=== serial_subtractor_flat ===
**serial_subtractor_flat: met2 routing**

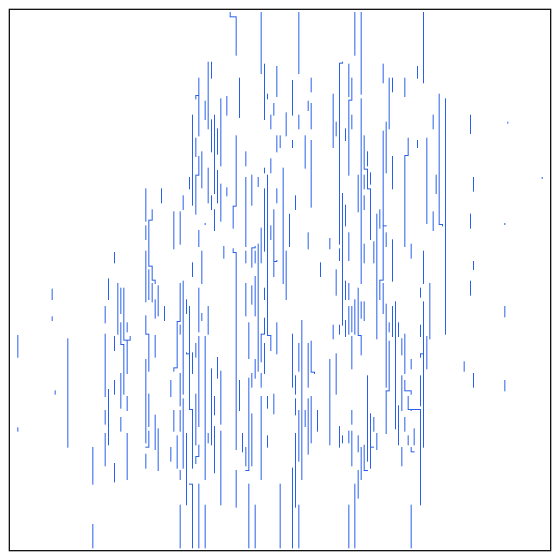

File: src/rtl/serial_subtractor_pkg.sv
// Shared constants for the bit-serial subtractor.
// State encodings, default width and counter sizing.
package serial_subtractor_pkg;

    localparam int DEFAULT_WIDTH = 8;

    typedef enum logic [1:0] {
        IDLE = 2'd0,
        RUN  = 2'd1,
        DONE = 2'd2
    } state_t;

    function automatic int cnt_width(input int w);
        return $clog2(w + 1);
    endfunction

endpackage

File: src/rtl/serial_subtractor_if.sv
// Request/result bundle between a requester and the serial subtractor.
// The requester drives start and operands; the subtractor drives status and result.
interface serial_subtractor_if
    import serial_subtractor_pkg::*;
#(
    parameter int WIDTH = DEFAULT_WIDTH
);

    logic             start;
    logic [WIDTH-1:0] a;
    logic [WIDTH-1:0] b;
    logic             busy;
    logic             done;
    logic [WIDTH-1:0] diff;
    logic             borrow_out;
    logic             overflow;

    modport master (
        output start, a, b,
        input  busy, done, diff, borrow_out, overflow
    );

    modport slave (
        input  start, a, b,
        output busy, done, diff, borrow_out, overflow
    );

endinterface

File: src/rtl/serial_subtractor_full_subtractor.sv
// One-bit full subtractor cell: d = a - b - bin with borrow out.
module full_subtractor (
    input  logic a,
    input  logic b,
    input  logic bin,
    output logic d,
    output logic bout
);

    assign d    = a ^ b ^ bin;
    assign bout = (~a & b) | (~(a ^ b) & bin);

endmodule

File: src/rtl/serial_subtractor.sv
// Bit-serial subtractor: one bit per clock, LSB first, WIDTH cycles per result.
// Results are held in output registers until the next operation completes.
module serial_subtractor
    import serial_subtractor_pkg::*;
#(
    parameter int WIDTH = DEFAULT_WIDTH
) (
    input logic               clk,
    input logic               rst,
    serial_subtractor_if.slave bus
);

    localparam int             CW   = cnt_width(WIDTH);
    localparam logic [CW-1:0]  LAST = CW'(WIDTH - 1);

    state_t           state;
    state_t           next;
    logic [WIDTH-1:0] a_sr;
    logic [WIDTH-1:0] b_sr;
    logic [WIDTH-1:0] res;
    logic [WIDTH-1:0] res_nx;
    logic [WIDTH-1:0] diff_q;
    logic             a_msb;
    logic             b_msb;
    logic             borrow;
    logic             borrow_q;
    logic             ovf_q;
    logic [CW-1:0]    cnt;
    logic             d;
    logic             bout;
    logic             last;

    full_subtractor u_cell (
        .a   (a_sr[0]),
        .b   (b_sr[0]),
        .bin (borrow),
        .d   (d),
        .bout(bout)
    );

    assign last   = (cnt == LAST);
    assign res_nx = {d, {(WIDTH-1){1'b0}}} | (res >> 1);

    always_comb begin
        next = state;
        unique case (state)
            IDLE:    next = bus.start ? RUN : IDLE;
            RUN:     next = last ? DONE : RUN;
            DONE:    next = bus.start ? RUN : IDLE;
            default: next = IDLE;
        endcase
    end

    always_ff @(posedge clk) begin
        if (rst) begin
            state    <= IDLE;
            a_sr     <= '0;
            b_sr     <= '0;
            res      <= '0;
            diff_q   <= '0;
            a_msb    <= 1'b0;
            b_msb    <= 1'b0;
            borrow   <= 1'b0;
            borrow_q <= 1'b0;
            ovf_q    <= 1'b0;
            cnt      <= '0;
        end else begin
            state <= next;
            unique case (state)
                IDLE, DONE: begin
                    if (bus.start) begin
                        a_sr   <= bus.a;
                        b_sr   <= bus.b;
                        a_msb  <= bus.a[WIDTH-1];
                        b_msb  <= bus.b[WIDTH-1];
                        borrow <= 1'b0;
                        cnt    <= '0;
                    end
                end
                RUN: begin
                    a_sr   <= a_sr >> 1;
                    b_sr   <= b_sr >> 1;
                    res    <= res_nx;
                    borrow <= bout;
                    cnt    <= cnt + 1'b1;
                    // The MSB of the result is the bit produced on this last edge.
                    if (last) begin
                        diff_q   <= res_nx;
                        borrow_q <= bout;
                        ovf_q    <= (a_msb != b_msb) && (d != a_msb);
                    end
                end
                default: ;
            endcase
        end
    end

    assign bus.busy       = (state == RUN);
    assign bus.done       = (state == DONE);
    assign bus.diff       = diff_q;
    assign bus.borrow_out = borrow_q;
    assign bus.overflow   = ovf_q;

endmodule

File: src/flat_wrapper.sv
// flat-port wrapper written by rule: the top's interface ports become plain ports
module serial_subtractor_flat import serial_subtractor_pkg::*;
#(
    parameter int WIDTH = DEFAULT_WIDTH
)
  (clk, rst, bus_start, bus_a, bus_b, bus_busy, bus_done, bus_diff, bus_borrow_out, bus_overflow);
  serial_subtractor_if #(.WIDTH(WIDTH)) bus_i ();
  input logic clk;
  input logic rst;
  input wire logic [$bits(bus_i.start)-1:0] bus_start;
  input wire logic [$bits(bus_i.a)-1:0] bus_a;
  input wire logic [$bits(bus_i.b)-1:0] bus_b;
  output wire logic [$bits(bus_i.busy)-1:0] bus_busy;
  output wire logic [$bits(bus_i.done)-1:0] bus_done;
  output wire logic [$bits(bus_i.diff)-1:0] bus_diff;
  output wire logic [$bits(bus_i.borrow_out)-1:0] bus_borrow_out;
  output wire logic [$bits(bus_i.overflow)-1:0] bus_overflow;
  assign bus_i.start = bus_start;
  assign bus_i.a = bus_a;
  assign bus_i.b = bus_b;
  assign bus_busy = bus_i.busy;
  assign bus_done = bus_i.done;
  assign bus_diff = bus_i.diff;
  assign bus_borrow_out = bus_i.borrow_out;
  assign bus_overflow = bus_i.overflow;
  serial_subtractor #(.WIDTH(WIDTH)) u_core (.clk(clk), .rst(rst), .bus(bus_i));
endmodule
File: config.mk
export PLATFORM = sky130hd
export DESIGN_NAME = serial_subtractor_flat
export DESIGN_NICKNAME = d
export VERILOG_FILES = /design/src/rtl/serial_subtractor_pkg.sv /design/src/rtl/serial_subtractor_if.sv /design/src/rtl/serial_subtractor_full_subtractor.sv /design/src/rtl/serial_subtractor.sv /design/src/flat_wrapper.sv
export SDC_FILE = /design/constraint.sdc
export NUM_CORES = 1
export LEC_CHECK = 0
export CORE_MARGIN = 5
export CORE_UTILIZATION = 35
export CTS_CLUSTER_SIZE = 24
export DETAILED_ROUTE_END_ITERATION = 16
export SLEW_MARGIN = 10
export SYNTH_ARGS = -nofsm -noshare
export SYNTH_HDL_FRONTEND = slang
export SYNTH_HIERARCHICAL = 1
export SYNTH_SLANG_ARGS = --single-unit
File: constraint.sdc
create_clock -name clk -period 1.7 [get_ports clk]
set_input_delay 0.17 -clock clk [delete_from_list [all_inputs] [get_ports clk]]
set_output_delay 0.17 -clock clk [all_outputs]
set_load 0.02 [all_outputs]
=== mem_access_unit ===
**src/rtl/mem_pkg.sv**
```systemverilog
// ============================================================================
// Module  : mem_pkg
// Brief   : Shared op codes, FSM states and byte-lane constants for the
//           memory access unit and its byte-lane helper.
// Revision: 1.0 - initial release
// ============================================================================
`default_nettype none

package mem_pkg;

  // Width of one byte lane inside a memory word
  localparam int BYTE_W = 8;

  // Operation codes carried on req_op
  localparam logic [2:0] OP_LW  = 3'b000;
  localparam logic [2:0] OP_LB  = 3'b001;
  localparam logic [2:0] OP_LBU = 3'b010;
  localparam logic [2:0] OP_SW  = 3'b100;
  localparam logic [2:0] OP_SB  = 3'b101;

  // Sequencer states
  typedef enum logic [1:0] {
    ST_IDLE = 2'd0,
    ST_RD   = 2'd1,
    ST_WR   = 2'd2
  } state_t;

endpackage

`default_nettype wire

```
**src/rtl/byte_lane_unit.sv**
```systemverilog
// ============================================================================
// Module  : byte_lane_unit
// Brief   : Combinational byte-lane helper. Extracts and sign/zero-extends
//           one little-endian byte of a word for loads, and merges a byte
//           into a word for read-modify-write byte stores.
// Revision: 1.0 - initial release
// ============================================================================
`default_nettype none

module byte_lane_unit
  import mem_pkg::*;
#(
  parameter int DATA_W = 32
) (
  input  logic [DATA_W-1:0] word_in,
  input  logic [1:0]        lane,
  input  logic              sign_ext,
  input  logic [BYTE_W-1:0] byte_in,
  output logic [DATA_W-1:0] load_ext,
  output logic [DATA_W-1:0] merged
);

  logic [BYTE_W-1:0] sel_byte;

  // Select byte k = bits [8k+7:8k], extend it, and build the merged word
  always_comb begin
    sel_byte = word_in[{lane, 3'b000} +: BYTE_W];
    load_ext = {{(DATA_W-BYTE_W){sign_ext & sel_byte[BYTE_W-1]}}, sel_byte};
    merged   = word_in;
    merged[{lane, 3'b000} +: BYTE_W] = byte_in;
  end

endmodule

`default_nettype wire

```
**src/rtl/mem_access_unit.sv**
```systemverilog
// ============================================================================
// Module  : mem_access_unit
// Brief   : Load/store sequencer in front of a word-only memory stage.
//           Adds LB/LBU byte loads and SB byte stores (read-modify-write),
//           forces word alignment and stalls during multi-cycle accesses.
// Revision: 1.0 - initial release
// ============================================================================
`default_nettype none

module mem_access_unit
  import mem_pkg::*;
#(
  parameter int ADDR_W = 32,
  parameter int DATA_W = 32
) (
  input  logic              clk,
  input  logic              reset,
  input  logic              req_valid,
  input  logic [2:0]        req_op,
  input  logic [ADDR_W-1:0] req_addr,
  input  logic [DATA_W-1:0] req_wdata,
  output logic              stall,
  output logic              load_valid,
  output logic [DATA_W-1:0] load_data,
  output logic              align_err,
  output logic              Mem_WrEn,
  output logic [ADDR_W-1:0] ALU_MEM_Addr,
  output logic [DATA_W-1:0] MEM_DataIn,
  input  logic [DATA_W-1:0] MEM_DataOut
);

  state_t            state_q, state_d;
  logic [2:0]        op_q, op_d;
  logic [ADDR_W-1:0] addr_q, addr_d;
  logic [1:0]        lane_q, lane_d;
  logic [BYTE_W-1:0] byte_q, byte_d;
  logic [DATA_W-1:0] wbuf_q, wbuf_d;
  logic [DATA_W-1:0] load_data_q, load_data_d;
  logic              load_valid_q, load_valid_d;
  logic              align_err_q, align_err_d;

  logic              stall_c;
  logic              wr_en_c;
  logic [ADDR_W-1:0] mem_addr_c;
  logic [DATA_W-1:0] mem_din_c;
  logic              start_rd;
  logic              misaligned;
  logic [ADDR_W-1:0] req_word_addr;
  logic [DATA_W-1:0] lane_ext;
  logic [DATA_W-1:0] lane_merged;

  assign req_word_addr = {req_addr[ADDR_W-1:2], 2'b00};
  assign misaligned    = |req_addr[1:0];

  byte_lane_unit #(
    .DATA_W (DATA_W)
  ) u_byte_lane (
    .word_in  (MEM_DataOut),
    .lane     (lane_q),
    .sign_ext (op_q == OP_LB),
    .byte_in  (byte_q),
    .load_ext (lane_ext),
    .merged   (lane_merged)
  );

  // Next-state and memory-side control; everything defaults to hold/idle
  always_comb begin
    state_d      = state_q;
    op_d         = op_q;
    addr_d       = addr_q;
    lane_d       = lane_q;
    byte_d       = byte_q;
    wbuf_d       = wbuf_q;
    load_data_d  = load_data_q;
    load_valid_d = 1'b0;
    align_err_d  = 1'b0;
    stall_c      = 1'b0;
    wr_en_c      = 1'b0;
    mem_addr_c   = addr_q;
    mem_din_c    = '0;
    start_rd     = 1'b0;

    case (state_q)
      ST_IDLE: begin
        if (req_valid) begin
          case (req_op)
            OP_SW: begin
              if (misaligned) begin
                align_err_d = 1'b1;
              end else begin
                // Aligned word store completes in the acceptance cycle
                wr_en_c    = 1'b1;
                mem_addr_c = req_word_addr;
                mem_din_c  = req_wdata;
                addr_d     = req_word_addr;
              end
            end
            OP_LW: begin
              if (misaligned) align_err_d = 1'b1;
              else            start_rd    = 1'b1;
            end
            OP_LB, OP_LBU, OP_SB: start_rd = 1'b1;
            default: ;
          endcase
        end
        // Loads and byte stores all begin with a word read
        if (start_rd) begin
          mem_addr_c = req_word_addr;
          addr_d     = req_word_addr;
          op_d       = req_op;
          lane_d     = req_addr[1:0];
          byte_d     = req_wdata[BYTE_W-1:0];
          stall_c    = 1'b1;
          state_d    = ST_RD;
        end
      end
      ST_RD: begin
        stall_c = 1'b1;
        if (op_q == OP_SB) begin
          wbuf_d  = lane_merged;
          state_d = ST_WR;
        end else begin
          load_data_d  = (op_q == OP_LW) ? MEM_DataOut : lane_ext;
          load_valid_d = 1'b1;
          state_d      = ST_IDLE;
        end
      end
      ST_WR: begin
        stall_c   = 1'b1;
        wr_en_c   = 1'b1;
        mem_din_c = wbuf_q;
        state_d   = ST_IDLE;
      end
      default: state_d = ST_IDLE;
    endcase
  end

  // State and data registers with synchronous reset
  always_ff @(posedge clk) begin
    if (reset) begin
      state_q      <= ST_IDLE;
      op_q         <= '0;
      addr_q       <= '0;
      lane_q       <= '0;
      byte_q       <= '0;
      wbuf_q       <= '0;
      load_data_q  <= '0;
      load_valid_q <= 1'b0;
      align_err_q  <= 1'b0;
    end else begin
      state_q      <= state_d;
      op_q         <= op_d;
      addr_q       <= addr_d;
      lane_q       <= lane_d;
      byte_q       <= byte_d;
      wbuf_q       <= wbuf_d;
      load_data_q  <= load_data_d;
      load_valid_q <= load_valid_d;
      align_err_q  <= align_err_d;
    end
  end

  // Combinational outputs are forced to zero while reset is asserted so a
  // reset landing on the write cycle of a byte store cannot corrupt memory
  assign stall        = stall_c & ~reset;
  assign Mem_WrEn     = wr_en_c & ~reset;
  assign ALU_MEM_Addr = reset ? '0 : mem_addr_c;
  assign MEM_DataIn   = reset ? '0 : mem_din_c;
  assign load_valid   = load_valid_q;
  assign load_data    = load_data_q;
  assign align_err    = align_err_q;

endmodule

`default_nettype wire

```
**config.mk**
```make
export PLATFORM = sky130hd
export DESIGN_NAME = mem_access_unit
export DESIGN_NICKNAME = d
export VERILOG_FILES = /design/src/rtl/mem_pkg.sv /design/src/rtl/byte_lane_unit.sv /design/src/rtl/mem_access_unit.sv
export SDC_FILE = /design/constraint.sdc
export NUM_CORES = 1
export LEC_CHECK = 0
export CAP_MARGIN = 20
export CORE_MARGIN = 2
export CORE_UTILIZATION = 45
export CTS_BUF_LIST = sky130_fd_sc_hd__clkbuf_4
export DETAILED_ROUTE_END_ITERATION = 16
export PLACE_DENSITY = 0.82
export SYNTH_ARGS = -nofsm -noshare
export SYNTH_HDL_FRONTEND = slang
export SYNTH_SLANG_ARGS = --single-unit
```
**constraint.sdc**
```tcl
create_clock -name clk -period 5 [get_ports clk]
set_clock_uncertainty 0.1 [all_clocks]
set_input_delay 1 -clock clk [delete_from_list [all_inputs] [get_ports clk]]
set_output_delay 1 -clock clk [all_outputs]
set_load 0.02 [all_outputs]
```
**serial_subtractor_flat: met3 routing**

The bar under the picture is 20 um long.
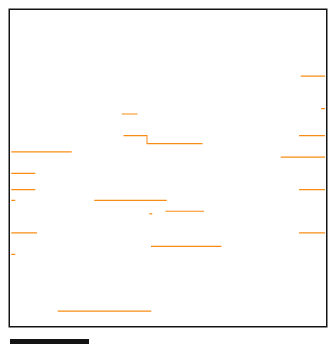
wire length on this layer: 163 um
longest straight run: 23.2 um
nets with wire on the layer: 16

## Picture notes: 'met2 routing' of serial_subtractor_flat
share of all routed wire: 48%
main direction: vertical

==> results.txt, serial_subtractor_flat <==
Most used DFF post-synth: dfxtp_1
Vert. Die Dim: 79.57 um
Final Total Pwr: 1923 uW
status: finished, final reports clean
hpwl dp: 2410 um
Final Non-Filler Cells: 292
Max Used Layer: met4
area grow syn2layout: 26.22%
most common cell in the netlist: dfxtp_1
worst slew pin tran: 386.0 ps
Layout Nets: 245
Leak: 0.0007527 uW
most numerous logic cell after layout: dfxtp_1
CP peak stage delay: 600 ps
Synth top cells by count: 42 x dfxtp_1, 41 x a21oi_1, 28 x nand3_1, 20 x nand2_1, 14 x a22oi_1
Avg Cell Area, Syn: 8.600 um^2
cell row count: 25
Tool Warnings: 26
mux share: 0.01551
crit path DAT: 1330 ps
crit path DRT: 1530 ps
clock skew: 5.601 ps
worst hold path depth: 2
GR Layer Usage met3: 0.03386
adder share: 0.01920
CP startpoint kind: flop
Yosys chip area: 1694 um^2
Longest Clk Path Bufs: 2
==> serial_subtractor_flat: repair_timing <==
action	in CTS	in global routing
endpoints found under the hold margin	0	0
gates resized	0	1
endpoints found under the setup margin	0	1
buffers inserted	0	0
==> serial_subtractor_flat: path summary, 6_finish.rpt <==
path	from	endpoint	slack, ps
min	u_core/res[1]	u_core/res[1]	460
min reg2reg	u_core/res[1]	u_core/res[1]	460
max reg2reg	u_core/b_sr[0]	u_core/bus.overflow	220
max	u_core/state[0]	bus_done	200
==> serial_subtractor_flat: worst register-to-register path, cell delays in order, from the launching register on <==
cell and delay [ps]:
dfxtp_1 340, inv_1 60, fa_1 560, and3b_1 170, a21oi_1 40, a311oi_1 240
==> serial_subtractor_flat: layout make-up <==
cell class / instances / area (um^2)
clock inverters: 1 / 5.005
fillers: 469 / 2585
inverters: 4 / 15.01
clock buffers: 7 / 86.33
well taps: 67 / 83.83
multi-input cells: 132 / 737.0
repair buffers: 39 / 370.4
flip-flops and latches: 42 / 840.8
==> serial_subtractor_flat: report_power, final <==
part	internal, uW	total (uW)	switching [uW]
sequential	1020	1040	22.2
clock	328	657	329
combinational	99.6	225	125
**mem_access_unit: met2 routing**

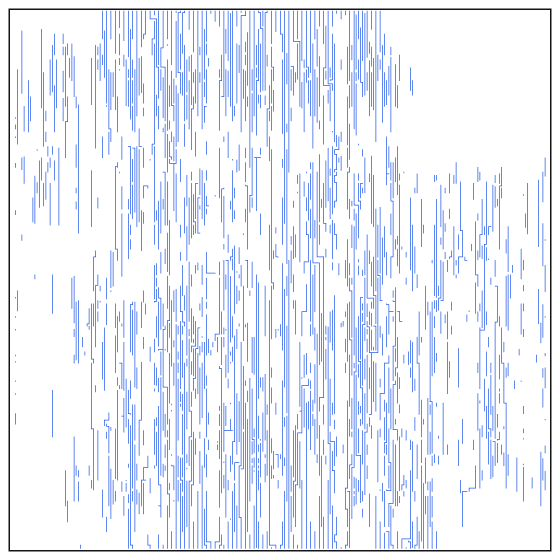
main direction: vertical
share of all routed wire: 48%
longest straight run: 61.0 um
wire length on this layer: 8,330 um
nets with wire on the layer: 771
final wirelength: 17,340 um
Vias: 5,365

==> results.txt, mem_access_unit <==
dpl cells: 946
Comb area share: 0.3751
CLK BUF: 19
status: finished, final reports clean
Hold Startpoint: load_data[5]
cell row count: 40
VDD IR max: 0.1717 mV
n_diodes: 3
first-pass iteration count of the detailed router: 6
Final Total Pwr: 2110 uW
number of buffers created by CTS: 17
Crit Path Max Fanout: 32
Final Wtd Congestion: 0.9063
share of cells above drive strength 1: 0.08383
library cells used by synthesis: 34
antenna-violating nets left: 0
CORE AREA: 11,960 um^2
worst hold path depth: 1
final hold vios: 0
worst slew pin tran: 980.9 ps
Yosys chip area: 5488 um^2
CTS H-tree depth: 4
pre-CTS WS: 474.4 ps
Synth logic family: simple AND/OR/NAND/NOR gates
Root Buffer: clkbuf_4
R2R Setup Slk: 2150 ps
post_cts resized: 0
Longest Clk Path Bufs: 2
-- mem_access_unit: critical path, cell delays in order --
cell	delay, ps
clkdlybuf4s50_1	560
mux2i_1	290
o311a_1	430
nor2_4	60
buf_12	190
mux2i_1	250
clkdlybuf4s50_1	670
-- mem_access_unit: layout by cell type, fill, tap and decap left out, drive strengths merged, types with 2 or more instances in the layout --
master,synthesis,routed
clkdlybuf4s50,0,200
dfxtp,113,113
nor2,108,108
nand2,72,72
a211oi,57,57
mux2i,52,52
a21oi,42,42
nor2b,33,33
a22oi,32,32
nor3,28,28
clkbuf,31,20
buf,22,12
ha,9,9
clkinv,0,9
o21ai,8,8
nand2b,7,7
o2bb2ai,7,7
and3,4,4
inv,5,4
diode,0,3
bufinv,0,3
and4bb,2,2
and2,2,2
clkinvlp,0,2
-- mem_access_unit: sequential cells by signal (all words and copies together) (netlist names) --
signal and flops:
load_valid 1, addr_q 32, wbuf_q 32, byte_q 8, load_data 32, align_err 1
op_q 3, lane_q 2, state_q 2
-- mem_access_unit: metal layers --
metal  GRT usage  wire [um]  vias to the layer above
met5           0          0                        -
met3     0.05664       1196                       47
met4      0.1358        612                        0
met2      0.4284       8332                      216
met1      0.3288       7201                     2472
li1            -          -                     2630

==> layout pictures side by side <==
Met1 routing.
The bar under the picture is 20 um long.
(a)
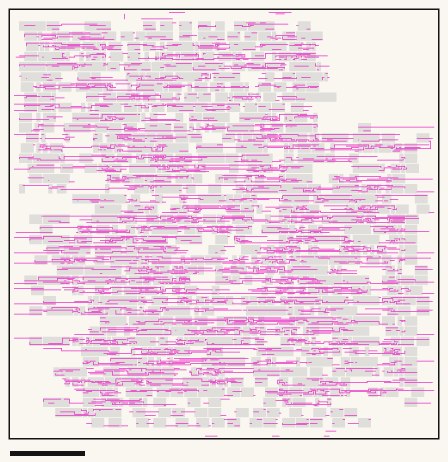
(b)
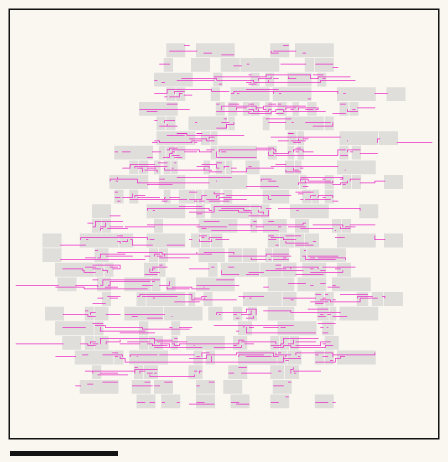
- (a) = mem_access_unit
- (b) = serial_subtractor_flat
Of these, largest die: (a)

Key to (b):
longest straight run: 29.4 um
nets with wire on the layer: 223


=== video_pattern_gen ===
**video_pattern_gen: met1 routing**

The bar under the picture is 20 um long.
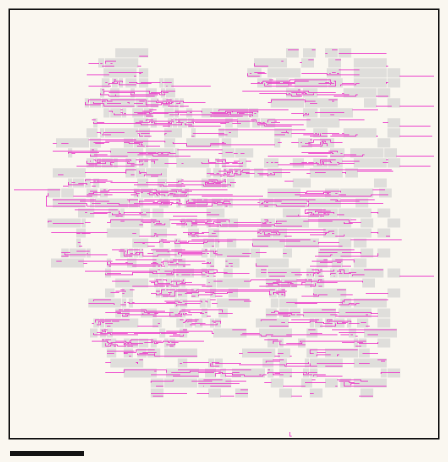

## config.mk

```make
export PLATFORM = sky130hd
export DESIGN_NAME = video_pattern_gen
export DESIGN_NICKNAME = d
export VERILOG_FILES = /design/src/rtl/video_pattern_gen.sv
export SDC_FILE = /design/constraint.sdc
export NUM_CORES = 1
export LEC_CHECK = 0
export CELL_PAD_IN_SITES_DETAIL_PLACEMENT = 0
export CELL_PAD_IN_SITES_GLOBAL_PLACEMENT = 1
export CORE_MARGIN = 10
export CORE_UTILIZATION = 39
export DETAILED_ROUTE_END_ITERATION = 8
export PLACE_DENSITY_LB_ADDON = 0.15
export SYNTH_ARGS = -nofsm -noshare
export SYNTH_HDL_FRONTEND = slang
export SYNTH_SLANG_ARGS = --single-unit
export TNS_END_PERCENT = 10
```

## constraint.sdc

```tcl
create_clock -name opclk -period 2.78 [get_ports opclk]
set_clock_uncertainty 0.05 [all_clocks]
set_input_delay 0.278 -clock opclk [delete_from_list [all_inputs] [get_ports opclk]]
set_output_delay 0.278 -clock opclk [all_outputs]
set_load 0.03 [all_outputs]
```

## src/rtl/video_pattern_gen.sv

```systemverilog
// ---------------------------------------------------------------------------
// video_pattern_gen
//
// Purpose: free-running video timing generator with built-in test patterns.
// A three-state FSM (IDLE/RUN/DRAIN) gates a pixel/line counter pair; every
// output is a registered function of the counters, so syncs, data enable and
// pixel data leave the block with one cycle of latency and stay aligned.
// When enable drops, the frame in flight is finished (DRAIN) before the
// block returns to IDLE. As a result, every frame starts at pixel (0,0).
//
// Handshake: none. enable is a level "run request"; out_de qualifies
// out_data on every cycle (no back-pressure). frame_done is a single-cycle
// pulse that coincides with the final pixel's outputs.
//
// Ports:
//   opclk        in   pixel clock, rising edge
//   rst_n        in   asynchronous active-low reset
//   enable       in   run request
//   pattern_sel  in   0 h ramp, 1 v ramp, 2 colour bars, 3 frame count
//                     (sampled only at pixel (0,0))
//   out_vsync    out  vertical sync, active-high
//   out_hsync    out  horizontal sync, active-high
//   out_de       out  data enable
//   out_data     out  NUM_D components of DSIZE bits; component 0 is the MSB
//   frame_done   out  one-cycle pulse at the end of every frame
//   frame_cnt    out  completed-frame count, wraps 65535 -> 0
//   dbg_state_o  out  current FSM state (0 IDLE, 1 RUN, 2 DRAIN)
//
// Build option: define VIDEO_GEN_FRAME_LIMIT_EN to stop generation once
// frame_cnt reaches FRAME_MAX; the block then ignores enable until reset.
// Without the macro generation is unlimited.
//
// Assumes H_TOTAL >= 8 so the horizontal counter can hold a bar index.
// ---------------------------------------------------------------------------
`timescale 1ns/1ps
module video_pattern_gen #(
  parameter int DSIZE     = 8,
  parameter int NUM_D     = 3,
  parameter int H_ACTIVE  = 1920,
  parameter int H_FP      = 88,
  parameter int H_SYNC    = 44,
  parameter int H_BP      = 148,
  parameter int V_ACTIVE  = 1080,
  parameter int V_FP      = 4,
  parameter int V_SYNC    = 5,
  parameter int V_BP      = 36,
  parameter int FRAME_MAX = 20
) (
  input  logic                   opclk,
  input  logic                   rst_n,
  input  logic                   enable,
  input  logic [1:0]             pattern_sel,
  output logic                   out_vsync,
  output logic                   out_hsync,
  output logic                   out_de,
  output logic [NUM_D*DSIZE-1:0] out_data,
  output logic                   frame_done,
  output logic [15:0]            frame_cnt,
  output logic [1:0]             dbg_state_o
);

  localparam int H_TOTAL = H_ACTIVE + H_FP + H_SYNC + H_BP;
  localparam int V_TOTAL = V_ACTIVE + V_FP + V_SYNC + V_BP;
  localparam int HW      = $clog2(H_TOTAL);
  localparam int VW      = $clog2(V_TOTAL);
  localparam int DW      = NUM_D * DSIZE;
  // Bar width falls back to 1 for tiny active widths to avoid divide-by-0.
  localparam int BAR_W   = (H_ACTIVE / 8 > 0) ? H_ACTIVE / 8 : 1;

  localparam logic [HW-1:0] H_LAST     = HW'(H_TOTAL - 1);
  localparam logic [HW-1:0] H_ACT      = HW'(H_ACTIVE);
  localparam logic [HW-1:0] H_HS_START = HW'(H_ACTIVE + H_FP);
  localparam logic [HW-1:0] H_HS_END   = HW'(H_ACTIVE + H_FP + H_SYNC);
  localparam logic [HW-1:0] BAR_W_C    = HW'(BAR_W);
  localparam logic [HW-1:0] BAR_MAX    = HW'(7);
  localparam logic [VW-1:0] V_LAST     = VW'(V_TOTAL - 1);
  localparam logic [VW-1:0] V_ACT      = VW'(V_ACTIVE);
  localparam logic [VW-1:0] V_VS_START = VW'(V_ACTIVE + V_FP);
  localparam logic [VW-1:0] V_VS_END   = VW'(V_ACTIVE + V_FP + V_SYNC);

`ifdef VIDEO_GEN_FRAME_LIMIT_EN
  localparam bit LIMIT_EN = 1'b1;
`else
  localparam bit LIMIT_EN = 1'b0;
`endif

  typedef enum logic [1:0] {
    IDLE  = 2'd0,
    RUN   = 2'd1,
    DRAIN = 2'd2
  } state_e;

  state_e          state_q, state_d;
  logic [HW-1:0]   h_q, h_d;
  logic [VW-1:0]   v_q, v_d;
  logic [1:0]      pat_q, pat_d;
  logic            limit_q, limit_d;
  logic            vs_q, vs_d;
  logic            hs_q, hs_d;
  logic            de_q, de_d;
  logic [DW-1:0]   data_q, data_d;
  logic            done_q, done_d;
  logic [15:0]     fcnt_q, fcnt_d;

  logic            active;
  logic            h_last;
  logic            frame_end;
  logic            first_px;
  logic            limit_hit;
  logic [1:0]      pat_eff;
  logic [HW-1:0]   bar_raw;
  logic [2:0]      bar;
  logic [DSIZE-1:0] comp;

  assign active    = (state_q != IDLE);
  assign h_last    = (h_q == H_LAST);
  assign frame_end = active && h_last && (v_q == V_LAST);
  assign first_px  = active && (h_q == '0) && (v_q == '0);
  // The pattern for pixel (0,0) itself must already use the new selection.
  assign pat_eff   = first_px ? pattern_sel : pat_q;
  assign limit_hit = LIMIT_EN && frame_end && ((fcnt_q + 16'd1) == 16'(FRAME_MAX));

  // ---------------------------------------------------------------- FSM
  always_comb begin
    state_d = state_q;
    limit_d = limit_q | limit_hit;
    case (state_q)
      IDLE: begin
        if (enable && !limit_q) state_d = RUN;
      end
      RUN: begin
        if (limit_hit)                  state_d = IDLE;
        else if (!enable && frame_end)  state_d = IDLE;  // frame already complete
        else if (!enable)               state_d = DRAIN;
      end
      DRAIN: begin
        if (frame_end || limit_hit)     state_d = IDLE;
        else if (enable)                state_d = RUN;
      end
      default: state_d = IDLE;
    endcase
  end

  // ----------------------------------------------------------- counters
  always_comb begin
    h_d   = '0;
    v_d   = '0;
    pat_d = first_px ? pattern_sel : pat_q;
    if (active) begin
      if (h_last) begin
        h_d = '0;
        v_d = (v_q == V_LAST) ? '0 : v_q + VW'(1);
      end else begin
        h_d = h_q + HW'(1);
        v_d = v_q;
      end
    end
  end

  // ------------------------------------------------ registered outputs
  always_comb begin
    de_d   = active && (h_q < H_ACT) && (v_q < V_ACT);
    hs_d   = active && (h_q >= H_HS_START) && (h_q < H_HS_END);
    vs_d   = active && (v_q >= V_VS_START) && (v_q < V_VS_END);
    done_d = frame_end;
    fcnt_d = frame_end ? fcnt_q + 16'd1 : fcnt_q;

    bar_raw = h_q / BAR_W_C;
    bar     = (bar_raw > BAR_MAX) ? 3'd7 : bar_raw[2:0];

    data_d = '0;
    comp   = '0;
    for (int k = 0; k < NUM_D; k++) begin
      case (pat_eff)
        2'd0:    comp = DSIZE'(h_q);
        2'd1:    comp = DSIZE'(v_q);
        2'd2:    comp = {DSIZE{bar[k % 3]}};
        default: comp = DSIZE'(fcnt_q);
      endcase
      data_d[(NUM_D-1-k)*DSIZE +: DSIZE] = comp;
    end
    if (!de_d) data_d = '0;
  end

  always_ff @(posedge opclk or negedge rst_n) begin
    if (!rst_n) begin
      state_q <= IDLE;
      h_q     <= '0;
      v_q     <= '0;
      pat_q   <= '0;
      limit_q <= 1'b0;
      vs_q    <= 1'b0;
      hs_q    <= 1'b0;
      de_q    <= 1'b0;
      data_q  <= '0;
      done_q  <= 1'b0;
      fcnt_q  <= '0;
    end else begin
      state_q <= state_d;
      h_q     <= h_d;
      v_q     <= v_d;
      pat_q   <= pat_d;
      limit_q <= limit_d;
      vs_q    <= vs_d;
      hs_q    <= hs_d;
      de_q    <= de_d;
      data_q  <= data_d;
      done_q  <= done_d;
      fcnt_q  <= fcnt_d;
    end
  end

  assign out_vsync   = vs_q;
  assign out_hsync   = hs_q;
  assign out_de      = de_q;
  assign out_data    = data_q;
  assign frame_done  = done_q;
  assign frame_cnt   = fcnt_q;
  assign dbg_state_o = state_q;

endmodule

```

=== instr_encoder_flat ===
## src/rtl/instr_encoder_if.sv

```systemverilog
// Instruction-field stream from the boot/test front end into the encoder.
interface instr_encoder_if;
    logic        in_valid;
    logic        in_ready;
    logic        in_last;
    logic [2:0]  op_sel;
    logic [4:0]  rs;
    logic [4:0]  rt;
    logic [4:0]  rd;
    logic [4:0]  shamt;
    logic [5:0]  funct;
    logic [15:0] imm;
    logic [25:0] target;

    modport master (
        output in_valid, in_last, op_sel, rs, rt, rd, shamt, funct, imm, target,
        input  in_ready
    );

    modport slave (
        input  in_valid, in_last, op_sel, rs, rt, rd, shamt, funct, imm, target,
        output in_ready
    );
endinterface

```

## src/rtl/instr_encoder.sv

```systemverilog
// Program loader: encodes MIPS instruction fields, buffers them in a 4-deep FIFO
// and writes them to consecutive instruction-memory words.
module instr_encoder #(
    parameter int ADDR_W = 8,
    parameter int BASE   = 0
) (
    input  logic                clk,
    input  logic                reset,
    input  logic                start,
    instr_encoder_if.slave      in_if,
    output logic                im_we,
    output logic [ADDR_W-1:0]   im_addr,
    output logic [31:0]         im_wdata,
    output logic                busy,
    output logic                done,
    output logic                bad_op,
    output logic                overflow,
    output logic [ADDR_W:0]     words_written
);
    typedef enum logic [1:0] {IDLE, LOAD, DRAIN, FINISH} state_t;

    localparam logic [ADDR_W-1:0] TOP_ADDR  = '1;
    localparam logic [ADDR_W-1:0] BASE_ADDR = ADDR_W'(BASE);

    state_t            state;
    logic [31:0]       fifo_mem [4];
    logic [1:0]        wr_ptr;
    logic [1:0]        rd_ptr;
    logic [2:0]        count;
    logic [ADDR_W-1:0] addr;
    logic [31:0]       enc;
    logic              push;
    logic              pop;

    // Readiness looks only at registered occupancy, so a same-cycle pop never frees a slot.
    assign in_if.in_ready = (state == LOAD) && (count < 3'd4);
    assign push = in_if.in_valid && in_if.in_ready;
    assign pop  = (count != 3'd0);

    always_comb begin
        enc = '0;
        case (in_if.op_sel)
            3'd0: enc = {6'b000000, in_if.rs, in_if.rt, in_if.rd, in_if.shamt, in_if.funct};
            3'd1: enc = {6'b100011, in_if.rs, in_if.rt, in_if.imm};
            3'd2: enc = {6'b101011, in_if.rs, in_if.rt, in_if.imm};
            3'd3: enc = {6'b000100, in_if.rs, in_if.rt, in_if.imm};
            3'd4: enc = {6'b001000, in_if.rs, in_if.rt, in_if.imm};
            3'd5: enc = {6'b000010, in_if.target};
            default: enc = '0;
        endcase
    end

    always_ff @(posedge clk or posedge reset) begin
        if (reset) begin
            state         <= IDLE;
            for (int unsigned i = 0; i < 4; i++) fifo_mem[i] <= '0;
            wr_ptr        <= '0;
            rd_ptr        <= '0;
            count         <= '0;
            addr          <= '0;
            im_we         <= 1'b0;
            im_addr       <= '0;
            im_wdata      <= '0;
            busy          <= 1'b0;
            done          <= 1'b0;
            bad_op        <= 1'b0;
            overflow      <= 1'b0;
            words_written <= '0;
        end else begin
            if (push) begin
                fifo_mem[wr_ptr] <= enc;
                wr_ptr           <= wr_ptr + 2'd1;
                if (in_if.op_sel >= 3'd6) bad_op <= 1'b1;
            end
            if (pop) rd_ptr <= rd_ptr + 2'd1;
            count <= count + {2'b00, push} - {2'b00, pop};

            // Past the top address words are still popped but silently dropped.
            im_we <= 1'b0;
            if (pop && !overflow) begin
                im_we         <= 1'b1;
                im_addr       <= addr;
                im_wdata      <= fifo_mem[rd_ptr];
                words_written <= words_written + (ADDR_W+1)'(1);
                if (addr == TOP_ADDR) overflow <= 1'b1;
                else                  addr     <= addr + ADDR_W'(1);
            end

            case (state)
                IDLE: begin
                    if (start) begin
                        state         <= LOAD;
                        busy          <= 1'b1;
                        addr          <= BASE_ADDR;
                        words_written <= '0;
                        bad_op        <= 1'b0;
                        overflow      <= 1'b0;
                    end
                end
                LOAD: begin
                    if (push && in_if.in_last) state <= DRAIN;
                end
                DRAIN: begin
                    if (count == 3'd0) begin
                        state <= FINISH;
                        busy  <= 1'b0;
                        done  <= 1'b1;
                    end
                end
                FINISH: begin
                    done  <= 1'b0;
                    state <= IDLE;
                end
                default: state <= IDLE;
            endcase
        end
    end
endmodule

```

## src/flat_wrapper.sv

```systemverilog
// flat-port wrapper written by rule: the top's interface ports become plain ports
module instr_encoder_flat 
#(
    parameter int ADDR_W = 8,
    parameter int BASE   = 0
)
  (clk, reset, start, im_we, im_addr, im_wdata, busy, done, bad_op, overflow, words_written, in_if_in_valid, in_if_in_last, in_if_op_sel, in_if_rs, in_if_rt, in_if_rd, in_if_shamt, in_if_funct, in_if_imm, in_if_target, in_if_in_ready);
  instr_encoder_if in_if_i ();
  input  logic clk;
  input  logic reset;
  input  logic start;
  output logic im_we;
  output logic [ADDR_W-1:0] im_addr;
  output logic [31:0] im_wdata;
  output logic busy;
  output logic done;
  output logic bad_op;
  output logic overflow;
  output logic [ADDR_W:0] words_written;
  input wire logic [$bits(in_if_i.in_valid)-1:0] in_if_in_valid;
  input wire logic [$bits(in_if_i.in_last)-1:0] in_if_in_last;
  input wire logic [$bits(in_if_i.op_sel)-1:0] in_if_op_sel;
  input wire logic [$bits(in_if_i.rs)-1:0] in_if_rs;
  input wire logic [$bits(in_if_i.rt)-1:0] in_if_rt;
  input wire logic [$bits(in_if_i.rd)-1:0] in_if_rd;
  input wire logic [$bits(in_if_i.shamt)-1:0] in_if_shamt;
  input wire logic [$bits(in_if_i.funct)-1:0] in_if_funct;
  input wire logic [$bits(in_if_i.imm)-1:0] in_if_imm;
  input wire logic [$bits(in_if_i.target)-1:0] in_if_target;
  output wire logic [$bits(in_if_i.in_ready)-1:0] in_if_in_ready;
  assign in_if_i.in_valid = in_if_in_valid;
  assign in_if_i.in_last = in_if_in_last;
  assign in_if_i.op_sel = in_if_op_sel;
  assign in_if_i.rs = in_if_rs;
  assign in_if_i.rt = in_if_rt;
  assign in_if_i.rd = in_if_rd;
  assign in_if_i.shamt = in_if_shamt;
  assign in_if_i.funct = in_if_funct;
  assign in_if_i.imm = in_if_imm;
  assign in_if_i.target = in_if_target;
  assign in_if_in_ready = in_if_i.in_ready;
  instr_encoder #(.ADDR_W(ADDR_W), .BASE(BASE)) u_core (.clk(clk), .reset(reset), .start(start), .in_if(in_if_i), .im_we(im_we), .im_addr(im_addr), .im_wdata(im_wdata), .busy(busy), .done(done), .bad_op(bad_op), .overflow(overflow), .words_written(words_written));
endmodule
```

## config.mk

```make
export PLATFORM = sky130hd
export DESIGN_NAME = instr_encoder_flat
export DESIGN_NICKNAME = d
export VERILOG_FILES = /design/src/rtl/instr_encoder_if.sv /design/src/rtl/instr_encoder.sv /design/src/flat_wrapper.sv
export SDC_FILE = /design/constraint.sdc
export NUM_CORES = 1
export LEC_CHECK = 0
export ABC_AREA = 1
export CAP_MARGIN = 15
export CORE_MARGIN = 3
export CORE_UTILIZATION = 25
export DETAILED_ROUTE_END_ITERATION = 6
export MAX_ROUTING_LAYER = met4
export PLACE_DENSITY = 0.41
export SYNTH_ARGS = -nofsm -noshare
export SYNTH_HDL_FRONTEND = slang
export SYNTH_SLANG_ARGS = --single-unit
```

## constraint.sdc

```tcl
create_clock -name clk -period 8.8 [get_ports clk]
set_input_delay 1.76 -clock clk [delete_from_list [all_inputs] [get_ports clk]]
set_output_delay 1.76 -clock clk [all_outputs]
set_load 0.02 [all_outputs]
```

=== univ_shift_reg ===
[src/rtl/shift_pkg.sv]
// Shared encodings for the universal shift register:
// operation modes, burst FSM states and a mode classifier.
package shift_pkg;

    typedef enum logic [2:0] {
        MODE_HOLD = 3'b000,
        MODE_SHR  = 3'b001,
        MODE_SHL  = 3'b010,
        MODE_LOAD = 3'b011,
        MODE_ROR  = 3'b100,
        MODE_ROL  = 3'b101,
        MODE_RSV6 = 3'b110,
        MODE_RSV7 = 3'b111
    } mode_e;

    typedef enum logic [1:0] {
        ST_IDLE  = 2'b00,
        ST_BURST = 2'b01,
        ST_DONE  = 2'b10
    } state_e;

    // Only shifts and rotations may be repeated as a burst.
    function automatic logic is_burst_mode(mode_e m);
        return (m == MODE_SHR) || (m == MODE_SHL) ||
               (m == MODE_ROR) || (m == MODE_ROL);
    endfunction

endpackage

[src/rtl/shift_burst_ctrl.sv]
// Burst sequencer: decides when the datapath steps and
// which operation it applies, and counts burst length down.
module shift_burst_ctrl
    import shift_pkg::*;
#(
    parameter int CW = 4
) (
    input  logic          clk,
    input  logic          rst,
    input  logic          en,
    input  logic [2:0]    mode,
    input  logic          start,
    input  logic [CW-1:0] count,
    output logic          step,
    output mode_e         op,
    output logic          busy,
    output logic          done
);

    state_e        state_q;
    state_e        state_d;
    mode_e         mode_q;
    mode_e         mode_in;
    logic [CW-1:0] cnt_q;
    logic          accept;

    assign mode_in = mode_e'(mode);
    // A start is honoured only in IDLE, with en high, for shift/rotate.
    assign accept = en && start && is_burst_mode(mode_in);

    // State register, latched burst mode and remaining count.
    always_ff @(posedge clk) begin
        if (rst) begin
            state_q <= ST_IDLE;
            mode_q  <= MODE_HOLD;
            cnt_q   <= '0;
        end else begin
            state_q <= state_d;
            if (state_q == ST_IDLE && accept) begin
                mode_q <= mode_in;
                cnt_q  <= count;
            end else if (state_q == ST_BURST && en) begin
                cnt_q <= cnt_q - CW'(1);
            end
        end
    end

    // Next-state logic.
    always_comb begin
        state_d = state_q;
        unique case (state_q)
            ST_IDLE: begin
                if (accept) begin
                    state_d = (count != '0) ? ST_BURST : ST_DONE;
                end
            end
            ST_BURST: begin
                if (en && cnt_q == CW'(1)) begin
                    state_d = ST_DONE;
                end
            end
            ST_DONE: state_d = ST_IDLE;
            default: state_d = ST_IDLE;
        endcase
    end

    // Outputs: step enable, operation select and status flags.
    always_comb begin
        step = 1'b0;
        op   = mode_in;
        busy = 1'b0;
        done = 1'b0;
        unique case (state_q)
            ST_IDLE: begin
                step = en && !accept;
            end
            ST_BURST: begin
                step = en;
                op   = mode_q;
                busy = 1'b1;
            end
            ST_DONE: begin
                op   = MODE_HOLD;
                done = 1'b1;
            end
            default: begin
                op = MODE_HOLD;
            end
        endcase
    end

endmodule

[src/rtl/univ_shift_reg.sv]
// Universal shift register: hold, shift, rotate and load,
// either one step per cycle or as a counted burst.
module univ_shift_reg
    import shift_pkg::*;
#(
    parameter int               WIDTH = 8,
    parameter logic [WIDTH-1:0] INIT  = {WIDTH{1'b0}},
    parameter int               CW    = $clog2(WIDTH) + 1
) (
    input  logic             clk,
    input  logic             rst,
    input  logic             en,
    input  logic [2:0]       mode,
    input  logic             sin_r,
    input  logic             sin_l,
    input  logic [WIDTH-1:0] pdata,
    input  logic             start,
    input  logic [CW-1:0]    count,
    output logic [WIDTH-1:0] q,
    output logic             sout_r,
    output logic             sout_l,
    output logic             busy,
    output logic             done
);

    logic             step;
    mode_e            op;
    logic [WIDTH-1:0] q_nxt;

    shift_burst_ctrl #(
        .CW (CW)
    ) u_ctrl (
        .clk   (clk),
        .rst   (rst),
        .en    (en),
        .mode  (mode),
        .start (start),
        .count (count),
        .step  (step),
        .op    (op),
        .busy  (busy),
        .done  (done)
    );

    // Operation selected by the controller; serial inputs are live.
    always_comb begin
        q_nxt = q;
        unique case (op)
            MODE_SHR:  q_nxt = {sin_r, q[WIDTH-1:1]};
            MODE_SHL:  q_nxt = {q[WIDTH-2:0], sin_l};
            MODE_LOAD: q_nxt = pdata;
            MODE_ROR:  q_nxt = {q[0], q[WIDTH-1:1]};
            MODE_ROL:  q_nxt = {q[WIDTH-2:0], q[WIDTH-1]};
            default:   q_nxt = q;
        endcase
    end

    // Register update, gated by the controller's step enable.
    always_ff @(posedge clk) begin
        if (rst) begin
            q <= INIT;
        end else if (step) begin
            q <= q_nxt;
        end
    end

    assign sout_r = q[0];
    assign sout_l = q[WIDTH-1];

endmodule

[config.mk]
export PLATFORM = sky130hd
export DESIGN_NAME = univ_shift_reg
export DESIGN_NICKNAME = d
export VERILOG_FILES = /design/src/rtl/shift_pkg.sv /design/src/rtl/shift_burst_ctrl.sv /design/src/rtl/univ_shift_reg.sv
export SDC_FILE = /design/constraint.sdc
export NUM_CORES = 1
export LEC_CHECK = 0
export CORE_MARGIN = 2
export CORE_UTILIZATION = 51
export DETAILED_ROUTE_END_ITERATION = 10
export PLACE_DENSITY = 0.92
export SYNTH_ARGS = -nofsm -noshare
export SYNTH_HDL_FRONTEND = slang
export SYNTH_SLANG_ARGS = --single-unit
[constraint.sdc]
create_clock -name clk -period 5.7 [get_ports clk]
set_input_delay 1.14 -clock clk [delete_from_list [all_inputs] [get_ports clk]]
set_output_delay 1.14 -clock clk [all_outputs]
set_load 0.01 [all_outputs]
=== gauss5_window_ctrl ===
### config.mk
export PLATFORM = sky130hd
export DESIGN_NAME = gauss5_window_ctrl
export DESIGN_NICKNAME = d
export VERILOG_FILES = /design/src/rtl/gauss5_window_ctrl.sv
export SDC_FILE = /design/constraint.sdc
export NUM_CORES = 1
export LEC_CHECK = 0
export CORE_AREA = 3 3 306 308
export DETAILED_ROUTE_END_ITERATION = 6
export DIE_AREA = 0 0 309 311
export SETUP_SLACK_MARGIN = 0.1
export SLEW_MARGIN = 20
export SYNTH_ARGS = -nofsm -noshare
export SYNTH_HDL_FRONTEND = slang
export SYNTH_SLANG_ARGS = --single-unit
### constraint.sdc
create_clock -name clk -period 2.4 [get_ports clk]
set_clock_uncertainty 0.15 [all_clocks]
set_input_delay 0.48 -clock clk [delete_from_list [all_inputs] [get_ports clk]]
set_output_delay 0.48 -clock clk [all_outputs]
set_load 0.1 [all_outputs]
### src/rtl/gauss5_window_ctrl.sv
// rtl/gauss5_window_ctrl.sv - frame FSM and 5x5 window builder behind the 5-row line buffer
// Optional WIN_COORD_EN adds win_row/win_col centre-coordinate outputs.
module gauss5_window_ctrl #(
    parameter int PIC_WIDTH  = 250,
    parameter int PIC_HEIGHT = 250,
    parameter int WIDTH      = 24,
    parameter int RST_CYCLES = 8
) (
    input  logic                 clk,
    input  logic                 rst_n,
    input  logic                 start,
    input  logic [WIDTH-1:0]     pix_in,
    input  logic                 pix_valid,
    output logic                 pix_ready,
    output logic                 lb_rst_fifo,
    input  logic                 lb_fifo_rst_busy,
    output logic [WIDTH-1:0]     lb_din,
    output logic                 lb_valid_in,
    output logic                 lb_rd_en_all,
    input  logic [WIDTH-1:0]     lb_dout1,
    input  logic [WIDTH-1:0]     lb_dout2,
    input  logic [WIDTH-1:0]     lb_dout3,
    input  logic [WIDTH-1:0]     lb_dout4,
    input  logic [WIDTH-1:0]     lb_dout5,
    output logic [25*WIDTH-1:0]  win,
    output logic                 win_valid,
`ifdef WIN_COORD_EN
    output logic [15:0]          win_row,
    output logic [15:0]          win_col,
`endif
    output logic                 frame_done
);

    localparam logic [2:0] S_IDLE  = 3'd0;
    localparam logic [2:0] S_FRST  = 3'd1;
    localparam logic [2:0] S_WAIT  = 3'd2;
    localparam logic [2:0] S_RUN   = 3'd3;
    localparam logic [2:0] S_FLUSH = 3'd4;

    localparam logic [15:0] COL_LAST = 16'(PIC_WIDTH - 1);
    localparam logic [15:0] ROW_LAST = 16'(PIC_HEIGHT - 1);
    localparam logic [15:0] RST_LAST = 16'(RST_CYCLES - 1);

    logic [2:0]       state;
    logic [15:0]      col_cnt;
    logic [15:0]      row_cnt;
    logic [15:0]      rst_cnt;
    logic             accept;
    logic             rd_en;
    logic             col_last;
    logic [WIDTH-1:0] dcol [5];

    assign pix_ready    = (state == S_RUN);
    assign accept       = pix_valid && pix_ready;
    assign lb_din       = pix_ready ? pix_in : '0;
    assign lb_valid_in  = accept;
    assign lb_rst_fifo  = (state != S_FRST);
    assign col_last     = (col_cnt == COL_LAST);
    // The fifos hold five complete rows only once row 5 starts arriving.
    assign rd_en        = (accept && (row_cnt >= 16'd5)) || (state == S_FLUSH);
    assign lb_rd_en_all = rd_en;
    assign frame_done   = (state == S_FLUSH) && col_last;

    // Window row 0 is the oldest line (dout5), row 4 the newest (dout1).
    assign dcol[0] = lb_dout5;
    assign dcol[1] = lb_dout4;
    assign dcol[2] = lb_dout3;
    assign dcol[3] = lb_dout2;
    assign dcol[4] = lb_dout1;

    always_ff @(posedge clk or negedge rst_n) begin
        if (!rst_n) begin
            state   <= S_IDLE;
            col_cnt <= '0;
            row_cnt <= '0;
            rst_cnt <= '0;
        end else begin
            case (state)
                S_IDLE: begin
                    if (start) begin
                        state   <= S_FRST;
                        rst_cnt <= '0;
                        col_cnt <= '0;
                        row_cnt <= '0;
                    end
                end
                S_FRST: begin
                    if (rst_cnt == RST_LAST) state <= S_WAIT;
                    else                     rst_cnt <= rst_cnt + 16'd1;
                end
                S_WAIT: begin
                    if (!lb_fifo_rst_busy) state <= S_RUN;
                end
                S_RUN: begin
                    if (accept) begin
                        if (col_last) begin
                            col_cnt <= '0;
                            if (row_cnt == ROW_LAST) state <= S_FLUSH;
                            else                     row_cnt <= row_cnt + 16'd1;
                        end else begin
                            col_cnt <= col_cnt + 16'd1;
                        end
                    end
                end
                S_FLUSH: begin
                    if (col_last) begin
                        col_cnt <= '0;
                        state   <= S_IDLE;
                    end else begin
                        col_cnt <= col_cnt + 16'd1;
                    end
                end
                default: state <= S_IDLE;
            endcase
        end
    end

    always_ff @(posedge clk or negedge rst_n) begin
        if (!rst_n) begin
            win       <= '0;
            win_valid <= 1'b0;
`ifdef WIN_COORD_EN
            win_row   <= '0;
            win_col   <= '0;
`endif
        end else begin
            win_valid <= rd_en && (col_cnt >= 16'd4);
            if (rd_en) begin
                for (int r = 0; r < 5; r++) begin
                    for (int c = 0; c < 4; c++) begin
                        win[WIDTH*(5*r+c) +: WIDTH] <= win[WIDTH*(5*r+c+1) +: WIDTH];
                    end
                    win[WIDTH*(5*r+4) +: WIDTH] <= dcol[r];
                end
            end
`ifdef WIN_COORD_EN
            if (rd_en && (col_cnt >= 16'd4)) begin
                win_row <= (state == S_FLUSH) ? 16'(PIC_HEIGHT - 3) : row_cnt - 16'd3;
                win_col <= col_cnt - 16'd2;
            end
`endif
        end
    end

endmodule

**univ_shift_reg: met3 routing**

The bar under the picture is 20 um long.
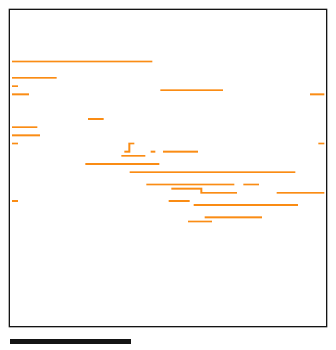
share of all routed wire: 5.8%
wire length on this layer: 178 um
final wirelength: 3062 um
GR Layer Usage met3: 0.04571
Vias: 1,182

==> results.txt, univ_shift_reg <==
status: finished, final reports clean
CP peak stage delay: 730 ps
Yosys chip area: 1195 um^2
Hold Crit Class: reg -> reg
CORE AREA: 2212 um^2
worst hold path depth: 1
clock skew: 6.272 ps
CTS clk-pin slew, worst paths: 110 ps
GR Util met2: 0.4083
DR WL/cell: 16.12 um
DRC: 0
pre-CTS WS: 2488 ps
Max Used Layer: met4
Synth top cells by count: 17 x dfxtp_1, 14 x nor2_1, 10 x nand2_1, 7 x a32o_1, 7 x mux2i_1
IO Port Bufs: 32
adder share: 0.02094
worst r2r dst: q[5]
crit path DAT: 2070 ps
CP startpoint kind: flop
final hold vios: 0
initial antenna violation count: 0
Most used DFF post-synth: dfxtp_1
# Cells Yosys: 139
## univ_shift_reg: flip-flops by register name, summed over array words and instances (netlist names)
signal	flops
u_ctrl.mode_q	3
q	8
u_ctrl.cnt_q	4
u_ctrl.state_q	2
## univ_shift_reg: layout make-up
cell class              instances  area, um^2
multi-input cells             104       750.7
fillers                       178       720.7
flip-flops and latches         17       340.3
repair buffers                 32       320.3
well taps                      28       35.03
clock buffers                   4       26.28
inverters                       5       18.77
## univ_shift_reg: stage by stage
step | std cells | cell area, um^2
floorplan | 139 | 1195
global placement | 186 | 1465
detailed placement | 186 | 1465
CTS | 190 | 1491
global route | 190 | 1491
finish | 190 | 1491
## univ_shift_reg: cells in the final DEF, fill, tap and decap left out, types with 2 or more instances in the layout
master,Yosys,layout
a211oi_1,3,3
a21oi_1,3,3
a22o_1,2,2
a31oi_1,3,3
a32o_1,7,7
clkbuf_4,0,3
clkdlybuf4s50_1,0,32
dfxtp_1,17,17
ha_1,2,2
inv_1,5,5
mux2i_1,7,7
nand2_1,10,10
nand2b_1,2,2
nand3b_1,3,3
nor2_1,14,14
nor2b_1,4,4
nor4_1,3,3
o21ai_0,2,2
o22a_1,6,6
o32ai_1,6,6
xnor2_1,2,2
xor2_1,3,3
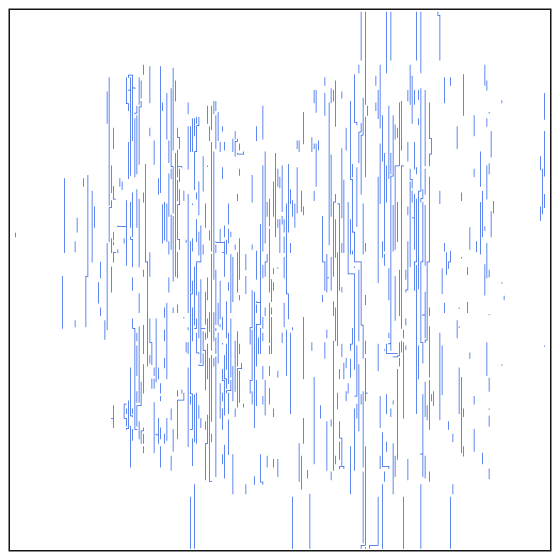
**Above:** video_pattern_gen (met2 routing).
wire length on this layer: 4,150 um
share of all routed wire: 46%
main direction: vertical
nets with wire on the layer: 331

Notes on 'met1 routing' of video_pattern_gen above:
nets with wire on the layer: 373
share of all routed wire: 47%
wire length on this layer: 4,260 um
longest straight run: 40.5 um
main direction: horizontal

==> results.txt, video_pattern_gen <==
final wirelength: 9057 um
GR Layer Usage met3: 0.03287
crit path DRT: 3020 ps
post-synth top area cell: dfrtp_1
highest clock rate: 387.1 MHz
CORE AREA: 9153 um^2
# Cells Yosys: 337
asr flop ratio synth: 1.000
CTS clk-pin slew, worst paths: 90 ps
Seq. cell area: 1777 um^2
Yosys chip area: 3625 um^2
Die Span X: 116.4 um
worst slew pin tran: 739.6 ps
Seq area share: 0.3903
Mapped Cells: 337
final setup fails: 0
Most Crowded Layer GR: met2
status: finished, final reports clean
average vias per placed instance: 5.407
flops & latches, synth: 71
launch point of the worst path: h_q[9]
post-synth top area share: 0.4902
Worst R2R Start: h_q[9]
Vias: 2,828
DRC: 0
Most used DFF post-synth: dfrtp_1
[video_pattern_gen: critical path: stages (launching register included)]
cell and delay, ps:
dfrtp_1 450, or4_4 550, nor3_4 200, and3_2 340
mux2i_1 110, buf_4 180, a2bb2oi_1 370, o221a_2 280
[video_pattern_gen: timing repair]
action | CTS | global route
resized | 0 | 1
endpoints found under the setup margin | 0 | 21
hold buffers | 1 | 0
buffers inserted | 0 | 0
endpoints found under the hold margin | 19 | 0
[video_pattern_gen: logic make-up (layout without fill, tap and decap cells)]
family / after synthesis / in the layout / share of synthesized area
AOI/OAI and AO/OA: 74 / 74 / 0.1705
DFF: 71 / 71 / 0.4902
and+or+nand+nor: 123 / 123 / 0.1909
xor gates and xnor gates: 28 / 28 / 0.06765
buffers and inverters: 28 / 103 / 0.03831
muxes: 7 / 7 / 0.02243
adders and majority gates: 6 / 6 / 0.02002
[video_pattern_gen: metrics by stage]
stage          cell area [um^2]  hold slack, ps
2_1_floorplan              3625          -67.59
3_3_place_gp               4362           233.2
3_5_place_dp               4362           227.7
4_1_cts                    4551           382.2
5_1_grt                    4552           406.7
6_report                   4552           364.1
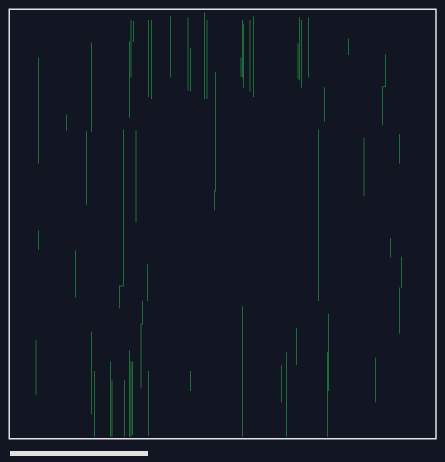
**Above:** gauss5_window_ctrl (the metal 4 layer).
The bar under the picture is 100 um long.
nets with wire on the layer: 36
share of all routed wire: 3.3%
longest straight run: 124 um
wire length on this layer: 2,710 um
final wirelength: 81,530 um
Vias: 17,470

**gauss5_window_ctrl: met3 routing**

The bar under the picture is 100 um long.
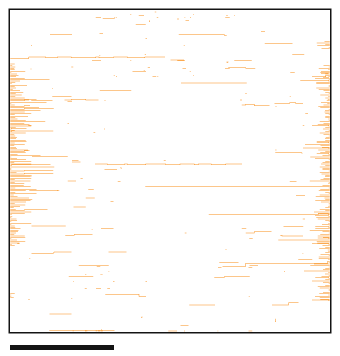
share of all routed wire: 5.9%
main direction: horizontal
longest straight run: 178 um
nets with wire on the layer: 368
wire length on this layer: 4,840 um
GR Layer Usage met3: 0.03982

==> results.txt, gauss5_window_ctrl <==
status: finished with violations
violated checks: negative setup slack
Final WS setup: -585.2 ps
R2R Setup Slk: -150 ps
worst slew pin tran: 508.7 ps
final setup fails: 264
Final Util: 0.4312
Avg Cell Area, Syn: 15.58 um^2
cell row count: 111
dpl cells: 3,634
met2 routed WL: 42,310 um
highest clock rate: 335.0 MHz
initial antenna violation count: 3
gauss5_window_ctrl: metrics by stage:
| stage | hold WS [ps] |
|---|---|
| after floorplan | 34.41 |
| after global placement | 282.9 |
| after detailed placement | 281.5 |
| after CTS | 201.4 |
| after global routing | 220.9 |
| final | 239.2 |
gauss5_window_ctrl: worst max-delay path, cell delays in order (launching register included):
cell     delay (ps)
dfrtp_1         390
or4_4           550
nor4_4          190
nand2_1         130
nor2_4          150
buf_12          140
buf_12          170
gauss5_window_ctrl: cells in the mapped netlist (all sizes together), types with 2 or more instances:
| library cell | count |
|---|---|
| dfrtp | 652 |
| mux2 | 601 |
| buf | 63 |
| nor2 | 54 |
| nand2 | 36 |
| and2 | 25 |
| xor2 | 19 |
| nand3 | 18 |
| xnor2 | 16 |
| clkbuf | 15 |
| nand4 | 14 |
| o21ai | 13 |
| inv | 11 |
| nor4 | 11 |
| a21oi | 9 |
| nor3 | 8 |
| and3 | 7 |
| ha | 7 |
| and4 | 4 |
| o31ai | 4 |
| nand3b | 3 |
| nor3b | 3 |
| mux2i | 2 |
| nand2b | 2 |
| nor4b | 2 |
| or4 | 2 |
**instr_encoder_flat: met2 routing**

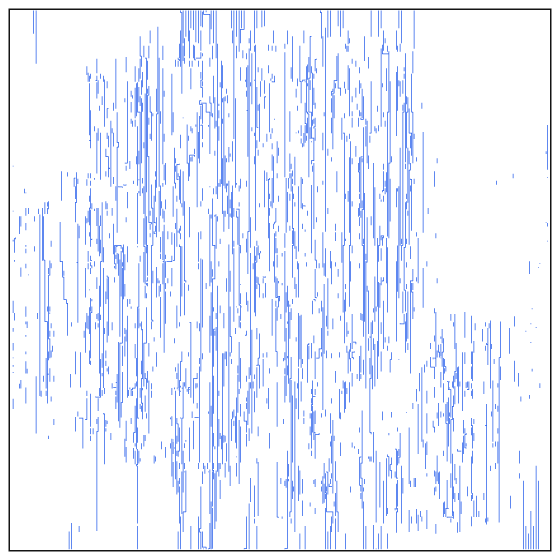
nets with wire on the layer: 936
longest straight run: 82.3 um

==> results.txt, instr_encoder_flat <==
status: finished, final reports clean
io pins: 131
CP peak stage delay: 830 ps
hpwl dp: 16,210 um
largest net degree at the start of global routing: 125
vias in the first global route: 7,221
Setup TNS: 0 ps
CP Depth: 8
Hold WS: 475.5 ps
CP Capture Type: flop
CTS tree: done
post-synth top area cell: dfrtp_1
Die Span X: 195.7 um
CTS clk-pin slew, worst paths: 70 ps
Die ar.: 38,310 um^2
capture point of the critical path: u_core.fifo_mem[37]
-- instr_encoder_flat: final cells by class --
class / count / area (um^2) / area share
multi-input combinational: 735 / 3503 / 0.3139
inverter: 110 / 420.4 / 0.03767
clock inverter: 14 / 130.1 / 0.01166
antenna: 1 / 2.502 / 0.0002242
clock buffer: 18 / 439.2 / 0.03935
sequential: 189 / 4732 / 0.4240
tap: 455 / 569.3 / 0.05101
timing repair buffer: 137 / 1364 / 0.1222
-- instr_encoder_flat: state kept, by name (all words and copies together) (netlist names) --
| name | cells |
|---|---|
| u_core.state | 2 |
| u_core.overflow | 1 |
| u_core.count | 3 |
| u_core.rd_ptr | 2 |
| u_core.addr | 8 |
| u_core.busy | 1 |
| u_core.wr_ptr | 2 |
| u_core.im_we | 1 |
| u_core.fifo_mem | 120 |
| u_core.done | 1 |
| u_core.im_wdata | 30 |
| u_core.bad_op | 1 |
| u_core.im_addr | 8 |
| u_core.words_written | 9 |
-- instr_encoder_flat: layer usage --
layer	wire, um	global-route usage	part of all wire
met5	0	-	0
met4	318	0.03433	0.012
met3	765	0.02559	0.029
met2	12050	0.2197	0.46
met1	13220	0.1996	0.50

==> gallery <==
Clock routing.
Plate I
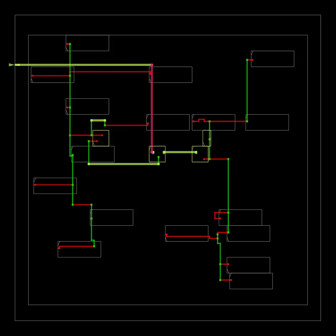
Plate II
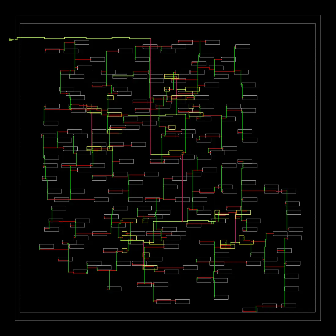
Plate III
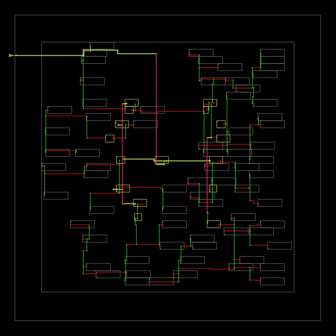
Plate IV
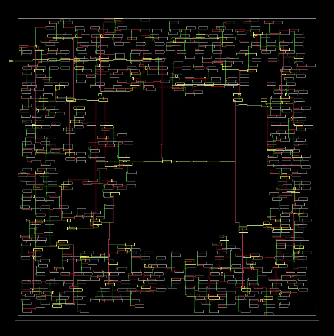
video_pattern_gen is Plate III.
univ_shift_reg is Plate I.
gauss5_window_ctrl is Plate IV.
instr_encoder_flat is Plate II.


=== mem_port_scheduler ===
**mem_port_scheduler: clock routing**

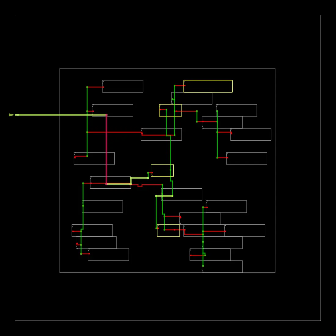

[config.mk]
export PLATFORM = sky130hd
export DESIGN_NAME = mem_port_scheduler
export DESIGN_NICKNAME = d
export VERILOG_FILES = /design/src/rtl/mem_port_scheduler.sv
export SDC_FILE = /design/constraint.sdc
export NUM_CORES = 1
export LEC_CHECK = 0
export CORE_MARGIN = 10
export CORE_UTILIZATION = 50
export CTS_BUF_LIST = sky130_fd_sc_hd__clkbuf_8
export CTS_CLUSTER_SIZE = 24
export DETAILED_ROUTE_END_ITERATION = 8
export GPL_TIMING_DRIVEN = 1
export PLACE_DENSITY = 0.84
export SLEW_MARGIN = 5
export SYNTH_ARGS = -nofsm -noshare
export SYNTH_HDL_FRONTEND = slang
export SYNTH_SLANG_ARGS = --single-unit
[constraint.sdc]
create_clock -name gclk -period 4.95 [get_ports gclk]
set_input_delay 0.99 -clock gclk [delete_from_list [all_inputs] [get_ports gclk]]
set_output_delay 0.99 -clock gclk [all_outputs]
set_load 0.01 [all_outputs]
[src/rtl/mem_port_scheduler.sv]
// Shared RAM read-port scheduler between IF and MEM: combinational grant, a run
// limit on MEM while IF waits, one-cycle return steering and a stall counter.
//
// state    | meaning
// IF_OWN   | grant_mem=0, IF drives the RAM address, run_cnt cleared
// MEM_OWN  | grant_mem=1, run_cnt < MAX_MEM_RUN (or no IF requester)
// FORCE_IF | IF_Req & MEM_RdReq & run_cnt==MAX_MEM_RUN, IF forced in, MEM waits
module mem_port_scheduler #(
  parameter int          MAX_MEM_RUN = 4,
  parameter int          DATA_W      = 16,
  parameter logic [DATA_W-1:0] NOP_WORD = '0
) (
  input  logic              gclk,
  input  logic              rst_n,
  input  logic              IF_Req,
  input  logic              IF_Flush,
  input  logic              MEM_RdReq,
  output logic              RAM_AddrSel,
  output logic              IF_DataSel,
  output logic [DATA_W-1:0] MEM_IFBypassData,
  output logic              IF_Stall,
  output logic              MEM_Wait,
  output logic              MEM_RdValid,
  output logic [15:0]       StallCnt
);

  localparam logic [3:0] RUN_MAX = 4'(MAX_MEM_RUN);

  logic [3:0] run_cnt;
  logic       run_at_max;
  logic       grant_mem;

  assign run_at_max  = (run_cnt == RUN_MAX);
  assign grant_mem   = MEM_RdReq & ~(IF_Req & run_at_max);
  assign RAM_AddrSel = grant_mem;
  assign IF_Stall    = IF_Req & grant_mem;
  assign MEM_Wait    = MEM_RdReq & ~grant_mem;

  // MEM runs only count against the limit while IF is actually waiting.
  always_ff @(posedge gclk or negedge rst_n) begin
    if (!rst_n) begin
      run_cnt <= 4'd0;
    end else if (!grant_mem) begin
      run_cnt <= 4'd0;
    end else if (IF_Req) begin
      run_cnt <= run_cnt + 4'd1;
    end
  end

  // Steering flags line up with the RAM read data one cycle after the address.
  always_ff @(posedge gclk or negedge rst_n) begin
    if (!rst_n) begin
      MEM_RdValid      <= 1'b0;
      IF_DataSel       <= 1'b0;
      MEM_IFBypassData <= NOP_WORD;
    end else begin
      MEM_RdValid      <= grant_mem;
      IF_DataSel       <= grant_mem | IF_Flush;
      MEM_IFBypassData <= NOP_WORD;
    end
  end

  always_ff @(posedge gclk or negedge rst_n) begin
    if (!rst_n) begin
      StallCnt <= 16'd0;
    end else if (IF_Stall && (StallCnt != 16'hFFFF)) begin
      StallCnt <= StallCnt + 16'd1;
    end
  end

endmodule

=== cocotb_array_serializer_flat ===
### src/rtl/cocotb_array_pkg.sv
// Shared types and helpers for the array serializer slice.
package cocotb_array_pkg;

  typedef enum logic {
    SER_IDLE,
    SER_SEND
  } ser_state_t;

  // An index for a single-entry dimension still needs one bit.
  function automatic int idx_w(input int n);
    return (n > 1) ? $clog2(n) : 1;
  endfunction

endpackage

### src/rtl/cocotb_array_serializer_if.sv
// Tile-in / element-out handshake bundle for cocotb_array_serializer.
interface cocotb_array_serializer_if #(
  parameter int W    = 8,
  parameter int ROWS = 3,
  parameter int COLS = 3
);
  import cocotb_array_pkg::*;

  localparam int RW = idx_w(ROWS);
  localparam int CW = idx_w(COLS);

  logic          s_valid;
  logic          s_ready;
  logic [W-1:0]  s_tile [ROWS][COLS];
  logic          m_valid;
  logic          m_ready;
  logic [W-1:0]  m_data;
  logic [RW-1:0] m_row;
  logic [CW-1:0] m_col;
  logic          m_last;

  modport master (
    output s_valid, s_tile, m_ready,
    input  s_ready, m_valid, m_data, m_row, m_col, m_last
  );

  modport slave (
    input  s_valid, s_tile, m_ready,
    output s_ready, m_valid, m_data, m_row, m_col, m_last
  );

endinterface

### src/rtl/cocotb_array_ser_idx.sv
// Row-major row/column counter; clear wins over advance.
module cocotb_array_ser_idx
  import cocotb_array_pkg::*;
#(
  parameter int ROWS = 3,
  parameter int COLS = 3,
  localparam int RW  = idx_w(ROWS),
  localparam int CW  = idx_w(COLS)
) (
  input  logic          clk,
  input  logic          rst_n,
  input  logic          clear_i,
  input  logic          advance_i,
  output logic [RW-1:0] row_o,
  output logic [CW-1:0] col_o,
  output logic          at_last_o
);

  localparam logic [RW-1:0] ROW_MAX = RW'(ROWS - 1);
  localparam logic [CW-1:0] COL_MAX = CW'(COLS - 1);

  logic [RW-1:0] row_q, row_d;
  logic [CW-1:0] col_q, col_d;
  logic          row_end, col_end;

  assign row_end = (row_q == ROW_MAX);
  assign col_end = (col_q == COL_MAX);

  // NOTE: every always_comb output gets a default first so no path leaves it unassigned (no latch).
  always_comb begin
    row_d = row_q;
    col_d = col_q;
    if (clear_i) begin
      row_d = '0;
      col_d = '0;
    end else if (advance_i) begin
      if (col_end) begin
        col_d = '0;
        row_d = row_end ? '0 : row_q + RW'(1);
      end else begin
        col_d = col_q + CW'(1);
      end
    end
  end

  // NOTE: sequential state uses non-blocking assignments only.
  always_ff @(posedge clk or negedge rst_n) begin
    if (!rst_n) begin
      row_q <= '0;
      col_q <= '0;
    end else begin
      row_q <= row_d;
      col_q <= col_d;
    end
  end

  assign row_o     = row_q;
  assign col_o     = col_q;
  assign at_last_o = row_end && col_end;

endmodule

### src/rtl/cocotb_array_serializer.sv
// Captures a ROWS x COLS tile and streams it row-major, one element per beat.
// Optional 16-bit completed-tile counter under `COCOTB_ARRAY_SER_COUNT_EN.
module cocotb_array_serializer
  import cocotb_array_pkg::*;
#(
  parameter int W    = 8,
  parameter int ROWS = 3,
  parameter int COLS = 3
) (
  input  logic clk,
  input  logic rst_n,
  cocotb_array_serializer_if.slave bus
`ifdef COCOTB_ARRAY_SER_COUNT_EN
  ,
  output logic [15:0] tile_count
`endif
);

  localparam int RW = idx_w(ROWS);
  localparam int CW = idx_w(COLS);

  ser_state_t    state_q, state_d;
  logic [W-1:0]  tile_q [ROWS][COLS];
  logic [RW-1:0] row;
  logic [CW-1:0] col;
  logic          at_last;
  logic          m_valid, s_ready, accept, beat;

  always_comb begin
    state_d = state_q;
    m_valid = 1'b0;
    s_ready = 1'b0;
    case (state_q)
      SER_IDLE: s_ready = rst_n;
      SER_SEND: begin
        m_valid = 1'b1;
        // Refill on the edge that retires the final beat: zero-bubble tiles.
        s_ready = rst_n && bus.m_ready && at_last;
      end
      default: state_d = SER_IDLE;
    endcase
    accept = bus.s_valid && s_ready;
    beat   = m_valid && bus.m_ready;
    if (accept)
      state_d = SER_SEND;
    else if (beat && at_last)
      state_d = SER_IDLE;
  end

  always_ff @(posedge clk or negedge rst_n) begin
    if (!rst_n) state_q <= SER_IDLE;
    else        state_q <= state_d;
  end

  // NOTE: the tile store is reset because idle outputs must read as zero after reset.
  always_ff @(posedge clk or negedge rst_n) begin
    if (!rst_n) begin
      for (int r = 0; r < ROWS; r++)
        for (int c = 0; c < COLS; c++)
          tile_q[r][c] <= '0;
    end else if (accept) begin
      tile_q <= bus.s_tile;
    end
  end

  cocotb_array_ser_idx #(
    .ROWS (ROWS),
    .COLS (COLS)
  ) u_idx (
    .clk       (clk),
    .rst_n     (rst_n),
    .clear_i   (accept),
    .advance_i (beat),
    .row_o     (row),
    .col_o     (col),
    .at_last_o (at_last)
  );

  assign bus.s_ready = s_ready;
  assign bus.m_valid = m_valid;
  assign bus.m_data  = tile_q[row][col];
  assign bus.m_row   = row;
  assign bus.m_col   = col;
  assign bus.m_last  = m_valid && at_last;

`ifdef COCOTB_ARRAY_SER_COUNT_EN
  logic [15:0] tile_count_q;

  always_ff @(posedge clk or negedge rst_n) begin
    if (!rst_n)              tile_count_q <= '0;
    else if (beat && at_last) tile_count_q <= tile_count_q + 16'd1;
  end

  assign tile_count = tile_count_q;
`endif

endmodule

### src/flat_wrapper.sv
// flat-port wrapper written by rule: the top's interface ports become plain ports
module cocotb_array_serializer_flat import cocotb_array_pkg::*;
#(
  parameter int W    = 8,
  parameter int ROWS = 3,
  parameter int COLS = 3
)
  (clk, rst_n, bus_s_valid, bus_s_tile, bus_m_ready, bus_s_ready, bus_m_valid, bus_m_data, bus_m_row, bus_m_col, bus_m_last);
  cocotb_array_serializer_if #(.W(W), .ROWS(ROWS), .COLS(COLS)) bus_i ();
  input  logic clk;
  input  logic rst_n;
  input wire logic [$bits(bus_i.s_valid)-1:0] bus_s_valid;
  input wire logic [$bits(bus_i.s_tile)-1:0] bus_s_tile;
  input wire logic [$bits(bus_i.m_ready)-1:0] bus_m_ready;
  output wire logic [$bits(bus_i.s_ready)-1:0] bus_s_ready;
  output wire logic [$bits(bus_i.m_valid)-1:0] bus_m_valid;
  output wire logic [$bits(bus_i.m_data)-1:0] bus_m_data;
  output wire logic [$bits(bus_i.m_row)-1:0] bus_m_row;
  output wire logic [$bits(bus_i.m_col)-1:0] bus_m_col;
  output wire logic [$bits(bus_i.m_last)-1:0] bus_m_last;
  assign bus_i.s_valid = bus_s_valid;
  assign bus_i.s_tile = {>>{bus_s_tile}};
  assign bus_i.m_ready = bus_m_ready;
  assign bus_s_ready = bus_i.s_ready;
  assign bus_m_valid = bus_i.m_valid;
  assign bus_m_data = bus_i.m_data;
  assign bus_m_row = bus_i.m_row;
  assign bus_m_col = bus_i.m_col;
  assign bus_m_last = bus_i.m_last;
  cocotb_array_serializer #(.W(W), .ROWS(ROWS), .COLS(COLS)) u_core (.clk(clk), .rst_n(rst_n), .bus(bus_i));
endmodule
### config.mk
export PLATFORM = sky130hd
export DESIGN_NAME = cocotb_array_serializer_flat
export DESIGN_NICKNAME = d
export VERILOG_FILES = /design/src/rtl/cocotb_array_pkg.sv /design/src/rtl/cocotb_array_serializer_if.sv /design/src/rtl/cocotb_array_ser_idx.sv /design/src/rtl/cocotb_array_serializer.sv /design/src/flat_wrapper.sv
export SDC_FILE = /design/constraint.sdc
export NUM_CORES = 1
export LEC_CHECK = 0
export CAP_MARGIN = 20
export CORE_AREA = 5 5 100 102
export CTS_CLUSTER_SIZE = 24
export DETAILED_ROUTE_END_ITERATION = 10
export DIE_AREA = 0 0 105 107
export PLACE_DENSITY_LB_ADDON = 0.15
export REMOVE_ABC_BUFFERS = 1
export SLEW_MARGIN = 10
export SYNTH_ARGS = -nofsm -noshare
export SYNTH_HDL_FRONTEND = slang
export SYNTH_SLANG_ARGS = --single-unit
### constraint.sdc
create_clock -name clk -period 2.6 [get_ports clk]
set_clock_uncertainty 0.2 [all_clocks]
set_input_delay 0.65 -clock clk [delete_from_list [all_inputs] [get_ports clk]]
set_output_delay 0.65 -clock clk [all_outputs]
set_load 0.005 [all_outputs]
**mem_port_scheduler: met1 routing**

The bar under the picture is 20 um long.
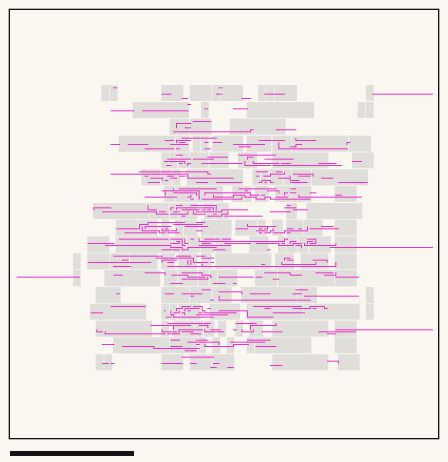
nets with wire on the layer: 127
share of all routed wire: 39%
main direction: horizontal

**mem_port_scheduler: met3 routing**

The bar under the picture is 20 um long.
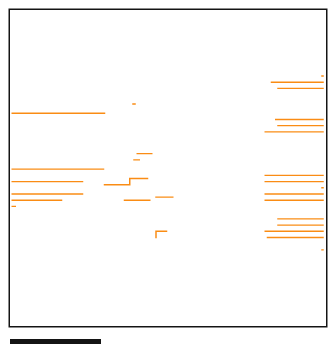
nets with wire on the layer: 27
wire length on this layer: 261 um
longest straight run: 20.2 um
main direction: horizontal
share of all routed wire: 10%

About 'clock routing' of mem_port_scheduler:
clock network power: 164 uW
number of buffers created by CTS: 3

==> results.txt, mem_port_scheduler <==
status: finished, final reports clean
Root Buffer: clkbuf_8
fin. max-slew vios: 0
worst hold path depth: 1
post_cts resized: 0
vias in the first global route: 911
Post-CTS Hold Fix Bufs: 0
highest clock rate: 258.0 MHz
adder share: 0.03102
CP startpoint kind: primary input
Insertion Delay late pin: 260 ps
pre-CTS WS: 1074 ps
flops & latches, synth: 22
final hold vios: 0
area grow syn2layout: 23.79%
Comb. pwr: 143 uW
CTS H-tree depth: 1
Layout Nets: 157
Basic Gates by Area: 0.2151
Hold EP: StallCnt[0]
aoi share: 0.02792
-- mem_port_scheduler: placed cells by master, fill, tap and decap left out --
master           Yosys  routed
nand4_2              1       1
nor3_1               6       6
nand2b_1             1       1
and2_1               1       1
nand4_1              6       6
clkdlybuf4s50_1      0      25
xor2_1              13      13
conb_1               1      16
nor4_2               1       1
inv_1                7       7
nand3b_1             1       1
nor2_1              10      10
a21oi_1              1       1
or2_1                1       1
dfrtp_1             22      22
or4_1                1       1
o21ai_0              1       1
and4_1               2       2
clkbuf_8             0       3
bufinv_16            0       1
xnor2_1              3       3
and3_1               2       2
ha_1                 3       3
nand2_1              8       8
a31oi_1              1       1
a2111oi_0            2       2
mux2_2               2       2
mux2i_1              1       1
nor3b_1              1       1
nor4b_1              1       1
nand3_1              4       4
-- mem_port_scheduler: area by class of cell --
cell class,instances,area share
well taps,28,0.02339
flip-flops and latches,22,0.3676
multi-input cells,90,0.3768
clock buffers,3,0.02757
clock inverters,1,0.02005
repair buffers,25,0.1671
inverters,7,0.01754
-- mem_port_scheduler: routing by layer --
metal,vias up,share of wire,GRT usage
met5,-,0,0
met4,0,0.011,0.04878
met3,4,0.10,0.05278
met2,33,0.50,0.1704
met1,425,0.39,0.1028
li1,435,-,-
**cocotb_array_serializer_flat: met2 routing**

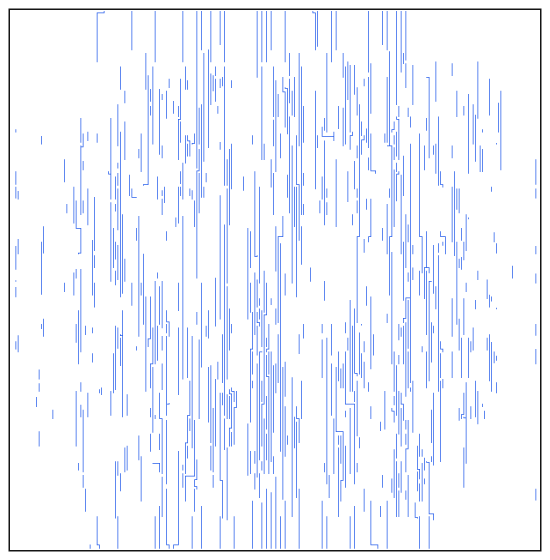
share of all routed wire: 49%
longest straight run: 47.3 um
main direction: vertical

**cocotb_array_serializer_flat: met1 routing**

The bar under the picture is 20 um long.
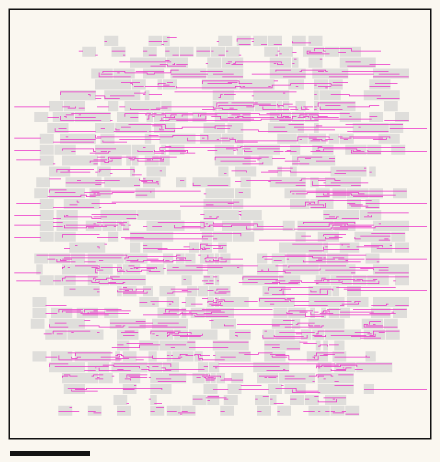
nets with wire on the layer: 430
share of all routed wire: 47%
wire length on this layer: 4,260 um
main direction: horizontal
longest straight run: 31.7 um

==> results.txt, cocotb_array_serializer_flat <==
CTS clk-pin slew, worst paths: 70 ps
number of buffers created by CTS: 9
first-pass iteration count of the detailed router: 4
Layout non-clock buf frac: 0.2315
violated checks: negative setup slack
largest cell class by area: multi-input combinational cells
Hold Crit Class: in -> async
CP max-delay cell: dfrtp_2
Comb area share: 0.3500
mapped cell area: 3899 um^2
share of cells above drive strength 1: 0.4225
final setup fails: 5
pre-CTS WS: -344.5 ps
Final WS setup: -118.9 ps
dominant logic cell types in the final layout: 78 x clkdlybuf4s50_1, 75 x dfrtp_1, 70 x mux2_4
Leak: 0.002720 uW
Final Util: 0.6141
RSZ-0062 raised after global routing: yes
status: finished with violations
flops & latches, synth: 77
most common cell in the netlist: dfrtp_1
## cocotb_array_serializer_flat: path summary, 6_finish.rpt
| kind | from | endpoint | slack [ps] | cells after the start |
|---|---|---|---|---|
| hold / removal | rst_n | u_core.tile_q[13] | 210 | 2 |
| min in group clk | u_core.tile_q[58] | u_core.tile_q[58] | 320 | 1 |
| setup / recovery | u_core.u_idx.row_o[1] | bus_m_data[6] | -120 | 6 |
| max in group asynchronous | rst_n | u_core.u_idx.col_o[0] | 1540 | 2 |
| hold reg to reg | u_core.tile_q[58] | u_core.tile_q[58] | 320 | 1 |
| setup reg to reg | u_core.u_idx.row_o[1] | u_core.tile_q[24] | 410 | 8 |
## cocotb_array_serializer_flat: cell families (layout without fill, tap and decap cells)
kind of cell / after synthesis / after routing / synth area share
flip-flops: 77 / 77 / 0.4942
AND/OR/NAND/NOR: 37 / 37 / 0.04814
buffers and inverters: 21 / 150 / 0.03915
multiplexers: 97 / 97 / 0.3399
AND-OR/OR-AND: 39 / 39 / 0.07863
## cocotb_array_serializer_flat: layer usage
metal / wire length [um] / vias up
li1: - / 1236
met1: 4262 / 1300
met2: 4503 / 48
met3: 280 / 7
met4: 90 / 0
met5: 0 / -

=== key_debounce_sched ===
**key_debounce_sched: met1 routing**

The bar under the picture is 20 um long.
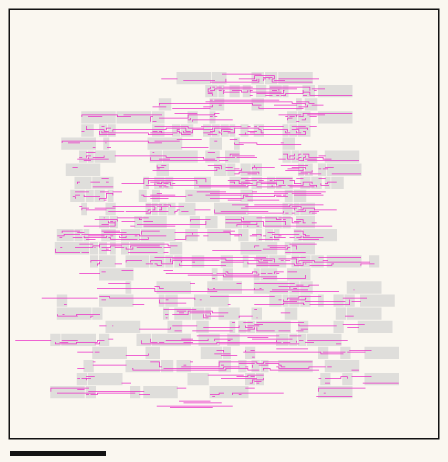

**src/rtl/key_debounce_sched_pkg.sv**
```systemverilog
// rtl/key_debounce_sched_pkg.sv - shared FSM encoding and timing constants for the key debouncer
package key_debounce_sched_pkg;

    // Scheduler phases: scanning for a changed key, qualifying its new level, committing it
    typedef enum logic [1:0] {
        ST_SCAN   = 2'd0,
        ST_QUAL   = 2'd1,
        ST_COMMIT = 2'd2
    } state_e;

    // 20 ms qualification window at 50 MHz
    localparam int unsigned CNT_MAX_DEFAULT  = 999_999;
    // Short window used in simulation
    localparam int unsigned CNT_MAX_SIM      = 24;
    localparam int unsigned CNT_W_DEFAULT    = 20;
    localparam int unsigned NUM_KEYS_DEFAULT = 4;

endpackage

```
**src/rtl/key_sync2.sv**
```systemverilog
// rtl/key_sync2.sv - parameterized-width two-flop synchronizer, resets to all ones
module key_sync2 #(
    parameter int unsigned WIDTH = 4
) (
    input  logic             clk_i,
    input  logic             rst_i,
    input  logic [WIDTH-1:0] d_i,
    output logic [WIDTH-1:0] q_o
);

    logic [WIDTH-1:0] meta_q;
    logic [WIDTH-1:0] sync_q;

    // Two-stage capture of the raw pins; reset value is "released" for active-low keys
    always_ff @(posedge clk_i) begin
        if (rst_i) begin
            meta_q <= '1;
            sync_q <= '1;
        end else begin
            meta_q <= d_i;
            sync_q <= meta_q;
        end
    end

    assign q_o = sync_q;

endmodule

```
**src/rtl/key_debounce_sched.sv**
```systemverilog
// rtl/key_debounce_sched.sv - round-robin debouncer sharing one stability counter across keys
module key_debounce_sched
    import key_debounce_sched_pkg::*;
#(
    parameter int unsigned NUM_KEYS = NUM_KEYS_DEFAULT,
    parameter int unsigned CNT_MAX  = CNT_MAX_DEFAULT,
    parameter int unsigned CNT_W    = CNT_W_DEFAULT
) (
    input  logic                        sys_clk,
    input  logic                        sys_rst,
    input  logic [NUM_KEYS-1:0]         key_in,
    output logic [NUM_KEYS-1:0]         key_level,
    output logic [NUM_KEYS-1:0]         key_press,
    output logic [NUM_KEYS-1:0]         key_release,
    output logic                        busy,
    output logic [$clog2(NUM_KEYS)-1:0] cur_key
);

    localparam int unsigned PTR_W = $clog2(NUM_KEYS);
    localparam logic [PTR_W-1:0] PTR_LAST = PTR_W'(NUM_KEYS - 1);
    localparam logic [CNT_W-1:0] CNT_LAST = CNT_W'(CNT_MAX - 1);

    logic [NUM_KEYS-1:0] ks;

    state_e              state_q, state_d;
    logic [PTR_W-1:0]    ptr_q, ptr_d;
    logic [PTR_W-1:0]    ptr_inc;
    logic [CNT_W-1:0]    cnt_q, cnt_d;
    logic [NUM_KEYS-1:0] level_q, level_d;
    logic [NUM_KEYS-1:0] press_q, press_d;
    logic [NUM_KEYS-1:0] release_q, release_d;
    logic                ks_cur;
    logic                level_cur;

    key_sync2 #(
        .WIDTH (NUM_KEYS)
    ) u_sync (
        .clk_i (sys_clk),
        .rst_i (sys_rst),
        .d_i   (key_in),
        .q_o   (ks)
    );

    // Pointer advance with explicit wrap so non-power-of-two key counts stay in range
    always_comb begin
        ptr_inc   = (ptr_q == PTR_LAST) ? '0 : ptr_q + PTR_W'(1);
        ks_cur    = ks[ptr_q];
        level_cur = level_q[ptr_q];
    end

    // Scheduler next-state: scan for a mismatch, qualify it, then commit the new level
    always_comb begin
        state_d   = state_q;
        ptr_d     = ptr_q;
        cnt_d     = cnt_q;
        level_d   = level_q;
        press_d   = '0;
        release_d = '0;
        case (state_q)
            ST_SCAN: begin
                if (ks_cur != level_cur) begin
                    state_d = ST_QUAL;
                    cnt_d   = '0;
                end else begin
                    ptr_d = ptr_inc;
                end
            end
            ST_QUAL: begin
                if (ks_cur == level_cur) begin
                    // Bounced back before the window closed: drop it and move on for fairness
                    state_d = ST_SCAN;
                    ptr_d   = ptr_inc;
                end else if (cnt_q == CNT_LAST) begin
                    state_d = ST_COMMIT;
                end else begin
                    cnt_d = cnt_q + CNT_W'(1);
                end
            end
            ST_COMMIT: begin
                level_d[ptr_q] = ~level_cur;
                if (level_cur) begin
                    press_d[ptr_q] = 1'b1;
                end else begin
                    release_d[ptr_q] = 1'b1;
                end
                ptr_d   = ptr_inc;
                state_d = ST_SCAN;
            end
            default: begin
                state_d = ST_SCAN;
            end
        endcase
    end

    // Scheduler state, shared counter and registered outputs
    always_ff @(posedge sys_clk) begin
        if (sys_rst) begin
            state_q   <= ST_SCAN;
            ptr_q     <= '0;
            cnt_q     <= '0;
            level_q   <= '1;
            press_q   <= '0;
            release_q <= '0;
        end else begin
            state_q   <= state_d;
            ptr_q     <= ptr_d;
            cnt_q     <= cnt_d;
            level_q   <= level_d;
            press_q   <= press_d;
            release_q <= release_d;
        end
    end

    assign key_level   = level_q;
    assign key_press   = press_q;
    assign key_release = release_q;
    assign busy        = (state_q != ST_SCAN);
    assign cur_key     = ptr_q;

endmodule

```
**config.mk**
```make
export PLATFORM = sky130hd
export DESIGN_NAME = key_debounce_sched
export DESIGN_NICKNAME = d
export VERILOG_FILES = /design/src/rtl/key_debounce_sched_pkg.sv /design/src/rtl/key_sync2.sv /design/src/rtl/key_debounce_sched.sv
export SDC_FILE = /design/constraint.sdc
export NUM_CORES = 1
export LEC_CHECK = 0
export ABC_AREA = 0
export ABC_CLOCK_PERIOD_IN_PS = 2400
export CAP_MARGIN = 20
export CORE_MARGIN = 8
export CORE_UTILIZATION = 40
export DETAILED_ROUTE_END_ITERATION = 10
export DONT_BUFFER_PORTS = 1
export PLACE_DENSITY_LB_ADDON = 0.12
export SLEW_MARGIN = 5
export SYNTH_ARGS = -nofsm -noshare
export SYNTH_HDL_FRONTEND = slang
export SYNTH_SLANG_ARGS = --single-unit
```
**constraint.sdc**
```tcl
create_clock -name sys_clk -period 2.4 [get_ports sys_clk]
set_input_delay 0.36 -clock sys_clk [delete_from_list [all_inputs] [get_ports sys_clk]]
set_output_delay 0.36 -clock sys_clk [all_outputs]
set_load 0.02 [all_outputs]
```
=== corr_score_engine ===
File: config.mk
export PLATFORM = sky130hd
export DESIGN_NAME = corr_score_engine
export DESIGN_NICKNAME = d
export VERILOG_FILES = /design/src/rtl/corr_score_engine.sv
export SDC_FILE = /design/constraint.sdc
export NUM_CORES = 1
export LEC_CHECK = 0
export CORE_MARGIN = 1
export CORE_UTILIZATION = 45
export DETAILED_ROUTE_END_ITERATION = 8
export GPL_TIMING_DRIVEN = 0
export PLACE_DENSITY = 0.7
export SLEW_MARGIN = 20
export SYNTH_ARGS = -nofsm -noshare
export SYNTH_HDL_FRONTEND = slang
export SYNTH_SLANG_ARGS = --single-unit
File: constraint.sdc
create_clock -name iCLK -period 7.9 [get_ports iCLK]
set_input_delay 1.975 -clock iCLK [delete_from_list [all_inputs] [get_ports iCLK]]
set_output_delay 1.975 -clock iCLK [all_outputs]
set_load 0.01 [all_outputs]
File: src/rtl/corr_score_engine.sv
// Window correlation scorer: raster-scans WIN_H x WIN_V pixels from frame and template, sums saturating similarity.
// Optional best-score tracking is compiled in when CORR_SCORE_BEST_TRACK_EN is defined.
module corr_score_engine #(
    parameter int PIX_W   = 10,
    parameter int COORD_W = 13,
    parameter int WIN_H   = 64,
    parameter int WIN_V   = 48,
    parameter int RD_LAT  = 2,
    parameter int SCORE_W = 32
) (
    input  logic               iCLK,
    input  logic               iRST,
    input  logic               iStart,
    input  logic [COORD_W-1:0] iXstart,
    input  logic [COORD_W-1:0] iYstart,
    input  logic [PIX_W-1:0]   iPixSram,
    input  logic [PIX_W-1:0]   iPixSearch,
    output logic [COORD_W-1:0] oX_sram,
    output logic [COORD_W-1:0] oY_sram,
    output logic [COORD_W-1:0] oX_search,
    output logic [COORD_W-1:0] oY_search,
    output logic               oBusy,
    output logic               oDone,
    output logic [SCORE_W-1:0] oScore
`ifdef CORR_SCORE_BEST_TRACK_EN
    ,
    input  logic               iClearBest,
    output logic [SCORE_W-1:0] oBestScore,
    output logic [COORD_W-1:0] oBestX,
    output logic [COORD_W-1:0] oBestY
`endif
);

    localparam int PW = (RD_LAT > 0) ? RD_LAT : 1;
    localparam logic [PW-1:0]      LOW_MASK = {PW{1'b1}} >> 1;
    localparam logic [COORD_W-1:0] X_LAST   = COORD_W'(WIN_H - 1);
    localparam logic [COORD_W-1:0] Y_LAST   = COORD_W'(WIN_V - 1);

    typedef enum logic [1:0] {IDLE, SCAN, DRAIN} state_t;

    function automatic logic [PIX_W-1:0] abs_diff(input logic [PIX_W-1:0] a, input logic [PIX_W-1:0] b);
        logic signed [PIX_W:0] d;
        logic signed [PIX_W:0] m;
        d = $signed({1'b0, a}) - $signed({1'b0, b});
        m = (d < 0) ? -d : d;
        return m[PIX_W-1:0];
    endfunction

    function automatic logic [SCORE_W-1:0] sat_add(input logic [SCORE_W-1:0] acc, input logic [PIX_W-1:0] t);
        logic [SCORE_W:0] s;
        s = {1'b0, acc} + (SCORE_W + 1)'(t);
        return s[SCORE_W] ? {SCORE_W{1'b1}} : s[SCORE_W-1:0];
    endfunction

    state_t             state_q, state_d;
    logic [COORD_W-1:0] x_q, x_d, y_q, y_d, xs_q, xs_d, ys_q, ys_d;
    logic [PW-1:0]      vld_q, vld_d;
    logic [SCORE_W-1:0] acc_q, acc_d, score_q, score_d;
    logic               done_q, done_d, busy_q, busy_d;
    logic [PIX_W-1:0]   term;
    logic               pipe_out, last;
`ifdef CORR_SCORE_BEST_TRACK_EN
    logic [SCORE_W-1:0] best_q, best_d;
    logic [COORD_W-1:0] bestx_q, bestx_d, besty_q, besty_d;
`endif

    always_comb begin
        state_d = state_q;
        x_d     = x_q;
        y_d     = y_q;
        xs_d    = xs_q;
        ys_d    = ys_q;
        acc_d   = acc_q;
        score_d = score_q;
        busy_d  = busy_q;
        done_d  = 1'b0;
        term    = {PIX_W{1'b1}} - abs_diff(iPixSram, iPixSearch);

        vld_d[0] = (state_q == SCAN);
        for (int i = 1; i < PW; i++) vld_d[i] = vld_q[i-1];
        pipe_out = (RD_LAT == 0) ? (state_q == SCAN) : vld_q[PW-1];
        // The final sample leaves the pipe when nothing younger is still in flight.
        last = pipe_out && ((RD_LAT == 0)
               ? (state_q == SCAN && x_q == X_LAST && y_q == Y_LAST)
               : (state_q == DRAIN && (vld_q & LOW_MASK) == '0));

        if (pipe_out) acc_d = sat_add(acc_q, term);

        case (state_q)
            IDLE: begin
                if (iStart && !done_q) begin
                    xs_d    = iXstart;
                    ys_d    = iYstart;
                    x_d     = '0;
                    y_d     = '0;
                    acc_d   = '0;
                    busy_d  = 1'b1;
                    state_d = SCAN;
                end
            end
            SCAN: begin
                if (x_q == X_LAST) begin
                    if (y_q == Y_LAST) begin
                        state_d = DRAIN;
                    end else begin
                        x_d = '0;
                        y_d = y_q + 1'b1;
                    end
                end else begin
                    x_d = x_q + 1'b1;
                end
            end
            default: ;
        endcase

        if (last) begin
            score_d = sat_add(acc_q, term);
            done_d  = 1'b1;
            busy_d  = 1'b0;
            x_d     = '0;
            y_d     = '0;
            state_d = IDLE;
        end

`ifdef CORR_SCORE_BEST_TRACK_EN
        best_d  = best_q;
        bestx_d = bestx_q;
        besty_d = besty_q;
        if (last && score_d > best_q) begin
            best_d  = score_d;
            bestx_d = xs_q;
            besty_d = ys_q;
        end
        if (iClearBest) begin
            best_d  = '0;
            bestx_d = '0;
            besty_d = '0;
        end
`endif
    end

    always_ff @(posedge iCLK) begin
        if (iRST) begin
            state_q <= IDLE;
            x_q     <= '0;
            y_q     <= '0;
            xs_q    <= '0;
            ys_q    <= '0;
            vld_q   <= '0;
            acc_q   <= '0;
            score_q <= '0;
            done_q  <= 1'b0;
            busy_q  <= 1'b0;
`ifdef CORR_SCORE_BEST_TRACK_EN
            best_q  <= '0;
            bestx_q <= '0;
            besty_q <= '0;
`endif
        end else begin
            state_q <= state_d;
            x_q     <= x_d;
            y_q     <= y_d;
            xs_q    <= xs_d;
            ys_q    <= ys_d;
            vld_q   <= vld_d;
            acc_q   <= acc_d;
            score_q <= score_d;
            done_q  <= done_d;
            busy_q  <= busy_d;
`ifdef CORR_SCORE_BEST_TRACK_EN
            best_q  <= best_d;
            bestx_q <= bestx_d;
            besty_q <= besty_d;
`endif
        end
    end

    assign oX_sram   = xs_q + x_q;
    assign oY_sram   = ys_q + y_q;
    assign oX_search = x_q;
    assign oY_search = y_q;
    assign oBusy     = busy_q;
    assign oDone     = done_q;
    assign oScore    = score_q;
`ifdef CORR_SCORE_BEST_TRACK_EN
    assign oBestScore = best_q;
    assign oBestX     = bestx_q;
    assign oBestY     = besty_q;
`endif

endmodule

=== branch_seq_ctrl ===
### src/rtl/branch_seq_ctrl.sv
// PC sequencer with MIPS delay-slot redirect, link strobe and halt/fault status.
// Optional link-register logic is enabled with `define BRANCH_SEQ_LINK_EN.
//
// state | meaning
// RUN   | sequential fetch
// DSLOT | delay slot executing, redirect pending
// HALT  | stopped until reset
module branch_seq_ctrl #(
  parameter logic [31:0] RESET_VECTOR = 32'hBFC00000,
  parameter logic [31:0] HALT_ADDR    = 32'h00000000
) (
  input  logic        clk,
  input  logic        reset_n,
  input  logic        advance,
  input  logic        condition_met,
  input  logic        is_jump,
  input  logic        link,
  input  logic [31:0] target,
  output logic [31:0] pc,
  output logic        in_delay_slot,
  output logic        link_we,
  output logic [31:0] link_data,
  output logic        active,
  output logic        fault
);

  typedef enum logic [1:0] {RUN, DSLOT, HALT} state_t;

  state_t      state, state_nxt;
  logic [31:0] pc_nxt;
  logic [31:0] target_q, target_q_nxt;
  logic        fault_nxt;
  logic        take;

  assign take = condition_met | is_jump;

  always_ff @(posedge clk or negedge reset_n) begin
    if (!reset_n) begin
      state    <= RUN;
      pc       <= RESET_VECTOR;
      target_q <= 32'd0;
      fault    <= 1'b0;
    end else begin
      state    <= state_nxt;
      pc       <= pc_nxt;
      target_q <= target_q_nxt;
      fault    <= fault_nxt;
    end
  end

  always_comb begin
    state_nxt    = state;
    pc_nxt       = pc;
    target_q_nxt = target_q;
    fault_nxt    = fault;
    case (state)
      RUN: begin
        if (advance) begin
          if (take) begin
            // a misaligned target stops the core with pc left on the branch
            if (target[1:0] != 2'b00) begin
              fault_nxt = 1'b1;
              state_nxt = HALT;
            end else begin
              target_q_nxt = target;
              pc_nxt       = pc + 32'd4;
              state_nxt    = DSLOT;
            end
          end else begin
            pc_nxt = pc + 32'd4;
          end
        end
      end
      DSLOT: begin
        if (advance) begin
          pc_nxt    = target_q;
          state_nxt = (target_q == HALT_ADDR) ? HALT : RUN;
        end
      end
      HALT: begin
      end
      default: begin
        state_nxt = HALT;
      end
    endcase
  end

  assign in_delay_slot = (state == DSLOT);
  assign active        = (state != HALT);

`ifdef BRANCH_SEQ_LINK_EN
  // strobe is tied to retirement in RUN only, independent of the branch outcome
  always_ff @(posedge clk or negedge reset_n) begin
    if (!reset_n) begin
      link_we   <= 1'b0;
      link_data <= 32'd0;
    end else begin
      link_we <= advance & link & (state == RUN);
      if (advance & link & (state == RUN)) begin
        link_data <= pc + 32'd8;
      end
    end
  end
`else
  logic link_unused;
  assign link_unused = link;
  assign link_we     = 1'b0;
  assign link_data   = 32'd0;
`endif

endmodule

### config.mk
export PLATFORM = sky130hd
export DESIGN_NAME = branch_seq_ctrl
export DESIGN_NICKNAME = d
export VERILOG_FILES = /design/src/rtl/branch_seq_ctrl.sv
export SDC_FILE = /design/constraint.sdc
export NUM_CORES = 1
export LEC_CHECK = 0
export CAP_MARGIN = 20
export CORE_ASPECT_RATIO = 0.75
export CORE_MARGIN = 2
export CORE_UTILIZATION = 40
export DETAILED_ROUTE_END_ITERATION = 8
export PLACE_DENSITY = 0.69
export SYNTH_ARGS = -nofsm -noshare
export SYNTH_HDL_FRONTEND = slang
export SYNTH_SLANG_ARGS = --single-unit
### constraint.sdc
create_clock -name clk -period 2.1 [get_ports clk]
set_clock_uncertainty 0.1 [all_clocks]
set_input_delay 0.63 -clock clk [delete_from_list [all_inputs] [get_ports clk]]
set_output_delay 0.63 -clock clk [all_outputs]
set_load 0.02 [all_outputs]
=== auth_request_arbiter ===
===== src/rtl/auth_request_arbiter.sv =====
// Request stage ahead of authentication_driver: one holding register per source (PD, DEBUG),
// round-robin issue of an encoded request byte, and a watchdog on the acknowledge/done waits.
module auth_request_arbiter #(
   parameter int TIMEOUT_W = 8,
   parameter int TIMEOUT   = 200
) (
   input  logic       clk,
   input  logic       reset,
   input  logic       pd_req_valid,
   input  logic [1:0] pd_req_role,
   input  logic       pd_req_usb,
   output logic       pd_req_accept,
   input  logic       debug_req_valid,
   input  logic [1:0] debug_req_role,
   input  logic       debug_req_usb,
   output logic       debug_req_accept,
   output logic [1:0] req_reject,
   input  logic       PD_in_ready,
   input  logic       DEBUG_in_ready,
   input  logic       auth_msg_ready,
   output logic [7:0] pending_auth_request,
   output logic       busy,
   output logic       timeout_err
);

   typedef enum logic [3:0] {
      ST_IDLE      = 4'b0001,
      ST_ISSUE     = 4'b0010,
      ST_WAIT_DONE = 4'b0100,
      ST_RELEASE   = 4'b1000
   } state_t;

   localparam logic [TIMEOUT_W-1:0] WD_LIMIT = TIMEOUT_W'(TIMEOUT - 1);

   // Index 0 is PD, index 1 is DEBUG throughout.
   logic [1:0] req_valid_vec;
   logic [1:0] req_usb_vec;
   logic [1:0] req_role_arr [2];
   logic [1:0] in_ready_vec;
   logic [1:0] hold_valid_vec;
   logic [1:0] accept_vec;
   logic [1:0] reject_vec;
   logic [1:0] free_vec;
   logic [7:0] enc_arr [2];

   state_t               state_reg;
   logic                 rr_reg;
   logic                 win_reg;
   logic [TIMEOUT_W-1:0] wd_reg;
   logic [7:0]           pending_reg;
   logic                 timeout_reg;

   logic win_next;
   logic waiting;
   logic exit_now;
   logic wd_expired;
   logic abort;

   assign req_valid_vec   = {debug_req_valid, pd_req_valid};
   assign req_usb_vec     = {debug_req_usb, pd_req_usb};
   assign req_role_arr[0] = pd_req_role;
   assign req_role_arr[1] = debug_req_role;
   assign in_ready_vec    = {DEBUG_in_ready, PD_in_ready};

   genvar gi;
   generate
      for (gi = 0; gi < 2; gi++) begin : g_src
         localparam logic [1:0] REQ_ID = (gi == 0) ? 2'b01 : 2'b10;

         logic       hold_valid_reg;
         logic [1:0] hold_role_reg;
         logic       hold_usb_reg;
         logic       accept_reg;
         logic       reject_reg;
         logic       role_legal;

         assign role_legal = (req_role_arr[gi] == 2'b01) || (req_role_arr[gi] == 2'b10);

         // A full register ignores the requester; freeing and capturing never share an edge.
         always_ff @(posedge clk or posedge reset) begin
            if (reset) begin
               hold_valid_reg <= 1'b0;
               hold_role_reg  <= 2'b00;
               hold_usb_reg   <= 1'b0;
               accept_reg     <= 1'b0;
               reject_reg     <= 1'b0;
            end else begin
               accept_reg <= 1'b0;
               reject_reg <= 1'b0;
               if (hold_valid_reg) begin
                  if (free_vec[gi]) begin
                     hold_valid_reg <= 1'b0;
                  end
               end else if (req_valid_vec[gi]) begin
                  if (role_legal) begin
                     hold_valid_reg <= 1'b1;
                     hold_role_reg  <= req_role_arr[gi];
                     hold_usb_reg   <= req_usb_vec[gi];
                     accept_reg     <= 1'b1;
                  end else begin
                     reject_reg <= 1'b1;
                  end
               end
            end
         end

         assign hold_valid_vec[gi] = hold_valid_reg;
         assign accept_vec[gi]     = accept_reg;
         assign reject_vec[gi]     = reject_reg;
         assign enc_arr[gi]        = {REQ_ID, hold_role_reg, 1'b0, hold_usb_reg, 2'b00};
      end
   endgenerate

   // rr only breaks ties; a lone valid source wins regardless of the pointer.
   assign win_next   = (hold_valid_vec == 2'b11) ? rr_reg : hold_valid_vec[1];
   assign waiting    = (state_reg == ST_ISSUE) || (state_reg == ST_WAIT_DONE);
   assign exit_now   = ((state_reg == ST_ISSUE) && in_ready_vec[win_reg]) ||
                       ((state_reg == ST_WAIT_DONE) && auth_msg_ready);
   assign wd_expired = (wd_reg == WD_LIMIT);
   assign abort      = waiting && wd_expired && !exit_now;

   always_comb begin
      free_vec = 2'b00;
      if ((state_reg == ST_RELEASE) || abort) begin
         free_vec[win_reg] = 1'b1;
      end
   end

   always_ff @(posedge clk or posedge reset) begin
      if (reset) begin
         state_reg   <= ST_IDLE;
         rr_reg      <= 1'b0;
         win_reg     <= 1'b0;
         wd_reg      <= '0;
         pending_reg <= 8'h00;
         timeout_reg <= 1'b0;
      end else begin
         timeout_reg <= 1'b0;
         case (state_reg)
            ST_IDLE: begin
               if (|hold_valid_vec) begin
                  win_reg     <= win_next;
                  pending_reg <= enc_arr[win_next];
                  wd_reg      <= '0;
                  state_reg   <= ST_ISSUE;
               end
            end
            ST_ISSUE, ST_WAIT_DONE: begin
               if (exit_now) begin
                  wd_reg <= '0;
                  if (state_reg == ST_ISSUE) begin
                     pending_reg <= 8'h00;
                     state_reg   <= ST_WAIT_DONE;
                  end else begin
                     state_reg <= ST_RELEASE;
                  end
               end else if (wd_expired) begin
                  pending_reg <= 8'h00;
                  timeout_reg <= 1'b1;
                  wd_reg      <= '0;
                  rr_reg      <= ~rr_reg;
                  state_reg   <= ST_IDLE;
               end else begin
                  wd_reg <= wd_reg + 1'b1;
               end
            end
            ST_RELEASE: begin
               rr_reg    <= ~rr_reg;
               state_reg <= ST_IDLE;
            end
            default: begin
               state_reg <= ST_IDLE;
            end
         endcase
      end
   end

   assign pd_req_accept        = accept_vec[0];
   assign debug_req_accept     = accept_vec[1];
   assign req_reject           = reject_vec;
   assign pending_auth_request = pending_reg;
   assign busy                 = (state_reg != ST_IDLE);
   assign timeout_err          = timeout_reg;

endmodule

===== config.mk =====
export PLATFORM = sky130hd
export DESIGN_NAME = auth_request_arbiter
export DESIGN_NICKNAME = d
export VERILOG_FILES = /design/src/rtl/auth_request_arbiter.sv
export SDC_FILE = /design/constraint.sdc
export NUM_CORES = 1
export LEC_CHECK = 0
export CAP_MARGIN = 20
export CORE_MARGIN = 1
export CORE_UTILIZATION = 55
export DETAILED_ROUTE_END_ITERATION = 8
export HOLD_SLACK_MARGIN = 0.15
export MAX_ROUTING_LAYER = met4
export PLACE_DENSITY = 0.82
export SYNTH_ARGS = -nofsm -noshare
export SYNTH_HDL_FRONTEND = slang
export SYNTH_SLANG_ARGS = --single-unit

===== constraint.sdc =====
create_clock -name clk -period 5 [get_ports clk]
set_input_delay 1 -clock clk [delete_from_list [all_inputs] [get_ports clk]]
set_output_delay 1 -clock clk [all_outputs]
set_load 0.02 [all_outputs]

**auth_request_arbiter: cells by drive strength**

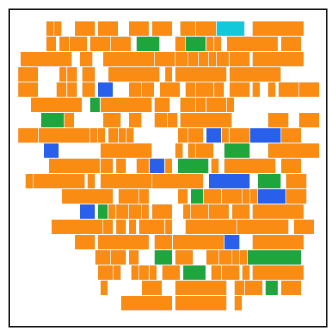
legend:
  drive 1 or less:
    colour: orange
    cells: 159
    most_used: dfrtp_1
  drive 2:
    colour: green
    cells: 13
    most_used: mux2_2
  drive 6 and up:
    colour: cyan
    cells: 1
    most_used: clkbuf_8
  drive 3 to 4:
    colour: blue
    cells: 9
    most_used: clkbuf_4
Final Instance Area: 1912 um^2
Final WS setup: 2027 ps

**auth_request_arbiter: met2 routing**

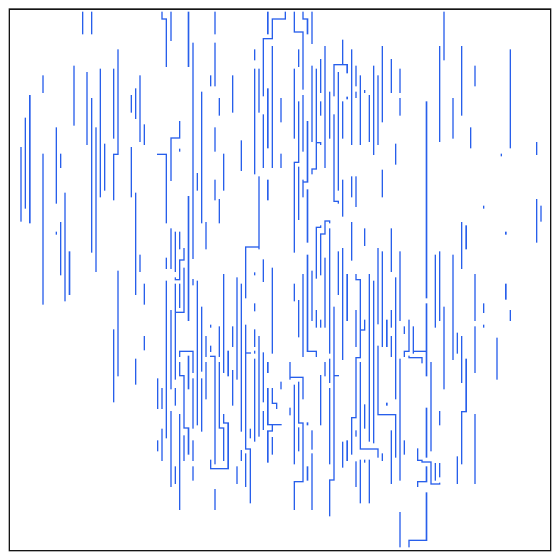
longest straight run: 22.4 um
main direction: vertical
share of all routed wire: 46%

==> results.txt, auth_request_arbiter <==
gr ovfl total: 0
yosys warning tally: 0
GR Layer Usage met3: 0.05069
CP max-delay cell: dfstp_2
cell row count: 19
final setup fails: 0
CTS sink count: 32
status: finished, final reports clean
DRT iter0 DRCs: 33
crit path DAT: 1970 ps
highest clock rate: 336.4 MHz
CP Depth: 2
first-pass iteration count of the detailed router: 4
mux share: 0.07390
Hold Startpoint: rr_reg
CLK BUF: 6
GRT met1 Usage: 0.2949
Vert. Die Dim: 56.36 um
GR Util met2: 0.3384
xor+xnor area frac: 0.02156
-- auth_request_arbiter: report_power, final --
group / switching, uW / internal [uW] / total, uW / leakage, uW
clock network: 89.2 / 66.8 / 156 / 0.0000380
registers: 57.7 / 322 / 380 / 0.000399
logic: 212 / 200 / 412 / 0.000410
-- auth_request_arbiter: metrics by stage --
step	hold WS, ps	area [um^2]	worst slack [ps]	std cells
final	462.2	1912	2027	213
after detailed placement	449.3	1851	2131	205
after CTS	466.7	1912	2029	213
after floorplan	433.2	1633	2904	160
after global routing	475.4	1912	1969	213
after global placement	449.2	1851	2183	205
-- auth_request_arbiter: layout by cell type (no fill, tap or decap), types with 2 or more instances in the layout --
cell type        count
xor2_1               3
clkbuf_4             5
nand4_1              2
mux2i_1              6
nor2_1              13
o21ai_0             11
nor4b_1              2
clkdlybuf4s50_1     23
nand2b_1             3
a22o_1               4
or4b_1               2
nand3_1              6
a21oi_1              6
a21boi_0             3
conb_1               3
or2_2                2
nand2_1             10
nor2b_1              3
mux2_2               4
and3_1               3
a31oi_1              2
inv_1               10
clkinv_2             2
dfrtp_1             31
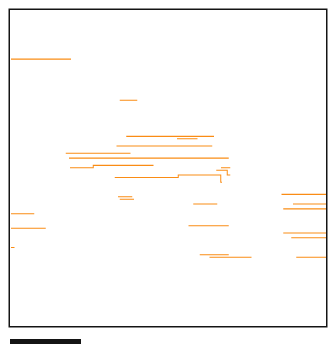
**Above:** key_debounce_sched (met3 routing).
The bar under the picture is 20 um long.
nets with wire on the layer: 23
share of all routed wire: 6.7%
final wirelength: 4856 um
Vias: 1,708

About 'met1 routing' of key_debounce_sched:
longest straight run: 23.0 um
main direction: horizontal
nets with wire on the layer: 240
share of all routed wire: 51%
wire length on this layer: 2,450 um

==> results.txt, key_debounce_sched <==
CTS sink count: 44
vias in the first global route: 1,587
GRT met1 Usage: 0.1829
share of cells above drive strength 1: 0.1633
Final Util: 0.4584
Comb gates: 168
post_cts resized: 0
crit path DRT: 2620 ps
DRT iter0 DRCs: 113
CP startpoint kind: flop
yosys warning tally: 0
asr flop ratio synth: 0
gr ovfl total: 0
aoi share: 0.1545
Final WS setup: 246.4 ps
Total GRT Usage: 0.1283
status: finished, final reports clean
Slew headroom: 0.5961
# Cells Yosys: 233
CTS clk-pin slew, worst paths: 80 ps
## key_debounce_sched: where the power goes
part | total [uW] | internal (uW) | switching [uW] | leakage (uW)
sequential | 759 | 748 | 11.7 | 0.000357
clock | 446 | 197 | 249 | 0.0000400
combinational | 217 | 83.4 | 134 | 0.000451
total | 1420 | 1030 | 394 | 0.000848
## key_debounce_sched: cells in the final DEF, fill, tap and decap left out, types with 3 or more instances in the layout
master | synthesis | final
nor3_1 | 4 | 4
buf_4 | 0 | 19
clkbuf_8 | 0 | 5
or2_1 | 5 | 5
xor2_1 | 4 | 4
nand2b_1 | 3 | 3
nand2_1 | 9 | 9
nand4_1 | 6 | 6
o21ai_1 | 13 | 13
and3_1 | 9 | 9
inv_1 | 5 | 5
a21oi_1 | 9 | 9
nand3_1 | 18 | 18
o31ai_1 | 6 | 6
nor4_1 | 3 | 3
a31oi_1 | 3 | 3
and2_1 | 9 | 9
ha_1 | 6 | 6
mux2i_1 | 7 | 7
or2_2 | 4 | 4
dfxtp_1 | 44 | 44
nor2_1 | 16 | 16
o211ai_1 | 7 | 7
**branch_seq_ctrl: met3 routing**

The bar under the picture is 20 um long.
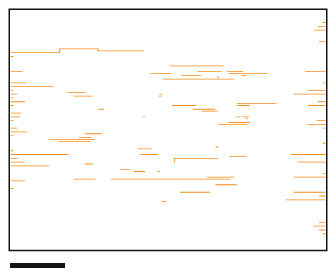
main direction: horizontal
nets with wire on the layer: 74
wire length on this layer: 596 um
longest straight run: 42.8 um

==> results.txt, branch_seq_ctrl <==
Met1 Wirelength: 4216 um
yosys warning tally: 0
Yosys chip area: 3626 um^2
fin. max-slew vios: 0
share of cells above drive strength 1: 0.2171
Max Used Layer: met4
critical path class: reg -> out
Tool Warnings: 27
Crit Path Max Fanout: 3
largest net degree at the start of global routing: 68
crit path DRT: 1370 ps
Insertion Delay late pin: 320 ps
average vias per placed instance: 5.472
largest cell class by area: multi-input combinational cells
worst r2r dst: pc[28]
Tmin final: 2048 ps
Final Wtd Congestion: 0.8172
crit path DAT: 1320 ps
status: finished, final reports clean
Seq. cell area: 1689 um^2
CTS sink count: 67
Seq area share: 0.3446
antenna-violating nets left: 0
CORE AREA: 8934 um^2
EDFF count, synth: 0
CTS H-tree depth: 3
Vias: 3,108
number of buffers created by CTS: 9
most numerous logic cell after layout: dfrtp_1
Comb area share: 0.3594
-- branch_seq_ctrl: registers in the layout, indices dropped and copies added, names as in the netlist --
register / cells
target_q: 32
pc: 32
fault: 1
state: 2
-- branch_seq_ctrl: cell families after synthesis --
family / after synthesis / share of synthesized area
AND/OR/NAND/NOR: 110 / 0.1749
AND-OR/OR-AND: 96 / 0.1639
other: 1 / 0.001034
adder cells (fa/ha/maj): 1 / 0.003450
multiplexers: 32 / 0.09938
flip-flops: 67 / 0.4655
buffers and inverters: 54 / 0.09178
-- branch_seq_ctrl: worst min-delay path by stage --
stage                       end  depth (start not counted)  startpoint
floorplan                 fault                          0     reset_n
global placement          fault                          1       fault
detailed placement        fault                          1       fault
CTS                 target_q[4]                          2     reset_n
global route        target_q[1]                          2     reset_n
finish              target_q[8]                          2     reset_n
-- branch_seq_ctrl: layer usage --
metal	global-route usage	vias to the layer above
met4	0.06541	0
met3	0.04755	17
li1	-	1458
met2	0.2938	135
met5	0	-
met1	0.2733	1498
-- branch_seq_ctrl: power by group --
group          internal (uW)  switching (uW)
Combinational            293             346
Clock                   1310             544
Sequential              1440             156
**corr_score_engine: met1 routing**

The bar under the picture is 50 um long.
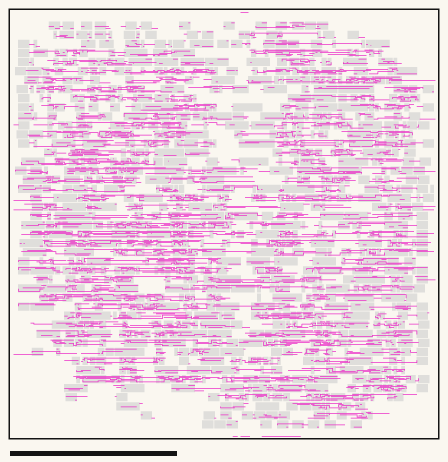
longest straight run: 36.3 um
main direction: horizontal
GRT met1 Usage: 0.3015
Vias: 6,756
final wirelength: 18,510 um

==> results.txt, corr_score_engine <==
status: finished, final reports clean
clock skew: 10.32 ps
Hold Crit Class: reg -> reg
Layout Nets: 1,134
most numerous logic cell after layout: clkdlybuf4s50_1
main area contributors: dfxtp_1 34%, ha_1 8.2%, xnor2_1 6.7%
# Taps: 211
Seq pwr share: 0.364
average vias per placed instance: 5.370
Comb. pwr: 276 uW
DR WL/cell: 14.71 um
logic area: 4478 um^2
fin crit share: 0.8869
switching power: 440.2 uW
EDFF count, synth: 0
Max Used Layer: met4
CP Capture Type: flop
Leak: 0.003532 uW
capture point of the critical path: acc_q[25]
mux share: 0.002781
crit path DRT: 8160 ps
Fill cells: 1,420
worst r2r dst: acc_q[25]
worst path cell trace: clkdlybuf4s50_1 -> inv_1 -> ha_1 -> fa_1 -> nor2b_1 -> o22ai_1 -> xnor2_1 -> nand3b_1 -> or4_1 -> o21ai_1 -> xnor2_1 -> ha_1 -> and3_1 -> and3_1 -> a221oi_2 -> nor3_2 -> nor2b_1 -> clkbuf_1 -> a311oi_1
Comb area share: 0.4744
net count after synthesis: 982
Final WS setup: 893.2 ps
## corr_score_engine: synthesized netlist by cell type (all sizes together) (3+ instances only)
library cell	count
or3	9
o21bai	4
o21ai	33
o211ai	4
nor4b	3
clkbuf	28
a211oi	41
or4	3
nor4	6
nand3b	3
nor2b	13
fa	4
nand2b	5
ha	47
nor3	34
nor2	114
a21oi	59
nand2	84
and4b	3
and2	6
inv	33
and3	20
a21o	10
buf	10
o31a	3
dfxtp	122
xnor2	55
nand4	9
nand3	18
o22ai	3
xor2	24
a21boi	5
and4	4
o21a	17
a31oi	7
or2	6
a311oi	9
nor3b	3
## corr_score_engine: sequential cells by signal, summed over array words and instances, names as in the netlist
name	flops
acc_q	32
oBusy	1
oDone	1
oScore	32
oX_search	13
oY_search	13
state_q	2
vld_q	2
xs_q	13
ys_q	13
## corr_score_engine: stage by stage
step / std cells / util / hold slack (ps)
final: 1258 / 0.6119 / 446.4
after global routing: 1258 / 0.6119 / 456.4
after CTS: 1258 / 0.6119 / 443.0
after detailed placement: 1226 / 0.5700 / 435.2
after global placement: 1226 / 0.5700 / 432.6
after floorplan: 882 / - / 439.1

=== msx_bus_transaction ===
File: config.mk
export PLATFORM = sky130hd
export DESIGN_NAME = msx_bus_transaction
export DESIGN_NICKNAME = d
export VERILOG_FILES = /design/src/rtl/msx_bus_transaction.sv
export SDC_FILE = /design/constraint.sdc
export NUM_CORES = 1
export LEC_CHECK = 0
export ABC_AREA = 1
export CORE_ASPECT_RATIO = 1.1
export CORE_UTILIZATION = 38
export DETAILED_ROUTE_END_ITERATION = 16
export PLACE_DENSITY = 0.81
export RECOVER_POWER = 25
export SLEW_MARGIN = 30
export SYNTH_ARGS = -nofsm -noshare
export SYNTH_HDL_FRONTEND = slang
export SYNTH_SLANG_ARGS = --single-unit
File: constraint.sdc
create_clock -name CLK -period 1.65 [get_ports CLK]
set_clock_uncertainty 0.05 [all_clocks]
set_input_delay 0.165 -clock CLK [delete_from_list [all_inputs] [get_ports CLK]]
set_output_delay 0.165 -clock CLK [all_outputs]
set_load 0.02 [all_outputs]
File: src/rtl/msx_bus_transaction.sv
// MSX cartridge bus transaction engine: turns qualified slot-memory / I/O strobes into
// single valid/ready backend requests and holds WAIT until read data returns.
// Optional read-response watchdog enabled with `define MSX_BUS_TIMEOUT_EN.
module msx_bus_transaction #(
  parameter logic [7:0]  IO_BASE        = 8'h7C,
  parameter logic [7:0]  IO_MASK        = 8'hFE,
  parameter int unsigned TIMEOUT_CYCLES = 1023
) (
  input  logic        CLK,
  input  logic        RESET_n,
  input  logic [15:0] BUS_ADDR,
  input  logic [7:0]  BUS_DIN,
  input  logic        BUS_SLTSL_n,
  input  logic        BUS_MERQ_n,
  input  logic        BUS_IORQ_n,
  input  logic        BUS_M1_n,
  input  logic        BUS_RFSH_n,
  input  logic        BUS_RD_n,
  input  logic        BUS_WR_n,
  output logic [7:0]  BUS_DOUT,
  output logic        BUS_BUSDIR_n,
  output logic        BUS_WAIT_n,
  output logic        REQ_VALID,
  input  logic        REQ_READY,
  output logic        REQ_WR,
  output logic        REQ_IO,
  output logic [15:0] REQ_ADDR,
  output logic [7:0]  REQ_WDATA,
  input  logic        RSP_VALID,
  input  logic [7:0]  RSP_RDATA
);

  localparam int unsigned AW = 16;
  localparam int unsigned DW = 8;
  localparam int unsigned CW = 10;

  typedef enum logic [1:0] {
    S_IDLE  = 2'd0,
    S_ISSUE = 2'd1,
    S_RSPW  = 2'd2,
    S_HOLD  = 2'd3
  } state_t;

  state_t        r_state, w_state_nxt;
  logic          r_rd_d, r_wr_d;
  logic          r_req_valid, w_req_valid_nxt;
  logic          r_req_wr, w_req_wr_nxt;
  logic          r_req_io, w_req_io_nxt;
  logic [AW-1:0] r_req_addr, w_req_addr_nxt;
  logic [DW-1:0] r_req_wdata, w_req_wdata_nxt;
  logic [DW-1:0] r_dout, w_dout_nxt;
  logic          r_busdir_n, w_busdir_n_nxt;
  logic          r_wait_n, w_wait_n_nxt;
  logic          r_abort, w_abort_nxt;

  logic w_trig_rd, w_trig_wr, w_mem_q, w_io_q, w_qual;
  logic w_abort, w_strobe_n, w_hs_done;
  logic w_tmo_hit, w_tmo_any;

  // Exactly one strobe falling while the other stays high is a trigger
  assign w_trig_rd = r_rd_d & ~BUS_RD_n & BUS_WR_n;
  assign w_trig_wr = r_wr_d & ~BUS_WR_n & BUS_RD_n;
  assign w_mem_q   = ~BUS_SLTSL_n & ~BUS_MERQ_n & BUS_RFSH_n;
  assign w_io_q    = ~BUS_IORQ_n & BUS_M1_n & ((BUS_ADDR[7:0] & IO_MASK) == IO_BASE);
  assign w_qual    = (w_trig_rd | w_trig_wr) & (w_mem_q | w_io_q);

  assign w_abort    = r_abort | (~r_req_wr & BUS_RD_n);
  assign w_strobe_n = r_req_wr ? BUS_WR_n : BUS_RD_n;
  assign w_hs_done  = (r_state == S_RSPW) | REQ_READY;

`ifdef MSX_BUS_TIMEOUT_EN
  logic [CW-1:0] r_cnt, w_cnt_nxt;
  logic          r_tmo, w_tmo_nxt;

  assign w_tmo_hit = ((r_state == S_ISSUE) || (r_state == S_RSPW)) && !r_req_wr && !r_tmo &&
                     (r_cnt == CW'(TIMEOUT_CYCLES - 1));
  assign w_tmo_any = r_tmo | w_tmo_hit;

  // Watchdog counter: cleared while idle, runs across ISSUE and RSPW
  always_comb begin
    w_cnt_nxt = r_cnt;
    w_tmo_nxt = r_tmo;
    if (r_state == S_IDLE) begin
      w_cnt_nxt = '0;
      w_tmo_nxt = 1'b0;
    end else if ((r_state == S_ISSUE) || (r_state == S_RSPW)) begin
      w_cnt_nxt = r_cnt + CW'(1);
      if (w_tmo_hit) w_tmo_nxt = 1'b1;
    end
  end

  always_ff @(posedge CLK or negedge RESET_n) begin
    if (!RESET_n) begin
      r_cnt <= '0;
      r_tmo <= 1'b0;
    end else begin
      r_cnt <= w_cnt_nxt;
      r_tmo <= w_tmo_nxt;
    end
  end
`else
  logic w_unused_tmo;
  assign w_tmo_hit    = 1'b0;
  assign w_tmo_any    = 1'b0;
  assign w_unused_tmo = ^CW'(TIMEOUT_CYCLES);
`endif

  // Next-state and registered-output logic
  always_comb begin
    w_state_nxt     = r_state;
    w_req_valid_nxt = r_req_valid;
    w_req_wr_nxt    = r_req_wr;
    w_req_io_nxt    = r_req_io;
    w_req_addr_nxt  = r_req_addr;
    w_req_wdata_nxt = r_req_wdata;
    w_dout_nxt      = r_dout;
    w_busdir_n_nxt  = r_busdir_n;
    w_wait_n_nxt    = r_wait_n;
    w_abort_nxt     = r_abort;

    unique case (r_state)
      S_IDLE: begin
        if (w_qual) begin
          w_req_valid_nxt = 1'b1;
          w_req_wr_nxt    = w_trig_wr;
          w_req_io_nxt    = w_io_q & ~w_mem_q;
          w_req_addr_nxt  = BUS_ADDR;
          w_req_wdata_nxt = BUS_DIN;
          w_wait_n_nxt    = w_trig_wr;
          w_abort_nxt     = 1'b0;
          w_state_nxt     = S_ISSUE;
        end
      end

      S_ISSUE, S_RSPW: begin
        w_abort_nxt = w_abort;
        if (w_abort || w_tmo_hit) w_wait_n_nxt = 1'b1;
        if (w_tmo_hit) w_dout_nxt = 8'hFF;
        if ((r_state == S_ISSUE) && REQ_READY) w_req_valid_nxt = 1'b0;
        if (w_hs_done) begin
          if (r_req_wr) begin
            w_state_nxt = S_HOLD;
          end else if (w_abort) begin
            // Drain the pending response so it cannot be credited to a later cycle
            w_state_nxt = (RSP_VALID || w_tmo_any) ? S_IDLE : S_RSPW;
          end else if (w_tmo_any) begin
            w_busdir_n_nxt = 1'b0;
            w_state_nxt    = S_HOLD;
          end else if (RSP_VALID) begin
            w_dout_nxt     = RSP_RDATA;
            w_wait_n_nxt   = 1'b1;
            w_busdir_n_nxt = 1'b0;
            w_state_nxt    = S_HOLD;
          end else begin
            w_state_nxt = S_RSPW;
          end
        end
      end

      S_HOLD: begin
        if (w_strobe_n) begin
          w_busdir_n_nxt = 1'b1;
          w_state_nxt    = S_IDLE;
        end
      end

      default: w_state_nxt = S_IDLE;
    endcase
  end

  always_ff @(posedge CLK or negedge RESET_n) begin
    if (!RESET_n) begin
      r_state     <= S_IDLE;
      r_rd_d      <= 1'b1;
      r_wr_d      <= 1'b1;
      r_req_valid <= 1'b0;
      r_req_wr    <= 1'b0;
      r_req_io    <= 1'b0;
      r_req_addr  <= '0;
      r_req_wdata <= '0;
      r_dout      <= 8'hFF;
      r_busdir_n  <= 1'b1;
      r_wait_n    <= 1'b1;
      r_abort     <= 1'b0;
    end else begin
      r_state     <= w_state_nxt;
      r_rd_d      <= BUS_RD_n;
      r_wr_d      <= BUS_WR_n;
      r_req_valid <= w_req_valid_nxt;
      r_req_wr    <= w_req_wr_nxt;
      r_req_io    <= w_req_io_nxt;
      r_req_addr  <= w_req_addr_nxt;
      r_req_wdata <= w_req_wdata_nxt;
      r_dout      <= w_dout_nxt;
      r_busdir_n  <= w_busdir_n_nxt;
      r_wait_n    <= w_wait_n_nxt;
      r_abort     <= w_abort_nxt;
    end
  end

  assign REQ_VALID    = r_req_valid;
  assign REQ_WR       = r_req_wr;
  assign REQ_IO       = r_req_io;
  assign REQ_ADDR     = r_req_addr;
  assign REQ_WDATA    = r_req_wdata;
  assign BUS_DOUT     = r_dout;
  assign BUS_BUSDIR_n = r_busdir_n;
  assign BUS_WAIT_n   = r_wait_n;

endmodule

=== term_cursor_writer ===
===== src/rtl/term_cursor_writer.sv =====
// rtl/term_cursor_writer.sv - byte stream to text-buffer cell writer with cursor, wrap and row clear
module term_cursor_writer #(
    parameter int COLS   = 80,
    parameter int ROWS   = 25,
    parameter int ADDR_W = 11
) (
    input  logic              i_clk100,
    input  logic              i_rst_n,
    input  logic [7:0]        i_rx_data,
    input  logic              i_rx_valid,
    output logic              o_wr_en,
    output logic [ADDR_W-1:0] o_wr_addr,
    output logic [7:0]        o_wr_data,
    output logic [4:0]        o_cur_row,
    output logic [6:0]        o_cur_col,
    output logic              o_busy,
    output logic              o_overflow
);

    localparam logic [ADDR_W-1:0] COLS_A    = ADDR_W'(COLS);
    localparam logic [ADDR_W-1:0] LAST_CELL = ADDR_W'(ROWS * COLS - 1);
    localparam logic [4:0]        LAST_ROW  = 5'(ROWS - 1);
    localparam logic [6:0]        LAST_COL  = 7'(COLS - 1);
    localparam logic [7:0]        COLS_B    = 8'(COLS);
    localparam logic [7:0]        SPACE     = 8'h20;

    typedef enum logic [0:0] {
        S_IDLE,
        S_CLEAR
    } state_t;

    state_t            r_state;
    state_t            w_state_nxt;

    logic [7:0]        r_mem [0:3];
    logic [1:0]        r_rd_ptr;
    logic [1:0]        r_wr_ptr;
    logic [2:0]        r_count;
    logic              r_overflow;

    logic [4:0]        r_row;
    logic [6:0]        r_col;
    logic              r_wr_en;
    logic [ADDR_W-1:0] r_wr_addr;
    logic [7:0]        r_wr_data;
    logic [ADDR_W-1:0] r_clr_addr;
    logic [ADDR_W-1:0] r_clr_end;

    logic              w_pop;
    logic              w_push;
    logic              w_full;
    logic [7:0]        w_byte;
    logic [4:0]        w_adv_row;
    logic [ADDR_W-1:0] w_adv_base;
    logic [ADDR_W-1:0] w_cur_addr;
    logic [7:0]        w_tab;

    logic [4:0]        w_row_nxt;
    logic [6:0]        w_col_nxt;
    logic              w_wr_en_nxt;
    logic [ADDR_W-1:0] w_wr_addr_nxt;
    logic [7:0]        w_wr_data_nxt;
    logic [ADDR_W-1:0] w_clr_addr_nxt;
    logic [ADDR_W-1:0] w_clr_end_nxt;

    // A full FIFO still accepts a byte when the head is leaving in the same cycle
    assign w_full     = (r_count == 3'd4);
    assign w_push     = i_rx_valid && (!w_full || w_pop);
    assign w_byte     = r_mem[r_rd_ptr];

    // Cursor-derived addresses; the row wraps to the top since there is no scrolling
    assign w_adv_row  = (r_row == LAST_ROW) ? 5'd0 : r_row + 5'd1;
    assign w_adv_base = ADDR_W'(w_adv_row) * COLS_A;
    assign w_cur_addr = ADDR_W'(r_row) * COLS_A + ADDR_W'(r_col);
    assign w_tab      = {1'b0, r_col[6:3], 3'b000} + 8'd8;

    // FIFO storage, pointers, occupancy and sticky drop flag
    always_ff @(posedge i_clk100 or negedge i_rst_n) begin
        if (!i_rst_n) begin
            for (int i = 0; i < 4; i++) r_mem[i] <= '0;
            r_rd_ptr   <= '0;
            r_wr_ptr   <= '0;
            r_count    <= '0;
            r_overflow <= 1'b0;
        end else begin
            if (w_push) begin
                r_mem[r_wr_ptr] <= i_rx_data;
                r_wr_ptr        <= r_wr_ptr + 2'd1;
            end
            if (w_pop) r_rd_ptr <= r_rd_ptr + 2'd1;
            case ({w_push, w_pop})
                2'b10:   r_count <= r_count + 3'd1;
                2'b01:   r_count <= r_count - 3'd1;
                default: r_count <= r_count;
            endcase
            if (i_rx_valid && !w_push) r_overflow <= 1'b1;
        end
    end

    // FSM state register
    always_ff @(posedge i_clk100 or negedge i_rst_n) begin
        if (!i_rst_n) r_state <= S_IDLE;
        else          r_state <= w_state_nxt;
    end

    // Decode and clear sweep; the pop cycle issues the first write so output lands next cycle
    always_comb begin
        w_state_nxt    = r_state;
        w_pop          = 1'b0;
        w_row_nxt      = r_row;
        w_col_nxt      = r_col;
        w_wr_en_nxt    = 1'b0;
        w_wr_addr_nxt  = r_wr_addr;
        w_wr_data_nxt  = r_wr_data;
        w_clr_addr_nxt = r_clr_addr;
        w_clr_end_nxt  = r_clr_end;
        case (r_state)
            S_IDLE: begin
                if (r_count != 3'd0) begin
                    w_pop = 1'b1;
                    if (w_byte >= 8'h20 && w_byte <= 8'h7E) begin
                        w_wr_en_nxt   = 1'b1;
                        w_wr_addr_nxt = w_cur_addr;
                        w_wr_data_nxt = w_byte;
                        if (r_col == LAST_COL) begin
                            w_col_nxt      = 7'd0;
                            w_row_nxt      = w_adv_row;
                            w_clr_addr_nxt = w_adv_base;
                            w_clr_end_nxt  = w_adv_base + COLS_A - ADDR_W'(1);
                            w_state_nxt    = S_CLEAR;
                        end else begin
                            w_col_nxt = r_col + 7'd1;
                        end
                    end else begin
                        case (w_byte)
                            8'h0D: w_col_nxt = 7'd0;
                            8'h0A: begin
                                w_row_nxt      = w_adv_row;
                                w_wr_en_nxt    = 1'b1;
                                w_wr_addr_nxt  = w_adv_base;
                                w_wr_data_nxt  = SPACE;
                                w_clr_addr_nxt = w_adv_base + ADDR_W'(1);
                                w_clr_end_nxt  = w_adv_base + COLS_A - ADDR_W'(1);
                                w_state_nxt    = S_CLEAR;
                            end
                            8'h08: if (r_col != 7'd0) w_col_nxt = r_col - 7'd1;
                            8'h09: w_col_nxt = (w_tab >= COLS_B) ? LAST_COL : w_tab[6:0];
                            8'h0C: begin
                                w_row_nxt      = 5'd0;
                                w_col_nxt      = 7'd0;
                                w_wr_en_nxt    = 1'b1;
                                w_wr_addr_nxt  = '0;
                                w_wr_data_nxt  = SPACE;
                                w_clr_addr_nxt = ADDR_W'(1);
                                w_clr_end_nxt  = LAST_CELL;
                                w_state_nxt    = S_CLEAR;
                            end
                            default: ;
                        endcase
                    end
                end
            end
            S_CLEAR: begin
                w_wr_en_nxt   = 1'b1;
                w_wr_addr_nxt = r_clr_addr;
                w_wr_data_nxt = SPACE;
                if (r_clr_addr == r_clr_end) w_state_nxt = S_IDLE;
                else                         w_clr_addr_nxt = r_clr_addr + ADDR_W'(1);
            end
            default: w_state_nxt = S_IDLE;
        endcase
    end

    // Cursor, registered write port and clear-sweep bounds
    always_ff @(posedge i_clk100 or negedge i_rst_n) begin
        if (!i_rst_n) begin
            r_row      <= '0;
            r_col      <= '0;
            r_wr_en    <= 1'b0;
            r_wr_addr  <= '0;
            r_wr_data  <= '0;
            r_clr_addr <= '0;
            r_clr_end  <= '0;
        end else begin
            r_row      <= w_row_nxt;
            r_col      <= w_col_nxt;
            r_wr_en    <= w_wr_en_nxt;
            r_wr_addr  <= w_wr_addr_nxt;
            r_wr_data  <= w_wr_data_nxt;
            r_clr_addr <= w_clr_addr_nxt;
            r_clr_end  <= w_clr_end_nxt;
        end
    end

    assign o_wr_en    = r_wr_en;
    assign o_wr_addr  = r_wr_addr;
    assign o_wr_data  = r_wr_data;
    assign o_cur_row  = r_row;
    assign o_cur_col  = r_col;
    assign o_busy     = (r_state != S_IDLE) || (r_count != 3'd0);
    assign o_overflow = r_overflow;

endmodule


===== config.mk =====
export PLATFORM = sky130hd
export DESIGN_NAME = term_cursor_writer
export DESIGN_NICKNAME = d
export VERILOG_FILES = /design/src/rtl/term_cursor_writer.sv
export SDC_FILE = /design/constraint.sdc
export NUM_CORES = 1
export LEC_CHECK = 0
export CORE_ASPECT_RATIO = 1.5
export CORE_MARGIN = 2
export CORE_UTILIZATION = 45
export CTS_CLUSTER_DIAMETER = 150
export DETAILED_ROUTE_END_ITERATION = 10
export GPL_TIMING_DRIVEN = 0
export SLEW_MARGIN = 0
export SYNTH_ARGS = -nofsm -noshare
export SYNTH_HDL_FRONTEND = slang
export SYNTH_SLANG_ARGS = --single-unit

===== constraint.sdc =====
create_clock -name i_clk100 -period 4 [get_ports i_clk100]
set_clock_uncertainty 0.1 [all_clocks]
set_input_delay 0.4 -clock i_clk100 [delete_from_list [all_inputs] [get_ports i_clk100]]
set_output_delay 0.4 -clock i_clk100 [all_outputs]
set_load 0.005 [all_outputs]

=== pc_fetch_unit ===
==> src/rtl/mips_pkg.sv <==
// Shared MIPS-subset definitions: opcodes, fetch-stage state encoding and
// the default reset vector.
package mips_pkg;

  localparam logic [5:0] OP_RTYPE = 6'h00;
  localparam logic [5:0] OP_ADDI  = 6'h08;
  localparam logic [5:0] OP_LW    = 6'h23;
  localparam logic [5:0] OP_SW    = 6'h2B;
  localparam logic [5:0] OP_ANDI  = 6'h0C;
  localparam logic [5:0] OP_BEQ   = 6'h04;
  localparam logic [5:0] OP_JAL   = 6'h03;

  localparam logic [31:0] RESET_PC_DEFAULT = 32'h0000_0000;

  typedef enum logic {
    S_FETCH = 1'b0,
    S_HOLD  = 1'b1
  } fetch_state_e;

  // Branch displacement in bytes: sign-extended word offset shifted left by two.
  function automatic logic [31:0] branch_offset(input logic [15:0] imm);
    return {{14{imm[15]}}, imm, 2'b00};
  endfunction

endpackage

==> src/rtl/pc_fetch_unit_next_pc_calc.sv <==
// Combinational next-PC selection: jump target, taken branch, or fall-through.
module next_pc_calc
  import mips_pkg::*;
(
  input  logic [31:0] pc_plus4,
  input  logic [25:0] target_field,
  input  logic        jump,
  input  logic        branch,
  input  logic        zero,
  output logic [31:0] next_pc
);

  logic [31:0] jump_target;
  logic [31:0] branch_target;

  assign jump_target   = {pc_plus4[31:28], target_field, 2'b00};
  assign branch_target = pc_plus4 + branch_offset(target_field[15:0]);

  // Jump wins so that don't-care branch bits on jal never matter.
  always_comb begin
    next_pc = pc_plus4;
    if (jump) begin
      next_pc = jump_target;
    end else if (branch && zero) begin
      next_pc = branch_target;
    end
  end

endmodule

==> src/rtl/pc_fetch_unit.sv <==
// Instruction fetch stage: owns the PC, fetches from variable-latency memory,
// holds the word for decode and steps the PC when downstream advances.
module pc_fetch_unit
  import mips_pkg::*;
#(
  parameter logic [31:0] RESET_PC = RESET_PC_DEFAULT,
  parameter int          CNT_W    = 32
) (
  input  logic             clk,
  input  logic             rst,
  output logic             imem_req,
  output logic [31:0]      imem_addr,
  input  logic             imem_ready,
  input  logic [31:0]      imem_rdata,
  output logic [31:0]      instr,
  output logic             instr_valid,
  output logic [5:0]       op_code,
  output logic [31:0]      pc,
  output logic [31:0]      pc_plus4,
  input  logic             advance,
  input  logic             Jump,
  input  logic             Branch,
  input  logic             Zero,
  output logic [CNT_W-1:0] retired
);

  fetch_state_e     state_q, state_d;
  logic [31:0]      pc_q, pc_d;
  logic [31:0]      instr_q, instr_d;
  logic             instr_valid_q, instr_valid_d;
  logic [CNT_W-1:0] retired_q, retired_d;
  logic [31:0]      next_pc;

  assign pc_plus4 = pc_q + 32'd4;

  next_pc_calc u_next_pc_calc (
    .pc_plus4     (pc_plus4),
    .target_field (instr_q[25:0]),
    .jump         (Jump),
    .branch       (Branch),
    .zero         (Zero),
    .next_pc      (next_pc)
  );

  always_comb begin
    state_d       = state_q;
    pc_d          = pc_q;
    instr_d       = instr_q;
    instr_valid_d = instr_valid_q;
    retired_d     = retired_q;
    case (state_q)
      S_FETCH: begin
        if (imem_ready) begin
          instr_d       = imem_rdata;
          instr_valid_d = 1'b1;
          state_d       = S_HOLD;
        end
      end
      S_HOLD: begin
        if (advance) begin
          pc_d          = next_pc;
          instr_valid_d = 1'b0;
          retired_d     = retired_q + CNT_W'(1);
          state_d       = S_FETCH;
        end
      end
      default: state_d = S_FETCH;
    endcase
  end

  always_ff @(posedge clk or posedge rst) begin
    if (rst) begin
      state_q       <= S_FETCH;
      pc_q          <= RESET_PC;
      instr_q       <= '0;
      instr_valid_q <= 1'b0;
      retired_q     <= '0;
    end else begin
      state_q       <= state_d;
      pc_q          <= pc_d;
      instr_q       <= instr_d;
      instr_valid_q <= instr_valid_d;
      retired_q     <= retired_d;
    end
  end

  // The state register sits in S_FETCH during reset, so the request is masked
  // until reset is released.
  assign imem_req    = (state_q == S_FETCH) && !rst;
  assign imem_addr   = pc_q;
  assign instr       = instr_q;
  assign instr_valid = instr_valid_q;
  assign op_code     = instr_q[31:26];
  assign pc          = pc_q;
  assign retired     = retired_q;

endmodule

==> config.mk <==
export PLATFORM = sky130hd
export DESIGN_NAME = pc_fetch_unit
export DESIGN_NICKNAME = d
export VERILOG_FILES = /design/src/rtl/mips_pkg.sv /design/src/rtl/pc_fetch_unit_next_pc_calc.sv /design/src/rtl/pc_fetch_unit.sv
export SDC_FILE = /design/constraint.sdc
export NUM_CORES = 1
export LEC_CHECK = 0
export ABC_CLOCK_PERIOD_IN_PS = 4350
export CORE_AREA = 2 2 122 124
export DETAILED_ROUTE_END_ITERATION = 10
export DIE_AREA = 0 0 124 126
export PLACE_DENSITY = 0.9
export SETUP_SLACK_MARGIN = 0.3
export SLEW_MARGIN = 10
export SYNTH_ARGS = -nofsm -noshare
export SYNTH_HDL_FRONTEND = slang
export SYNTH_SLANG_ARGS = --single-unit
==> constraint.sdc <==
create_clock -name clk -period 4.35 [get_ports clk]
set_input_delay 0.6525 -clock clk [delete_from_list [all_inputs] [get_ports clk]]
set_output_delay 0.6525 -clock clk [all_outputs]
set_load 0.02 [all_outputs]
=== logic_issue_queue ===
--- src/rtl/logic_pkg.sv ---
// Shared definitions for the logic-unit issue path.
//  - Opcode encodings understood by the registered logic unit.
//  - Issue FSM state encoding.
//  - Default operand and opcode widths.
package logic_pkg;

   localparam int unsigned DEF_SEL_LENGTH  = 2;
   localparam int unsigned DEF_DATA_LENGTH = DEF_SEL_LENGTH >> 1;

   localparam logic [1:0] OP_AND = 2'b00;
   localparam logic [1:0] OP_OR  = 2'b01;
   localparam logic [1:0] OP_XOR = 2'b10;
   localparam logic [1:0] OP_NOT = 2'b11;

   typedef enum logic [1:0] {
      ST_IDLE  = 2'd0,
      ST_ISSUE = 2'd1,
      ST_WAIT  = 2'd2,
      ST_HOLD  = 2'd3
   } state_t;

endpackage

--- src/rtl/logic_cmd_fifo.sv ---
// Synchronous command FIFO.
// Ports:
//  clk, reset        clock (posedge), asynchronous active-high reset
//  push, wdata       write request and data (ignored when full)
//  pop, rdata        read request (ignored when empty); rdata shows the head entry
//  full, empty       occupancy flags
//  count             occupancy, 0..DEPTH
module logic_cmd_fifo #(
   parameter int unsigned WIDTH = 4,
   parameter int unsigned DEPTH = 4
) (
   input  logic                     clk,
   input  logic                     reset,
   input  logic                     push,
   input  logic [WIDTH-1:0]         wdata,
   input  logic                     pop,
   output logic [WIDTH-1:0]         rdata,
   output logic                     full,
   output logic                     empty,
   output logic [$clog2(DEPTH):0]   count
);

   localparam int unsigned AW = $clog2(DEPTH);
   localparam logic [AW:0] FULL_CNT = (AW+1)'(DEPTH);

   logic [WIDTH-1:0] mem [DEPTH];
   logic [AW-1:0]    wr_ptr;
   logic [AW-1:0]    rd_ptr;
   logic             do_push;
   logic             do_pop;

   assign full    = (count == FULL_CNT);
   assign empty   = (count == '0);
   assign do_push = push && !full;
   assign do_pop  = pop && !empty;
   assign rdata   = mem[rd_ptr];

   // Pointers are power-of-two wide, so the increments wrap naturally.
   always_ff @(posedge clk or posedge reset) begin
      if (reset) begin
         wr_ptr <= '0;
         rd_ptr <= '0;
         count  <= '0;
      end else begin
         if (do_push) wr_ptr <= wr_ptr + 1'b1;
         if (do_pop)  rd_ptr <= rd_ptr + 1'b1;
         case ({do_push, do_pop})
            2'b10:   count <= count + 1'b1;
            2'b01:   count <= count - 1'b1;
            default: count <= count;
         endcase
      end
   end

   always_ff @(posedge clk) begin
      if (do_push) mem[wr_ptr] <= wdata;
   end

endmodule

--- src/rtl/logic_issue_queue.sv ---
// Issue queue feeding the registered logic unit.
// Buffers {A,B,sel} commands, issues one at a time, captures the unit's
// result one clock after it samples the operands, and offers {result, sel}
// downstream with valid/ready.
// Ports:
//  clk, reset                     clock (posedge), asynchronous active-high reset
//  cmd_valid/cmd_ready            command handshake; cmd_ready = queue not full
//  cmd_A, cmd_B, cmd_sel          command fields
//  lu_A, lu_B, lu_sel             registered drive to the logic unit
//  lu_G                           logic unit output
//  res_valid/res_ready            result handshake
//  res_data, res_sel              captured result and its opcode
//  level                          queue occupancy
module logic_issue_queue
   import logic_pkg::*;
#(
   parameter int unsigned SEL_LENGTH  = DEF_SEL_LENGTH,
   parameter int unsigned DATA_LENGTH = DEF_DATA_LENGTH,
   parameter int unsigned FIFO_DEPTH  = 4
) (
   input  logic                          clk,
   input  logic                          reset,
   input  logic                          cmd_valid,
   output logic                          cmd_ready,
   input  logic [DATA_LENGTH-1:0]        cmd_A,
   input  logic [DATA_LENGTH-1:0]        cmd_B,
   input  logic [SEL_LENGTH-1:0]         cmd_sel,
   output logic [DATA_LENGTH-1:0]        lu_A,
   output logic [DATA_LENGTH-1:0]        lu_B,
   output logic [SEL_LENGTH-1:0]         lu_sel,
   input  logic [DATA_LENGTH-1:0]        lu_G,
   output logic                          res_valid,
   input  logic                          res_ready,
   output logic [DATA_LENGTH-1:0]        res_data,
   output logic [SEL_LENGTH-1:0]         res_sel,
   output logic [$clog2(FIFO_DEPTH):0]   level
);

   localparam int unsigned CW = 2*DATA_LENGTH + SEL_LENGTH;

   state_t          state;
   logic [CW-1:0]   head;
   logic            full;
   logic            empty;
   logic            pop;

   assign cmd_ready = !full;

   // Pop exactly when the FSM is about to load the unit: from IDLE, or from
   // HOLD in the same edge the current result is accepted.
   always_comb begin
      pop = 1'b0;
      if (!empty && (state == ST_IDLE || (state == ST_HOLD && res_ready)))
         pop = 1'b1;
   end

   logic_cmd_fifo #(
      .WIDTH (CW),
      .DEPTH (FIFO_DEPTH)
   ) u_fifo (
      .clk   (clk),
      .reset (reset),
      .push  (cmd_valid),
      .wdata ({cmd_A, cmd_B, cmd_sel}),
      .pop   (pop),
      .rdata (head),
      .full  (full),
      .empty (empty),
      .count (level)
   );

   always_ff @(posedge clk or posedge reset) begin
      if (reset) begin
         state     <= ST_IDLE;
         lu_A      <= '0;
         lu_B      <= '0;
         lu_sel    <= '0;
         res_valid <= 1'b0;
         res_data  <= '0;
         res_sel   <= '0;
      end else begin
         case (state)
            ST_IDLE: begin
               if (pop) begin
                  {lu_A, lu_B, lu_sel} <= head;
                  state <= ST_ISSUE;
               end
            end
            // Logic unit samples lu_* on this edge.
            ST_ISSUE: state <= ST_WAIT;
            ST_WAIT: begin
               res_data  <= lu_G;
               res_sel   <= lu_sel;
               res_valid <= 1'b1;
               state     <= ST_HOLD;
            end
            ST_HOLD: begin
               if (res_ready) begin
                  res_valid <= 1'b0;
                  if (pop) begin
                     {lu_A, lu_B, lu_sel} <= head;
                     state <= ST_ISSUE;
                  end else begin
                     state <= ST_IDLE;
                  end
               end
            end
            default: state <= ST_IDLE;
         endcase
      end
   end

endmodule

--- config.mk ---
export PLATFORM = sky130hd
export DESIGN_NAME = logic_issue_queue
export DESIGN_NICKNAME = d
export VERILOG_FILES = /design/src/rtl/logic_pkg.sv /design/src/rtl/logic_cmd_fifo.sv /design/src/rtl/logic_issue_queue.sv
export SDC_FILE = /design/constraint.sdc
export NUM_CORES = 1
export LEC_CHECK = 0
export ABC_CLOCK_PERIOD_IN_PS = 2750
export CORE_AREA = 2 2 74 76
export DETAILED_ROUTE_END_ITERATION = 8
export DIE_AREA = 0 0 76 78
export PLACE_DENSITY = 0.58
export SYNTH_ARGS = -nofsm -noshare
export SYNTH_HDL_FRONTEND = slang
export SYNTH_SLANG_ARGS = --single-unit
--- constraint.sdc ---
create_clock -name clk -period 2.75 [get_ports clk]
set_input_delay 0.275 -clock clk [delete_from_list [all_inputs] [get_ports clk]]
set_output_delay 0.275 -clock clk [all_outputs]
set_load 0.1 [all_outputs]
**pc_fetch_unit: clock routing**

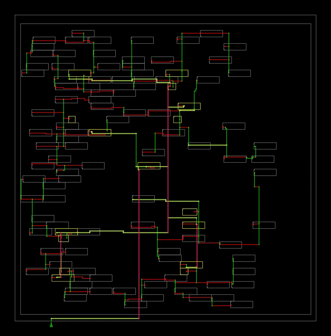
registers: 96
CLK BUF: 9
clock skew: 15.21 ps
Insertion Delay late pin: 370 ps

==> results.txt, pc_fetch_unit <==
status: finished, final reports clean
Buf/Inv on CP: 1
asr flop ratio synth: 1.000
CP Capture Type: primary output
vias in the first global route: 6,254
Final Non-Filler Cells: 1,093
worst r2r dst: imem_addr[29]
# Taps: 184
pre-CTS WS: 609.9 ps
DR WL/cell: 18.80 um
Hold WS: 498.0 ps
Layout non-clock buf frac: 0.2333
crit path DRT: 3700 ps
critical path class: reg -> out
EDFF count, synth: 0
-- pc_fetch_unit: layer usage --
layer | up-vias | routed length (um) | GRT usage
met5 | - | 0 | 0
met1 | 3078 | 8145 | 0.3372
met2 | 312 | 10050 | 0.4389
li1 | 2921 | - | -
met3 | 54 | 1847 | 0.06884
met4 | 0 | 512 | 0.08790
-- pc_fetch_unit: logic make-up after synthesis --
logic type	after synthesis	share of synthesized area
adders and majority gates	38	0.07181
other	1	0.0005576
and+or+nand+nor	244	0.1743
muxes	36	0.05972
DFF	96	0.3572
AOI/OAI and AO/OA	163	0.1589
buffers and inverters	86	0.07200
xor gates and xnor gates	81	0.1055
-- pc_fetch_unit: sequential cells by signal, indices dropped and copies added (netlist names) --
register	cells
instr	32
retired	32
instr_valid	1
imem_addr	30
state_q	1
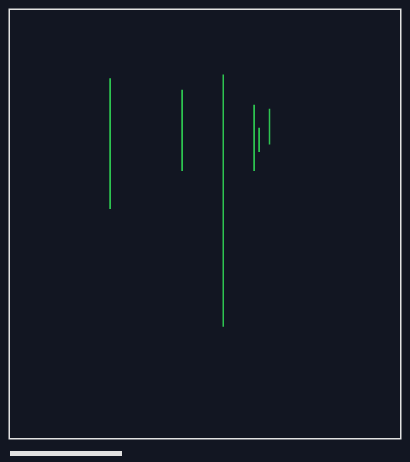
**Above:** msx_bus_transaction (the metal 4 layer).
The bar under the picture is 20 um long.
longest straight run: 44.9 um
main direction: vertical
nets with wire on the layer: 6
wire length on this layer: 104 um
share of all routed wire: 2.3%

==> results.txt, msx_bus_transaction <==
Final WS setup: 78.92 ps
share of cells above drive strength 1: 0.1711
io pins: 80
CORE AREA: 4750 um^2
Setup Buffers After CTS: 1
status: finished, final reports clean
most common cell in the netlist: nand2_1
highest clock rate: 636.5 MHz
post-synth top area share: 0.3901
worst slew pin tran: 742.9 ps
initial antenna violation count: 0
GR Layer Usage met3: 0.06349
Max Used Layer: met4
Synth logic family: simple AND/OR/NAND/NOR gates
net count after synthesis: 258
Vias: 1,696
Synth top cells by count: 101 x nand2_1, 30 x dfrtp_1, 12 x dfstp_2, 11 x nand3_1, 10 x inv_1
msx_bus_transaction: registers in the layout (all words and copies together) (netlist names), 2 cells and up:
name	flops
REQ_ADDR	16
BUS_DOUT	8
REQ_WDATA	8
r_state	2
msx_bus_transaction: worst paths after layout:
check	from	slack (ps)	to
worst max register to register	r_state[1]	80	BUS_DOUT[1]
worst min-delay path	BUS_ADDR[9]	340	REQ_ADDR[9]
worst min register to register	REQ_ADDR[15]	440	REQ_ADDR[15]
max in group asynchronous	RESET_n	210	REQ_IO
min in group asynchronous	RESET_n	390	REQ_ADDR[7]
worst max-delay path	r_state[1]	80	BUS_DOUT[1]
msx_bus_transaction: through the flow:
step                hold slack, ps  cells  setup TNS [ps]
floorplan                   -180.6    211               0
global placement             20.23    350         -0.8048
detailed placement           32.34    350          -255.4
global route                 349.4    360               0
CTS                          247.0    360               0
finish                       336.7    360               0
msx_bus_transaction: cell type report:
type,count,area share
clock buffers,5,0.02344
clock inverters,3,0.007246
inverters,14,0.01833
multi-input cells,149,0.2647
flip-flops and latches,42,0.3632
well taps,56,0.02387
repair buffers,91,0.2992
**term_cursor_writer: the metal 4 layer**

The bar under the picture is 20 um long.
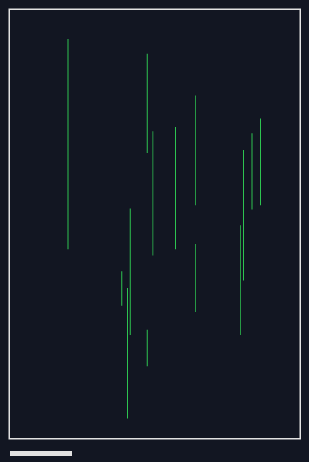
share of all routed wire: 3.3%
nets with wire on the layer: 13
main direction: vertical
wire length on this layer: 472 um

**term_cursor_writer: met3 routing**

The bar under the picture is 20 um long.
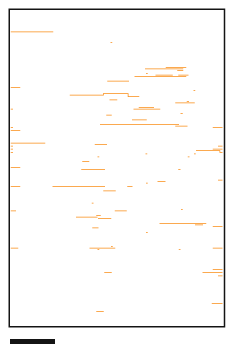
longest straight run: 34.5 um
share of all routed wire: 2.9%
nets with wire on the layer: 56
main direction: horizontal
wire length on this layer: 408 um
Vias: 4,402
final wirelength: 14,120 um
GR Layer Usage met3: 0.03424

==> results.txt, term_cursor_writer <==
status: finished, final reports clean
cell row count: 49
yosys warning tally: 0
CP peak stage delay: 460 ps
CP max-delay cell: dfrtp_1
Layout non-clock buf frac: 0.09391
Slew headroom: 0.4062
Max-cap violations: 0
worst slew pin tran: 882.5 ps
Longest Clk Path Bufs: 2
Crit Path Max Fanout: 7
Layout Nets: 631
most numerous cell on the critical path: ha_1
most common cell in the netlist: dfrtp_1
met2 routed WL: 7646 um
io pins: 45
largest net degree at the start of global routing: 57
launch point of the worst path: o_cur_row[0]
==> term_cursor_writer: logic make-up (layout without fill, tap and decap cells) <==
logic type / Yosys count / in the layout / synth area share
flops: 90 / 90 / 0.4110
mux: 46 / 46 / 0.1105
compound gates: 116 / 116 / 0.1464
xor+xnor: 33 / 33 / 0.05548
simple gates: 160 / 160 / 0.1566
fa+ha+maj: 32 / 32 / 0.07854
buf+inv: 54 / 116 / 0.04155
==> term_cursor_writer: through the flow <==
stage	hold slack, ps	setup TNS [ps]	setup WS, ps	instances
5_1_grt	405.8	0	115.3	746
2_1_floorplan	4.409	0	926.7	531
6_report	380.1	0	381.5	746
4_1_cts	386.2	0	364.6	746
3_5_place_dp	292.2	0	391.5	729
3_3_place_gp	357.3	-87930	-982.1	728
**logic_issue_queue: met2 routing**

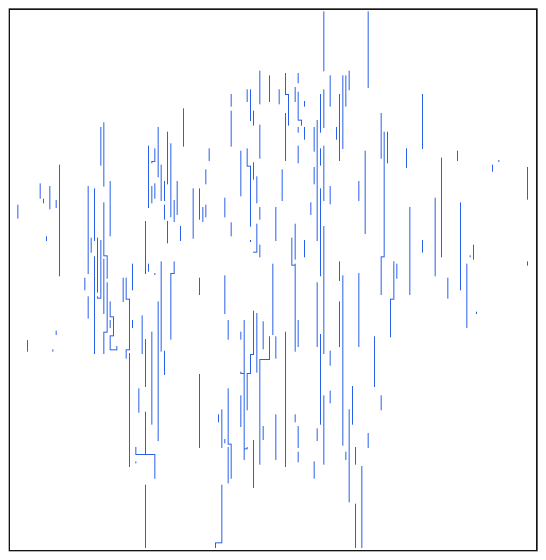
nets with wire on the layer: 124
main direction: vertical
longest straight run: 24.5 um
wire length on this layer: 1,110 um
share of all routed wire: 46%

**logic_issue_queue: met1 routing**

The bar under the picture is 20 um long.
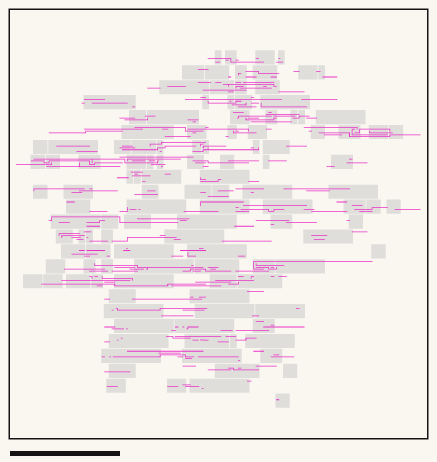
wire length on this layer: 1,110 um
nets with wire on the layer: 119
GRT met1 Usage: 0.1142
Vias: 846
final wirelength: 2415 um

==> results.txt, logic_issue_queue <==
Final Wtd Congestion: 0.6818
CTS H-tree depth: 2
CTS tree: done
critical path class: reg -> reg
crit path DAT: 2430 ps
Setup Buffers After CTS: 0
mapped cell area: 1488 um^2
n_diodes: 0
Max Used Layer: met4
post-synth top area cell: edfxtp_1
CP delay by family, top: simple AND/OR/NAND/NOR gates
highest clock rate: 448.7 MHz
CTS clk-pin slew, worst paths: 60 ps
library cells used by synthesis: 27
status: finished, final reports clean
asr flop ratio synth: 0.5152
Layout Nets: 142
Hold WS: 389.1 ps
Root Buffer: clkbuf_8
Insertion Delay late pin: 280 ps
Vert. Die Dim: 78 um
Post-CTS Hold Fix Bufs: 0
Synth top cells by count: 17 x dfrtp_1, 16 x edfxtp_1, 11 x inv_1, 9 x ha_1, 8 x mux2_2
## logic_issue_queue: cell type report
| type | count | area [um^2] |
|---|---|---|
| Clock buffer | 8 | 90.09 |
| Fill cell | 494 | 3208 |
| Inverter | 11 | 41.29 |
| Multi-Input combinational cell | 52 | 535.5 |
| Sequential cell | 33 | 909.6 |
| Tap cell | 70 | 87.58 |
| Timing Repair Buffer | 20 | 170.2 |
## logic_issue_queue: worst paths after layout
path | startpoint | end | slack (ps) | cells past startpoint
hold reg to reg | res_sel[0] | res_sel[0] | 510 | 1
min in group clk | res_sel[0] | res_sel[0] | 510 | 1
setup / recovery | u_fifo.count[0] | u_fifo.count[2] | 520 | 9
max in group asynchronous | reset | u_fifo.count[0] | 1890 | 2
setup reg to reg | u_fifo.count[0] | u_fifo.count[2] | 520 | 9
hold / removal | reset | res_data | 390 | 2
## logic_issue_queue: flip-flops by register name, indices dropped and copies added (netlist names)
signal         flops
u_fifo.mem        16
u_fifo.count       3
lu_sel             2
res_sel            2
state              2
u_fifo.rd_ptr      2
u_fifo.wr_ptr      2
lu_A               1
lu_B               1
res_data           1
res_valid          1

=== tlb_refill_walker_flat ===
**tlb_refill_walker_flat: met1 routing**

The bar under the picture is 20 um long.
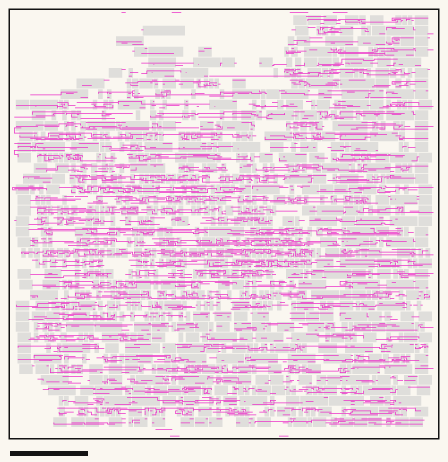
**tlb_refill_walker_flat: met2 routing**

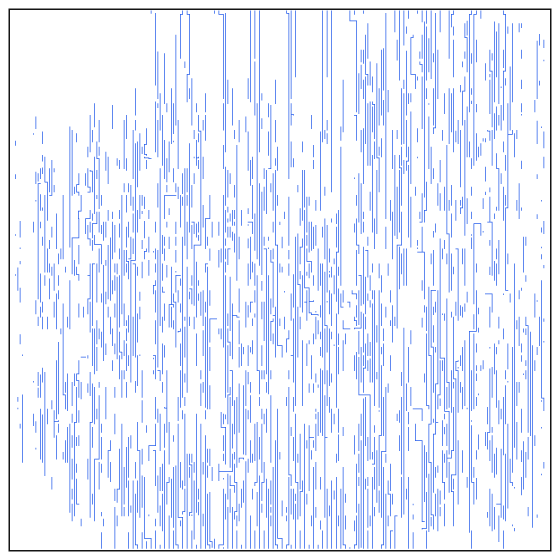
File: config.mk
export PLATFORM = sky130hd
export DESIGN_NAME = tlb_refill_walker_flat
export DESIGN_NICKNAME = d
export VERILOG_FILES = /design/src/rtl/mmu_pkg.sv /design/src/rtl/tlb_refill_walker_if.sv /design/src/rtl/tlb_victim_ctr.sv /design/src/rtl/tlb_refill_walker.sv /design/src/flat_wrapper.sv
export SDC_FILE = /design/constraint.sdc
export NUM_CORES = 1
export LEC_CHECK = 0
export ABC_AREA = 1
export CAP_MARGIN = 20
export CORE_UTILIZATION = 48
export DETAILED_ROUTE_END_ITERATION = 8
export PLACE_DENSITY = 0.87
export SYNTH_ARGS = -nofsm -noshare
export SYNTH_HDL_FRONTEND = slang
export SYNTH_SLANG_ARGS = --single-unit
File: constraint.sdc
create_clock -name CLK -period 7.6 [get_ports CLK]
set_input_delay 1.52 -clock CLK [delete_from_list [all_inputs] [get_ports CLK]]
set_output_delay 1.52 -clock CLK [all_outputs]
set_load 0.01 [all_outputs]
File: src/rtl/mmu_pkg.sv
// -----------------------------------------------------------------------------
// mmu_pkg
// Shared MMU definitions for the TLB refill walker:
//   - walker FSM state encodings and state enum
//   - PTE bit positions (PFN_LSB, D_BIT, V_BIT)
//   - TLB entry field offsets for entry layout {VPN, ASID, PFN, D, V}
//   - default widths for the walker parameters
//   - helper that forms the PTE address from the table base and a VPN
// -----------------------------------------------------------------------------
package mmu_pkg;

    // Default widths.
    localparam int DEF_LOG_WAYS = 2;
    localparam int DEF_VPN_W    = 22;
    localparam int DEF_PFN_W    = 22;
    localparam int ASID_W       = 8;

    // PTE word layout: PFN in [31:PFN_LSB], dirty and valid in the low bits.
    localparam int PFN_LSB = 10;
    localparam int D_BIT   = 1;
    localparam int V_BIT   = 0;

    // TLB entry layout, LSB first: V, D, PFN, ASID, VPN.
    localparam int ENT_V_BIT   = 0;
    localparam int ENT_D_BIT   = 1;
    localparam int ENT_PFN_LSB = 2;

    function automatic int ent_asid_lsb(input int pfn_w);
        return ENT_PFN_LSB + pfn_w;
    endfunction

    function automatic int ent_vpn_lsb(input int pfn_w);
        return ENT_PFN_LSB + pfn_w + ASID_W;
    endfunction

    // Walker FSM state encodings, kept as plain constants so legacy code
    // comparing raw state bits still lines up with the enum below.
    localparam logic [1:0] S_IDLE  = 2'd0;
    localparam logic [1:0] S_REQ   = 2'd1;
    localparam logic [1:0] S_WRITE = 2'd2;
    localparam logic [1:0] S_RESP  = 2'd3;

    typedef enum logic [1:0] {
        ST_IDLE  = S_IDLE,
        ST_REQ   = S_REQ,
        ST_WRITE = S_WRITE,
        ST_RESP  = S_RESP
    } walk_state_e;

    // PTE address: base + VPN * 4, wrapping modulo 2^32.
    function automatic logic [31:0] pte_addr(input logic [31:0] base,
                                             input logic [31:0] vpn_ext);
        return base + {vpn_ext[29:0], 2'b00};
    endfunction

endpackage

File: src/rtl/tlb_refill_walker_if.sv
// -----------------------------------------------------------------------------
// tlb_refill_walker_if
// PTE read bus between the refill walker and the memory system.
//   MEM_REQ    walker -> memory   read request, held until MEM_ACK
//   MEM_ADDR   walker -> memory   PTE physical address, stable while MEM_REQ
//   MEM_ACK    memory -> walker   read complete, MEM_RDATA valid this cycle
//   MEM_RDATA  memory -> walker   PTE word
// Modports: master (walker side), slave (memory side).
// -----------------------------------------------------------------------------
interface tlb_refill_walker_if;

    logic        MEM_REQ;
    logic [31:0] MEM_ADDR;
    logic        MEM_ACK;
    logic [31:0] MEM_RDATA;

    modport master (
        output MEM_REQ,
        output MEM_ADDR,
        input  MEM_ACK,
        input  MEM_RDATA
    );

    modport slave (
        input  MEM_REQ,
        input  MEM_ADDR,
        output MEM_ACK,
        output MEM_RDATA
    );

endinterface

File: src/rtl/tlb_victim_ctr.sv
// -----------------------------------------------------------------------------
// tlb_victim_ctr
// Round-robin victim pointer for TLB refills.
//   CLK    in   clock
//   RESET  in   synchronous active-high reset, clears IDX
//   INC    in   advance to the next entry (one TLB write happened)
//   IDX    out  current victim entry, wraps from 2^LOG_WAYS-1 to 0
// -----------------------------------------------------------------------------
module tlb_victim_ctr #(
    parameter int LOG_WAYS = 2
) (
    input  logic                CLK,
    input  logic                RESET,
    input  logic                INC,
    output logic [LOG_WAYS-1:0] IDX
);

    always_ff @(posedge CLK) begin
        if (RESET) begin
            IDX <= '0;
        end else if (INC) begin
            IDX <= IDX + LOG_WAYS'(1);
        end
    end

endmodule

File: src/rtl/tlb_refill_walker.sv
// -----------------------------------------------------------------------------
// tlb_refill_walker
// Hardware TLB refill engine. Accepts one miss at a time (data side has
// priority), reads the single-level PTE at PT_BASE + VPN*4, writes a TLB
// entry when the PTE is valid, then pulses DONE or FAULT to the requester.
//
// Ports:
//   CLK, RESET            clock, synchronous active-high reset
//   PT_BASE               page-table base, sampled when a miss is accepted
//   ASID                  address-space ID, sampled when a miss is accepted
//   I_MISS / I_VPN        ifetch miss (level) and its VPN
//   D_MISS / D_VPN        data miss (level) and its VPN
//   mem                   PTE read bus (MEM_REQ/MEM_ADDR/MEM_ACK/MEM_RDATA)
//   TLB_WE                one-cycle TLB write strobe
//   TLB_INDEX             victim entry for the write
//   TLB_ENTRY             {VPN, ASID, PFN, D, V}, MSB first
//   I_DONE / D_DONE       refill complete pulses
//   I_FAULT / D_FAULT     invalid-PTE pulses
//   BUSY                  walk in progress
//
// Every output is either a register or a decode of the state register, so
// there is no combinational path from any input to any output.
// -----------------------------------------------------------------------------
module tlb_refill_walker
    import mmu_pkg::*;
#(
    parameter int LOG_WAYS = DEF_LOG_WAYS,
    parameter int VPN_W    = DEF_VPN_W,
    parameter int PFN_W    = DEF_PFN_W
) (
    input  logic                      CLK,
    input  logic                      RESET,
    input  logic [31:0]               PT_BASE,
    input  logic [7:0]                ASID,
    input  logic                      I_MISS,
    input  logic [VPN_W-1:0]          I_VPN,
    input  logic                      D_MISS,
    input  logic [VPN_W-1:0]          D_VPN,
    tlb_refill_walker_if.master       mem,
    output logic                      TLB_WE,
    output logic [LOG_WAYS-1:0]       TLB_INDEX,
    output logic [VPN_W+PFN_W+9:0]    TLB_ENTRY,
    output logic                      I_DONE,
    output logic                      D_DONE,
    output logic                      I_FAULT,
    output logic                      D_FAULT,
    output logic                      BUSY
);

    walk_state_e state;

    logic              src_d;     // 1: walk serves the data side
    logic              fault_q;   // fetched PTE was invalid
    logic [VPN_W-1:0]  vpn_q;
    logic [7:0]        asid_q;
    logic [31:0]       addr_q;
    logic [PFN_W-1:0]  pfn_q;
    logic              d_q;
    logic              v_q;

    // Miss arbitration in IDLE: data always wins over ifetch.
    logic              accept;
    logic              accept_d;
    logic [VPN_W-1:0]  accept_vpn;
    logic [31:0]       accept_addr;

    always_comb begin
        accept      = D_MISS | I_MISS;
        accept_d    = D_MISS;
        accept_vpn  = D_MISS ? D_VPN : I_VPN;
        accept_addr = pte_addr(PT_BASE, 32'(accept_vpn));
    end

    always_ff @(posedge CLK) begin
        if (RESET) begin
            state   <= ST_IDLE;
            src_d   <= 1'b0;
            fault_q <= 1'b0;
            vpn_q   <= '0;
            asid_q  <= '0;
            addr_q  <= '0;
            pfn_q   <= '0;
            d_q     <= 1'b0;
            v_q     <= 1'b0;
        end else begin
            unique case (state)
                ST_IDLE: begin
                    if (accept) begin
                        src_d   <= accept_d;
                        vpn_q   <= accept_vpn;
                        asid_q  <= ASID;
                        addr_q  <= accept_addr;
                        fault_q <= 1'b0;
                        state   <= ST_REQ;
                    end
                end
                ST_REQ: begin
                    if (mem.MEM_ACK) begin
                        pfn_q   <= mem.MEM_RDATA[PFN_LSB +: PFN_W];
                        d_q     <= mem.MEM_RDATA[D_BIT];
                        v_q     <= mem.MEM_RDATA[V_BIT];
                        fault_q <= ~mem.MEM_RDATA[V_BIT];
                        state   <= mem.MEM_RDATA[V_BIT] ? ST_WRITE : ST_RESP;
                    end
                end
                ST_WRITE: begin
                    state <= ST_RESP;
                end
                ST_RESP: begin
                    // Always return through IDLE so the requester gets one
                    // lookup cycle against the freshly written entry.
                    state <= ST_IDLE;
                end
                default: begin
                    state <= ST_IDLE;
                end
            endcase
        end
    end

    tlb_victim_ctr #(
        .LOG_WAYS (LOG_WAYS)
    ) u_victim (
        .CLK   (CLK),
        .RESET (RESET),
        .INC   (TLB_WE),
        .IDX   (TLB_INDEX)
    );

    // State decodes and registered data outputs.
    assign mem.MEM_REQ  = (state == ST_REQ);
    assign mem.MEM_ADDR = addr_q;
    assign TLB_WE       = (state == ST_WRITE);
    assign BUSY         = (state != ST_IDLE);
    assign D_DONE       = (state == ST_RESP) &  src_d & ~fault_q;
    assign I_DONE       = (state == ST_RESP) & ~src_d & ~fault_q;
    assign D_FAULT      = (state == ST_RESP) &  src_d &  fault_q;
    assign I_FAULT      = (state == ST_RESP) & ~src_d &  fault_q;
    assign TLB_ENTRY    = {vpn_q, asid_q, pfn_q, d_q, v_q};

endmodule

File: src/flat_wrapper.sv
// flat-port wrapper written by rule: the top's interface ports become plain ports
module tlb_refill_walker_flat import mmu_pkg::*;
#(
    parameter int LOG_WAYS = DEF_LOG_WAYS,
    parameter int VPN_W    = DEF_VPN_W,
    parameter int PFN_W    = DEF_PFN_W
)
  (CLK, RESET, PT_BASE, ASID, I_MISS, I_VPN, D_MISS, D_VPN, TLB_WE, TLB_INDEX, TLB_ENTRY, I_DONE, D_DONE, I_FAULT, D_FAULT, BUSY, mem_MEM_REQ, mem_MEM_ADDR, mem_MEM_ACK, mem_MEM_RDATA);
  tlb_refill_walker_if mem_i ();
  input  logic CLK;
  input  logic RESET;
  input  logic [31:0] PT_BASE;
  input  logic [7:0] ASID;
  input  logic I_MISS;
  input  logic [VPN_W-1:0] I_VPN;
  input  logic D_MISS;
  input  logic [VPN_W-1:0] D_VPN;
  output logic TLB_WE;
  output logic [LOG_WAYS-1:0] TLB_INDEX;
  output logic [VPN_W+PFN_W+9:0] TLB_ENTRY;
  output logic I_DONE;
  output logic D_DONE;
  output logic I_FAULT;
  output logic D_FAULT;
  output logic BUSY;
  output wire logic [$bits(mem_i.MEM_REQ)-1:0] mem_MEM_REQ;
  output wire logic [$bits(mem_i.MEM_ADDR)-1:0] mem_MEM_ADDR;
  input wire logic [$bits(mem_i.MEM_ACK)-1:0] mem_MEM_ACK;
  input wire logic [$bits(mem_i.MEM_RDATA)-1:0] mem_MEM_RDATA;
  assign mem_MEM_REQ = mem_i.MEM_REQ;
  assign mem_MEM_ADDR = mem_i.MEM_ADDR;
  assign mem_i.MEM_ACK = mem_MEM_ACK;
  assign mem_i.MEM_RDATA = mem_MEM_RDATA;
  tlb_refill_walker #(.LOG_WAYS(LOG_WAYS), .VPN_W(VPN_W), .PFN_W(PFN_W)) u_core (.CLK(CLK), .RESET(RESET), .PT_BASE(PT_BASE), .ASID(ASID), .I_MISS(I_MISS), .I_VPN(I_VPN), .D_MISS(D_MISS), .D_VPN(D_VPN), .mem(mem_i), .TLB_WE(TLB_WE), .TLB_INDEX(TLB_INDEX), .TLB_ENTRY(TLB_ENTRY), .I_DONE(I_DONE), .D_DONE(D_DONE), .I_FAULT(I_FAULT), .D_FAULT(D_FAULT), .BUSY(BUSY));
endmodule
==> results.txt <==
Comb area share: 0.3911
Layout Nets: 1,254
CTS H-tree depth: 3
status: finished, final reports clean
cell row count: 39
main area contributors: dfxtp_1 33%, nand2_1 16%, nor2_1 13%
fin crit share: 0.5784
Die Span X: 110.0 um
DRT iter0 DRCs: 346
Final Wtd Congestion: 0.9418
worst hold path depth: 1
registers: 92
GR Layer Usage met3: 0.05644
CP Capture Type: flop
area grow syn2layout: 43.50%
CORE AREA: 11,370 um^2
CTS sink count: 92
Hold Crit Class: reg -> reg
About 'met1 routing' of tlb_refill_walker_flat:
share of all routed wire: 40%
nets with wire on the layer: 1,107
GRT met1 Usage: 0.3032
Vias: 6,216
final wirelength: 16,750 um

About 'met2 routing' of tlb_refill_walker_flat:
share of all routed wire: 49%
main direction: vertical
wire length on this layer: 8,160 um
nets with wire on the layer: 988

-- worst reg2reg max path, stage by stage (launching register included) --
cell and delay [ps]:
dfxtp_1 330, inv_1 120, ha_1 290, nand2_4 290
inv_2 610, buf_4 520, o21ai_1 160, o211ai_1 110
inv_1 50
-- cell families (layout without fill, tap and decap cells) --
logic type	count (synthesis)	count (layout)	synth area share
simple gates	520	520	0.3789
buf+inv	157	349	0.1099
compound gates	112	112	0.1034
flops	92	92	0.3289
fa+ha+maj	27	27	0.06166
xor+xnor	11	11	0.01720
-- state kept, by name, summed over array words and instances, names as in the netlist --
signal               count
u_core.asid_q            8
u_core.d_q               1
u_core.fault_q           1
u_core.mem.MEM_ADDR     32
u_core.pfn_q            22
u_core.src_d             1
u_core.state             2
u_core.u_victim.IDX      2
u_core.v_q               1
u_core.vpn_q            22
-- report_power, final --
group          internal, uW  leakage [uW]  total (uW)  switching [uW]
clock network           278      0.000158         479             202
registers               651      0.000760         736            85.2
logic                   517       0.00299        1100             583
total                  1450       0.00391        2320             870


## Gallery

Met2 routing.
panel A
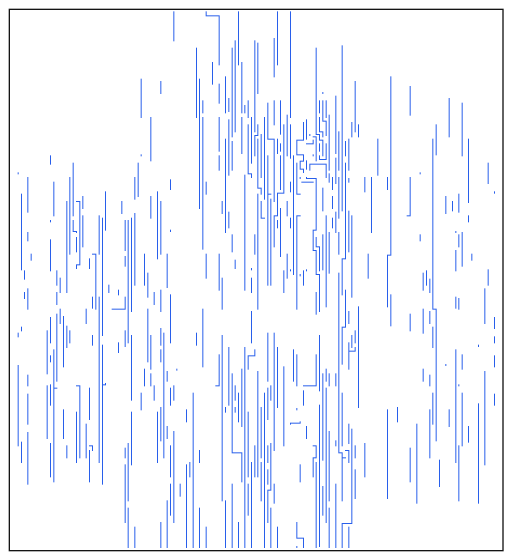
panel B
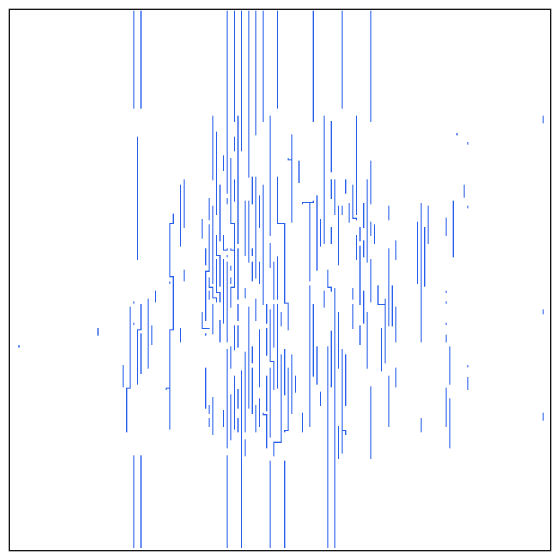
panel C
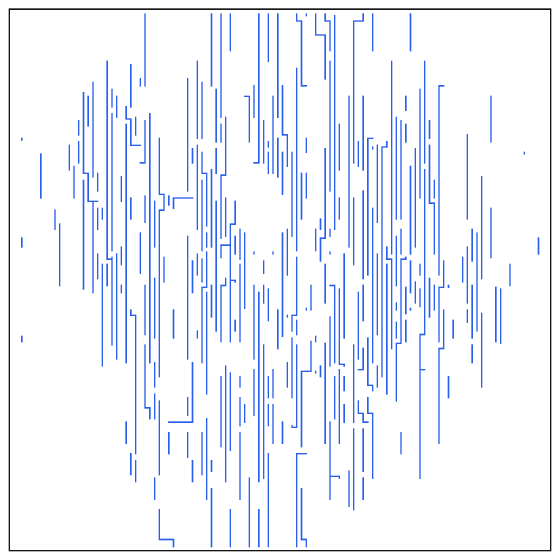
panel D
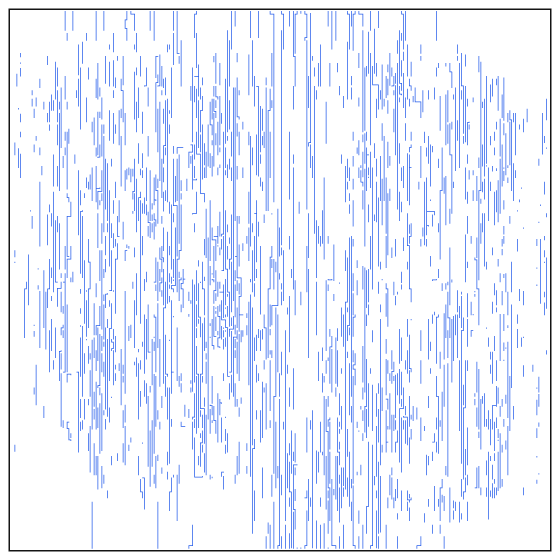
panel E
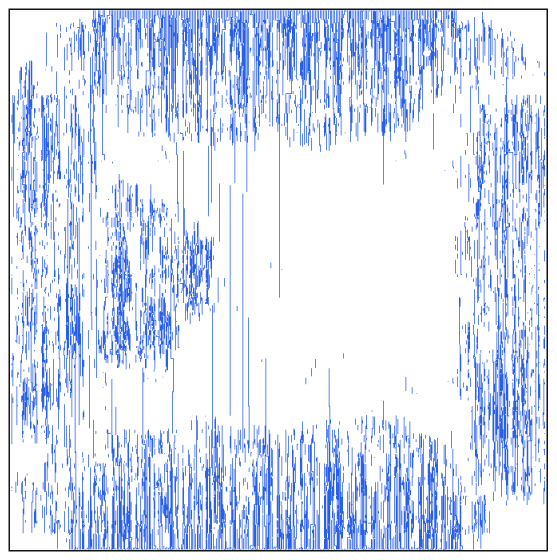
panel F
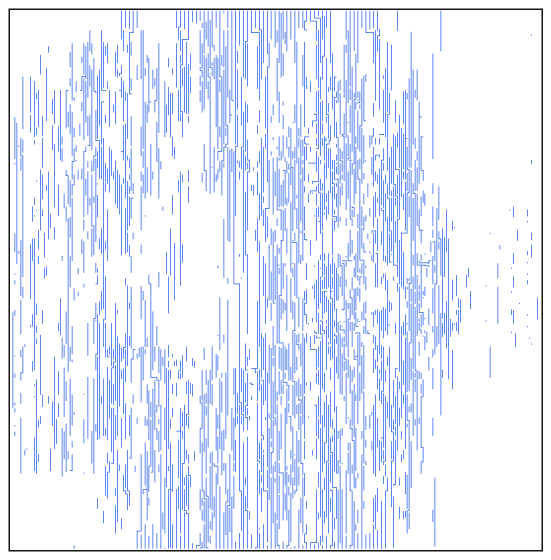
panel A: msx_bus_transaction
panel F: pc_fetch_unit
panel B: mem_port_scheduler
panel C: univ_shift_reg
panel D: corr_score_engine
panel E: gauss5_window_ctrl


## Gallery

Clock routing.
picture 1
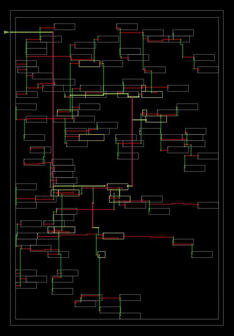
picture 2
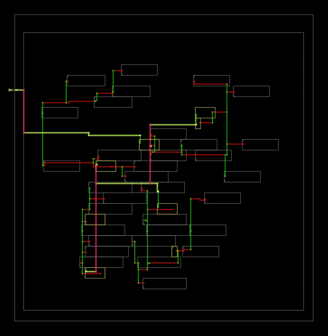
picture 3
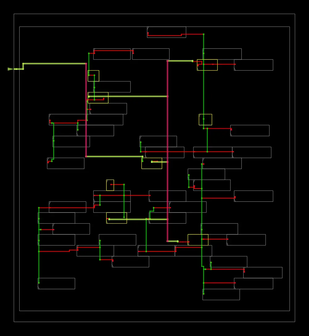
picture 4
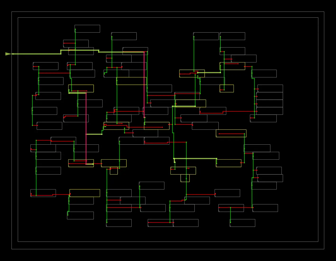
picture 5
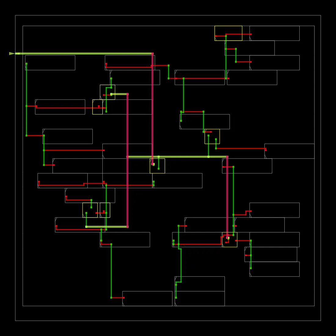
picture 6
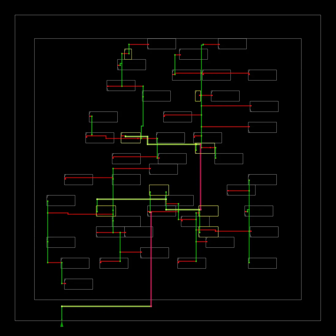
| from | picture |
|---|---|
| serial_subtractor_flat | picture 6 |
| msx_bus_transaction | picture 3 |
| branch_seq_ctrl | picture 4 |
| term_cursor_writer | picture 1 |
| auth_request_arbiter | picture 5 |
| logic_issue_queue | picture 2 |
Of these, most sequential cells: picture 1

Power is estimated from default activity; no workload was simulated.
